# controller_fsm_flat

### Routing congestion, controller_fsm_flat

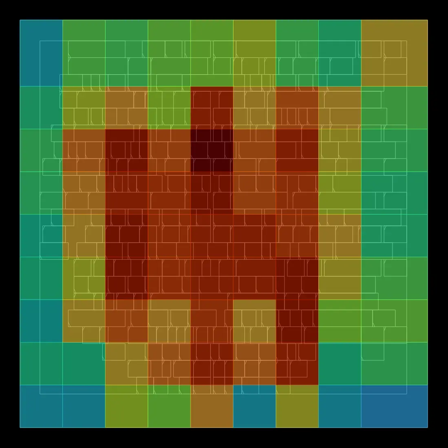

--- src/rtl/controller_fsm_if.sv ---
`timescale 1ns/1ps
// Control bundle between the instruction sequencer and the CPU datapath.
// The sequencer side is the master: it reads the IR fields and drives every load/select.
interface controller_fsm_if;
   logic       s;
   logic [2:0] opcode;
   logic [1:0] op;
   logic       w;
   logic [2:0] nsel;
   logic       loada;
   logic       loadb;
   logic       loadc;
   logic       loads;
   logic       asel;
   logic       bsel;
   logic [1:0] vsel;
   logic       write;
   logic       load_pc;
   logic       reset_pc;
   logic       addr_sel;
   logic [1:0] mem_cmd;
   logic       load_ir;
   logic       load_addr;

   modport master (
      input  s, opcode, op,
      output w, nsel, loada, loadb, loadc, loads, asel, bsel, vsel,
             write, load_pc, reset_pc, addr_sel, mem_cmd, load_ir, load_addr
   );

   modport slave (
      output s, opcode, op,
      input  w, nsel, loada, loadb, loadc, loads, asel, bsel, vsel,
             write, load_pc, reset_pc, addr_sel, mem_cmd, load_ir, load_addr
   );
endinterface

--- src/rtl/controller_fsm.sv ---
`timescale 1ns/1ps
// Moore sequencer for the simple CPU: fetch, decode, ALU, load/store and halt states.
// Outputs are registered from the next state so they always match the current state.
module controller_fsm (
   input  logic             clk,
   input  logic             reset,
   controller_fsm_if.master bus
);

   typedef enum logic [4:0] {
      GETA        = 5'b00001,
      GETB        = 5'b00010,
      DECODE      = 5'b00011,
      ADD         = 5'b00100,
      CMP         = 5'b00101,
      AND         = 5'b00110,
      MVN         = 5'b00111,
      WRITEREG    = 5'b01000,
      WRITEIMM    = 5'b01001,
      MOV         = 5'b01010,
      RST         = 5'b01011,
      IF1         = 5'b01100,
      IF2         = 5'b01101,
      UPDATEPC    = 5'b01110,
      ADDLDR      = 5'b01111,
      READLDR     = 5'b10000,
      ADDSTR      = 5'b10001,
      GETRD       = 5'b10011,
      OUTRD       = 5'b10100,
      GETEMPTYADD = 5'b10101,
      WRITELDR    = 5'b10110,
      STRWRITE    = 5'b10111,
      HALT        = 5'b11000
   } state_t;

   localparam logic [2:0] RN     = 3'b001;
   localparam logic [2:0] RD     = 3'b010;
   localparam logic [2:0] RM     = 3'b100;
   localparam logic [1:0] MNONE  = 2'b00;
   localparam logic [1:0] MREAD  = 2'b01;
   localparam logic [1:0] MWRITE = 2'b10;

   typedef struct packed {
      logic       w;
      logic [2:0] nsel;
      logic       loada;
      logic       loadb;
      logic       loadc;
      logic       loads;
      logic       asel;
      logic       bsel;
      logic [1:0] vsel;
      logic       write;
      logic       load_pc;
      logic       reset_pc;
      logic       addr_sel;
      logic [1:0] mem_cmd;
      logic       load_ir;
      logic       load_addr;
   } ctl_t;

   state_t state;
   state_t state_next;
   ctl_t   ctl;
   logic   unused_s;

   // Only DECODE, GETA, GETB and GETEMPTYADD look at the IR; everything else is a fixed chain.
   function automatic state_t next_state(state_t st, logic [2:0] opcode, logic [1:0] op);
      state_t nx;
      nx = IF1;
      case (st)
         RST:      nx = IF1;
         IF1:      nx = IF2;
         IF2:      nx = UPDATEPC;
         UPDATEPC: nx = DECODE;
         DECODE: begin
            casez ({opcode, op})
               5'b110_10: nx = WRITEIMM;
               5'b110_00: nx = GETB;
               5'b101_??: nx = GETB;
               5'b011_00: nx = GETA;
               5'b100_00: nx = GETA;
               5'b111_??: nx = HALT;
               default:   nx = IF1;
            endcase
         end
         GETB: begin
            if (opcode == 3'b110 && op == 2'b00)      nx = MOV;
            else if (opcode == 3'b101 && op == 2'b11) nx = MVN;
            else if (opcode == 3'b101)                nx = GETA;
            else                                      nx = IF1;
         end
         GETA: begin
            casez ({opcode, op})
               5'b101_00: nx = ADD;
               5'b101_01: nx = CMP;
               5'b101_10: nx = AND;
               5'b011_??: nx = ADDLDR;
               5'b100_??: nx = ADDSTR;
               default:   nx = IF1;
            endcase
         end
         ADD, AND, MOV, MVN: nx = WRITEREG;
         CMP, WRITEREG, WRITEIMM: nx = IF1;
         ADDLDR, ADDSTR: nx = GETEMPTYADD;
         GETEMPTYADD: nx = (opcode == 3'b011) ? READLDR : GETRD;
         READLDR:  nx = WRITELDR;
         WRITELDR: nx = IF1;
         GETRD:    nx = OUTRD;
         OUTRD:    nx = STRWRITE;
         STRWRITE: nx = IF1;
         HALT:     nx = HALT;
         default:  nx = RST;
      endcase
      return nx;
   endfunction

   function automatic ctl_t decode_ctl(state_t st);
      ctl_t c;
      c         = '0;
      c.nsel    = 3'b000;
      c.mem_cmd = MNONE;
      case (st)
         RST:      begin c.w = 1'b1; c.reset_pc = 1'b1; c.load_pc = 1'b1; end
         IF1:      begin c.addr_sel = 1'b1; c.mem_cmd = MREAD; end
         IF2:      begin c.addr_sel = 1'b1; c.mem_cmd = MREAD; c.load_ir = 1'b1; end
         UPDATEPC: c.load_pc = 1'b1;
         GETA:     begin c.nsel = RN; c.loada = 1'b1; end
         GETB:     begin c.nsel = RM; c.loadb = 1'b1; end
         ADD, AND: c.loadc = 1'b1;
         MOV, MVN: begin c.asel = 1'b1; c.loadc = 1'b1; end
         CMP:      c.loads = 1'b1;
         WRITEREG: begin c.nsel = RD; c.vsel = 2'b00; c.write = 1'b1; end
         WRITEIMM: begin c.nsel = RN; c.vsel = 2'b10; c.write = 1'b1; end
         ADDLDR, ADDSTR: begin c.bsel = 1'b1; c.loadc = 1'b1; end
         GETEMPTYADD: c.load_addr = 1'b1;
         READLDR:  c.mem_cmd = MREAD;
         WRITELDR: begin c.mem_cmd = MREAD; c.nsel = RD; c.vsel = 2'b01; c.write = 1'b1; end
         GETRD:    begin c.nsel = RD; c.loadb = 1'b1; end
         OUTRD:    begin c.asel = 1'b1; c.loadc = 1'b1; end
         STRWRITE: c.mem_cmd = MWRITE;
         HALT:     c.w = 1'b1;
         default:  c = '0;
      endcase
      return c;
   endfunction

   assign state_next = next_state(state, bus.opcode, bus.op);
   // The legacy start input is kept on the bus but never steers the sequence.
   assign unused_s   = bus.s;

   always_ff @(posedge clk or negedge reset) begin
      if (!reset) begin
         state <= RST;
         ctl   <= decode_ctl(RST);
      end else begin
         state <= state_next;
         ctl   <= decode_ctl(state_next);
      end
   end

   assign bus.w         = ctl.w;
   assign bus.nsel      = ctl.nsel;
   assign bus.loada     = ctl.loada;
   assign bus.loadb     = ctl.loadb;
   assign bus.loadc     = ctl.loadc;
   assign bus.loads     = ctl.loads;
   assign bus.asel      = ctl.asel;
   assign bus.bsel      = ctl.bsel;
   assign bus.vsel      = ctl.vsel;
   assign bus.write     = ctl.write;
   assign bus.load_pc   = ctl.load_pc;
   assign bus.reset_pc  = ctl.reset_pc;
   assign bus.addr_sel  = ctl.addr_sel;
   assign bus.mem_cmd   = ctl.mem_cmd;
   assign bus.load_ir   = ctl.load_ir;
   assign bus.load_addr = ctl.load_addr;

endmodule

--- src/flat_wrapper.sv ---
// flat-port wrapper written by rule: the top's interface ports become plain ports
module controller_fsm_flat 
  (clk, reset, bus_s, bus_opcode, bus_op, bus_w, bus_nsel, bus_loada, bus_loadb, bus_loadc, bus_loads, bus_asel, bus_bsel, bus_vsel, bus_write, bus_load_pc, bus_reset_pc, bus_addr_sel, bus_mem_cmd, bus_load_ir, bus_load_addr);
  controller_fsm_if bus_i ();
  input  logic clk;
  input  logic reset;
  input wire logic [$bits(bus_i.s)-1:0] bus_s;
  input wire logic [$bits(bus_i.opcode)-1:0] bus_opcode;
  input wire logic [$bits(bus_i.op)-1:0] bus_op;
  output wire logic [$bits(bus_i.w)-1:0] bus_w;
  output wire logic [$bits(bus_i.nsel)-1:0] bus_nsel;
  output wire logic [$bits(bus_i.loada)-1:0] bus_loada;
  output wire logic [$bits(bus_i.loadb)-1:0] bus_loadb;
  output wire logic [$bits(bus_i.loadc)-1:0] bus_loadc;
  output wire logic [$bits(bus_i.loads)-1:0] bus_loads;
  output wire logic [$bits(bus_i.asel)-1:0] bus_asel;
  output wire logic [$bits(bus_i.bsel)-1:0] bus_bsel;
  output wire logic [$bits(bus_i.vsel)-1:0] bus_vsel;
  output wire logic [$bits(bus_i.write)-1:0] bus_write;
  output wire logic [$bits(bus_i.load_pc)-1:0] bus_load_pc;
  output wire logic [$bits(bus_i.reset_pc)-1:0] bus_reset_pc;
  output wire logic [$bits(bus_i.addr_sel)-1:0] bus_addr_sel;
  output wire logic [$bits(bus_i.mem_cmd)-1:0] bus_mem_cmd;
  output wire logic [$bits(bus_i.load_ir)-1:0] bus_load_ir;
  output wire logic [$bits(bus_i.load_addr)-1:0] bus_load_addr;
  assign bus_i.s = bus_s;
  assign bus_i.opcode = bus_opcode;
  assign bus_i.op = bus_op;
  assign bus_w = bus_i.w;
  assign bus_nsel = bus_i.nsel;
  assign bus_loada = bus_i.loada;
  assign bus_loadb = bus_i.loadb;
  assign bus_loadc = bus_i.loadc;
  assign bus_loads = bus_i.loads;
  assign bus_asel = bus_i.asel;
  assign bus_bsel = bus_i.bsel;
  assign bus_vsel = bus_i.vsel;
  assign bus_write = bus_i.write;
  assign bus_load_pc = bus_i.load_pc;
  assign bus_reset_pc = bus_i.reset_pc;
  assign bus_addr_sel = bus_i.addr_sel;
  assign bus_mem_cmd = bus_i.mem_cmd;
  assign bus_load_ir = bus_i.load_ir;
  assign bus_load_addr = bus_i.load_addr;
  controller_fsm u_core (.clk(clk), .reset(reset), .bus(bus_i));
endmodule
--- config.mk ---
export PLATFORM = sky130hd
export DESIGN_NAME = controller_fsm_flat
export DESIGN_NICKNAME = d
export VERILOG_FILES = /design/src/rtl/controller_fsm_if.sv /design/src/rtl/controller_fsm.sv /design/src/flat_wrapper.sv
export SDC_FILE = /design/constraint.sdc
export NUM_CORES = 1
export LEC_CHECK = 0
export CAP_MARGIN = 20
export CORE_MARGIN = 3
export CORE_UTILIZATION = 48
export DETAILED_ROUTE_END_ITERATION = 10
export GPL_ROUTABILITY_DRIVEN = 0
export MAX_ROUTING_LAYER = met4
export PLACE_DENSITY = 0.78
export SYNTH_ARGS = -nofsm -noshare
export SYNTH_HDL_FRONTEND = slang
export SYNTH_SLANG_ARGS = --single-unit
--- constraint.sdc ---
create_clock -name clk -period 2 [get_ports clk]
set_input_delay 0.2 -clock clk [delete_from_list [all_inputs] [get_ports clk]]
set_output_delay 0.2 -clock clk [all_outputs]
set_load 0.02 [all_outputs]
# alu_4

**config.mk**
```make
export PLATFORM = sky130hd
export DESIGN_NAME = alu_4
export DESIGN_NICKNAME = d
export VERILOG_FILES = /design/src/rtl/alu_4_pkg.sv /design/src/rtl/alu_4_adder.sv /design/src/rtl/alu_4.sv
export SDC_FILE = /design/constraint.sdc
export NUM_CORES = 1
export LEC_CHECK = 0
export CORE_MARGIN = 1.5
export CORE_UTILIZATION = 47
export DETAILED_ROUTE_END_ITERATION = 10
export GPL_ROUTABILITY_DRIVEN = 0
export HOLD_SLACK_MARGIN = 0.02
export MAX_ROUTING_LAYER = met4
export PLACE_DENSITY = 0.8
export SYNTH_ARGS = -nofsm -noshare
export SYNTH_HDL_FRONTEND = slang
export SYNTH_SLANG_ARGS = --single-unit
```
**constraint.sdc**
```tcl
create_clock -name clk -period 8.2 [get_ports clk]
set_input_delay 1.64 -clock clk [delete_from_list [all_inputs] [get_ports clk]]
set_output_delay 1.64 -clock clk [all_outputs]
set_load 0.005 [all_outputs]
```
**src/rtl/alu_4_pkg.sv**
```systemverilog
// alu_4_pkg -- shared constants for the 4-bit registered ALU.
//   WIDTH_DEFAULT : the only supported operand/result width.
//   ARITH / LOGIC : values of the S2 mode select.
//   OP_*          : the eight {S2,S1,S0} operation codes.
//   y_sel_e       : arithmetic-mode encoding of {S1,S0} for the adder's Y operand.
package alu_4_pkg;

  localparam int WIDTH_DEFAULT = 4;
  localparam int DATA_W        = WIDTH_DEFAULT;

  localparam logic ARITH = 1'b0;
  localparam logic LOGIC = 1'b1;

  localparam logic [2:0] OP_INC_A = 3'b000; // A + Cin
  localparam logic [2:0] OP_ADD   = 3'b001; // A + B + Cin
  localparam logic [2:0] OP_SUB   = 3'b010; // A + ~B + Cin
  localparam logic [2:0] OP_DEC_A = 3'b011; // A + 1111 + Cin
  localparam logic [2:0] OP_AND   = 3'b100;
  localparam logic [2:0] OP_OR    = 3'b101;
  localparam logic [2:0] OP_XOR   = 3'b110;
  localparam logic [2:0] OP_NOT_A = 3'b111;

  typedef enum logic [1:0] {
    Y_ZERO = 2'b00,
    Y_B    = 2'b01,
    Y_NOTB = 2'b10,
    Y_ONES = 2'b11
  } y_sel_e;

endpackage

```
**src/rtl/alu_4_adder.sv**
```systemverilog
// alu_4_adder -- 4-bit ripple-carry adder.
//   a, y   : addends
//   cin    : carry into bit 0
//   sum    : truncated 4-bit sum
//   cout   : carry out of bit 3
//   c_msb  : carry into bit 3 (for signed-overflow detection)
module alu_4_adder
  import alu_4_pkg::*;
(
  input  logic [DATA_W-1:0] a,
  input  logic [DATA_W-1:0] y,
  input  logic              cin,
  output logic [DATA_W-1:0] sum,
  output logic              cout,
  output logic              c_msb
);

  logic [DATA_W:0] c;

  assign c[0] = cin;

  for (genvar i = 0; i < DATA_W; i++) begin : g_bit
    assign sum[i]   = a[i] ^ y[i] ^ c[i];
    assign c[i+1]   = (a[i] & y[i]) | (c[i] & (a[i] ^ y[i]));
  end

  assign cout  = c[DATA_W];
  assign c_msb = c[DATA_W-1];

endmodule

```
**src/rtl/alu_4.sv**
```systemverilog
// alu_4 -- 4-bit ALU with a one-cycle registered result.
//   clk, rst   : rising-edge clock, synchronous active-high reset
//   in_valid   : S2/S1/S0/Cin/A/B valid this cycle
//   S2         : 0 arithmetic, 1 logic; S1,S0 select the operation in the mode
//   Cin        : carry in (arithmetic only)
//   A, B       : operands
//   G, Cout    : registered result and carry out
//   out_valid  : G/Cout (and flags) were updated by the previous cycle's input
//   Z, N, V    : zero / negative / signed-overflow flags, present only when
//                the ALU_4_FLAGS_EN macro is defined
// Handshake: valid-only, no backpressure. Every cycle with in_valid=1 is
// accepted; its result appears on the next cycle with out_valid=1. With
// in_valid=0 the outputs hold and out_valid drops. rst wins over in_valid.
module alu_4
  import alu_4_pkg::*;
#(
  parameter int WIDTH = WIDTH_DEFAULT
) (
  input  logic             clk,
  input  logic             rst,
  input  logic             in_valid,
  input  logic             S2,
  input  logic             S1,
  input  logic             S0,
  input  logic             Cin,
  input  logic [WIDTH-1:0] A,
  input  logic [WIDTH-1:0] B,
  output logic [WIDTH-1:0] G,
  output logic             Cout,
  output logic             out_valid
`ifdef ALU_4_FLAGS_EN
  ,
  output logic             Z,
  output logic             N,
  output logic             V
`endif
);

  if (WIDTH != 4) begin : g_bad_width
    $error("alu_4: only WIDTH=4 is supported");
  end

  logic [2:0]       op;
  y_sel_e           y_sel;
  logic [WIDTH-1:0] y;
  logic [WIDTH-1:0] sum;
  logic             sum_cout;
  logic             c_msb;
  logic [WIDTH-1:0] logic_res;
  logic [WIDTH-1:0] g_next;
  logic             cout_next;
  logic             v_next;

  assign op    = {S2, S1, S0};
  assign y_sel = y_sel_e'({S1, S0});

  always_comb begin
    y = '0;
    case (y_sel)
      Y_ZERO:  y = '0;
      Y_B:     y = B;
      Y_NOTB:  y = ~B;
      Y_ONES:  y = '1;
      default: y = '0;
    endcase
  end

  alu_4_adder u_adder (
    .a     (A),
    .y     (y),
    .cin   (Cin),
    .sum   (sum),
    .cout  (sum_cout),
    .c_msb (c_msb)
  );

  always_comb begin
    logic_res = '0;
    case (op)
      OP_AND:   logic_res = A & B;
      OP_OR:    logic_res = A | B;
      OP_XOR:   logic_res = A ^ B;
      OP_NOT_A: logic_res = ~A;
      default:  logic_res = '0;
    endcase
  end

  always_comb begin
    g_next    = sum;
    cout_next = sum_cout;
    v_next    = c_msb ^ sum_cout;
    if (S2 == LOGIC) begin
      g_next    = logic_res;
      cout_next = 1'b0;
      v_next    = 1'b0;
    end
  end

  always_ff @(posedge clk) begin
    if (rst) begin
      G         <= '0;
      Cout      <= 1'b0;
      out_valid <= 1'b0;
    end else begin
      out_valid <= in_valid;
      if (in_valid) begin
        G    <= g_next;
        Cout <= cout_next;
      end
    end
  end

`ifdef ALU_4_FLAGS_EN
  always_ff @(posedge clk) begin
    if (rst) begin
      Z <= 1'b1;
      N <= 1'b0;
      V <= 1'b0;
    end else if (in_valid) begin
      Z <= (g_next == '0);
      N <= g_next[WIDTH-1];
      V <= v_next;
    end
  end
`else
  // Overflow only feeds the flag registers; keep it visibly unused here.
  logic unused_v;
  assign unused_v = v_next;
`endif

endmodule

```
# spi_matrix_tx

## src/rtl/spi_matrix_tx.sv

```systemverilog
// SPI mode-0 master that shifts one {y_matrix, x_matrix} LED frame to the display board.
// load frames the whole transfer; sdi changes only on the clk edge where sck falls.
module spi_matrix_tx #(
  parameter int FRAME_BITS = 144,
  parameter int CLK_DIV    = 4
) (
  input  logic        clk,
  input  logic        reset,
  input  logic        start,
  input  logic [71:0] x_matrix,
  input  logic [71:0] y_matrix,
  output logic        sck,
  output logic        sdi,
  output logic        load,
  output logic        busy,
  output logic        done
);

  typedef enum logic [2:0] {
    IDLE,
    SCK_LO,
    SCK_HI,
    TAIL,
    DONE
  } state_t;

  localparam logic [7:0] DIV_LAST = 8'(CLK_DIV - 1);
  localparam logic [7:0] BIT_LAST = 8'(FRAME_BITS - 1);

  state_t                r_state;
  state_t                w_state_next;
  logic [7:0]            r_div;
  logic [7:0]            w_div_next;
  logic [7:0]            r_bitcnt;
  logic [7:0]            w_bitcnt_next;
  logic [FRAME_BITS-1:0] r_shreg;
  logic [FRAME_BITS-1:0] w_shreg_next;
  logic                  w_div_last;
  logic                  w_in_frame;
  logic                  w_clocking;

  logic r_sck;
  logic r_sdi;
  logic r_load;
  logic r_done;

  always_comb begin
    // NOTE: every signal driven here gets a default first, so no path can infer a latch.
    w_state_next  = r_state;
    w_div_next    = r_div;
    w_bitcnt_next = r_bitcnt;
    w_shreg_next  = r_shreg;
    w_div_last    = (r_div == DIV_LAST);

    case (r_state)
      IDLE: begin
        if (start) begin
          w_shreg_next  = {y_matrix, x_matrix};
          w_bitcnt_next = 8'd0;
          w_div_next    = 8'd0;
          w_state_next  = SCK_LO;
        end
      end
      SCK_LO: begin
        if (w_div_last) begin
          w_div_next   = 8'd0;
          w_state_next = SCK_HI;
        end else begin
          w_div_next = r_div + 8'd1;
        end
      end
      SCK_HI: begin
        if (w_div_last) begin
          // Shifting on the falling sck edge keeps sdi stable for the whole high phase.
          w_div_next    = 8'd0;
          w_shreg_next  = {r_shreg[FRAME_BITS-2:0], 1'b0};
          w_bitcnt_next = r_bitcnt + 8'd1;
          w_state_next  = (r_bitcnt == BIT_LAST) ? TAIL : SCK_LO;
        end else begin
          w_div_next = r_div + 8'd1;
        end
      end
      TAIL: begin
        if (w_div_last) begin
          w_div_next   = 8'd0;
          w_state_next = DONE;
        end else begin
          w_div_next = r_div + 8'd1;
        end
      end
      DONE: begin
        w_state_next = IDLE;
      end
      default: begin
        w_state_next = IDLE;
      end
    endcase

    w_clocking = (w_state_next == SCK_LO) || (w_state_next == SCK_HI);
    w_in_frame = w_clocking || (w_state_next == TAIL);
  end

  // Pins are registered from the next state so sck/load/sdi leave the block glitch-free.
  always_ff @(posedge clk) begin
    if (!reset) begin
      // NOTE: sequential state uses non-blocking assignments; the shift register is reset too so an aborted frame leaves sdi low.
      r_state  <= IDLE;
      r_div    <= 8'd0;
      r_bitcnt <= 8'd0;
      r_shreg  <= '0;
      r_sck    <= 1'b0;
      r_sdi    <= 1'b0;
      r_load   <= 1'b0;
      r_done   <= 1'b0;
    end else begin
      r_state  <= w_state_next;
      r_div    <= w_div_next;
      r_bitcnt <= w_bitcnt_next;
      r_shreg  <= w_shreg_next;
      r_sck    <= (w_state_next == SCK_HI);
      r_sdi    <= w_clocking ? w_shreg_next[FRAME_BITS-1] : 1'b0;
      r_load   <= w_in_frame;
      r_done   <= (w_state_next == DONE);
    end
  end

  assign sck  = r_sck;
  assign sdi  = r_sdi;
  assign load = r_load;
  assign busy = r_load;
  assign done = r_done;

endmodule

```

## config.mk

```make
export PLATFORM = sky130hd
export DESIGN_NAME = spi_matrix_tx
export DESIGN_NICKNAME = d
export VERILOG_FILES = /design/src/rtl/spi_matrix_tx.sv
export SDC_FILE = /design/constraint.sdc
export NUM_CORES = 1
export LEC_CHECK = 0
export ABC_AREA = 1
export CORE_MARGIN = 1
export CORE_UTILIZATION = 50
export CTS_BUF_LIST = sky130_fd_sc_hd__clkbuf_8
export DETAILED_ROUTE_END_ITERATION = 7
export GPL_ROUTABILITY_DRIVEN = 0
export PLACE_DENSITY = 0.79
export SLEW_MARGIN = 40
export SYNTH_ARGS = -nofsm -noshare
export SYNTH_HDL_FRONTEND = slang
export SYNTH_SLANG_ARGS = --single-unit
```

## constraint.sdc

```tcl
create_clock -name clk -period 3.57 [get_ports clk]
set_clock_uncertainty 0.1 [all_clocks]
set_input_delay 0.5355 -clock clk [delete_from_list [all_inputs] [get_ports clk]]
set_output_delay 0.5355 -clock clk [all_outputs]
set_load 0.01 [all_outputs]
```


==> screenshots <==
Metal 3.
Cells faint in the background.
image #1
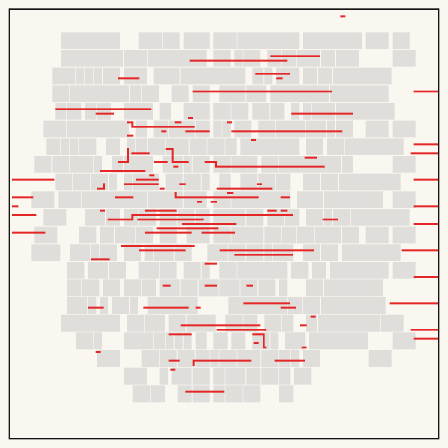
image #2
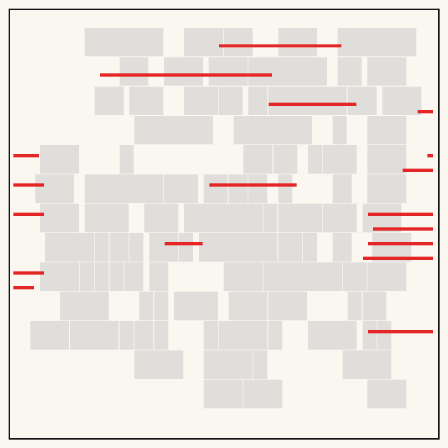
image #3
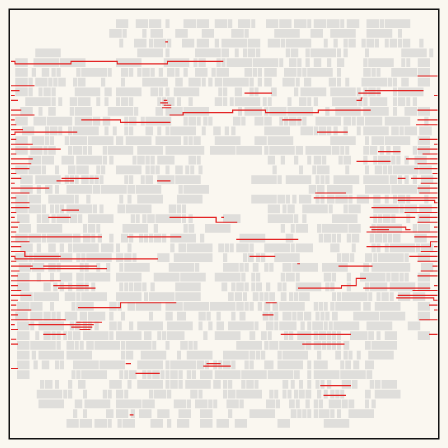
Image #2 is alu_4.
Image #1 is controller_fsm_flat.
Image #3 is spi_matrix_tx.

Key to image #1:
share of all routed wire: 7.2%
main direction: horizontal
longest straight run: 24.6 um
wire length on this layer: 444 um
nets with wire on the layer: 63

### Metal 1, controller_fsm_flat

The bar under the picture is 20 um long. Supply wires on this layer in gray.
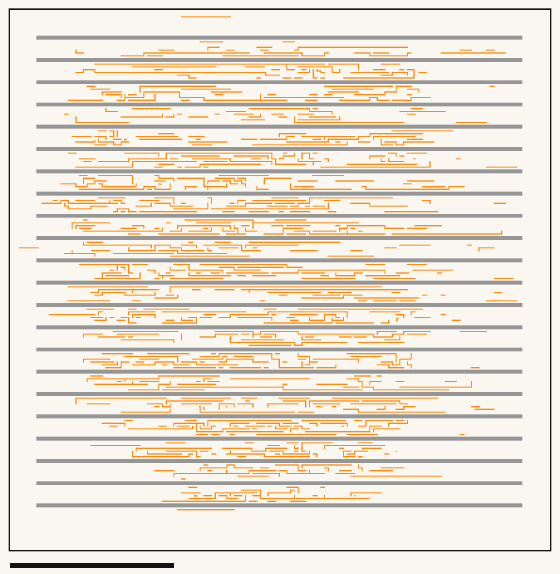
main direction: horizontal
nets with wire on the layer: 257
share of all routed wire: 38%
wire length on this layer: 2350 um
WL final: 6200 um
via count: 2026
M1 GR Usage: 0.323

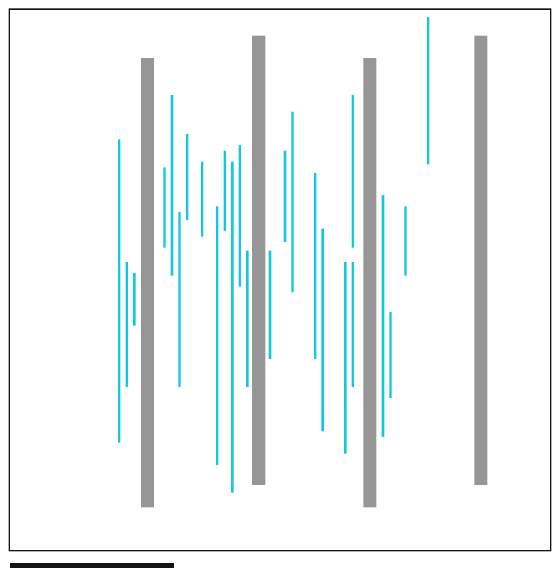
*The metal 4 layer, controller_fsm_flat*
The bar under the picture is 20 um long. Supply wires on this layer in gray.
share of all routed wire: 7.4%
nets with wire on the layer: 25
wire length on this layer: 458 um
longest straight run: 40.1 um

About 'Routing congestion' of controller_fsm_flat:
M3 GR Usage: 0.0425
met2 GRT Util: 0.491
most used routing layer in global routing: met2
Util after Layout: 0.777
GRT Total Usage: 0.287

==> job_summary.md, controller_fsm_flat <==
### Flow metrics

| Metric | Value |
|---|---|
| WL met2 | 2950 um |
| Post-layout period usage | 1.20 |
| Largest type area fraction | 0.276 |
| RSZ-0062 raised after global routing | true |
| Syn Inst Count | 192 |
| Pwr Density | 1610 mW/mm^2 |
| Crit path capture | u_core.bus.mem_cmd[0] |
| Final setup fails | 12 |
| Most used logic cell in the final layout | buf_4 |
| Worst Max-Slew Pin Slew | 0.386 ns |
| Non-clk invs | 9 |
| Tmin final | 2.40 ns |
| Crit-path max cell delay | 0.66 ns |
| Crit path max-delay family | simple AND/OR/NAND/NOR gates |
| Run status | finished with violations |
| Post-DP HPWL | 3950 um |
| Post-route setup slack | -0.401 ns |
| FFs w/ async S/R, synth | 1.00 |
| CP Data Arrival Time | 2.67 ns |
| Seq/total area | 0.240 |
| Violated checks | setup timing |
| NetSw | 0.00197 W |
| Post-synthesis cell area | 0.00172 mm^2 |
| Syn nets | 200 |
| Die Ht | 65.9 um |
| R2R depth | 6 |
| Number of clock buffers in the layout | 3 |
| Number of clock sinks | 25 |
| Seq/Total Area, Yosys | 0.367 |
controller_fsm_flat: cell families (layout without fill, tap and decap cells):
| family | after synthesis | after routing | synth area share |
|---|---|---|---|
| buf+inv | 24 | 108 | 0.0726 |
| simple gates | 90 | 90 | 0.328 |
| xor+xnor | 2 | 2 | 0.0102 |
| flops | 25 | 25 | 0.367 |
| compound gates | 51 | 51 | 0.222 |
controller_fsm_flat: what timing repair did:
item                                    4_1_cts  5_1_grt
pin swaps                                     9        6
endpoints found under the setup margin       13       13
buffers inserted                              8        0
gates resized                                13       15
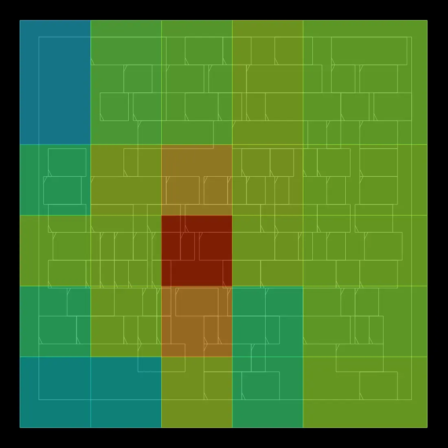
*Routing congestion, alu_4*
Util after Layout: 0.663
drt wl/cell: 11.4 um

==> job_summary.md, alu_4 <==
### Flow metrics

| Metric | Value |
|---|---|
| Layout cells sized above 1 | 0.0957 |
| Top Metal Used | met3 |
| Hold depth | 2 |
| Number of setup buffers added after CTS | 0 |
| CTS root buf | clkbuf_4 |
| R2R Path End | G[3] |
| Run status | complete, no violations |
| Main kind of combinational logic by area | adder cells |
| Int Pwr | 0.0000682 W |
| Flop-to-flop setup slack | 7.25 ns |
| WP buf/inv | 3 |
| Final Max Tran Viols | 0 |
| Worst R2R Start | G[3] |
| Final hold slack | 0.478 ns |
| Post-DP HPWL | 1020 um |
| Largest type area fraction | 0.190 |
[alu_4: flip-flops by register name, summed over array words and instances (netlist names)]
register / flops
out_valid: 1
Cout: 1
G: 4
[alu_4: worst register-to-register path: stages, from the launching register on]
cell and delay (ns):
dfxtp_1 0.32, or3b_2 0.45, o31ai_1 0.08
[alu_4: cell type report]
type	count	area, um^2
Multi-Input combinational cell	53	445
Sequential cell	6	120
Clock buffer	3	22.5
Tap cell	15	18.8
Inverter	12	45.0
Timing Repair Buffer	20	200
Fill cell	120	433
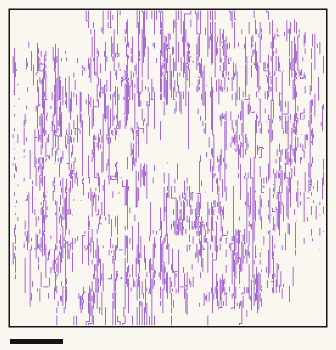
*The metal 2 layer, spi_matrix_tx*
The bar under the picture is 20 um long.
main direction: vertical
longest straight run: 37.7 um
wire length on this layer: 6940 um
share of all routed wire: 44%
nets with wire on the layer: 922
met2 GRT Util: 0.352
via count: 6554

==> job_summary.md, spi_matrix_tx <==
### Flow metrics

| Metric | Value |
|---|---|
| Run status | complete, no violations |
| Gr ovfl total | 0 |
| Final hold slack | 0.373 ns |
| Bufs on Longest Clock Path | 2 |
| Tap Count | 176 |
| WP buf/inv | 1 |
| Initial antenna violation count | 0 |
| Crit path DRT | 3.85 ns |
| Largest Register | r_shreg |
| Number of clock buffers in the layout | 19 |
| Setup Slack @ Placement | 0.998 ns |
| Seq/Total Area, Yosys | 0.485 |
| Hold Path Class | register to register |
| Comb gate area | 0.00312 mm^2 |
| Pwr Density | 441 mW/mm^2 |
| Flop area | 0.00334 mm^2 |
| Syn. warnings | 0 |
| # fillers | 1181 |
| Tool warning count | 28 |
| Regs by FF count | r_shreg x144, r_bitcnt x8, r_div x8 |
| Synth flops | 167 |
| Largest cell class by area | registers |
spi_matrix_tx: power by group through the flow:
stage | Combinational (W) | Clock [W] | Sequential (W)
5_1_grt | 0.000542 | 0.00151 | 0.00204
2_1_floorplan | 0.000256 | 0 | 0.00206
3_5_place_dp | 0.000490 | 0 | 0.00207
4_1_cts | 0.000492 | 0.00143 | 0.00203
6_report | 0.000489 | 0.00140 | 0.00203
3_3_place_gp | 0.000483 | 0 | 0.00207

# decode_hazard_ctrl

### config.mk
export PLATFORM = sky130hd
export DESIGN_NAME = decode_hazard_ctrl
export DESIGN_NICKNAME = d
export VERILOG_FILES = /design/src/rtl/decode_hazard_ctrl.sv
export SDC_FILE = /design/constraint.sdc
export NUM_CORES = 1
export LEC_CHECK = 0
export CAP_MARGIN = 0
export CORE_MARGIN = 4
export CORE_UTILIZATION = 45
export DETAILED_ROUTE_END_ITERATION = 12
export PLACE_DENSITY = 0.7
export RECOVER_POWER = 25
export SYNTH_ARGS = -nofsm -noshare
export SYNTH_HDL_FRONTEND = slang
export SYNTH_HIERARCHICAL = 1
export SYNTH_SLANG_ARGS = --single-unit
export TNS_END_PERCENT = 10
### constraint.sdc
create_clock -name clk -period 6.05 [get_ports clk]
set_input_delay 1.21 -clock clk [delete_from_list [all_inputs] [get_ports clk]]
set_output_delay 1.21 -clock clk [all_outputs]
set_load 0.01 [all_outputs]
### src/rtl/decode_hazard_ctrl.sv
// decode_hazard_ctrl -- scoreboard issue controller for the decode stage.
//
// Tracks the number of in-flight writes to each architectural register and
// decides, combinationally, whether the instruction held in IF/ID may issue.
// A writeback retiring through the bypassing register file in the same cycle
// is credited before the hazard check, so it clears a RAW hazard immediately.
//
// Ports:
//   clk, rst          clock; asynchronous active-low reset
//   id_valid          IF/ID holds a valid instruction
//   id_rd1_use/_sel   read port 1 in use / register select
//   id_rd2_use/_sel   read port 2 in use / register select
//   id_wr_en/_sel     instruction writes a register / destination select
//   wb_valid/wb_sel   writeback stage writing the register file this cycle
//   flush             full pipeline squash
//   issue             instruction advances to ID/EX this cycle
//   stall             hold PC and IF/ID
//   busy_mask         bit r set while register r has outstanding writes
//   stall_cycles      saturating count of stalled cycles
//   err               sticky: writeback to a register with nothing outstanding

// Per-register in-flight write counter.
module decode_hazard_slot #(
    parameter int CNT_W = 2
) (
    input  logic             clk,
    input  logic             rst,
    input  logic             flush,
    input  logic             acq,
    input  logic             rel,
    output logic [CNT_W-1:0] cnt,
    output logic             underflow
);
    // rel is already masked by flush, so a squashed writeback never flags.
    assign underflow = rel & ~acq & (cnt == '0);

    always_ff @(posedge clk or negedge rst) begin
        if (!rst)                         cnt <= '0;
        else if (flush)                   cnt <= '0;
        else if (acq & ~rel)              cnt <= cnt + CNT_W'(1);
        else if (rel & ~acq & cnt != '0)  cnt <= cnt - CNT_W'(1);
    end
endmodule

module decode_hazard_ctrl #(
    parameter int NUM_REGS     = 8,
    parameter int CNT_W        = 2,
    parameter int MAX_INFLIGHT = 3,
    parameter int STALL_CNT_W  = 16
) (
    input  logic                   clk,
    input  logic                   rst,
    input  logic                   id_valid,
    input  logic                   id_rd1_use,
    input  logic [2:0]             id_rd1_sel,
    input  logic                   id_rd2_use,
    input  logic [2:0]             id_rd2_sel,
    input  logic                   id_wr_en,
    input  logic [2:0]             id_wr_sel,
    input  logic                   wb_valid,
    input  logic [2:0]             wb_sel,
    input  logic                   flush,
    output logic                   issue,
    output logic                   stall,
    output logic [NUM_REGS-1:0]    busy_mask,
    output logic [STALL_CNT_W-1:0] stall_cycles,
    output logic                   err
);
    logic [NUM_REGS-1:0][CNT_W-1:0] cnt;
    logic [NUM_REGS-1:0]            rel;
    logic [NUM_REGS-1:0]            acq;
    logic [NUM_REGS-1:0]            underflow;

    genvar r;
    generate
        for (r = 0; r < NUM_REGS; r++) begin : g_reg
            assign rel[r]       = wb_valid & (wb_sel == 3'(r)) & ~flush;
            assign acq[r]       = issue & id_wr_en & (id_wr_sel == 3'(r));
            assign busy_mask[r] = (cnt[r] != '0);

            decode_hazard_slot #(.CNT_W(CNT_W)) u_slot (
                .clk       (clk),
                .rst       (rst),
                .flush     (flush),
                .acq       (acq[r]),
                .rel       (rel[r]),
                .cnt       (cnt[r]),
                .underflow (underflow[r])
            );
        end
    endgenerate

    // Effective counts after crediting the same-cycle writeback. One extra
    // bit keeps a stray release on an idle register from aliasing to a
    // legal count (0 - 1 must neither read as 0 nor as MAX_INFLIGHT).
    logic [CNT_W:0] eff1, eff2, effw;
    logic           haz_1, haz_2, haz_w;

    assign eff1  = {1'b0, cnt[id_rd1_sel]} - (CNT_W+1)'(rel[id_rd1_sel]);
    assign eff2  = {1'b0, cnt[id_rd2_sel]} - (CNT_W+1)'(rel[id_rd2_sel]);
    assign effw  = {1'b0, cnt[id_wr_sel]}  - (CNT_W+1)'(rel[id_wr_sel]);

    assign haz_1 = id_rd1_use & (eff1 != '0);
    assign haz_2 = id_rd2_use & (eff2 != '0);
    assign haz_w = id_wr_en   & (effw == (CNT_W+1)'(MAX_INFLIGHT));

    // rst gates the decision so nothing issues while the scoreboard is held.
    assign issue = rst & id_valid & ~flush & ~haz_1 & ~haz_2 & ~haz_w;
    assign stall = rst & id_valid & ~flush & ~issue;

    always_ff @(posedge clk or negedge rst) begin
        if (!rst) begin
            stall_cycles <= '0;
            err          <= 1'b0;
        end else begin
            if (stall && !(&stall_cycles))
                stall_cycles <= stall_cycles + STALL_CNT_W'(1);
            if (|underflow)
                err <= 1'b1;
        end
    end
endmodule
# serial_subtractor

[src/rtl/serial_subtractor.sv]
// Bit-serial unsigned subtractor: computes (a - b) mod 2^WIDTH one bit per clock, LSB first,
// and publishes the difference and final borrow together with a one-cycle done pulse.
module serial_subtractor #(
    parameter int WIDTH = 8
) (
    input  logic             clk,
    input  logic             rst_n,
    input  logic             start,
    input  logic [WIDTH-1:0] a,
    input  logic [WIDTH-1:0] b,
    output logic             busy,
    output logic             done,
    output logic [WIDTH-1:0] diff,
    output logic             borrow
);

    // One spare counter bit so the terminal compare is reached before any wrap.
    localparam int CW = $clog2(WIDTH) + 1;

    typedef enum logic [1:0] {
        S_IDLE,
        S_RUN,
        S_DONE
    } state_t;

    state_t           state_q, state_d;
    logic [WIDTH-1:0] a_sh_q, a_sh_d;
    logic [WIDTH-1:0] b_sh_q, b_sh_d;
    logic [WIDTH-1:0] res_q, res_d;
    logic [WIDTH-1:0] diff_q, diff_d;
    logic             br_q, br_d;
    logic             borrow_q, borrow_d;
    logic [CW-1:0]    cnt_q, cnt_d;

    logic a_bit, b_bit, d_bit, br_next;

    assign a_bit   = a_sh_q[0];
    assign b_bit   = b_sh_q[0];
    assign d_bit   = a_bit ^ b_bit ^ br_q;
    assign br_next = (~a_bit & b_bit) | (~(a_bit ^ b_bit) & br_q);

    always_comb begin
        // NOTE: every signal gets its hold value first, so no path through the case infers a latch.
        state_d  = state_q;
        a_sh_d   = a_sh_q;
        b_sh_d   = b_sh_q;
        res_d    = res_q;
        diff_d   = diff_q;
        br_d     = br_q;
        borrow_d = borrow_q;
        cnt_d    = cnt_q;

        case (state_q)
            S_IDLE: begin
                if (start) begin
                    state_d = S_RUN;
                    a_sh_d  = a;
                    b_sh_d  = b;
                    res_d   = '0;
                    br_d    = 1'b0;
                    cnt_d   = '0;
                end
            end
            S_RUN: begin
                a_sh_d = a_sh_q >> 1;
                b_sh_d = b_sh_q >> 1;
                res_d  = {d_bit, res_q[WIDTH-1:1]};
                br_d   = br_next;
                cnt_d  = cnt_q + 1'b1;
                // Publish only the completed word, never a partial result.
                if (cnt_q == CW'(WIDTH - 1)) begin
                    state_d  = S_DONE;
                    diff_d   = {d_bit, res_q[WIDTH-1:1]};
                    borrow_d = br_next;
                end
            end
            S_DONE: begin
                state_d = S_IDLE;
            end
            default: begin
                state_d = S_IDLE;
            end
        endcase
    end

    always_ff @(posedge clk) begin
        // NOTE: non-blocking assignments keep every flop sampling pre-edge values.
        if (!rst_n) begin
            state_q  <= S_IDLE;
            a_sh_q   <= '0;
            b_sh_q   <= '0;
            res_q    <= '0;
            diff_q   <= '0;
            br_q     <= 1'b0;
            borrow_q <= 1'b0;
            cnt_q    <= '0;
        end else begin
            state_q  <= state_d;
            a_sh_q   <= a_sh_d;
            b_sh_q   <= b_sh_d;
            res_q    <= res_d;
            diff_q   <= diff_d;
            br_q     <= br_d;
            borrow_q <= borrow_d;
            cnt_q    <= cnt_d;
        end
    end

    assign busy   = (state_q == S_RUN);
    assign done   = (state_q == S_DONE);
    assign diff   = diff_q;
    assign borrow = borrow_q;

endmodule
[config.mk]
export PLATFORM = sky130hd
export DESIGN_NAME = serial_subtractor
export DESIGN_NICKNAME = d
export VERILOG_FILES = /design/src/rtl/serial_subtractor.sv
export SDC_FILE = /design/constraint.sdc
export NUM_CORES = 1
export LEC_CHECK = 0
export CAP_MARGIN = 10
export CORE_UTILIZATION = 51
export DETAILED_ROUTE_END_ITERATION = 6
export PLACE_DENSITY = 0.83
export SLEW_MARGIN = 10
export SYNTH_ARGS = -nofsm -noshare
export SYNTH_HDL_FRONTEND = slang
export SYNTH_SLANG_ARGS = --single-unit
[constraint.sdc]
create_clock -name clk -period 1.7 [get_ports clk]
set_input_delay 0.17 -clock clk [delete_from_list [all_inputs] [get_ports clk]]
set_output_delay 0.17 -clock clk [all_outputs]
set_load 0.02 [all_outputs]
# tx_link_sequencer

--- config.mk ---
export PLATFORM = sky130hd
export DESIGN_NAME = tx_link_sequencer
export DESIGN_NICKNAME = d
export VERILOG_FILES = /design/src/rtl/tx_link_sequencer.sv
export SDC_FILE = /design/constraint.sdc
export NUM_CORES = 1
export LEC_CHECK = 0
export CAP_MARGIN = 20
export CORE_ASPECT_RATIO = 0.5
export CORE_MARGIN = 5
export CORE_UTILIZATION = 50
export CTS_CLUSTER_SIZE = 30
export DETAILED_ROUTE_END_ITERATION = 10
export DONT_BUFFER_PORTS = 1
export GPL_TIMING_DRIVEN = 0
export HOLD_SLACK_MARGIN = 0.15
export PLACE_DENSITY = 0.76
export SETUP_SLACK_MARGIN = 0.1
export SYNTH_ARGS = -nofsm -noshare
export SYNTH_HDL_FRONTEND = slang
export SYNTH_SLANG_ARGS = --single-unit
--- constraint.sdc ---
create_clock -name clk -period 1.95 [get_ports clk]
set_input_delay 0.2925 -clock clk [delete_from_list [all_inputs] [get_ports clk]]
set_output_delay 0.2925 -clock clk [all_outputs]
set_load 0.02 [all_outputs]
--- src/rtl/tx_link_sequencer.sv ---
// ----------------------------------------------------------------------------
// tx_link_sequencer
//
// Symbol-level controller in front of the transmit lane. It drives the byte,
// K flag, enable and TxElecIdle inputs of the transmitter. Once per symbol
// period it does one of the following:
//   - leaves electrical idle with a preamble of COM symbols;
//   - forwards a requester byte (valid/ready) or fills with logical idle;
//   - inserts a periodic SKP ordered set (COM followed by SKP symbols);
//   - sends an EIOS (COM followed by three EIDL symbols) before going idle.
//
// Ports:
//   clk         in   system clock, shared with the transmitter
//   rst         in   synchronous, active-low reset
//   linkUp      in   1 = request active link, 0 = request electrical idle
//   reqValid    in   requester offers reqData/reqK
//   reqData     in   requester byte
//   reqK        in   requester byte is a control (K) symbol
//   reqReady    out  one-clk pulse: the offered byte was consumed this edge
//   txData      out  byte to the transmitter
//   txK         out  K flag to the transmitter
//   txEnb       out  transmitter enable
//   txElecIdle  out  transmitter electrical-idle request
//   state       out  FSM state (IDLE=0, WAKE=1, DATA=2, SKP=3, EIOS=4)
//
// Symbol boundaries: WAKE ends with one extra strobe that moves to DATA and
// emits logical idle without consuming a byte. The strobe after the last SKP
// symbol makes a full DATA decision directly, so SKP never costs an extra
// fill symbol and a pending linkUp drop turns straight into EIOS.
// ----------------------------------------------------------------------------
module tx_link_sequencer #(
    parameter int unsigned SYM_DIV      = 10,
    parameter int unsigned WAKE_COMS    = 4,
    parameter int unsigned SKP_INTERVAL = 118,
    parameter int unsigned SKP_LEN      = 3
) (
    input  logic       clk,
    input  logic       rst,
    input  logic       linkUp,
    input  logic       reqValid,
    input  logic [7:0] reqData,
    input  logic       reqK,
    output logic       reqReady,
    output logic [7:0] txData,
    output logic       txK,
    output logic       txEnb,
    output logic       txElecIdle,
    output logic [2:0] state
);

    // 8b/10b symbol codes used by the ordered sets
    localparam logic [7:0] SymCom  = 8'hBC;
    localparam logic [7:0] SymSkp  = 8'h1C;
    localparam logic [7:0] SymEidl = 8'h7C;
    localparam logic [7:0] SymIdle = 8'h00;

    localparam int unsigned EiosLen = 3;

    localparam int unsigned SymCntW = (SYM_DIV > 1) ? $clog2(SYM_DIV) : 1;
    localparam int unsigned SkpTmrW = (SKP_INTERVAL > 0) ? $clog2(SKP_INTERVAL + 1) : 1;
    localparam int unsigned SubCntW = 8;

    localparam logic [SymCntW-1:0] SymLast  = SymCntW'(SYM_DIV - 1);
    localparam logic [SkpTmrW-1:0] SkpMax   = SkpTmrW'(SKP_INTERVAL);
    localparam logic [SubCntW-1:0] WakeLen  = SubCntW'(WAKE_COMS);
    localparam logic [SubCntW-1:0] SkpLen   = SubCntW'(SKP_LEN);
    localparam logic [SubCntW-1:0] EidlLen  = SubCntW'(EiosLen);

    typedef enum logic [2:0] {
        StIdle = 3'd0,
        StWake = 3'd1,
        StData = 3'd2,
        StSkp  = 3'd3,
        StEios = 3'd4
    } state_e;

    state_e              state_q, state_d;
    logic [SymCntW-1:0]  sym_cnt_q, sym_cnt_d;
    logic [SkpTmrW-1:0]  skp_timer_q, skp_timer_d;
    // symbols of the current ordered set already emitted
    logic [SubCntW-1:0]  sub_cnt_q, sub_cnt_d;
    logic [7:0]          tx_data_q, tx_data_d;
    logic                tx_k_q, tx_k_d;
    logic                tx_enb_q, tx_enb_d;
    logic                tx_eidle_q, tx_eidle_d;
    logic                req_ready_q, req_ready_d;

    logic                sym_strobe;
    logic                data_decide;
    logic                skp_due;

    always_comb begin
        sym_strobe  = (sym_cnt_q == SymLast);
        sym_cnt_d   = sym_strobe ? '0 : sym_cnt_q + 1'b1;
        skp_due     = (skp_timer_q >= SkpMax);

        state_d     = state_q;
        sub_cnt_d   = sub_cnt_q;
        skp_timer_d = skp_timer_q;
        tx_data_d   = tx_data_q;
        tx_k_d      = tx_k_q;
        tx_enb_d    = tx_enb_q;
        tx_eidle_d  = tx_eidle_q;
        req_ready_d = 1'b0;
        data_decide = 1'b0;

        if (sym_strobe) begin
            unique case (state_q)
                StIdle: begin
                    if (linkUp) begin
                        // the entry edge already carries the first COM
                        state_d    = StWake;
                        sub_cnt_d  = SubCntW'(1);
                        tx_data_d  = SymCom;
                        tx_k_d     = 1'b1;
                        tx_enb_d   = 1'b1;
                        tx_eidle_d = 1'b0;
                    end
                end

                StWake: begin
                    if (sub_cnt_q < WakeLen) begin
                        sub_cnt_d = sub_cnt_q + 1'b1;
                        tx_data_d = SymCom;
                        tx_k_d    = 1'b1;
                    end else begin
                        // linkUp is deliberately not looked at here
                        state_d     = StData;
                        skp_timer_d = '0;
                        tx_data_d   = SymIdle;
                        tx_k_d      = 1'b0;
                    end
                end

                StData: begin
                    data_decide = 1'b1;
                end

                StSkp: begin
                    if (sub_cnt_q < SkpLen) begin
                        sub_cnt_d = sub_cnt_q + 1'b1;
                        tx_data_d = SymSkp;
                        tx_k_d    = 1'b1;
                    end else begin
                        data_decide = 1'b1;
                    end
                end

                StEios: begin
                    if (sub_cnt_q < EidlLen) begin
                        sub_cnt_d = sub_cnt_q + 1'b1;
                        tx_data_d = SymEidl;
                        tx_k_d    = 1'b1;
                    end else begin
                        state_d    = StIdle;
                        tx_data_d  = SymIdle;
                        tx_k_d     = 1'b0;
                        tx_enb_d   = 1'b0;
                        tx_eidle_d = 1'b1;
                    end
                end

                default: begin
                    state_d    = StIdle;
                    tx_data_d  = SymIdle;
                    tx_k_d     = 1'b0;
                    tx_enb_d   = 1'b0;
                    tx_eidle_d = 1'b1;
                end
            endcase

            // Shared DATA decision: shutdown beats SKP, SKP beats data.
            if (data_decide) begin
                if (!linkUp) begin
                    state_d   = StEios;
                    sub_cnt_d = '0;
                    tx_data_d = SymCom;
                    tx_k_d    = 1'b1;
                end else if (skp_due) begin
                    state_d     = StSkp;
                    sub_cnt_d   = '0;
                    skp_timer_d = '0;
                    tx_data_d   = SymCom;
                    tx_k_d      = 1'b1;
                end else begin
                    state_d = StData;
                    // not due means below the limit, so +1 cannot overshoot
                    skp_timer_d = skp_timer_q + 1'b1;
                    if (reqValid) begin
                        tx_data_d   = reqData;
                        tx_k_d      = reqK;
                        req_ready_d = 1'b1;
                    end else begin
                        tx_data_d = SymIdle;
                        tx_k_d    = 1'b0;
                    end
                end
            end
        end
    end

    always_ff @(posedge clk) begin
        if (!rst) begin
            state_q     <= StIdle;
            sym_cnt_q   <= '0;
            skp_timer_q <= '0;
            sub_cnt_q   <= '0;
            tx_data_q   <= SymIdle;
            tx_k_q      <= 1'b0;
            tx_enb_q    <= 1'b0;
            tx_eidle_q  <= 1'b1;
            req_ready_q <= 1'b0;
        end else begin
            state_q     <= state_d;
            sym_cnt_q   <= sym_cnt_d;
            skp_timer_q <= skp_timer_d;
            sub_cnt_q   <= sub_cnt_d;
            tx_data_q   <= tx_data_d;
            tx_k_q      <= tx_k_d;
            tx_enb_q    <= tx_enb_d;
            tx_eidle_q  <= tx_eidle_d;
            req_ready_q <= req_ready_d;
        end
    end

    assign reqReady   = req_ready_q;
    assign txData     = tx_data_q;
    assign txK        = tx_k_q;
    assign txEnb      = tx_enb_q;
    assign txElecIdle = tx_eidle_q;
    assign state      = state_q;

endmodule

# toe_host_sequencer

File: config.mk
export PLATFORM = sky130hd
export DESIGN_NAME = toe_host_sequencer
export DESIGN_NICKNAME = d
export VERILOG_FILES = /design/src/rtl/toe_host_sequencer.sv
export SDC_FILE = /design/constraint.sdc
export NUM_CORES = 1
export LEC_CHECK = 0
export CAP_MARGIN = 0
export CORE_ASPECT_RATIO = 0.9
export CORE_MARGIN = 3
export CORE_UTILIZATION = 40
export CTS_CLUSTER_SIZE = 28
export DETAILED_ROUTE_END_ITERATION = 16
export PLACE_DENSITY = 0.69
export REMOVE_ABC_BUFFERS = 1
export SYNTH_ARGS = -nofsm -noshare
export SYNTH_HDL_FRONTEND = slang
export SYNTH_SLANG_ARGS = --single-unit
File: constraint.sdc
create_clock -name clk -period 4.2 [get_ports clk]
set_input_delay 0.63 -clock clk [delete_from_list [all_inputs] [get_ports clk]]
set_output_delay 0.63 -clock clk [all_outputs]
set_load 0.03 [all_outputs]
File: src/rtl/toe_host_sequencer.sv
// Avalon-MM master that loads a connection descriptor into the TOE registers,
// issues the open request, polls status until not busy, then clears the request.
module toe_host_sequencer #(
    parameter logic [31:0] BUSY_CODE = 32'h0000_D240,
    parameter logic [31:0] REQ_OPEN  = 32'h4000_0000,
    parameter int unsigned MAX_POLLS = 1024
) (
    input  logic        clk,
    input  logic        rst,
    input  logic        start,
    input  logic [31:0] ip_src,
    input  logic [31:0] ip_dst,
    input  logic [47:0] mac_src,
    input  logic [47:0] mac_dst,
    input  logic [15:0] port_src,
    input  logic [15:0] port_dst,
    output logic        busy,
    output logic        done,
    output logic        timeout,
    output logic [31:0] status,
    output logic        chipselect,
    output logic        write,
    output logic        read,
    output logic [3:0]  address,
    output logic [31:0] writedata,
    input  logic [31:0] readdata
);

    localparam logic [2:0] S_IDLE      = 3'd0;
    localparam logic [2:0] S_WR        = 3'd1;
    localparam logic [2:0] S_GAP       = 3'd2;
    localparam logic [2:0] S_POLL_RD   = 3'd3;
    localparam logic [2:0] S_POLL_WAIT = 3'd4;
    localparam logic [2:0] S_DONE      = 3'd5;

    // Steps 0..6 are descriptor words, 7 is the open request, 8 the clear.
    localparam logic [3:0]  STEP_REQ   = 4'd7;
    localparam logic [3:0]  STEP_CLR   = 4'd8;
    localparam logic [16:0] POLL_LIMIT = 17'(MAX_POLLS);

    logic [2:0]  r_state;
    logic [3:0]  r_step;
    logic [15:0] r_polls;
    logic [31:0] r_ip_dst;
    logic [47:0] r_mac_src;
    logic [47:0] r_mac_dst;
    logic [15:0] r_port_src;
    logic [15:0] r_port_dst;
    logic        r_busy;
    logic        r_done;
    logic        r_timeout;
    logic [31:0] r_status;
    logic        r_cs;
    logic        r_write;
    logic        r_read;
    logic [3:0]  r_address;
    logic [31:0] r_writedata;

    logic [3:0]  w_next_step;
    logic [3:0]  w_next_addr;
    logic [31:0] w_next_data;
    logic [16:0] w_polls_inc;

    always_comb begin
        w_next_step = r_step + 4'd1;
        w_polls_inc = {1'b0, r_polls} + 17'd1;
        w_next_addr = '0;
        w_next_data = '0;
        case (w_next_step)
            4'd1: begin w_next_addr = 4'd4; w_next_data = r_ip_dst;                   end
            4'd2: begin w_next_addr = 4'd5; w_next_data = r_mac_src[47:16];           end
            4'd3: begin w_next_addr = 4'd6; w_next_data = {r_mac_src[15:0], 16'h0};   end
            4'd4: begin w_next_addr = 4'd7; w_next_data = r_mac_dst[47:16];           end
            4'd5: begin w_next_addr = 4'd8; w_next_data = {r_mac_dst[15:0], 16'h0};   end
            4'd6: begin w_next_addr = 4'd9; w_next_data = {r_port_src, r_port_dst};   end
            4'd7: begin w_next_addr = 4'd0; w_next_data = REQ_OPEN;                   end
            default: begin w_next_addr = 4'd0; w_next_data = '0;                      end
        endcase
    end

    always_ff @(posedge clk) begin
        if (rst) begin
            r_state     <= S_IDLE;
            r_step      <= '0;
            r_polls     <= '0;
            r_ip_dst    <= '0;
            r_mac_src   <= '0;
            r_mac_dst   <= '0;
            r_port_src  <= '0;
            r_port_dst  <= '0;
            r_busy      <= 1'b0;
            r_done      <= 1'b0;
            r_timeout   <= 1'b0;
            r_status    <= '0;
            r_cs        <= 1'b0;
            r_write     <= 1'b0;
            r_read      <= 1'b0;
            r_address   <= '0;
            r_writedata <= '0;
        end else begin
            r_done <= 1'b0;
            case (r_state)
                S_IDLE: begin
                    if (start) begin
                        // ip_src goes straight onto the bus, so it needs no holding register.
                        r_ip_dst    <= ip_dst;
                        r_mac_src   <= mac_src;
                        r_mac_dst   <= mac_dst;
                        r_port_src  <= port_src;
                        r_port_dst  <= port_dst;
                        r_step      <= '0;
                        r_polls     <= '0;
                        r_timeout   <= 1'b0;
                        r_busy      <= 1'b1;
                        r_cs        <= 1'b1;
                        r_write     <= 1'b1;
                        r_address   <= 4'd3;
                        r_writedata <= ip_src;
                        r_state     <= S_WR;
                    end
                end
                S_WR: begin
                    r_cs    <= 1'b0;
                    r_write <= 1'b0;
                    r_state <= S_GAP;
                end
                S_GAP: begin
                    if (r_step == STEP_CLR) begin
                        r_busy  <= 1'b0;
                        r_done  <= 1'b1;
                        r_state <= S_DONE;
                    end else if (r_step == STEP_REQ) begin
                        r_cs      <= 1'b1;
                        r_read    <= 1'b1;
                        r_address <= 4'd2;
                        r_state   <= S_POLL_RD;
                    end else begin
                        r_step      <= w_next_step;
                        r_cs        <= 1'b1;
                        r_write     <= 1'b1;
                        r_address   <= w_next_addr;
                        r_writedata <= w_next_data;
                        r_state     <= S_WR;
                    end
                end
                S_POLL_RD: begin
                    r_cs    <= 1'b0;
                    r_read  <= 1'b0;
                    r_state <= S_POLL_WAIT;
                end
                S_POLL_WAIT: begin
                    r_status <= readdata;
                    r_polls  <= w_polls_inc[15:0];
                    if (readdata != BUSY_CODE || w_polls_inc == POLL_LIMIT) begin
                        r_timeout   <= (readdata == BUSY_CODE);
                        r_step      <= STEP_CLR;
                        r_cs        <= 1'b1;
                        r_write     <= 1'b1;
                        r_address   <= 4'd0;
                        r_writedata <= '0;
                        r_state     <= S_WR;
                    end else begin
                        r_cs    <= 1'b1;
                        r_read  <= 1'b1;
                        r_state <= S_POLL_RD;
                    end
                end
                S_DONE: begin
                    r_state <= S_IDLE;
                end
                default: begin
                    r_state <= S_IDLE;
                end
            endcase
        end
    end

    assign busy       = r_busy;
    assign done       = r_done;
    assign timeout    = r_timeout;
    assign status     = r_status;
    assign chipselect = r_cs;
    assign write      = r_write;
    assign read       = r_read;
    assign address    = r_address;
    assign writedata  = r_writedata;

endmodule

# io_debouncer

--- src/rtl/io_debouncer.sv ---
// -----------------------------------------------------------------------------
// io_debouncer
//
// Input conditioning between raw switch/button pins and the datapath io_in
// port. Each bit is handled independently:
//   1. a two-flop synchronizer brings the asynchronous pin into the clk domain,
//   2. a stability counter filters contact bounce,
//   3. the filtered level is presented on io_stable.
// With IO_DEBOUNCE_EDGE_EN defined, a registered one-cycle rising-edge pulse
// per bit is also produced on io_rise.
//
// Parameters:
//   WIDTH            number of independent input bits
//   DEBOUNCE_CYCLES  consecutive cycles a synchronized value must differ from
//                    the stable value before it is accepted (2..65535)
//
// Ports:
//   clk        in   1      divided system clock, rising-edge active
//   rst        in   1      asynchronous reset, active low
//   io_raw     in   WIDTH  raw, asynchronous, bouncing pin levels
//   io_stable  out  WIDTH  debounced level, registered
//   io_rise    out  WIDTH  one-cycle 0->1 pulse per bit, registered
//                          (only when IO_DEBOUNCE_EDGE_EN is defined)
//
// Build option: IO_DEBOUNCE_EDGE_EN
// -----------------------------------------------------------------------------
module io_debouncer #(
  parameter int WIDTH           = 4,
  parameter int DEBOUNCE_CYCLES = 16
) (
  input  logic             clk,
  input  logic             rst,
  input  logic [WIDTH-1:0] io_raw,
`ifdef IO_DEBOUNCE_EDGE_EN
  output logic [WIDTH-1:0] io_stable,
  output logic [WIDTH-1:0] io_rise
`else
  output logic [WIDTH-1:0] io_stable
`endif
);

  localparam int CNT_W = $clog2(DEBOUNCE_CYCLES);
  localparam logic [CNT_W-1:0] CNT_MAX = CNT_W'(DEBOUNCE_CYCLES - 1);
  localparam logic [CNT_W-1:0] CNT_ONE = CNT_W'(1);

  // Synchronizer stages: pure flop-to-flop, nothing in between.
  logic [WIDTH-1:0] s1_d, s1_q;
  logic [WIDTH-1:0] s2_d, s2_q;

  // Accepted stable level and per-bit stability counters.
  logic [WIDTH-1:0]            st_d, st_q;
  logic [WIDTH-1:0][CNT_W-1:0] cnt_d, cnt_q;

  always_comb begin
    s1_d = io_raw;
    s2_d = s1_q;
  end

  // Per-bit filter. Any return to the stable value clears the counter, so
  // progress is never carried across a glitch; acceptance also clears it,
  // which keeps the count bounded at DEBOUNCE_CYCLES-1.
  always_comb begin
    // NOTE: every output of this block gets a default first so no path leaves
    // a variable unassigned, which would otherwise infer a latch.
    st_d  = st_q;
    cnt_d = cnt_q;
    for (int i = 0; i < WIDTH; i++) begin
      if (s2_q[i] == st_q[i]) begin
        cnt_d[i] = '0;
      end else if (cnt_q[i] == CNT_MAX) begin
        st_d[i]  = s2_q[i];
        cnt_d[i] = '0;
      end else begin
        cnt_d[i] = cnt_q[i] + CNT_ONE;
      end
    end
  end

  // NOTE: state registers use non-blocking assignments so every flop samples
  // the pre-edge values of the others, regardless of statement order.
  always_ff @(posedge clk or negedge rst) begin
    if (!rst) begin
      s1_q  <= '0;
      s2_q  <= '0;
      st_q  <= '0;
      // NOTE: the counters are reset too; a count left over from before reset
      // would let a post-reset change be accepted early.
      cnt_q <= '0;
    end else begin
      s1_q  <= s1_d;
      s2_q  <= s2_d;
      st_q  <= st_d;
      cnt_q <= cnt_d;
    end
  end

  assign io_stable = st_q;

`ifdef IO_DEBOUNCE_EDGE_EN
  // Pulse in the same cycle io_stable first reads 1; falling edges are ignored.
  logic [WIDTH-1:0] rise_d, rise_q;

  always_comb begin
    rise_d = st_d & ~st_q;
  end

  always_ff @(posedge clk or negedge rst) begin
    if (!rst) begin
      rise_q <= '0;
    end else begin
      rise_q <= rise_d;
    end
  end

  assign io_rise = rise_q;
`endif

endmodule

--- config.mk ---
export PLATFORM = sky130hd
export DESIGN_NAME = io_debouncer
export DESIGN_NICKNAME = d
export VERILOG_FILES = /design/src/rtl/io_debouncer.sv
export SDC_FILE = /design/constraint.sdc
export NUM_CORES = 1
export LEC_CHECK = 0
export CORE_MARGIN = 1.5
export CORE_UTILIZATION = 53
export CTS_CLUSTER_SIZE = 12
export DETAILED_ROUTE_END_ITERATION = 10
export DONT_BUFFER_PORTS = 1
export HOLD_SLACK_MARGIN = 0.08
export PLACE_DENSITY_LB_ADDON = 0.15
export SLEW_MARGIN = 30
export SYNTH_ARGS = -nofsm -noshare
export SYNTH_HDL_FRONTEND = slang
export SYNTH_SLANG_ARGS = --single-unit
--- constraint.sdc ---
create_clock -name clk -period 1.2 [get_ports clk]
set_input_delay 0.24 -clock clk [delete_from_list [all_inputs] [get_ports clk]]
set_output_delay 0.24 -clock clk [all_outputs]
set_load 0.02 [all_outputs]
### Metal 1, toe_host_sequencer

The bar under the picture is 50 um long. Supply wires on this layer in gray.
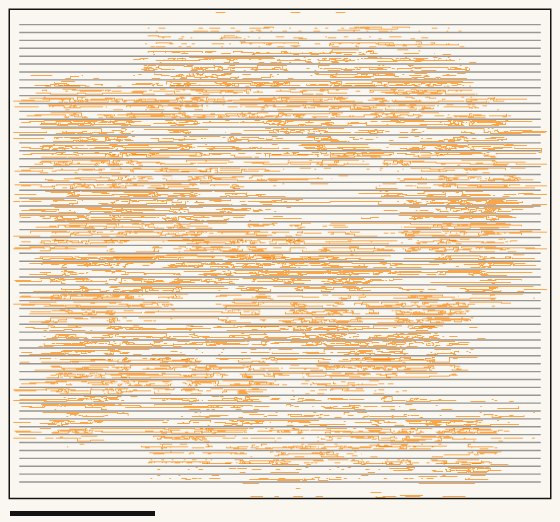
nets with wire on the layer: 1826
share of all routed wire: 45%
main direction: horizontal
longest straight run: 42.8 um
via count: 12200
WL final: 39600 um
M1 GR Usage: 0.338

==> job_summary.md, toe_host_sequencer <==
### Flow metrics

| Metric | Value |
|---|---|
| Top pwr grp | clock |
| Gr ovfl total | 0 |
| Pleak | 5.74 nW |
| First-pass GRT wire length | 61400 um |
| YS chip area | 0.0117 mm^2 |
| Number of global-route vias before repair | 11500 |
| Largest cell class by area | combinational gates |
| Logic share of the area | 0.379 |
| First drt pass iteration count | 6 |
| Post-DP HPWL | 26400 um |
| CTS root buf | clkbuf_16 |
| Run status | complete, no violations |
| Setup Slack @ Placement | 0.862 ns |
| Kind of end point of the critical path | register |
| Hold Path Class | register to register |
| RSZ-0062 raised after global routing | false |
| Yosys Instances | 1541 |
| Post-synthesis cell area | 0.0117 mm^2 |
| Final non-clock buffer share | 0.198 |
| Flop count | 257 |
| Tmin final | 3.46 ns |
| Reg power frac | 0.417 |
==> toe_host_sequencer: worst paths after layout <==
| path | startpoint | endpoint | slack [ns] | cells after the start |
|---|---|---|---|---|
| min reg2reg | status[21] | status[21] | 0.45 | 2 |
| max | r_step[0] | writedata[1] | 0.74 | 9 |
| max reg2reg | r_step[0] | writedata[1] | 0.74 | 9 |
| min | status[21] | status[21] | 0.45 | 2 |
==> toe_host_sequencer: layer usage <==
layer	track usage	wire (um)
met3	0.0367	2870
met4	0.0774	1140
met1	0.338	17700
met5	0	0
met2	0.374	17900
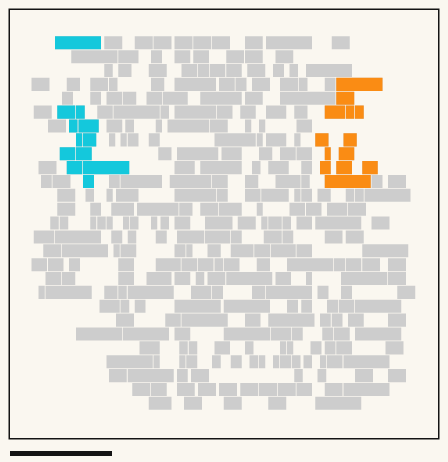
*Hierarchy map, decode_hazard_ctrl*
The bar under the picture is 20 um long. Other cells in gray.
| instance | color | cells |
|---|---|---|
| g_reg[0].u_slot | orange | 13 |
| g_reg[4].u_slot | cyan | 12 |
not colored: 283
Util after Layout: 0.591
fin cells: 380
chip area: 0.00705 mm^2

==> job_summary.md, decode_hazard_ctrl <==
### Flow metrics

| Metric | Value |
|---|---|
| Run status | finished with violations |
| Violated checks | capacitance limit, slew limit |
| Crit path max-delay family | buffers and inverters |
| Pwr Density | 186 mW/mm^2 |
| Final Max Tran Viols | 34 |
| Met2 GRT Util | 0.301 |
| Hold depth | 2 |
| Cts bufs inserted | 5 |
| Largest type area fraction | 0.318 |
| Met3 wire len | 344 um |
| Cells after DPL | 372 |
| MaxCap Viol Count | 1 |
| Top cells, area | dfrtp_1 (32%), mux4_2 (9.5%), xnor2_1 (8.1%) |
| Initial antenna violation count | 0 |
| Most used routing layer in global routing | met2 |
| Largest net degree at the start of global routing | 34 |
| Pleak | 1.23 nW |
| Comb. pwr | 0.000127 W |
| Setup Slack @ Placement | 0.517 ns |
[decode_hazard_ctrl: area by class of cell]
class | instances | area (um^2)
well taps | 72 | 90.1
fillers | 509 | 2270
multi-input cells | 203 | 1690
clock inverters | 2 | 37.5
inverters | 11 | 41.3
clock buffers | 6 | 82.6
flip-flops and latches | 33 | 826
repair buffers | 53 | 509
[decode_hazard_ctrl: sequential cells by signal, summed over array words and instances (netlist names)]
register and flops:
g.u_slot/cnt 16, stall_cycles 16, err 1
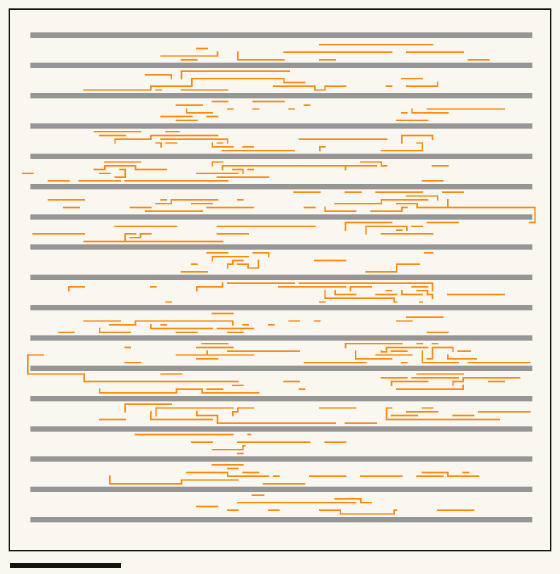
*Metal 1, io_debouncer*
The bar under the picture is 10 um long. Supply wires on this layer in gray.
share of all routed wire: 47%
longest straight run: 13.8 um
nets with wire on the layer: 107
wire length on this layer: 784 um
main direction: horizontal
M1 GR Usage: 0.213
WL final: 1680 um

==> job_summary.md, io_debouncer <==
### Flow metrics

| Metric | Value |
|---|---|
| Compound-Gate Fraction of Synth Area | 0.0627 |
| Clk power | 0.000614 W |
| Max reg flops | 16 |
| MaxCap Viol Count | 0 |
| Hold buffer count at CTS | 6 |
| Placed cell area | 0.00118 mm^2 |
| Fin cells | 129 |
| ANT nets after route | 0 |
| Die width | 48.5 um |
| Largest Register | cnt_q |
| Run status | complete, no violations |
| Bufs on Longest Clock Path | 2 |
| R2R depth | 3 |
| P_seq | 0.00103 W |
| Top pwr grp | registers |
| Tool warning count | 27 |
| Reg clk slew, reported paths | 0.15 ns |
| Drt wl/cell | 13.0 um |
| Clock latency (worst-skew pair) | 0.33 ns |
| Row cnt | 16 |
| Largest net degree at the start of global routing | 29 |
| Top Metal Used | met4 |
| Yosys Instances | 80 |
==> io_debouncer: placed cells by master (no fill, tap or decap) <==
cell / count
bufinv_16: 1
ha_2: 1
nor2_1: 4
nor2b_1: 4
nor3b_1: 3
clkbuf_4: 3
nand3_1: 1
xnor2_1: 8
buf_4: 11
ha_1: 2
nand4b_1: 4
mux2_4: 4
nand3_2: 3
dlygate4sd3_1: 5
ha_4: 1
a311oi_1: 1
buf_6: 1
dfrtp_1: 28
a21oi_1: 8
o21ai_0: 4
buf_12: 1
inv_1: 4
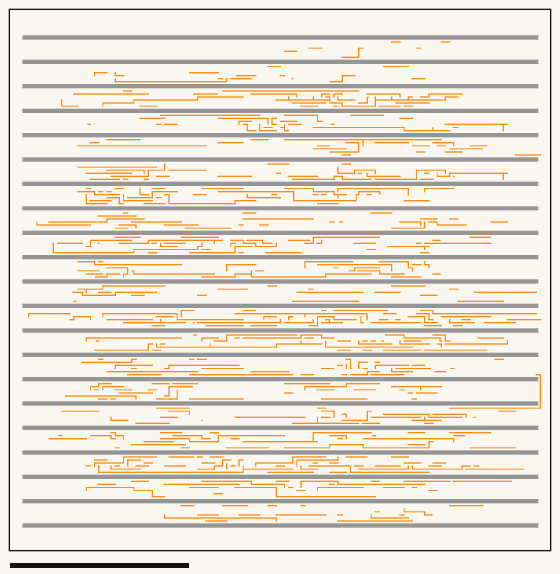
*Metal 1, serial_subtractor*
The bar under the picture is 20 um long. Supply wires on this layer in gray.
share of all routed wire: 46%
wire length on this layer: 1700 um
nets with wire on the layer: 219
longest straight run: 17.5 um
WL final: 3740 um
M1 GR Usage: 0.290
via count: 1515

==> job_summary.md, serial_subtractor <==
### Flow metrics

| Metric | Value |
|---|---|
| P_seq | 0.000986 W |
| Pleak | 0.805 nW |
| Final setup fails | 0 |
| Repair and plain buffers | 38 |
| Post-route setup slack | 0.132 ns |
| CTS root buf | clkbuf_4 |
| Tmin final | 1.57 ns |
| YS chip area | 0.00173 mm^2 |
| Setup TNS | 0 ns |
| M1 WL | 1700 um |
| Largest net degree at the start of global routing | 31 |
| First drt pass iteration count | 4 |
| FFs w/ async S/R, synth | 0 |
| Run status | complete, no violations |
| Yosys simple share | 0.162 |
| Largest cell class by area | combinational gates |
| Logic share of the area | 0.387 |
| Clk power | 0.000641 W |
| Row cnt | 20 |
| Drt wl/cell | 14.3 um |
| Int Pwr | 0.00142 W |
| Top cells, area | dfxtp_1 (45%), o221ai_1 (6.1%), or3b_2 (6.1%) |
| Number of global-route vias before repair | 1390 |
| Final hold vios | 0 |
| # DRC | 0 |
[serial_subtractor: repair_timing]
item | 4_1_cts | 5_1_grt
resized | 1 | 1
hold buffers | 0 | 0
gates cloned | 0 | 0
setup endpoints to repair | 1 | 1
[serial_subtractor: worst paths after layout]
check	start	to	slack, ns
min	diff[1]	diff[1]	0.46
max reg2reg	state_q[0]	cnt_q[3]	0.32
max	state_q[0]	busy	0.13
min reg2reg	diff[1]	diff[1]	0.46
[serial_subtractor: worst max-delay path: stages (launching register included)]
cell,delay [ns]
dfxtp_1,0.42
nand2b_1,0.14
inv_4,0.15
dlygate4sd2_1,0.35
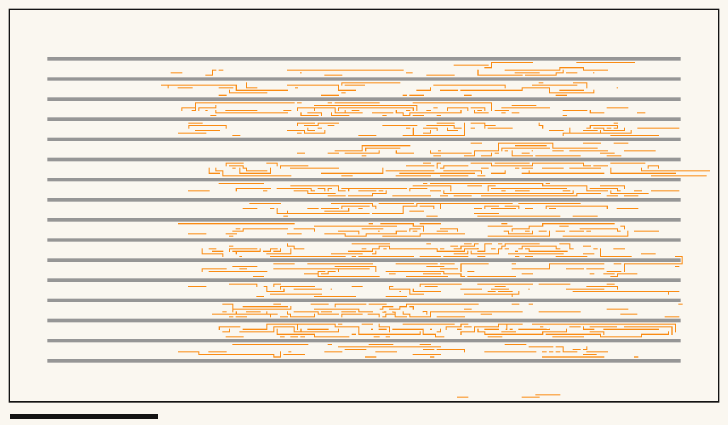
*Metal 1, tx_link_sequencer*
The bar under the picture is 20 um long. Supply wires on this layer in gray.
longest straight run: 19.3 um
main direction: horizontal
WL final: 4700 um
M1 GR Usage: 0.235
via count: 1706

==> job_summary.md, tx_link_sequencer <==
### Flow metrics

| Metric | Value |
|---|---|
| Post-layout period usage | 0.923 |
| Post-route setup slack | 0.149 ns |
| Unique cell types | 61 |
| Worst vdd ir | 0.239 mV |
| Clk pwr share | 0.391 |
| Switching part of the total | 0.238 |
| Inserted Diodes | 0 |
| R2R depth | 7 |
| Slew headroom | 0.637 |
| Kind of critical path | register to register |
| Iteration-0 DRC Markers | 182 |
| Hold EP | txData[0] |
| Hold depth | 2 |
| Number of global-route vias before repair | 1444 |
| MaxCap Viol Count | 0 |
| Run status | complete, no violations |
| Syn Inst Count | 205 |
| M1 WL | 1960 um |
| Core Area | 0.00349 mm^2 |
| RSZ-0062 raised after global routing | true |
-- tx_link_sequencer: cell families after synthesis --
kind of cell,Yosys count,synth area share
AND/OR/NAND/NOR,84,0.264
XOR/XNOR,2,0.00955
flip-flops,34,0.371
buffers and inverters,16,0.0552
AND-OR/OR-AND,62,0.255
adder cells (fa/ha/maj),5,0.0341
multiplexers,2,0.0109
-- tx_link_sequencer: layout make-up --
type,instances,area share
multi-input cells,155,0.532
flip-flops and latches,34,0.319
plain buffers,9,0.0364
repair buffers,10,0.0347
clock buffers,5,0.0318
well taps,51,0.0295
inverters,7,0.0121
clock inverters,2,0.00462

# uart_rx_frame

File: src/rtl/uart_rx_pkg.sv
// Shared types and constants for the UART receive path.
// Frame states, legal prescale ratios and the parity helper.
package uart_rx_pkg;

    typedef enum logic [2:0] {
        IDLE,
        START,
        DATA,
        PARITY,
        STOP
    } rx_state_e;

    localparam int PRESCALE_8   = 8;
    localparam int PRESCALE_16  = 16;
    localparam int PRESCALE_32  = 32;
    localparam int PRESCALE_DEF = PRESCALE_8;

    // Expected parity bit: odd parity inverts the XOR of the data bits.
    function automatic logic parity_of(
        input logic [31:0] data,
        input logic        odd
    );
        return (^data) ^ odd;
    endfunction

endpackage

File: src/rtl/uart_rx_sampler.sv
// Per-bit edge counter and 2-of-3 majority sampler around mid-bit.
// Strobes tell the frame FSM when a bit value and a bit end are ready.
module uart_rx_sampler
#(
    parameter int PRESCALE_W = 6
) (
    input  logic                  clk,
    input  logic                  rst,
    input  logic                  rx_in,
    input  logic                  start,
    input  logic                  run,
    input  logic                  abort,
    input  logic [PRESCALE_W-1:0] prescale,
    output logic                  sample_done,
    output logic                  bit_val,
    output logic                  bit_done
);

    localparam logic [PRESCALE_W-1:0] ONE = PRESCALE_W'(1);

    logic [PRESCALE_W-1:0] edge_cnt;
    logic [PRESCALE_W-1:0] half;
    logic                  s0;
    logic                  s1;

    assign half        = prescale >> 1;
    assign sample_done = run && (edge_cnt == half + ONE);
    assign bit_done    = run && (edge_cnt == prescale - ONE);
    // Third sample is the live line, so the vote lands on the h+1 edge.
    assign bit_val     = (s0 & s1) | (s0 & rx_in) | (s1 & rx_in);

    always_ff @(posedge clk or posedge rst) begin
        if (rst) begin
            edge_cnt <= '0;
            s0       <= 1'b0;
            s1       <= 1'b0;
        end else begin
            if (start) begin
                edge_cnt <= ONE;
            end else if (!run || abort || bit_done) begin
                edge_cnt <= '0;
            end else begin
                edge_cnt <= edge_cnt + ONE;
            end
            if (run && (edge_cnt == half - ONE)) begin
                s0 <= rx_in;
            end
            if (run && (edge_cnt == half)) begin
                s1 <= rx_in;
            end
        end
    end

endmodule

File: src/rtl/uart_rx_frame.sv
// UART receiver frame FSM: start/data/parity/stop handling.
// Delivers P_DATA with DATA_VALID, or PAR_ERR/STP_ERR pulses.
module uart_rx_frame
#(
    parameter int DATA_WIDTH = 8,
    parameter int PRESCALE_W = 6
) (
    input  logic                  CLK,
    input  logic                  RST,
    input  logic                  RX_IN,
    input  logic [PRESCALE_W-1:0] PRESCALE,
    input  logic                  PAR_EN,
    input  logic                  PAR_TYP,
    output logic [DATA_WIDTH-1:0] P_DATA,
    output logic                  DATA_VALID,
    output logic                  PAR_ERR,
    output logic                  STP_ERR
);

    import uart_rx_pkg::*;

    localparam int CNT_W = $clog2(DATA_WIDTH + 1);
    localparam logic [CNT_W-1:0] LAST_BIT = CNT_W'(DATA_WIDTH - 1);

    rx_state_e             state;
    logic [PRESCALE_W-1:0] pre_q;
    logic [PRESCALE_W-1:0] pre_sel;
    logic                  pre_ok;
    logic                  par_en_q;
    logic                  par_typ_q;
    logic                  par_bad;
    logic [CNT_W-1:0]      bit_cnt;
    logic [DATA_WIDTH-1:0] shreg;
    logic                  start;
    logic                  run;
    logic                  abort;
    logic                  sample_done;
    logic                  bit_val;
    logic                  bit_done;

    assign pre_ok  = (PRESCALE == PRESCALE_W'(PRESCALE_8))
                  || (PRESCALE == PRESCALE_W'(PRESCALE_16))
                  || (PRESCALE == PRESCALE_W'(PRESCALE_32));
    assign pre_sel = pre_ok ? PRESCALE : PRESCALE_W'(PRESCALE_DEF);

    assign start = (state == IDLE) && !RX_IN;
    assign run   = (state != IDLE);
    assign abort = (state == START) && sample_done && bit_val;

    uart_rx_sampler #(
        .PRESCALE_W (PRESCALE_W)
    ) u_sampler (
        .clk         (CLK),
        .rst         (RST),
        .rx_in       (RX_IN),
        .start       (start),
        .run         (run),
        .abort       (abort),
        .prescale    (pre_q),
        .sample_done (sample_done),
        .bit_val     (bit_val),
        .bit_done    (bit_done)
    );

    always_ff @(posedge CLK or posedge RST) begin
        if (RST) begin
            state      <= IDLE;
            pre_q      <= PRESCALE_W'(PRESCALE_DEF);
            par_en_q   <= 1'b0;
            par_typ_q  <= 1'b0;
            par_bad    <= 1'b0;
            bit_cnt    <= '0;
            shreg      <= '0;
            P_DATA     <= '0;
            DATA_VALID <= 1'b0;
            PAR_ERR    <= 1'b0;
            STP_ERR    <= 1'b0;
        end else begin
            DATA_VALID <= 1'b0;
            PAR_ERR    <= 1'b0;
            STP_ERR    <= 1'b0;
            unique case (state)
                IDLE: begin
                    if (!RX_IN) begin
                        state     <= START;
                        pre_q     <= pre_sel;
                        par_en_q  <= PAR_EN;
                        par_typ_q <= PAR_TYP;
                        par_bad   <= 1'b0;
                        bit_cnt   <= '0;
                    end
                end
                START: begin
                    if (abort) begin
                        state <= IDLE;
                    end else if (bit_done) begin
                        state <= DATA;
                    end
                end
                DATA: begin
                    if (sample_done) begin
                        shreg <= {bit_val, shreg[DATA_WIDTH-1:1]};
                    end
                    if (bit_done) begin
                        if (bit_cnt == LAST_BIT) begin
                            bit_cnt <= '0;
                            state   <= par_en_q ? PARITY : STOP;
                        end else begin
                            bit_cnt <= bit_cnt + 1'b1;
                        end
                    end
                end
                PARITY: begin
                    if (sample_done) begin
                        par_bad <= bit_val
                                != parity_of(32'(shreg), par_typ_q);
                    end
                    if (bit_done) begin
                        state <= STOP;
                    end
                end
                STOP: begin
                    // Errored frames never disturb the last good word.
                    if (sample_done) begin
                        if (par_bad || !bit_val) begin
                            PAR_ERR <= par_bad;
                            STP_ERR <= !bit_val;
                        end else begin
                            DATA_VALID <= 1'b1;
                            P_DATA     <= shreg;
                        end
                    end
                    if (bit_done) begin
                        state <= IDLE;
                    end
                end
                default: state <= IDLE;
            endcase
        end
    end

endmodule

File: config.mk
export PLATFORM = sky130hd
export DESIGN_NAME = uart_rx_frame
export DESIGN_NICKNAME = d
export VERILOG_FILES = /design/src/rtl/uart_rx_pkg.sv /design/src/rtl/uart_rx_sampler.sv /design/src/rtl/uart_rx_frame.sv
export SDC_FILE = /design/constraint.sdc
export NUM_CORES = 1
export LEC_CHECK = 0
export ABC_AREA = 1
export CAP_MARGIN = 20
export CORE_ASPECT_RATIO = 2
export CORE_MARGIN = 2
export CORE_UTILIZATION = 60
export DETAILED_ROUTE_END_ITERATION = 8
export PLACE_DENSITY = 0.83
export RECOVER_POWER = 50
export SETUP_SLACK_MARGIN = 0.02
export SYNTH_ARGS = -nofsm -noshare
export SYNTH_HDL_FRONTEND = slang
export SYNTH_SLANG_ARGS = --single-unit
File: constraint.sdc
create_clock -name CLK -period 2.85 [get_ports CLK]
set_input_delay 0.285 -clock CLK [delete_from_list [all_inputs] [get_ports CLK]]
set_output_delay 0.285 -clock CLK [all_outputs]
set_load 0.01 [all_outputs]
# uart_fifo_tx

**src/rtl/uart_fifo_tx.sv**
```systemverilog
// uart_fifo_tx: drains the debug-UART transmit FIFO onto the TX pin as 8N1.
// Define UART_FIFO_TX_PARITY_EN to insert an even parity bit before stop.
module uart_fifo_tx #(
    parameter int CLKS_PER_BIT = 868
) (
    input  logic       CLK_I,
    input  logic       RST_NI,
    input  logic       TX_EN_I,
    input  logic       FIFO_EMPTY_I,
    input  logic [7:0] FIFO_DATA_I,
    output logic       FIFO_RE_O,
    output logic       TX_O,
    output logic       BUSY_O,
    output logic       TX_DONE_O
);

    localparam int CW = (CLKS_PER_BIT > 1) ? $clog2(CLKS_PER_BIT) : 1;
    localparam logic [CW-1:0] CNT_LAST = CW'(CLKS_PER_BIT - 1);

`ifdef UART_FIFO_TX_PARITY_EN
    typedef enum logic [2:0] {
        S_IDLE,
        S_START,
        S_DATA,
        S_PARITY,
        S_STOP
    } state_e;
`else
    typedef enum logic [1:0] {
        S_IDLE,
        S_START,
        S_DATA,
        S_STOP
    } state_e;
`endif

    state_e        state_q, state_d;
    logic [CW-1:0] cnt_q, cnt_d;
    logic [2:0]    idx_q, idx_d;
    logic [7:0]    shift_q, shift_d;
    logic          tx_q, tx_d;
    logic          done_q, done_d;
    logic          bit_end;
    logic          pop;
`ifdef UART_FIFO_TX_PARITY_EN
    logic          par_q, par_d;
`endif

    assign bit_end = (cnt_q == CNT_LAST);

    // A new frame may start from idle or on the very last stop-bit cycle.
    assign pop = RST_NI & TX_EN_I & ~FIFO_EMPTY_I &
                 ((state_q == S_IDLE) |
                  ((state_q == S_STOP) & bit_end));

    always_comb begin
        state_d = state_q;
        cnt_d   = '0;
        idx_d   = idx_q;
        shift_d = shift_q;
        done_d  = (state_q == S_STOP) & bit_end;
        tx_d    = 1'b1;
`ifdef UART_FIFO_TX_PARITY_EN
        par_d   = par_q;
`endif

        if (state_q != S_IDLE) begin
            cnt_d = bit_end ? '0 : cnt_q + 1'b1;
        end

        unique case (state_q)
            S_IDLE: begin
                state_d = S_IDLE;
            end
            S_START: begin
                if (bit_end) begin
                    state_d = S_DATA;
                    idx_d   = 3'd0;
                end
            end
            S_DATA: begin
                if (bit_end) begin
                    shift_d = {1'b0, shift_q[7:1]};
                    idx_d   = idx_q + 3'd1;
                    if (idx_q == 3'd7) begin
`ifdef UART_FIFO_TX_PARITY_EN
                        state_d = S_PARITY;
`else
                        state_d = S_STOP;
`endif
                    end
                end
            end
`ifdef UART_FIFO_TX_PARITY_EN
            S_PARITY: begin
                if (bit_end) begin
                    state_d = S_STOP;
                end
            end
`endif
            S_STOP: begin
                if (bit_end) begin
                    state_d = S_IDLE;
                end
            end
            default: begin
                state_d = S_IDLE;
            end
        endcase

        if (pop) begin
            state_d = S_START;
            cnt_d   = '0;
            idx_d   = 3'd0;
            shift_d = FIFO_DATA_I;
`ifdef UART_FIFO_TX_PARITY_EN
            par_d   = ^FIFO_DATA_I;
`endif
        end

        // The line register is loaded with the level of the state being entered.
        unique case (state_d)
            S_START: tx_d = 1'b0;
            S_DATA:  tx_d = shift_d[0];
`ifdef UART_FIFO_TX_PARITY_EN
            S_PARITY: tx_d = par_d;
`endif
            default: tx_d = 1'b1;
        endcase
    end

    always_ff @(posedge CLK_I or negedge RST_NI) begin
        if (!RST_NI) begin
            state_q <= S_IDLE;
            cnt_q   <= '0;
            idx_q   <= 3'd0;
            shift_q <= 8'h00;
            tx_q    <= 1'b1;
            done_q  <= 1'b0;
        end else begin
            state_q <= state_d;
            cnt_q   <= cnt_d;
            idx_q   <= idx_d;
            shift_q <= shift_d;
            tx_q    <= tx_d;
            done_q  <= done_d;
        end
    end

`ifdef UART_FIFO_TX_PARITY_EN
    always_ff @(posedge CLK_I or negedge RST_NI) begin
        if (!RST_NI) begin
            par_q <= 1'b0;
        end else begin
            par_q <= par_d;
        end
    end
`endif

    assign FIFO_RE_O = pop;
    assign TX_O      = tx_q;
    assign BUSY_O    = (state_q != S_IDLE);
    assign TX_DONE_O = done_q;

endmodule

```
**config.mk**
```make
export PLATFORM = sky130hd
export DESIGN_NAME = uart_fifo_tx
export DESIGN_NICKNAME = d
export VERILOG_FILES = /design/src/rtl/uart_fifo_tx.sv
export SDC_FILE = /design/constraint.sdc
export NUM_CORES = 1
export LEC_CHECK = 0
export CORE_MARGIN = 1.5
export CORE_UTILIZATION = 53
export DETAILED_ROUTE_END_ITERATION = 10
export PLACE_DENSITY = 0.82
export RECOVER_POWER = 100
export SETUP_SLACK_MARGIN = 0.2
export SYNTH_ARGS = -nofsm -noshare
export SYNTH_HDL_FRONTEND = slang
export SYNTH_SLANG_ARGS = --single-unit
```
**constraint.sdc**
```tcl
create_clock -name CLK_I -period 2.5 [get_ports CLK_I]
set_input_delay 0.5 -clock CLK_I [delete_from_list [all_inputs] [get_ports CLK_I]]
set_output_delay 0.5 -clock CLK_I [all_outputs]
set_load 0.05 [all_outputs]
```
# konw_arbiter

===== src/rtl/konw_arbiter.sv =====
`default_nettype none
// ============================================================================
// Module  : konw_arbiter
// Purpose : Arbitrates NREQ requesters onto one two's-complement to
//           sign-magnitude converter and returns a tagged result with
//           valid/ready. Define KONW_ARB_RR_EN for round-robin arbitration
//           (fixed lowest-index priority otherwise).
// Revision: 1.0 - initial release
// ============================================================================
module konw_arbiter #(
    parameter int WIDTH = 32,
    parameter int NREQ  = 4,
    localparam int IDW  = $clog2(NREQ)
) (
    input  logic                  i_clk,
    input  logic                  i_rsn,
    input  logic [NREQ-1:0]       i_req_valid,
    input  logic [NREQ*WIDTH-1:0] i_req_data,
    output logic [NREQ-1:0]       o_req_ready,
    output logic                  o_res_valid,
    output logic [WIDTH-1:0]      o_res_data,
    output logic                  o_res_error,
    output logic [IDW-1:0]        o_res_id,
    input  logic                  i_res_ready
);

    typedef enum logic [1:0] {
        S_IDLE   = 2'd0,
        S_CONV   = 2'd1,
        S_RESULT = 2'd2
    } state_t;

    state_t           r_state;
    state_t           w_state_nxt;
    logic [WIDTH-1:0] r_operand;
    logic [IDW-1:0]   r_grant_id;
    logic [IDW-1:0]   w_win_id;
    logic [IDW-1:0]   w_cand;
    logic             w_any_valid;
    logic             w_accept;
    logic [WIDTH-2:0] w_mag;
    logic [WIDTH-1:0] w_conv;
    logic             w_err;

`ifdef KONW_ARB_RR_EN
    logic [IDW-1:0] r_last_grant;

    // Search begins just after the previous winner and wraps around.
    always_comb begin
        w_win_id    = '0;
        w_any_valid = 1'b0;
        w_cand      = '0;
        for (int i = 1; i <= NREQ; i++) begin
            w_cand = IDW'((int'(r_last_grant) + i) % NREQ);
            if (!w_any_valid && i_req_valid[w_cand]) begin
                w_any_valid = 1'b1;
                w_win_id    = w_cand;
            end
        end
    end

    always_ff @(posedge i_clk) begin
        if (!i_rsn) begin
            r_last_grant <= IDW'(NREQ - 1);
        end else if (w_accept) begin
            r_last_grant <= w_win_id;
        end
    end
`else
    always_comb begin
        w_win_id    = '0;
        w_any_valid = 1'b0;
        w_cand      = '0;
        for (int i = 0; i < NREQ; i++) begin
            w_cand = IDW'(i);
            if (!w_any_valid && i_req_valid[w_cand]) begin
                w_any_valid = 1'b1;
                w_win_id    = w_cand;
            end
        end
    end
`endif

    // Reset gates the grant so no requester sees an accept during reset cycles.
    assign w_accept = (r_state == S_IDLE) && i_rsn && w_any_valid;

    always_comb begin
        o_req_ready = '0;
        for (int k = 0; k < NREQ; k++) begin
            o_req_ready[k] = w_accept && (w_win_id == IDW'(k));
        end
    end

    always_comb begin
        w_state_nxt = r_state;
        case (r_state)
            S_IDLE:   if (w_accept) w_state_nxt = S_CONV;
            S_CONV:   w_state_nxt = S_RESULT;
            S_RESULT: if (i_res_ready) w_state_nxt = S_IDLE;
            default:  w_state_nxt = S_IDLE;
        endcase
    end

    // The most negative value naturally converts to {1, zeros} and is flagged.
    assign w_mag  = r_operand[WIDTH-1] ? (~r_operand[WIDTH-2:0] + (WIDTH-1)'(1))
                                       : r_operand[WIDTH-2:0];
    assign w_conv = {r_operand[WIDTH-1], w_mag};
    assign w_err  = (r_operand == {1'b1, {(WIDTH-1){1'b0}}});

    always_ff @(posedge i_clk) begin
        if (!i_rsn) begin
            r_state     <= S_IDLE;
            r_operand   <= '0;
            r_grant_id  <= '0;
            o_res_data  <= '0;
            o_res_error <= 1'b0;
            o_res_id    <= '0;
        end else begin
            r_state <= w_state_nxt;
            if (w_accept) begin
                r_operand  <= i_req_data[int'(w_win_id)*WIDTH +: WIDTH];
                r_grant_id <= w_win_id;
            end
            if (r_state == S_CONV) begin
                o_res_data  <= w_conv;
                o_res_error <= w_err;
                o_res_id    <= r_grant_id;
            end
        end
    end

    assign o_res_valid = (r_state == S_RESULT);

endmodule
`default_nettype wire


===== config.mk =====
export PLATFORM = sky130hd
export DESIGN_NAME = konw_arbiter
export DESIGN_NICKNAME = d
export VERILOG_FILES = /design/src/rtl/konw_arbiter.sv
export SDC_FILE = /design/constraint.sdc
export NUM_CORES = 1
export LEC_CHECK = 0
export ABC_AREA = 1
export CORE_MARGIN = 2
export CORE_UTILIZATION = 40
export CTS_CLUSTER_SIZE = 20
export DETAILED_ROUTE_END_ITERATION = 7
export PLACE_DENSITY_LB_ADDON = 0.25
export SYNTH_ARGS = -nofsm -noshare
export SYNTH_HDL_FRONTEND = slang
export SYNTH_SLANG_ARGS = --single-unit

===== constraint.sdc =====
create_clock -name i_clk -period 3.6 [get_ports i_clk]
set_clock_uncertainty 0.1 [all_clocks]
set_input_delay 0.36 -clock i_clk [delete_from_list [all_inputs] [get_ports i_clk]]
set_output_delay 0.36 -clock i_clk [all_outputs]
set_load 0.01 [all_outputs]

# irq_ctl

--- src/rtl/irq_ctl_pkg.sv ---
// Shared constants and ID helpers for the external-interrupt controller.
package irq_ctl_pkg;

  localparam int IRQ_ID_NONE = 0;

  function automatic int id_width(input int n);
    return $clog2(n + 1);
  endfunction

  // Source index i is reported to software as ID i+1; ID 0 is reserved for "none".
  function automatic int to_id(input int index);
    return index + 1;
  endfunction

endpackage

--- src/rtl/irq_prio_enc.sv ---
// Fixed-priority encoder: reports the lowest set bit of vec_i.
module irq_prio_enc #(
  parameter int N  = 8,
  parameter int IW = (N > 1) ? $clog2(N) : 1
) (
  input  logic [N-1:0]  vec_i,
  output logic          valid_o,
  output logic [IW-1:0] idx_o
);

  always_comb begin
    valid_o = |vec_i;
    idx_o   = '0;
    for (int i = N - 1; i >= 0; i--) begin
      if (vec_i[i]) idx_o = IW'(i);
    end
  end

endmodule

--- src/rtl/irq_ctl.sv ---
// External-interrupt controller: synchronizes sources, tracks pending/in-service,
// drives the core exti line and runs the claim/complete handshake with nesting.
module irq_ctl
  import irq_ctl_pkg::*;
#(
  parameter int               N_IRQ       = 8,
  parameter int               SYNC_STAGES = 2,
  parameter logic [N_IRQ-1:0] EDGE_MASK   = '0,
  parameter int               ID_W        = id_width(N_IRQ)
) (
  input  logic             clk,
  input  logic             rst,
  input  logic [N_IRQ-1:0] irq,
  input  logic             en_write,
  input  logic [N_IRQ-1:0] en_wdata,
  output logic [N_IRQ-1:0] en_reg,
  output logic [N_IRQ-1:0] pending,
  output logic [N_IRQ-1:0] in_service,
  output logic             exti,
  input  logic             claim,
  output logic [ID_W-1:0]  claim_id,
  input  logic             complete,
  input  logic [ID_W-1:0]  complete_id
);

  localparam int IDX_W = (N_IRQ > 1) ? $clog2(N_IRQ) : 1;

  logic [N_IRQ-1:0] sync_q [SYNC_STAGES];
  logic [N_IRQ-1:0] s, hist_q, rise_q;
  logic [N_IRQ-1:0] pend_q, pend_d, isv_q, isv_d, en_q, elig;
  logic [ID_W-1:0]  claim_id_q, claim_id_d;
  logic             best_v, top_v, fire;
  logic [IDX_W-1:0] best_idx, top_idx;

  for (genvar g = 0; g < SYNC_STAGES; g++) begin : g_sync
    if (g == 0) begin : g_first
      always_ff @(posedge clk) begin
        if (rst) sync_q[g] <= '0;
        else     sync_q[g] <= irq;
      end
    end else begin : g_next
      always_ff @(posedge clk) begin
        if (rst) sync_q[g] <= '0;
        else     sync_q[g] <= sync_q[g-1];
      end
    end
  end

  assign s    = sync_q[SYNC_STAGES-1];
  assign elig = pend_q & en_q & ~isv_q;

  irq_prio_enc #(.N(N_IRQ), .IW(IDX_W)) u_best (
    .vec_i(elig), .valid_o(best_v), .idx_o(best_idx)
  );
  irq_prio_enc #(.N(N_IRQ), .IW(IDX_W)) u_top (
    .vec_i(isv_q), .valid_o(top_v), .idx_o(top_idx)
  );

  // Only strictly higher priority than everything in service may interrupt again.
  assign exti = ~rst & best_v & (~top_v | (best_idx < top_idx));
  assign fire = claim & exti;

  always_comb begin
    pend_d     = pend_q;
    isv_d      = isv_q;
    claim_id_d = claim_id_q;
    if (claim) claim_id_d = fire ? ID_W'(to_id(int'(best_idx))) : ID_W'(IRQ_ID_NONE);
    for (int i = 0; i < N_IRQ; i++) begin
      // Edge sources use the registered rise so a new edge beats a same-cycle claim.
      if (EDGE_MASK[i]) pend_d[i] = rise_q[i] | (pend_q[i] & ~(fire && int'(best_idx) == i));
      else              pend_d[i] = s[i];
      if (fire && int'(best_idx) == i)             isv_d[i] = 1'b1;
      if (complete && int'(complete_id) == i + 1) isv_d[i] = 1'b0;
    end
  end

  always_ff @(posedge clk) begin
    if (rst) begin
      hist_q     <= '0;
      rise_q     <= '0;
      pend_q     <= '0;
      isv_q      <= '0;
      en_q       <= '0;
      claim_id_q <= '0;
    end else begin
      hist_q     <= s;
      rise_q     <= s & ~hist_q;
      pend_q     <= pend_d;
      isv_q      <= isv_d;
      claim_id_q <= claim_id_d;
      if (en_write) en_q <= en_wdata;
    end
  end

  assign en_reg     = en_q;
  assign pending    = pend_q;
  assign in_service = isv_q;
  assign claim_id   = claim_id_q;

endmodule

--- config.mk ---
export PLATFORM = sky130hd
export DESIGN_NAME = irq_ctl
export DESIGN_NICKNAME = d
export VERILOG_FILES = /design/src/rtl/irq_ctl_pkg.sv /design/src/rtl/irq_prio_enc.sv /design/src/rtl/irq_ctl.sv
export SDC_FILE = /design/constraint.sdc
export NUM_CORES = 1
export LEC_CHECK = 0
export ABC_AREA = 1
export CAP_MARGIN = 20
export CORE_MARGIN = 2
export CORE_UTILIZATION = 50
export CTS_BUF_LIST = sky130_fd_sc_hd__clkbuf_4
export DETAILED_ROUTE_END_ITERATION = 12
export MAX_ROUTING_LAYER = met4
export PLACE_DENSITY = 0.85
export SLEW_MARGIN = 20
export SYNTH_ARGS = -nofsm -noshare
export SYNTH_HDL_FRONTEND = slang
export SYNTH_HIERARCHICAL = 1
export SYNTH_SLANG_ARGS = --single-unit
--- constraint.sdc ---
create_clock -name clk -period 3.1 [get_ports clk]
set_input_delay 0.775 -clock clk [delete_from_list [all_inputs] [get_ports clk]]
set_output_delay 0.775 -clock clk [all_outputs]
set_load 0.05 [all_outputs]
# regfile_scrub

==> src/rtl/regfile_pkg.sv <==
// Shared types and default sizing for the scrubbed register file.
package regfile_pkg;

    typedef enum logic {
        ST_IDLE  = 1'b0,
        ST_SCRUB = 1'b1
    } state_t;

    localparam int DATA_W_DEF = 8;
    localparam int ADDR_W_DEF = 2;

endpackage

==> src/rtl/regfile_scrub_ctrl.sv <==
// Scrub sequencer: walks every entry once after reset or a clear request,
// then holds READY high while the register file is open for writes.
module regfile_scrub_ctrl
    import regfile_pkg::*;
#(
    parameter int ADDR_W = ADDR_W_DEF
) (
    input  logic              i_clk,
    input  logic              i_srst,
    input  logic              i_clear,
    output logic              o_scrub_we,
    output logic [ADDR_W-1:0] o_scrub_addr,
    output logic              o_ready
);

    localparam int              DEPTH   = 2 ** ADDR_W;
    localparam logic [ADDR_W:0] SC_LAST = (ADDR_W + 1)'(DEPTH - 1);

    state_t          r_state;
    logic [ADDR_W:0] r_sc;
    logic            r_ready;

    always_ff @(posedge i_clk) begin
        if (i_srst) begin
            r_state <= ST_SCRUB;
            r_sc    <= '0;
            r_ready <= 1'b0;
        end else begin
            case (r_state)
                // A clear request while scrubbing is ignored; the count runs on.
                ST_SCRUB: begin
                    if (r_sc == SC_LAST) begin
                        r_state <= ST_IDLE;
                        r_sc    <= '0;
                        r_ready <= 1'b1;
                    end else begin
                        r_sc <= r_sc + 1'b1;
                    end
                end
                ST_IDLE: begin
                    if (i_clear) begin
                        r_state <= ST_SCRUB;
                        r_sc    <= '0;
                        r_ready <= 1'b0;
                    end
                end
            endcase
        end
    end

    assign o_scrub_we   = (r_state == ST_SCRUB);
    assign o_scrub_addr = r_sc[ADDR_W-1:0];
    assign o_ready      = r_ready;

endmodule

==> src/rtl/regfile_scrub.sv <==
// Two-read / one-write register file with write-first forwarding, optional
// hard-wired zero entry, and a scrub sequencer that zeroes storage.
module regfile_scrub
    import regfile_pkg::*;
#(
    parameter int DATA_W   = DATA_W_DEF,
    parameter int ADDR_W   = ADDR_W_DEF,
    parameter int ZERO_REG = 0
) (
    input  logic              CLK,
    input  logic              RST,
    input  logic              CLEAR,
    input  logic              REGDST,
    input  logic              REGWRITE,
    input  logic [ADDR_W-1:0] REG_SOURCE,
    input  logic [ADDR_W-1:0] REG_TWO,
    input  logic [ADDR_W-1:0] REG_DEST,
    input  logic [DATA_W-1:0] REG_WRITE_DATA,
    output logic [DATA_W-1:0] READ_DATA_ONE,
    output logic [DATA_W-1:0] READ_DATA_TWO,
    output logic              READY
);

    localparam int DEPTH = 2 ** ADDR_W;

    logic                       w_scrub_we;
    logic [ADDR_W-1:0]          w_scrub_addr;
    logic [ADDR_W-1:0]          w_wa;
    logic                       w_wr_eff;
    logic [1:0][ADDR_W-1:0]     w_raddr;
    logic [DATA_W-1:0]          r_mem [DEPTH];

    regfile_scrub_ctrl #(
        .ADDR_W (ADDR_W)
    ) u_ctrl (
        .i_clk        (CLK),
        .i_srst       (RST),
        .i_clear      (CLEAR),
        .o_scrub_we   (w_scrub_we),
        .o_scrub_addr (w_scrub_addr),
        .o_ready      (READY)
    );

    assign w_wa = REGDST ? REG_DEST : REG_TWO;

    // A write that collides with a clear request or reset is dropped outright.
    assign w_wr_eff = REGWRITE && !w_scrub_we && !CLEAR && !RST
                      && !((ZERO_REG != 0) && (w_wa == '0));

    always_ff @(posedge CLK) begin
        if (w_scrub_we) begin
            r_mem[w_scrub_addr] <= '0;
        end else if (w_wr_eff) begin
            r_mem[w_wa] <= REG_WRITE_DATA;
        end
    end

    assign w_raddr = {REG_TWO, REG_SOURCE};

    for (genvar gi = 0; gi < 2; gi++) begin : g_rd
        logic [DATA_W-1:0] w_fwd;
        logic [DATA_W-1:0] r_rdata;

        always_comb begin
            if ((ZERO_REG != 0) && (w_raddr[gi] == '0)) begin
                w_fwd = '0;
            end else if (w_wr_eff && (w_wa == w_raddr[gi])) begin
                w_fwd = REG_WRITE_DATA;
            end else begin
                w_fwd = r_mem[w_raddr[gi]];
            end
        end

        always_ff @(posedge CLK) begin
            if (RST || w_scrub_we) begin
                r_rdata <= '0;
            end else begin
                r_rdata <= w_fwd;
            end
        end
    end

    assign READ_DATA_ONE = g_rd[0].r_rdata;
    assign READ_DATA_TWO = g_rd[1].r_rdata;

endmodule

==> config.mk <==
export PLATFORM = sky130hd
export DESIGN_NAME = regfile_scrub
export DESIGN_NICKNAME = d
export VERILOG_FILES = /design/src/rtl/regfile_pkg.sv /design/src/rtl/regfile_scrub_ctrl.sv /design/src/rtl/regfile_scrub.sv
export SDC_FILE = /design/constraint.sdc
export NUM_CORES = 1
export LEC_CHECK = 0
export CORE_UTILIZATION = 53
export CTS_BUF_LIST = sky130_fd_sc_hd__clkbuf_16
export CTS_CLUSTER_SIZE = 24
export DETAILED_ROUTE_END_ITERATION = 7
export GPL_ROUTABILITY_DRIVEN = 1
export MAX_ROUTING_LAYER = met4
export PLACE_DENSITY = 0.82
export SLEW_MARGIN = 20
export SYNTH_ARGS = -nofsm -noshare
export SYNTH_HDL_FRONTEND = slang
export SYNTH_SLANG_ARGS = --single-unit
export TNS_END_PERCENT = 50
==> constraint.sdc <==
create_clock -name CLK -period 2.8 [get_ports CLK]
set_input_delay 0.56 -clock CLK [delete_from_list [all_inputs] [get_ports CLK]]
set_output_delay 0.56 -clock CLK [all_outputs]
set_load 0.02 [all_outputs]

==> layout pictures side by side <==
Metal 1.
The bar under the picture is 20 um long. Supply wires on this layer in gray.
picture 1
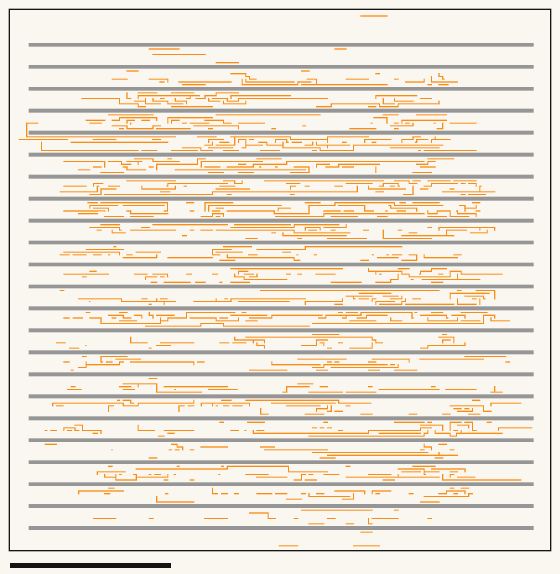
picture 2
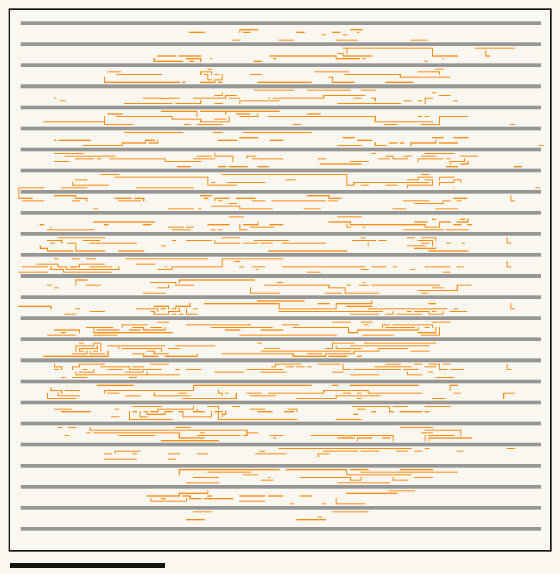
picture 3
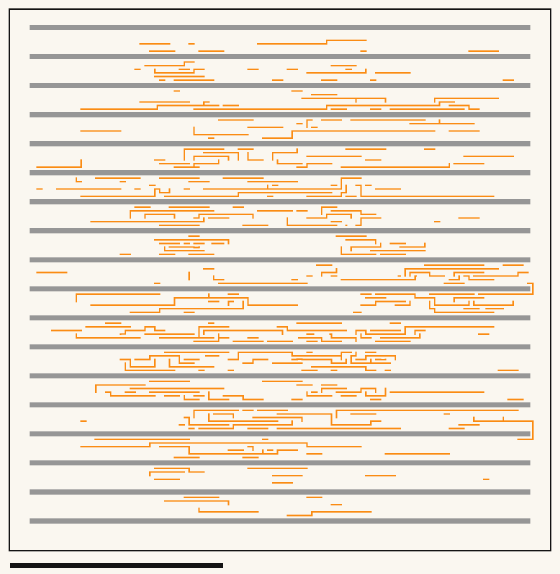
picture 4
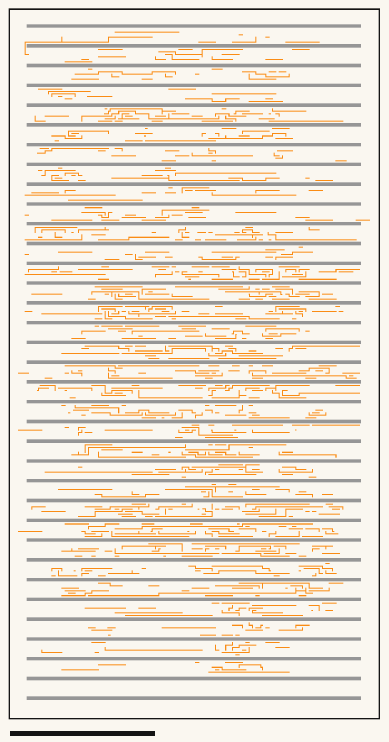
picture 5
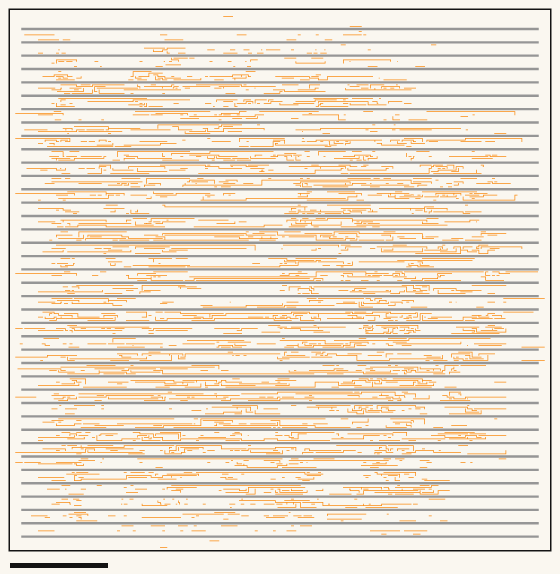
The one with the largest die is picture 5.
The one with the smallest die is picture 3.
| picture | from |
|---|---|
| picture 4 | uart_rx_frame |
| picture 3 | uart_fifo_tx |
| picture 5 | konw_arbiter |
| picture 2 | regfile_scrub |
| picture 1 | irq_ctl |

Key to picture 5:
nets with wire on the layer: 859
wire length on this layer: 6210 um

### Routing congestion, regfile_scrub

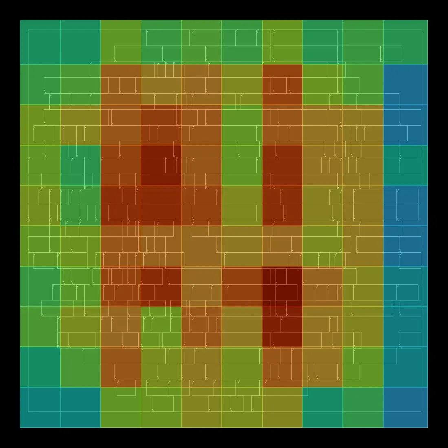
met2 GRT Util: 0.413
M3 GR Usage: 0.0625

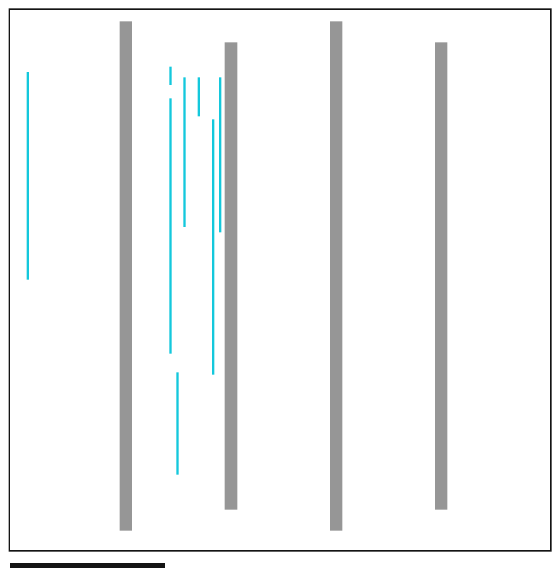
*The metal 4 layer, regfile_scrub*
The bar under the picture is 20 um long. Supply wires on this layer in gray.
wire length on this layer: 150 um
share of all routed wire: 2.8%
longest straight run: 32.6 um
WL final: 5300 um
via count: 1690

==> job_summary.md, regfile_scrub <==
### Flow metrics

| Metric | Value |
|---|---|
| Run status | complete, no violations |
| Reg power frac | 0.479 |
| Post-synthesis cell area | 0.00243 mm^2 |
| Post-DP HPWL | 3590 um |
| Clk power | 0.000624 W |
| Number of clock sinks | 53 |
| GRT Total Usage | 0.239 |
| Largest cell class by area | registers |
| First-pass GRT wire length | 8280 um |
| NetSw | 0.000539 W |
| Number of global-route vias before repair | 1654 |
| Levels on crit path | 8 |
| Flop count | 53 |
| Final hold slack | 0.461 ns |
| Top pwr grp | registers |
| Crit-path max cell delay | 0.64 ns |
| Comb. pwr | 0.000414 W |
| Synth area leader | edfxtp_1 |
| P_seq | 0.000955 W |
| Syn. warnings | 0 |
| Repair and plain buffers | 51 |
| R2R depth | 6 |
| Crit path max-delay family | buffers and inverters |
regfile_scrub: synthesized netlist by cell type, types with 2 or more instances:
cell type and count:
a21o_1 2, a21oi_1 13, a22oi_1 2, and2_1 9
buf_1 2, clkbuf_1 5, dfxtp_1 21, edfxtp_1 32
inv_1 3, mux2i_1 10, mux4_2 16, nand2_1 5
nand3_1 8, nand3b_1 2, nor2_1 16, o21ai_0 2
o21ai_1 8, xnor2_1 3, xor2_1 3
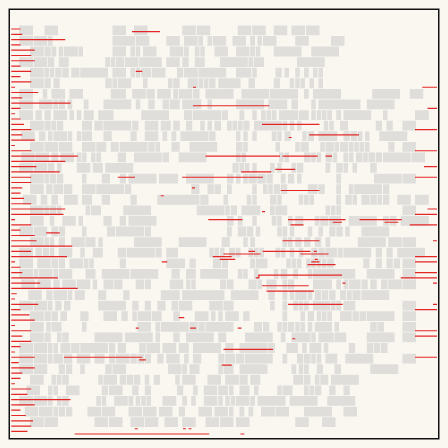
*Metal 3, konw_arbiter*
Cells faint in the background.
main direction: horizontal
longest straight run: 34.3 um
nets with wire on the layer: 131
M3 GR Usage: 0.0486
WL final: 13700 um
via count: 5034

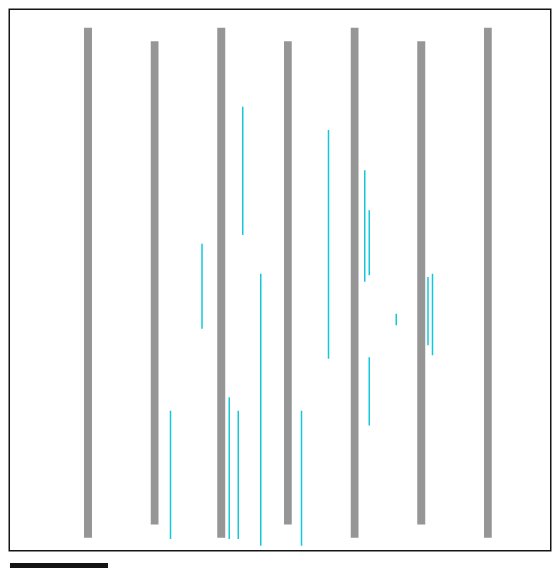
*The metal 4 layer, konw_arbiter*
The bar under the picture is 20 um long. Supply wires on this layer in gray.
share of all routed wire: 2.4%
wire length on this layer: 333 um
main direction: vertical

==> job_summary.md, konw_arbiter <==
### Flow metrics

| Metric | Value |
|---|---|
| Via/cell ratio | 5.10 |
| First-pass GRT wire length | 21600 um |
| Run status | complete, no violations |
| MaxCap Viol Count | 0 |
| YS chip area | 0.00449 mm^2 |
| Seq/Total Area, Yosys | 0.317 |
| Count leader, synth | nand2_1 |
| # port buffers | 174 |
| Inserted Diodes | 0 |
| Number of clock buffers in the layout | 11 |
| Unique cell types | 32 |
| NetSw | 0.000819 W |
| Drt wl/cell | 13.9 um |
| FFs w/ async S/R, synth | 0 |
| Iteration-0 DRC Markers | 271 |
| Crit path max-delay family | buffers and inverters |
| Post-route cell area | 0.00647 mm^2 |
| Largest net degree at the start of global routing | 129 |
| Synth Flop Type | dfxtp_1 |
| Final setup fails | 0 |
| RSZ-0062 raised after global routing | false |
| Gr ovfl total | 0 |
| Final hold slack | 0.369 ns |
| Initial antenna violation count | 0 |
| MUX area fraction | 0 |
| Regs by FF count | o_res_data x32, r_operand x32 |
==> konw_arbiter: per-layer routing <==
| layer | share of wire | routed length, um |
|---|---|---|
| met5 | 0 | 0 |
| met4 | 0.024 | 332 |
| met1 | 0.45 | 6210 |
| met2 | 0.46 | 6280 |
| met3 | 0.062 | 854 |
==> konw_arbiter: through the flow <==
stage,utilization,power [W]
finish,0.594,0.00263
global route,0.594,0.00279
CTS,0.594,0.00265
detailed placement,0.570,0.00179
global placement,0.570,0.00177
floorplan,-,0.00144
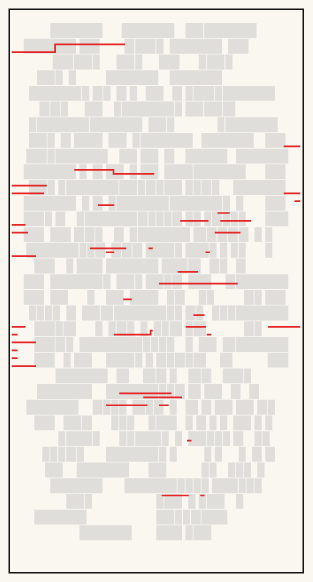
*Metal 3, uart_rx_frame*
Cells faint in the background.
wire length on this layer: 161 um
nets with wire on the layer: 32
main direction: horizontal
WL final: 5200 um
M3 GR Usage: 0.0292

==> job_summary.md, uart_rx_frame <==
### Flow metrics

| Metric | Value |
|---|---|
| Pwr Density | 676 mW/mm^2 |
| Final hold vios | 0 |
| Run status | complete, no violations |
| Via/cell ratio | 5.31 |
| Kind of critical path | register to register |
| Kind of end point of the critical path | register |
| Number of setup buffers added after CTS | 0 |
| Crit Path Max Fanout | 12 |
| Hold depth | 2 |
| Syn. warnings | 0 |
| Drt wl/cell | 12.8 um |
| Initial antenna violation count | 0 |
| Worst path most repeated cell | nand2_1 |
| Synth area leader | dfrtp_1 |
| Area Growth Syn to Fin | 12.2% |
| Worst R2R Start | state[2] |
| Clk pwr share | 0.236 |
| First drt pass iteration count | 4 |
uart_rx_frame: sequential cells by signal (all words and copies together), names as in the netlist:
signal              count
P_DATA                  8
shreg                   8
pre_q                   6
u_sampler.edge_cnt      6
bit_cnt                 4
state                   3
DATA_VALID              1
PAR_ERR                 1
STP_ERR                 1
par_bad                 1
par_en_q                1
par_typ_q               1
u_sampler.s0            1
u_sampler.s1            1
uart_rx_frame: routing by layer:
metal  up-vias  wire length, um
met5         -                0
met2        54             2680
li1       1074                -
met1      1016             2230
met4         0              120
met3        12              161
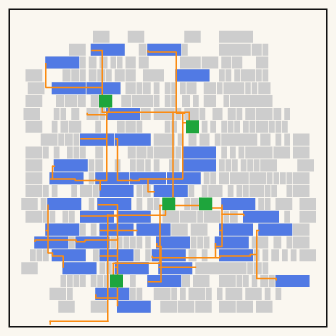
*Routed clock nets over the placement, irq_ctl*
[clock-net drivers] green | count: 5
[clock wires] orange | length: 435 um
[flip-flops] blue | count: 44
routed clock nets: 6
clk_skew: 0.00562 ns
Clk power: 0.000360 W
clock latency (worst-skew pair): 0.36 ns
Clk pwr share: 0.319

==> job_summary.md, irq_ctl <==
### Flow metrics

| Metric | Value |
|---|---|
| Reg clk slew, reported paths | 0.13 ns |
| GP Congestion | 0.897 |
| Gr ovfl total | 0 |
| R2R Path End | claim_id[0] |
| Post-layout period usage | 0.946 |
| Worst vdd ir | 0.316 mV |
| Seq/Total Area, Yosys | 0.446 |
| Count leader, synth | inv_1 |
| Worst Max-Slew Pin Slew | 0.533 ns |
| Met3 wire len | 200 um |
| Main kind of combinational logic by area | simple AND/OR/NAND/NOR gates |
| Run status | complete, no violations |
| MaxCap Viol Count | 0 |
| Post-route setup slack | 0.168 ns |
| Largest Register | sync_q |
| Synth Flop Type | dfxtp_1 |
| Repair and plain buffers | 59 |
| # DRC | 0 |
| Largest cell class by area | registers |
| Pwr Density | 415 mW/mm^2 |
| Flop count | 44 |
| MUX area fraction | 0 |
| M1 GR Usage | 0.270 |
| Synth area leader | dfxtp_1 |
| Flop area | 885 um^2 |
| Crit path DRT | 2.32 ns |
-- irq_ctl: where the power goes --
part | internal [W] | switching [W]
Clock | 0.000172 | 0.000188
Combinational | 0.0000723 | 0.000103
Sequential | 0.000586 | 0.00000938
Total | 0.000831 | 0.000301
-- irq_ctl: critical path, stage by stage (launching register included) --
cell	delay (ns)
dfxtp_1	0.47
nor2_1	0.13
inv_1	0.10
nand3_2	0.10
a31oi_4	0.22
ha_1	0.25
nand2_1	0.06
inv_1	0.03
nand2_1	0.06
nand2_2	0.07
a21boi_4	0.15
buf_12	0.15
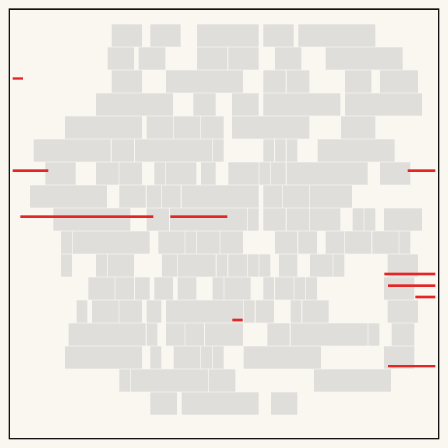
*Metal 3, uart_fifo_tx*
Cells faint in the background.
nets with wire on the layer: 9
share of all routed wire: 2.2%
M3 GR Usage: 0.0298
WL final: 2250 um
via count: 898

==> job_summary.md, uart_fifo_tx <==
### Flow metrics

| Metric | Value |
|---|---|
| Run status | complete, no violations |
| R2R Path End | shift_q[1] |
| Hold buffer count at CTS | 0 |
| Synth Flop Type | dfrtp_1 |
| Initial antenna violation count | 0 |
| Slew headroom | 0.142 |
| Placed cell area | 0.00139 mm^2 |
| # DRC | 0 |
| Synth flops | 25 |
| Fin nets | 151 |
| Repair and plain buffers | 21 |
| MUX area fraction | 0.0177 |
| Post-route setup slack | 0.182 ns |
| # port buffers | 15 |
| Fin cells | 163 |
| Seq/Total Area, Yosys | 0.522 |
| Tool warning count | 27 |
| Clk pwr share | 0.190 |
| Flop-to-flop setup slack | 0.29 ns |
| Worst vdd ir | 0.481 mV |
| Core Area | 0.00217 mm^2 |
| Most used logic cell in the final layout | dfrtp_1 |
## uart_fifo_tx: cells in the mapped netlist (3+ instances only)
cell type / n
a21o_1: 6
a22o_1: 8
and3_1: 3
buf_2: 3
dfrtp_1: 24
ha_1: 3
nand2_1: 10
nand3_1: 3
nand4_1: 3
nor2_1: 17
xnor2_1: 3
xor2_1: 6
## uart_fifo_tx: state kept, by name, indices dropped and copies added (netlist names)
register,count
cnt_q,10
shift_q,8
idx_q,3
state_q,2
TX_DONE_O,1
TX_O,1

# fht_frame_seq

### Metal 3, fht_frame_seq

Cells faint in the background.
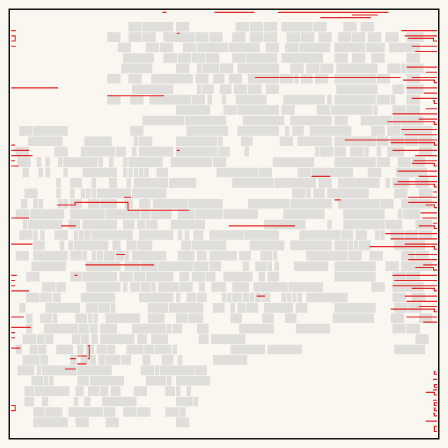

$ cat config.mk
export PLATFORM = sky130hd
export DESIGN_NAME = fht_frame_seq
export DESIGN_NICKNAME = d
export VERILOG_FILES = /design/src/rtl/fht_frame_seq.sv
export SDC_FILE = /design/constraint.sdc
export NUM_CORES = 1
export LEC_CHECK = 0
export ABC_AREA = 0
export CORE_UTILIZATION = 40
export DETAILED_ROUTE_END_ITERATION = 8
export PLACE_DENSITY = 0.77
export SLEW_MARGIN = 10
export SYNTH_ARGS = -nofsm -noshare
export SYNTH_HDL_FRONTEND = slang
export SYNTH_SLANG_ARGS = --single-unit
export TNS_END_PERCENT = 10
$ cat constraint.sdc
create_clock -name iCLK -period 2.1 [get_ports iCLK]
set_clock_uncertainty 0.1 [all_clocks]
set_input_delay 0.315 -clock iCLK [delete_from_list [all_inputs] [get_ports iCLK]]
set_output_delay 0.315 -clock iCLK [all_outputs]
set_load 0.01 [all_outputs]
$ cat src/rtl/fht_frame_seq.sv
// Frame sequencer for the FHT core.
// Loads 4N input samples round-robin into the four core banks, pulses the
// core start, waits for the core to finish, then streams the results back
// out in bit-reversed address order through a 2-entry skid buffer.
module fht_frame_seq #(
  parameter int D_BIT = 22,
  parameter int A_BIT = 8
) (
  input  logic             iCLK,
  input  logic             iRESET,
  // input sample stream
  input  logic             iVALID,
  input  logic [D_BIT-1:0] iDATA,
  output logic             oREADY,
  // core RAM write side
  output logic [3:0]       oWE,
  output logic [A_BIT-1:0] oADDR_WR,
  output logic [D_BIT-1:0] oDATA_WR,
  // core control
  output logic             oSTART,
  input  logic             iRDY_CORE,
  // core RAM read side
  output logic [A_BIT-1:0] oADDR_RD,
  input  logic [D_BIT-1:0] iDATA_RD_0,
  input  logic [D_BIT-1:0] iDATA_RD_1,
  input  logic [D_BIT-1:0] iDATA_RD_2,
  input  logic [D_BIT-1:0] iDATA_RD_3,
  // result stream
  output logic             oVALID,
  output logic [D_BIT-1:0] oDATA,
  input  logic             iREADY,
  output logic             oBUSY
);

  // Frame counters index {address, bank}: low two bits select the bank.
  localparam int CW = A_BIT + 2;
  localparam logic [CW-1:0] LAST = {CW{1'b1}};

  typedef enum logic [1:0] {S_LOAD, S_START, S_WAIT, S_UNLOAD} state_t;

  state_t           state_q, state_d;
  logic [CW-1:0]    wr_cnt_q, wr_cnt_d;
  logic [1:0]       wait_cnt_q, wait_cnt_d;
  logic [CW-1:0]    rd_cnt_q, rd_cnt_d;
  logic             iss_done_q, iss_done_d;
  logic [CW-1:0]    pop_cnt_q, pop_cnt_d;
  logic             infl_q, infl_d;
  logic [1:0]       infl_bank_q, infl_bank_d;
  logic [A_BIT-1:0] addr_rd_q, addr_rd_d;
  logic [1:0]       occ_q, occ_d;
  logic             wptr_q, wptr_d;
  logic             rptr_q, rptr_d;
  logic             rdy_en_q;
  logic [D_BIT-1:0] buf_q [2];

  logic             accept;
  logic             pop;
  logic             issue;
  logic [2:0]       ahead;
  logic [D_BIT-1:0] rd_data;

  function automatic logic [A_BIT-1:0] bitrev(input logic [A_BIT-1:0] v);
    logic [A_BIT-1:0] r;
    for (int i = 0; i < A_BIT; i++) r[i] = v[A_BIT-1-i];
    return r;
  endfunction

  // Handshakes and read-issue decision; a pop this cycle frees a slot, which
  // keeps one word per cycle flowing with only two buffer entries.
  always_comb begin
    accept  = oREADY & iVALID;
    pop     = oVALID & iREADY;
    ahead   = {1'b0, occ_q} + {2'b00, infl_q} - {2'b00, pop};
    issue   = (state_q == S_UNLOAD) && !iss_done_q && (ahead < 3'd2);
    unique case (infl_bank_q)
      2'd0:    rd_data = iDATA_RD_0;
      2'd1:    rd_data = iDATA_RD_1;
      2'd2:    rd_data = iDATA_RD_2;
      default: rd_data = iDATA_RD_3;
    endcase
  end

  // Next-state logic for the FSM, counters, read pipeline and skid buffer.
  always_comb begin
    state_d     = state_q;
    wr_cnt_d    = wr_cnt_q;
    wait_cnt_d  = wait_cnt_q;
    rd_cnt_d    = rd_cnt_q;
    iss_done_d  = iss_done_q;
    pop_cnt_d   = pop_cnt_q;
    infl_d      = 1'b0;
    infl_bank_d = infl_bank_q;
    addr_rd_d   = addr_rd_q;
    occ_d       = occ_q + {1'b0, infl_q} - {1'b0, pop};
    wptr_d      = wptr_q ^ infl_q;
    rptr_d      = rptr_q ^ pop;

    unique case (state_q)
      S_LOAD: begin
        if (accept) begin
          wr_cnt_d = wr_cnt_q + CW'(1);
          if (wr_cnt_q == LAST) state_d = S_START;
        end
      end
      S_START: begin
        wait_cnt_d = 2'd0;
        state_d    = S_WAIT;
      end
      S_WAIT: begin
        // The first two cycles may still see the done level of the last frame.
        if (wait_cnt_q != 2'd2) wait_cnt_d = wait_cnt_q + 2'd1;
        else if (iRDY_CORE)     state_d    = S_UNLOAD;
      end
      default: begin
        if (issue) begin
          rd_cnt_d    = rd_cnt_q + CW'(1);
          addr_rd_d   = bitrev(rd_cnt_q[CW-1:2]);
          infl_d      = 1'b1;
          infl_bank_d = rd_cnt_q[1:0];
          if (rd_cnt_q == LAST) iss_done_d = 1'b1;
        end
        if (pop) begin
          pop_cnt_d = pop_cnt_q + CW'(1);
          if (pop_cnt_q == LAST) begin
            state_d    = S_LOAD;
            iss_done_d = 1'b0;
          end
        end
      end
    endcase
  end

  // Control state registers.
  always_ff @(posedge iCLK or negedge iRESET) begin
    if (!iRESET) begin
      state_q     <= S_LOAD;
      wr_cnt_q    <= '0;
      wait_cnt_q  <= '0;
      rd_cnt_q    <= '0;
      iss_done_q  <= 1'b0;
      pop_cnt_q   <= '0;
      infl_q      <= 1'b0;
      infl_bank_q <= '0;
      addr_rd_q   <= '0;
      occ_q       <= '0;
      wptr_q      <= 1'b0;
      rptr_q      <= 1'b0;
      rdy_en_q    <= 1'b0;
    end else begin
      state_q     <= state_d;
      wr_cnt_q    <= wr_cnt_d;
      wait_cnt_q  <= wait_cnt_d;
      rd_cnt_q    <= rd_cnt_d;
      iss_done_q  <= iss_done_d;
      pop_cnt_q   <= pop_cnt_d;
      infl_q      <= infl_d;
      infl_bank_q <= infl_bank_d;
      addr_rd_q   <= addr_rd_d;
      occ_q       <= occ_d;
      wptr_q      <= wptr_d;
      rptr_q      <= rptr_d;
      rdy_en_q    <= 1'b1;
    end
  end

  // Skid buffer storage; contents are only observed while occupancy says so.
  always_ff @(posedge iCLK) begin
    if (infl_q) buf_q[wptr_q] <= rd_data;
  end

  // Output decode.
  always_comb begin
    oREADY   = (state_q == S_LOAD) && rdy_en_q;
    oWE      = accept ? (4'b0001 << wr_cnt_q[1:0]) : 4'b0000;
    oADDR_WR = wr_cnt_q[CW-1:2];
    oDATA_WR = iDATA;
    oSTART   = (state_q == S_START);
    oADDR_RD = addr_rd_q;
    oVALID   = (occ_q != 2'd0);
    oDATA    = oVALID ? buf_q[rptr_q] : '0;
    oBUSY    = (state_q != S_LOAD) || (wr_cnt_q != '0) || accept;
  end

endmodule

# uart_data_receiver_flat

File: config.mk
export PLATFORM = sky130hd
export DESIGN_NAME = uart_data_receiver_flat
export DESIGN_NICKNAME = d
export VERILOG_FILES = /design/src/rtl/uart_data_receiver_if.sv /design/src/rtl/uart_data_receiver.sv /design/src/flat_wrapper.sv
export SDC_FILE = /design/constraint.sdc
export NUM_CORES = 1
export LEC_CHECK = 0
export ABC_AREA = 1
export CORE_MARGIN = 2
export CORE_UTILIZATION = 60
export CTS_CLUSTER_DIAMETER = 100
export CTS_CLUSTER_SIZE = 40
export DETAILED_ROUTE_END_ITERATION = 10
export PLACE_DENSITY = 0.89
export SLEW_MARGIN = 20
export SYNTH_ARGS = -nofsm -noshare
export SYNTH_HDL_FRONTEND = slang
export SYNTH_SLANG_ARGS = --single-unit
export TNS_END_PERCENT = 100
File: constraint.sdc
create_clock -name clk -period 5.3 [get_ports clk]
set_input_delay 0.795 -clock clk [delete_from_list [all_inputs] [get_ports clk]]
set_output_delay 0.795 -clock clk [all_outputs]
set_load 0.01 [all_outputs]
File: src/rtl/uart_data_receiver_if.sv
// uart_data_receiver_if: serial line, baud select and received-word outputs of the UART word receiver
interface uart_data_receiver_if #(
  parameter int DATA_WIDTH = 32
);
  logic                  uart_rx;
  logic [2:0]            baud_set;
  logic [DATA_WIDTH-1:0] data;
  logic                  rx_done;
  logic                  timeout_flag;
  modport master (output uart_rx, baud_set, input data, rx_done, timeout_flag);
  modport slave (input uart_rx, baud_set, output data, rx_done, timeout_flag);
endinterface

File: src/rtl/uart_data_receiver.sv
// uart_data_receiver: 8N1 UART receiver assembling bytes into DATA_WIDTH words with an idle timeout
module uart_data_receiver #(
  parameter int DATA_WIDTH = 32,
  parameter bit MSB_FIRST  = 1'b0
) (
  input  logic                clk,
  input  logic                nrst,
  uart_data_receiver_if.slave bus
);
  localparam int NB  = DATA_WIDTH / 8;
  localparam int BCW = NB > 1 ? $clog2(NB) : 1;
  typedef enum logic [1:0] {IDLE, START, DATA, STOP} state_t;
  state_t                state, nxt;
  logic                  s1, s2, rx_prev, frame_err;
  logic [12:0]           baud_cnt, period, lim;
  logic [16:0]           to_cnt;
  logic [2:0]            bit_cnt;
  logic [7:0]            rx_byte;
  logic [BCW-1:0]        byte_cnt;
  logic [DATA_WIDTH-1:0] word, next_word;
  logic                  start_edge, hit, accept, ferr_hit, last, to_run, to_hit;
  always_comb begin
    case (bus.baud_set)
      3'd0: period = 13'd5208;
      3'd1: period = 13'd2604;
      3'd2: period = 13'd1302;
      3'd3: period = 13'd868;
      3'd4: period = 13'd434;
      3'd5: period = 13'd217;
      3'd6: period = 13'd109;
      3'd7: period = 13'd54;
    endcase
  end
  // START waits half a bit to land on the start-bit centre; later bits are a full period apart
  assign lim        = state == START ? {1'b0, period[12:1]} - 13'd1 : period - 13'd1;
  assign start_edge = rx_prev & ~s2;
  assign hit        = baud_cnt == lim && !frame_err;
  assign accept     = state == STOP && hit && s2;
  assign ferr_hit   = state == STOP && hit && !s2;
  assign last       = byte_cnt == BCW'(NB - 1);
  assign to_run     = state == IDLE && byte_cnt != '0 && !start_edge;
  assign to_hit     = to_cnt == {period, 4'd0} - 17'd1;
  assign next_word  = MSB_FIRST ? DATA_WIDTH'({word, rx_byte}) : DATA_WIDTH'({rx_byte, word} >> 8);
  always_comb begin
    nxt = state;
    case (state)
      IDLE:  nxt = start_edge ? START : IDLE;
      START: nxt = hit ? (s2 ? IDLE : DATA) : START;
      DATA:  nxt = hit && bit_cnt == 3'd7 ? STOP : DATA;
      STOP:  nxt = accept || (frame_err && s2) ? IDLE : STOP;
    endcase
  end
  always_ff @(posedge clk) begin
    if (nrst) begin
      state            <= IDLE;
      s1               <= 1'b1;
      s2               <= 1'b1;
      rx_prev          <= 1'b1;
      frame_err        <= 1'b0;
      baud_cnt         <= '0;
      bit_cnt          <= '0;
      rx_byte          <= '0;
      byte_cnt         <= '0;
      to_cnt           <= '0;
      word             <= '0;
      bus.data         <= '0;
      bus.rx_done      <= 1'b0;
      bus.timeout_flag <= 1'b0;
    end else begin
      state            <= nxt;
      s1               <= bus.uart_rx;
      s2               <= s1;
      rx_prev          <= s2;
      bus.rx_done      <= 1'b0;
      bus.timeout_flag <= 1'b0;
      baud_cnt         <= (state == IDLE || hit || frame_err) ? '0 : baud_cnt + 13'd1;
      bit_cnt          <= state != DATA ? '0 : hit ? bit_cnt + 3'd1 : bit_cnt;
      if (state == DATA && hit)
        rx_byte <= {s2, rx_byte[7:1]};
      // a framing error parks in STOP until the line returns high
      frame_err <= ferr_hit || (frame_err && !s2);
      to_cnt    <= to_run && !to_hit ? to_cnt + 17'd1 : '0;
      if (accept) begin
        byte_cnt <= last ? '0 : byte_cnt + BCW'(1);
        word     <= last ? '0 : next_word;
        if (last) begin
          bus.data    <= next_word;
          bus.rx_done <= 1'b1;
        end
      end else if (ferr_hit || (to_run && to_hit)) begin
        byte_cnt         <= '0;
        word             <= '0;
        bus.timeout_flag <= to_run && to_hit;
      end
    end
  end
endmodule

File: src/flat_wrapper.sv
// flat-port wrapper written by rule: the top's interface ports become plain ports
module uart_data_receiver_flat 
#(
  parameter int DATA_WIDTH = 32,
  parameter bit MSB_FIRST  = 1'b0
)
  (clk, nrst, bus_uart_rx, bus_baud_set, bus_data, bus_rx_done, bus_timeout_flag);
  uart_data_receiver_if #(.DATA_WIDTH(DATA_WIDTH)) bus_i ();
  input  logic clk;
  input  logic nrst;
  input wire logic [$bits(bus_i.uart_rx)-1:0] bus_uart_rx;
  input wire logic [$bits(bus_i.baud_set)-1:0] bus_baud_set;
  output wire logic [$bits(bus_i.data)-1:0] bus_data;
  output wire logic [$bits(bus_i.rx_done)-1:0] bus_rx_done;
  output wire logic [$bits(bus_i.timeout_flag)-1:0] bus_timeout_flag;
  assign bus_i.uart_rx = bus_uart_rx;
  assign bus_i.baud_set = bus_baud_set;
  assign bus_data = bus_i.data;
  assign bus_rx_done = bus_i.rx_done;
  assign bus_timeout_flag = bus_i.timeout_flag;
  uart_data_receiver #(.DATA_WIDTH(DATA_WIDTH), .MSB_FIRST(MSB_FIRST)) u_core (.clk(clk), .nrst(nrst), .bus(bus_i));
endmodule
# line_fill_unit_flat

$ cat src/rtl/line_fill_unit_if.sv
// Cache-side request/line signals and instruction-bus request/response
// signals of the line fill unit, grouped so the unit has a single bundle port.
interface line_fill_unit_if #(
  parameter int BUS_DATA_WIDTH = 64,
  parameter int BUS_TAG_WIDTH  = 13,
  parameter int LINE_BEATS     = 8
);
  // cache side
  logic                                 fill_req;
  logic [BUS_DATA_WIDTH-1:0]            fill_addr;
  logic                                 fill_ready;
  logic                                 fill_done;
  logic [BUS_DATA_WIDTH*LINE_BEATS-1:0] fill_line;
  logic [BUS_DATA_WIDTH-1:0]            fill_line_addr;
  // instruction bus side
  logic [BUS_DATA_WIDTH-1:0]            bus_req;
  logic                                 bus_reqcyc;
  logic [BUS_TAG_WIDTH-1:0]             bus_reqtag;
  logic                                 bus_reqack;
  logic                                 bus_respcyc;
  logic [BUS_DATA_WIDTH-1:0]            bus_resp;
  logic [BUS_TAG_WIDTH-1:0]             bus_resptag;
  logic                                 bus_respack;

  // the fill unit: accepts fills from the cache, initiates bus reads
  modport master (
    input  fill_req, fill_addr, bus_reqack, bus_respcyc, bus_resp, bus_resptag,
    output fill_ready, fill_done, fill_line, fill_line_addr,
           bus_req, bus_reqcyc, bus_reqtag, bus_respack
  );

  // the environment: cache plus arbiter/memory
  modport slave (
    output fill_req, fill_addr, bus_reqack, bus_respcyc, bus_resp, bus_resptag,
    input  fill_ready, fill_done, fill_line, fill_line_addr,
           bus_req, bus_reqcyc, bus_reqtag, bus_respack
  );
endinterface

$ cat src/rtl/line_fill_unit.sv
// Instruction-side line fill unit: takes one cache-line miss, issues a single
// tagged read on the instruction bus, gathers LINE_BEATS response beats and
// hands the assembled line back with a one-cycle done pulse.
module line_fill_unit #(
  parameter int                       BUS_DATA_WIDTH = 64,
  parameter int                       BUS_TAG_WIDTH  = 13,
  parameter int                       LINE_BEATS     = 8,
  parameter logic [BUS_TAG_WIDTH-1:0] READ_TAG       = 13'h1100
) (
  input  logic           clk,
  input  logic           reset,
  line_fill_unit_if.master lf
);

  localparam int LINE_BITS  = BUS_DATA_WIDTH * LINE_BEATS;
  localparam int LINE_BYTES = (BUS_DATA_WIDTH / 8) * LINE_BEATS;
  localparam int CNT_W      = $clog2(LINE_BEATS);
  localparam logic [CNT_W-1:0]          LAST_BEAT = CNT_W'(LINE_BEATS - 1);
  localparam logic [BUS_DATA_WIDTH-1:0] OFFS_MASK = BUS_DATA_WIDTH'(LINE_BYTES - 1);

  typedef enum logic [1:0] {
    ST_IDLE = 2'd0,
    ST_REQ  = 2'd1,
    ST_RESP = 2'd2,
    ST_DONE = 2'd3
  } state_t;

  state_t                    r_state;
  state_t                    w_state_nxt;
  logic [CNT_W-1:0]          r_cnt;
  logic [BUS_DATA_WIDTH-1:0] r_addr;
  logic [BUS_DATA_WIDTH-1:0] r_line_addr;
  logic [LINE_BITS-1:0]      r_buf;
  logic [LINE_BITS-1:0]      r_line;
  logic [LINE_BITS-1:0]      w_buf_nxt;
  logic                      w_accept;
  logic                      w_reqack;
  logic                      w_beat;
  logic                      w_last;

  assign w_accept = (r_state == ST_IDLE) && lf.fill_req;
  assign w_reqack = (r_state == ST_REQ) && lf.bus_reqack;
  // only our own tag is consumed; other tags belong to the data side
  assign w_beat   = (r_state == ST_RESP) && lf.bus_respcyc && (lf.bus_resptag == READ_TAG);
  assign w_last   = w_beat && (r_cnt == LAST_BEAT);

  // State register.
  always_ff @(posedge clk) begin
    if (reset) begin
      r_state <= ST_IDLE;
    end else begin
      r_state <= w_state_nxt;
    end
  end

  // Next-state logic for the single outstanding fill.
  always_comb begin
    w_state_nxt = r_state;
    case (r_state)
      ST_IDLE: begin
        if (w_accept) w_state_nxt = ST_REQ;
        else          w_state_nxt = ST_IDLE;
      end
      ST_REQ: begin
        if (w_reqack) w_state_nxt = ST_RESP;
        else          w_state_nxt = ST_REQ;
      end
      ST_RESP: begin
        if (w_last) w_state_nxt = ST_DONE;
        else        w_state_nxt = ST_RESP;
      end
      ST_DONE: w_state_nxt = ST_IDLE;
      default: w_state_nxt = ST_IDLE;
    endcase
  end

  // Working line with the current beat dropped into its slot.
  always_comb begin
    w_buf_nxt = r_buf;
    w_buf_nxt[int'(r_cnt) * BUS_DATA_WIDTH +: BUS_DATA_WIDTH] = lf.bus_resp;
  end

  // Address latch, beat counter, working buffer and the published line.
  // The published line is only replaced on the last beat so the cache sees
  // the previous line unchanged while a new fill is in progress.
  always_ff @(posedge clk) begin
    if (reset) begin
      r_cnt       <= '0;
      r_addr      <= '0;
      r_buf       <= '0;
      r_line      <= '0;
      r_line_addr <= '0;
    end else begin
      if (w_accept) r_addr <= lf.fill_addr & ~OFFS_MASK;
      if (w_reqack || w_last) r_cnt <= '0;
      else if (w_beat)        r_cnt <= r_cnt + CNT_W'(1);
      if (w_beat) r_buf <= w_buf_nxt;
      if (w_last) begin
        r_line      <= w_buf_nxt;
        r_line_addr <= r_addr;
      end
    end
  end

  assign lf.fill_ready     = (r_state == ST_IDLE);
  assign lf.fill_done      = (r_state == ST_DONE);
  assign lf.fill_line      = r_line;
  assign lf.fill_line_addr = r_line_addr;
  assign lf.bus_reqcyc     = (r_state == ST_REQ);
  assign lf.bus_req        = (r_state == ST_REQ) ? r_addr : '0;
  assign lf.bus_reqtag     = (r_state == ST_REQ) ? READ_TAG : '0;
  assign lf.bus_respack    = w_beat;

endmodule

$ cat src/flat_wrapper.sv
// flat-port wrapper written by rule: the top's interface ports become plain ports
module line_fill_unit_flat 
#(
  parameter int                       BUS_DATA_WIDTH = 64,
  parameter int                       BUS_TAG_WIDTH  = 13,
  parameter int                       LINE_BEATS     = 8,
  parameter logic [BUS_TAG_WIDTH-1:0] READ_TAG       = 13'h1100
)
  (clk, reset, lf_fill_req, lf_fill_addr, lf_bus_reqack, lf_bus_respcyc, lf_bus_resp, lf_bus_resptag, lf_fill_ready, lf_fill_done, lf_fill_line, lf_fill_line_addr, lf_bus_req, lf_bus_reqcyc, lf_bus_reqtag, lf_bus_respack);
  line_fill_unit_if #(.BUS_DATA_WIDTH(BUS_DATA_WIDTH), .BUS_TAG_WIDTH(BUS_TAG_WIDTH), .LINE_BEATS(LINE_BEATS)) lf_i ();
  input  logic clk;
  input  logic reset;
  input wire logic [$bits(lf_i.fill_req)-1:0] lf_fill_req;
  input wire logic [$bits(lf_i.fill_addr)-1:0] lf_fill_addr;
  input wire logic [$bits(lf_i.bus_reqack)-1:0] lf_bus_reqack;
  input wire logic [$bits(lf_i.bus_respcyc)-1:0] lf_bus_respcyc;
  input wire logic [$bits(lf_i.bus_resp)-1:0] lf_bus_resp;
  input wire logic [$bits(lf_i.bus_resptag)-1:0] lf_bus_resptag;
  output wire logic [$bits(lf_i.fill_ready)-1:0] lf_fill_ready;
  output wire logic [$bits(lf_i.fill_done)-1:0] lf_fill_done;
  output wire logic [$bits(lf_i.fill_line)-1:0] lf_fill_line;
  output wire logic [$bits(lf_i.fill_line_addr)-1:0] lf_fill_line_addr;
  output wire logic [$bits(lf_i.bus_req)-1:0] lf_bus_req;
  output wire logic [$bits(lf_i.bus_reqcyc)-1:0] lf_bus_reqcyc;
  output wire logic [$bits(lf_i.bus_reqtag)-1:0] lf_bus_reqtag;
  output wire logic [$bits(lf_i.bus_respack)-1:0] lf_bus_respack;
  assign lf_i.fill_req = lf_fill_req;
  assign lf_i.fill_addr = lf_fill_addr;
  assign lf_i.bus_reqack = lf_bus_reqack;
  assign lf_i.bus_respcyc = lf_bus_respcyc;
  assign lf_i.bus_resp = lf_bus_resp;
  assign lf_i.bus_resptag = lf_bus_resptag;
  assign lf_fill_ready = lf_i.fill_ready;
  assign lf_fill_done = lf_i.fill_done;
  assign lf_fill_line = lf_i.fill_line;
  assign lf_fill_line_addr = lf_i.fill_line_addr;
  assign lf_bus_req = lf_i.bus_req;
  assign lf_bus_reqcyc = lf_i.bus_reqcyc;
  assign lf_bus_reqtag = lf_i.bus_reqtag;
  assign lf_bus_respack = lf_i.bus_respack;
  line_fill_unit #(.BUS_DATA_WIDTH(BUS_DATA_WIDTH), .BUS_TAG_WIDTH(BUS_TAG_WIDTH), .LINE_BEATS(LINE_BEATS), .READ_TAG(READ_TAG)) u_core (.clk(clk), .reset(reset), .lf(lf_i));
endmodule
$ cat config.mk
export PLATFORM = sky130hd
export DESIGN_NAME = line_fill_unit_flat
export DESIGN_NICKNAME = d
export VERILOG_FILES = /design/src/rtl/line_fill_unit_if.sv /design/src/rtl/line_fill_unit.sv /design/src/flat_wrapper.sv
export SDC_FILE = /design/constraint.sdc
export NUM_CORES = 2
export LEC_CHECK = 0
export CORE_MARGIN = 2
export CORE_UTILIZATION = 33
export DETAILED_ROUTE_END_ITERATION = 12
export GPL_TIMING_DRIVEN = 1
export SKIP_LAST_GASP = 1
export SLEW_MARGIN = 5
export SYNTH_ARGS = -nofsm -noshare
export SYNTH_HDL_FRONTEND = slang
export SYNTH_SLANG_ARGS = --single-unit
$ cat constraint.sdc
create_clock -name clk -period 4 [get_ports clk]
set_input_delay 1 -clock clk [delete_from_list [all_inputs] [get_ports clk]]
set_output_delay 1 -clock clk [all_outputs]
set_load 0.005 [all_outputs]
# img_stream_writer

**src/rtl/img_pkg.sv**
```systemverilog
// Shared image-path constants and the stream writer state encoding.
package img_pkg;

  localparam int IMG_W     = 160;
  localparam int IMG_H     = 120;
  localparam int IMG_DEPTH = 19200;
  localparam int IMG_AW    = 15;

  typedef enum logic [1:0] {
    IDLE,
    RUN,
    DONE
  } wr_state_t;

endpackage

```
**src/rtl/img_addr_wrap.sv**
```systemverilog
// Image address increment that wraps at the last RAM word.
import img_pkg::*;

module img_addr_wrap #(
  parameter int DEPTH = IMG_DEPTH,
  parameter int AW    = IMG_AW
) (
  input  logic [AW-1:0] i_addr,
  output logic [AW-1:0] o_next
);

  localparam logic [AW-1:0] LAST = AW'(DEPTH - 1);

  // Out-of-range start addresses fall back to 0 on the first step.
  assign o_next = (i_addr >= LAST) ? '0 : i_addr + 1'b1;

endmodule

```
**src/rtl/img_stream_writer.sv**
```systemverilog
// Byte stream to image-RAM Avalon-MM writer; one write per pixel.
// Define IMG_WRITER_CHECKSUM_EN to enable the running 16-bit checksum.
import img_pkg::*;

module img_stream_writer #(
  parameter int DEPTH = IMG_DEPTH,
  parameter int AW    = IMG_AW,
  parameter int CW    = 15
) (
  input  logic          clk,
  input  logic          reset,
  input  logic          start,
  input  logic          abort,
  input  logic [AW-1:0] base_addr,
  input  logic [CW-1:0] pixel_count,
  input  logic          s_valid,
  input  logic [7:0]    s_data,
  output logic          s_ready,
  output logic [AW-1:0] avm_address,
  output logic          avm_chipselect,
  output logic          avm_write,
  output logic [7:0]    avm_writedata,
  input  logic          avm_waitrequest,
  output logic          busy,
  output logic          done,
  output logic [CW-1:0] written,
  output logic [15:0]   checksum
);

  wr_state_t     r_state;
  wr_state_t     w_state_nxt;
  logic [AW-1:0] r_addr;
  logic [AW-1:0] w_addr_inc;
  logic [CW-1:0] r_remaining;
  logic [CW-1:0] r_accepted;
  logic [CW-1:0] r_written;
  logic [7:0]    r_pend;
  logic          r_pend_v;
  logic          r_abort_seen;
  logic          w_run;
  logic          w_go;
  logic          w_accept;
  logic          w_wr_done;
  logic          w_last;

  img_addr_wrap #(
    .DEPTH (DEPTH),
    .AW    (AW)
  ) u_wrap (
    .i_addr (r_addr),
    .o_next (w_addr_inc)
  );

  assign w_run     = (r_state == RUN);
  assign w_go      = (r_state == IDLE) && start;
  assign s_ready   = w_run && !r_abort_seen
                   && (r_accepted < r_remaining)
                   && (!r_pend_v || !avm_waitrequest);
  assign w_accept  = s_valid && s_ready;
  assign w_wr_done = w_run && r_pend_v && !avm_waitrequest;
  assign w_last    = (r_written == r_remaining - CW'(1));

  always_comb begin
    w_state_nxt = r_state;
    unique case (r_state)
      IDLE: begin
        if (start)
          w_state_nxt = (pixel_count == '0) ? DONE : RUN;
      end
      RUN: begin
        if ((w_wr_done && w_last) || (r_abort_seen && !r_pend_v))
          w_state_nxt = DONE;
      end
      DONE:    w_state_nxt = IDLE;
      default: w_state_nxt = IDLE;
    endcase
  end

  always_ff @(posedge clk) begin
    if (reset) begin
      r_state      <= IDLE;
      r_addr       <= '0;
      r_remaining  <= '0;
      r_accepted   <= '0;
      r_written    <= '0;
      r_pend       <= '0;
      r_pend_v     <= 1'b0;
      r_abort_seen <= 1'b0;
    end else begin
      r_state <= w_state_nxt;
      if (w_go) begin
        r_addr       <= base_addr;
        r_remaining  <= pixel_count;
        r_accepted   <= '0;
        r_written    <= '0;
        r_abort_seen <= 1'b0;
      end
      if (w_run && abort)
        r_abort_seen <= 1'b1;
      if (w_wr_done) begin
        r_addr    <= w_addr_inc;
        r_written <= r_written + CW'(1);
      end
      // A same-edge accept refills the holding register without a bubble.
      if (w_accept) begin
        r_pend     <= s_data;
        r_pend_v   <= 1'b1;
        r_accepted <= r_accepted + CW'(1);
      end else if (w_wr_done) begin
        r_pend_v <= 1'b0;
      end
    end
  end

`ifdef IMG_WRITER_CHECKSUM_EN
  logic [15:0] r_csum;

  always_ff @(posedge clk) begin
    if (reset)
      r_csum <= '0;
    else if (w_go)
      r_csum <= '0;
    else if (w_wr_done)
      r_csum <= r_csum + {8'd0, r_pend};
  end

  assign checksum = r_csum;
`else
  assign checksum = 16'd0;
`endif

  assign avm_write      = r_pend_v;
  assign avm_chipselect = r_pend_v;
  assign avm_address    = r_addr;
  assign avm_writedata  = r_pend;
  assign busy           = (r_state != IDLE);
  assign done           = (r_state == DONE);
  assign written        = r_written;

endmodule

```
**config.mk**
```make
export PLATFORM = sky130hd
export DESIGN_NAME = img_stream_writer
export DESIGN_NICKNAME = d
export VERILOG_FILES = /design/src/rtl/img_pkg.sv /design/src/rtl/img_addr_wrap.sv /design/src/rtl/img_stream_writer.sv
export SDC_FILE = /design/constraint.sdc
export NUM_CORES = 1
export LEC_CHECK = 0
export ABC_AREA = 0
export ABC_CLOCK_PERIOD_IN_PS = 3200
export CAP_MARGIN = 25
export CELL_PAD_IN_SITES_DETAIL_PLACEMENT = 2
export CELL_PAD_IN_SITES_GLOBAL_PLACEMENT = 2
export CORE_MARGIN = 1.5
export CORE_UTILIZATION = 28
export CTS_CLUSTER_SIZE = 20
export DETAILED_ROUTE_END_ITERATION = 16
export PLACE_DENSITY = 0.79
export SYNTH_ARGS = -nofsm -noshare
export SYNTH_HDL_FRONTEND = slang
export SYNTH_SLANG_ARGS = --single-unit
```
**constraint.sdc**
```tcl
create_clock -name clk -period 3.2 [get_ports clk]
set_clock_uncertainty 0.2 [all_clocks]
set_input_delay 0.32 -clock clk [delete_from_list [all_inputs] [get_ports clk]]
set_output_delay 0.32 -clock clk [all_outputs]
set_load 0.03 [all_outputs]
```
### Metal 1, line_fill_unit_flat

The bar under the picture is 100 um long. Supply wires on this layer in gray.
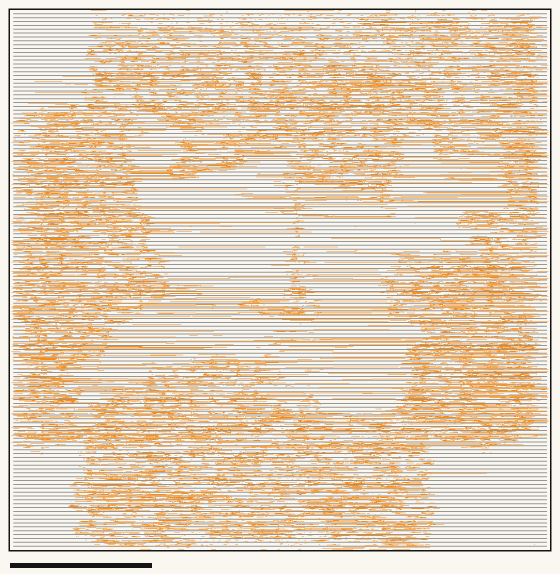
main direction: horizontal
wire length on this layer: 74.4 mm
M1 GR Usage: 0.290
WL final: 174000 um

==> job_summary.md, line_fill_unit_flat <==
### Flow metrics

| Metric | Value |
|---|---|
| Run status | complete, no violations |
| Die width | 381 um |
| FFs w/ async S/R, synth | 0 |
| R2R Path End | u_core.r_buf[312] |
| Post-DP HPWL | 112000 um |
| Inserted Diodes | 6 |
| Most used routing layer in global routing | met2 |
| Worst R2R Start | u_core.r_cnt[1] |
| Fin cells | 7402 |
| Most used logic cell in the final layout | dfxtp_1 |
| Top cells, area | dfxtp_1 (49%), mux2i_1 (11%), o2bb2ai_1 (5.5%) |
| MUX area fraction | 0.117 |
| M1 WL | 74400 um |
| Via count | 39200 |
| Seq/Total Area, Yosys | 0.489 |
| Placed cell area | 0.0562 mm^2 |
| Drt wl/cell | 23.5 um |
## line_fill_unit_flat: worst max-delay path by stage
| stage | from | endpoint | slack [ns] |
|---|---|---|---|
| 4_1_cts | u_core.r_state[0] | lf_bus_req[10] | 0.04 |
| 5_1_grt | u_core.r_state[0] | lf_bus_req[10] | 0.02 |
| 3_5_place_dp | lf_bus_resptag[10] | u_core.lf.fill_line[264] | -0.00005 |
| 6_report | u_core.r_state[0] | lf_bus_req[10] | 0.12 |
| 3_3_place_gp | lf_bus_resptag[10] | u_core.lf.fill_line[402] | 0.03 |
| 2_1_floorplan | lf_bus_resptag[3] | lf_bus_respack | 0.83 |
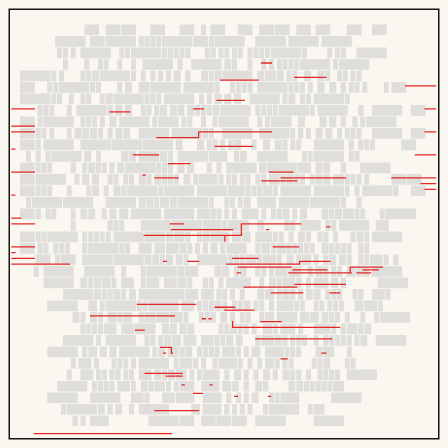
*Metal 3, uart_data_receiver_flat*
Cells faint in the background.
longest straight run: 32.4 um
nets with wire on the layer: 62
wire length on this layer: 551 um
share of all routed wire: 4.7%
main direction: horizontal
M3 GR Usage: 0.0407
WL final: 11800 um
via count: 5233

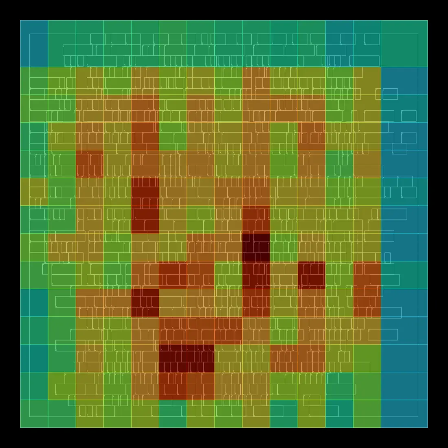
*Routing congestion, uart_data_receiver_flat*
met2 GRT Util: 0.388
GRT Total Usage: 0.245

==> job_summary.md, uart_data_receiver_flat <==
### Flow metrics

| Metric | Value |
|---|---|
| Fmax | 241 MHz |
| Post-synthesis cell area | 0.00568 mm^2 |
| ANT nets after route | 0 |
| Pleak | 2.89 nW |
| Number of clock buffers in the layout | 10 |
| Gr ovfl total | 0 |
| RSZ-0062 raised after global routing | false |
| Number of global-route vias before repair | 4704 |
| Reg clk slew, reported paths | 0.11 ns |
| Main kind of combinational logic by area | simple AND/OR/NAND/NOR gates |
| GP Congestion | 0.911 |
| Compound-Gate Fraction of Synth Area | 0.0650 |
| Run status | complete, no violations |
| Die Ht | 101 um |
| Fin cells | 1017 |
| IO Count | 40 |
uart_data_receiver_flat: registers in the layout (all words and copies together) (netlist names):
register                 flops
u_core.bus.data             32
u_core.baud_cnt             13
u_core.state                 2
u_core.rx_byte               8
u_core.rx_prev               1
u_core.frame_err             1
u_core.bus.timeout_flag      1
u_core.byte_cnt              2
u_core.s1                    1
u_core.bit_cnt               3
u_core.bus.rx_done           1
u_core.s2                    1
u_core.to_cnt               17
u_core.word                 24
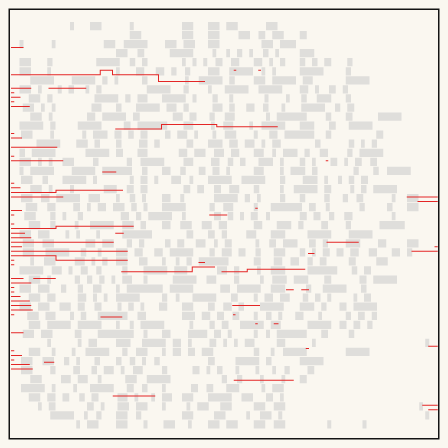
*Metal 3, img_stream_writer*
Cells faint in the background.
share of all routed wire: 3.7%
longest straight run: 34.7 um
wire length on this layer: 608 um
via count: 4643
WL final: 16600 um

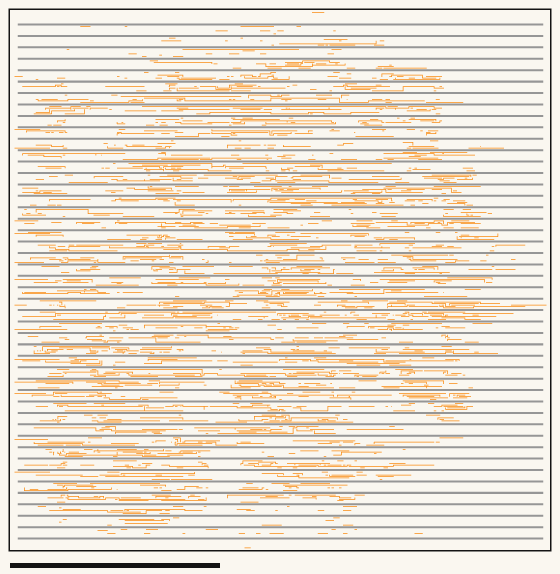
*Metal 1, img_stream_writer*
The bar under the picture is 50 um long. Supply wires on this layer in gray.
share of all routed wire: 43%
longest straight run: 58.0 um
nets with wire on the layer: 653
wire length on this layer: 7040 um
main direction: horizontal
M1 GR Usage: 0.233

==> job_summary.md, img_stream_writer <==
### Flow metrics

| Metric | Value |
|---|---|
| Inserted Diodes | 0 |
| Met2 GRT Util | 0.379 |
| Crit path max-delay family | AND-OR/OR-AND gates |
| Top Metal Used | met4 |
| Final hold vios | 0 |
| Adder Share, Synth | 0.0510 |
| M3 GR Usage | 0.0445 |
| Run status | complete, no violations |
| Pwr Density | 449 mW/mm^2 |
| Comb gate area | 0.00269 mm^2 |
| Compound-Gate Fraction of Synth Area | 0.191 |
| Yosys Instances | 582 |
| Clock latency (worst-skew pair) | 0.34 ns |
| Post-synth EDFFs | 0 |
| Core Area | 0.0153 mm^2 |
| Most used logic cell in the final layout | clkdlybuf4s50_1 |
| YS chip area | 0.00442 mm^2 |
| Gr ovfl total | 0 |
| Main kind of combinational logic by area | simple AND/OR/NAND/NOR gates |
| # DRC | 0 |
| FP Util | 0.288 |
| Initial antenna violation count | 0 |
img_stream_writer: worst max path at each step:
stage | to | slack (ns) | start | cells past startpoint
after floorplan | r_accepted[10] | 0.51 | r_remaining[9] | 9
after global routing | s_ready | 0.004 | r_remaining[2] | 7
final | s_ready | 0.14 | r_remaining[2] | 7
after detailed placement | s_ready | 0.1 | r_remaining[9] | 7
after global placement | s_ready | 0.18 | r_remaining[9] | 7
after CTS | s_ready | 0.03 | r_remaining[9] | 7
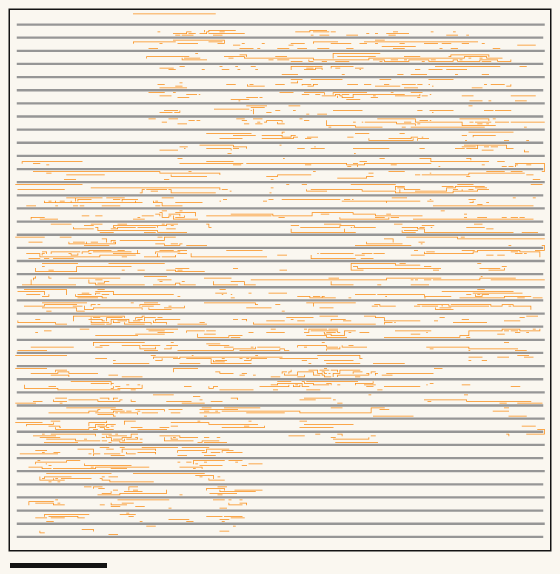
*Metal 1, fht_frame_seq*
The bar under the picture is 20 um long. Supply wires on this layer in gray.
main direction: horizontal
nets with wire on the layer: 537
wire length on this layer: 4130 um
longest straight run: 28.1 um
M1 GR Usage: 0.208
via count: 3339
WL final: 10900 um

## Picture notes: 'Metal 3' of fht_frame_seq
share of all routed wire: 6.5%
main direction: horizontal
nets with wire on the layer: 96
wire length on this layer: 713 um
longest straight run: 37.7 um
M3 GR Usage: 0.0539

==> job_summary.md, fht_frame_seq <==
### Flow metrics

| Metric | Value |
|---|---|
| Non-clk invs | 13 |
| Tool warning count | 36 |
| Syn. warnings | 0 |
| Tap Count | 143 |
| Post-synth EDFFs | 44 |
| CP Data Arrival Time | 2.42 ns |
| Violated checks | DRC, setup timing |
| Kind of critical path | register to register |
| Clock latency (worst-skew pair) | 0.34 ns |
| Chip area | 0.0125 mm^2 |
| Post-DP HPWL | 8120 um |
| Total power | 0.00795 W |
| Reg power frac | 0.341 |
| Post-route setup slack | -0.163 ns |
| Run status | finished with violations |
| Crit path launch | occ_q[0] |
| Most frequent cells after synthesis | dfrtp_1 (51), nand2_1 (50), edfxtp_1 (44) |
| Seq/total area | 0.384 |
| # DRC | 17 |
| Compound-Gate Fraction of Synth Area | 0.0208 |
| Final setup fails | 21 |
| WL met2 | 5920 um |
| Flop-to-flop setup slack | -0.16 ns |
| Largest type area fraction | 0.274 |
| Final Max Tran Viols | 0 |
| Number of clock sinks | 95 |
## fht_frame_seq: power by group through the flow
stage	sequential, W	combinational [W]	clock, W
floorplan	0.00269	0.00200	0
global placement	0.00272	0.00332	0
detailed placement	0.00274	0.00344	0
CTS	0.00271	0.00339	0.00195
global route	0.00276	0.00366	0.00201
finish	0.00271	0.00334	0.00190
## fht_frame_seq: what timing repair did
| action | 4_1_cts | 5_1_grt |
|---|---|---|
| endpoints found under the hold margin | 10 | 0 |
| hold buffers | 1 | 0 |
| setup endpoints to repair | 51 | 35 |
| pin swaps | 14 | 1 |
| gates resized | 33 | 22 |

==> layout pictures side by side <==
The metal 4 layer.
shot_01.png
The bar under the picture is 50 um long. Supply wires on this layer in gray.
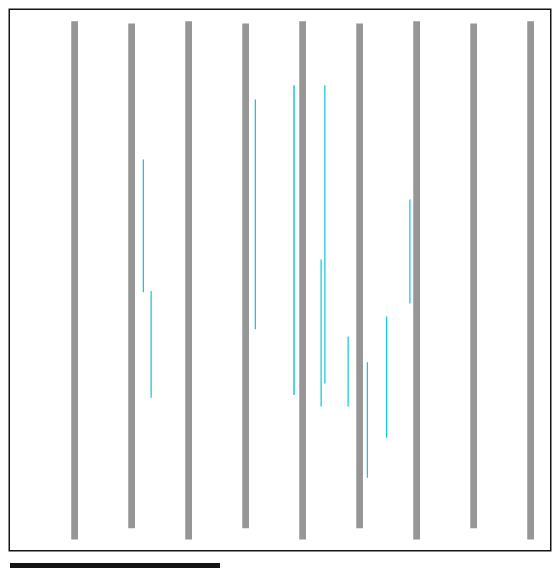
shot_02.png
The bar under the picture is 20 um long. Supply wires on this layer in gray.
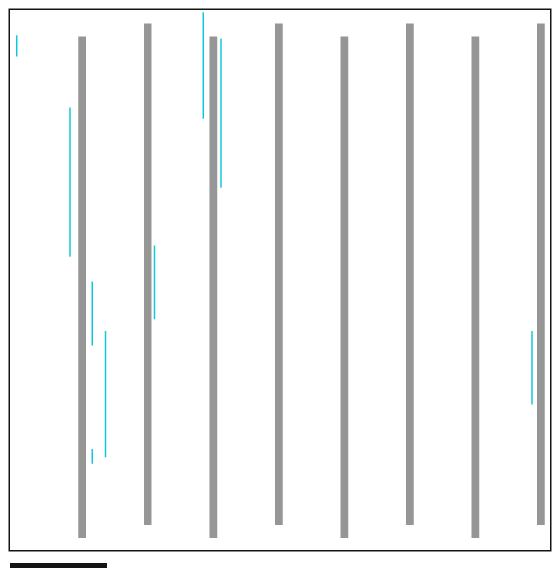
shot_03.png
The bar under the picture is 20 um long. Supply wires on this layer in gray.
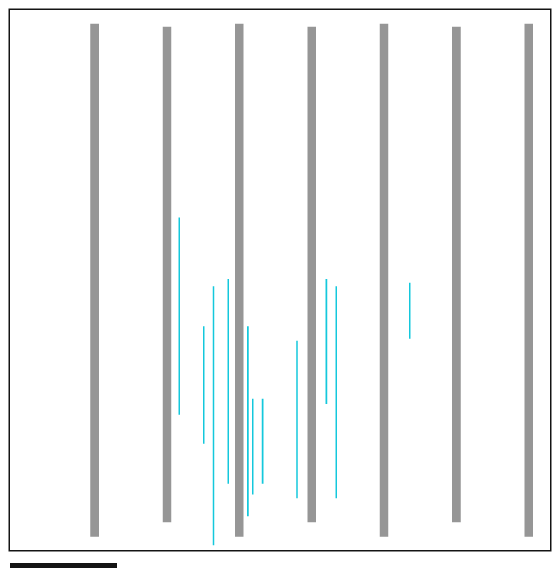
shot_04.png
The bar under the picture is 100 um long. Supply wires on this layer in gray.
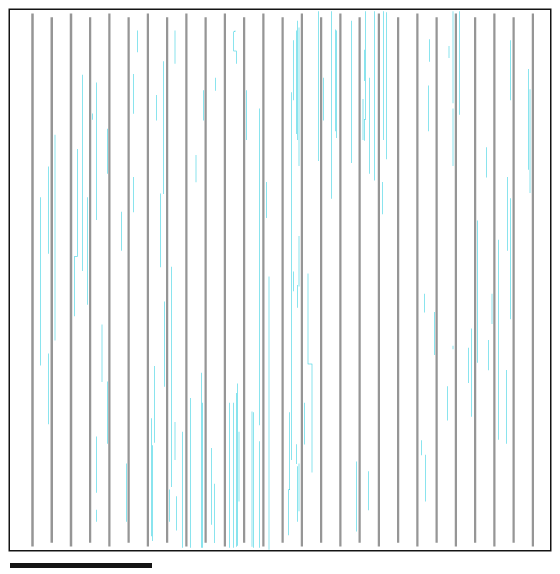
img_stream_writer: shot_01.png
line_fill_unit_flat: shot_04.png
uart_data_receiver_flat: shot_03.png
fht_frame_seq: shot_02.png
The one with the smallest die is shot_03.png.
The one with the largest die is shot_04.png.

Key to shot_01.png:
longest straight run: 73.4 um
wire length on this layer: 386 um



==> screenshots <==
Metal 3.
Cells faint in the background.
Plate I
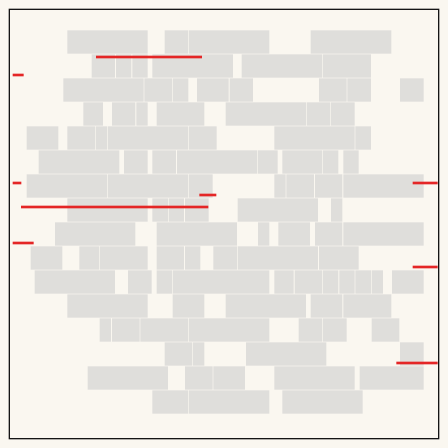
Plate II
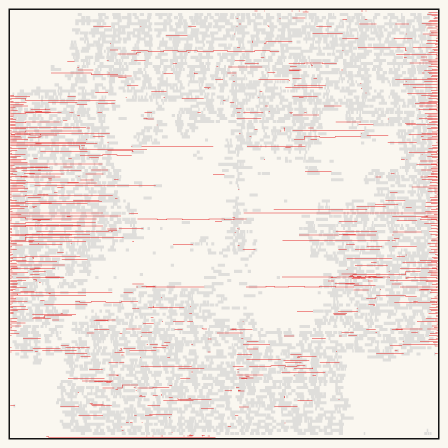
Plate III
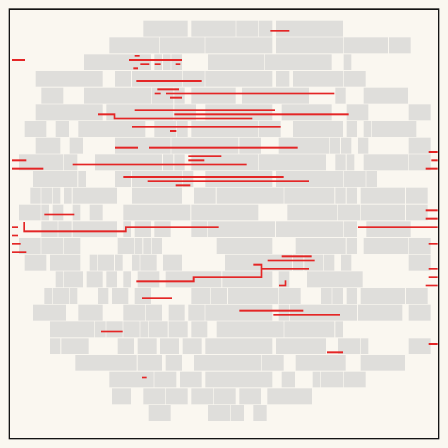
Plate IV
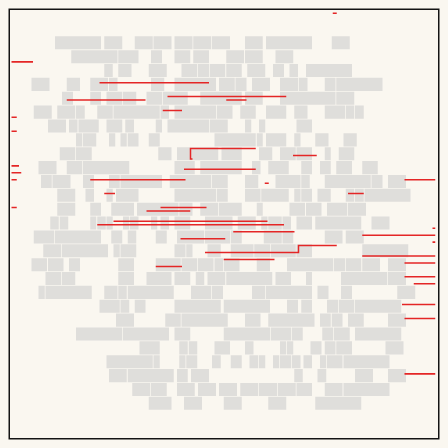
Plate V
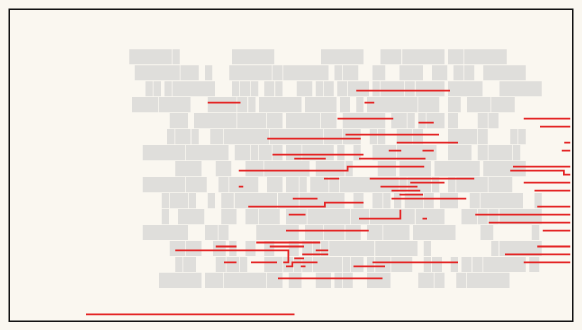
Plate VI
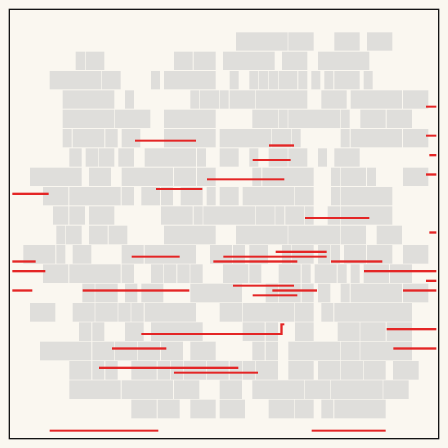
Plate III is regfile_scrub.
Plate II is line_fill_unit_flat.
Plate VI is serial_subtractor.
Plate V is tx_link_sequencer.
Plate IV is decode_hazard_ctrl.
Plate I is io_debouncer.


==> layout pictures side by side <==
Routing congestion.
panel A
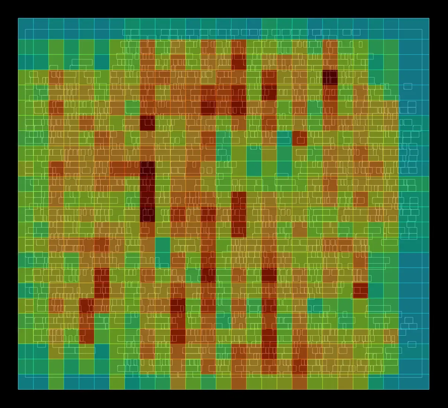
panel B
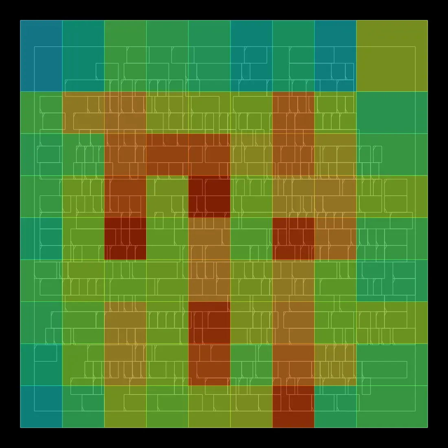
panel C
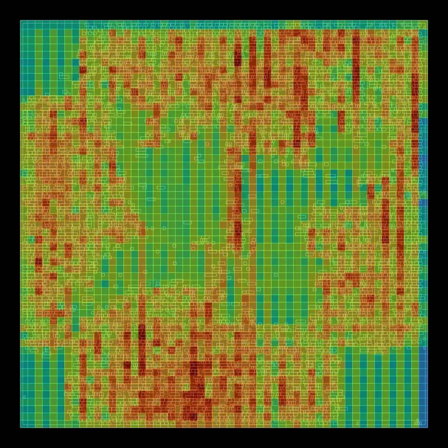
panel D
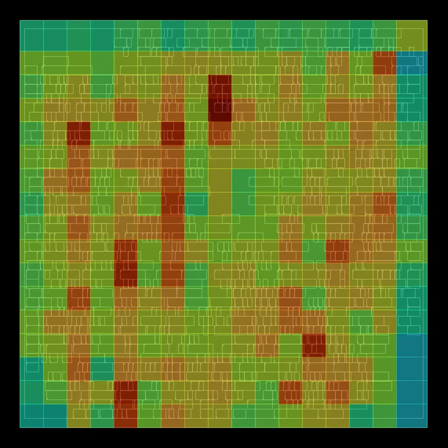
panel E
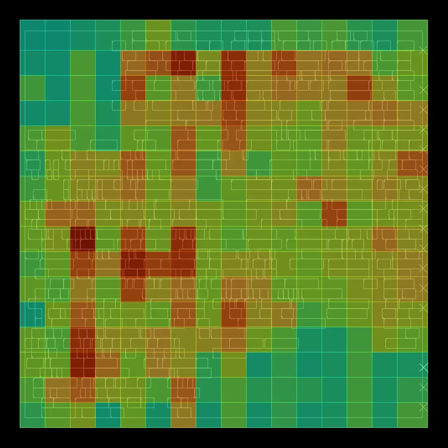
panel F
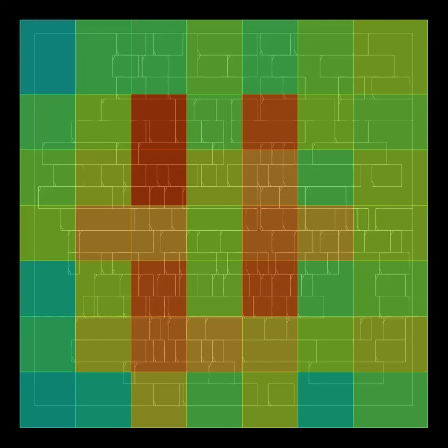
panel B -> irq_ctl
panel C -> line_fill_unit_flat
panel F -> uart_fifo_tx
panel E -> fht_frame_seq
panel D -> spi_matrix_tx
panel A -> toe_host_sequencer

Power is estimated from default activity; no workload was simulated.
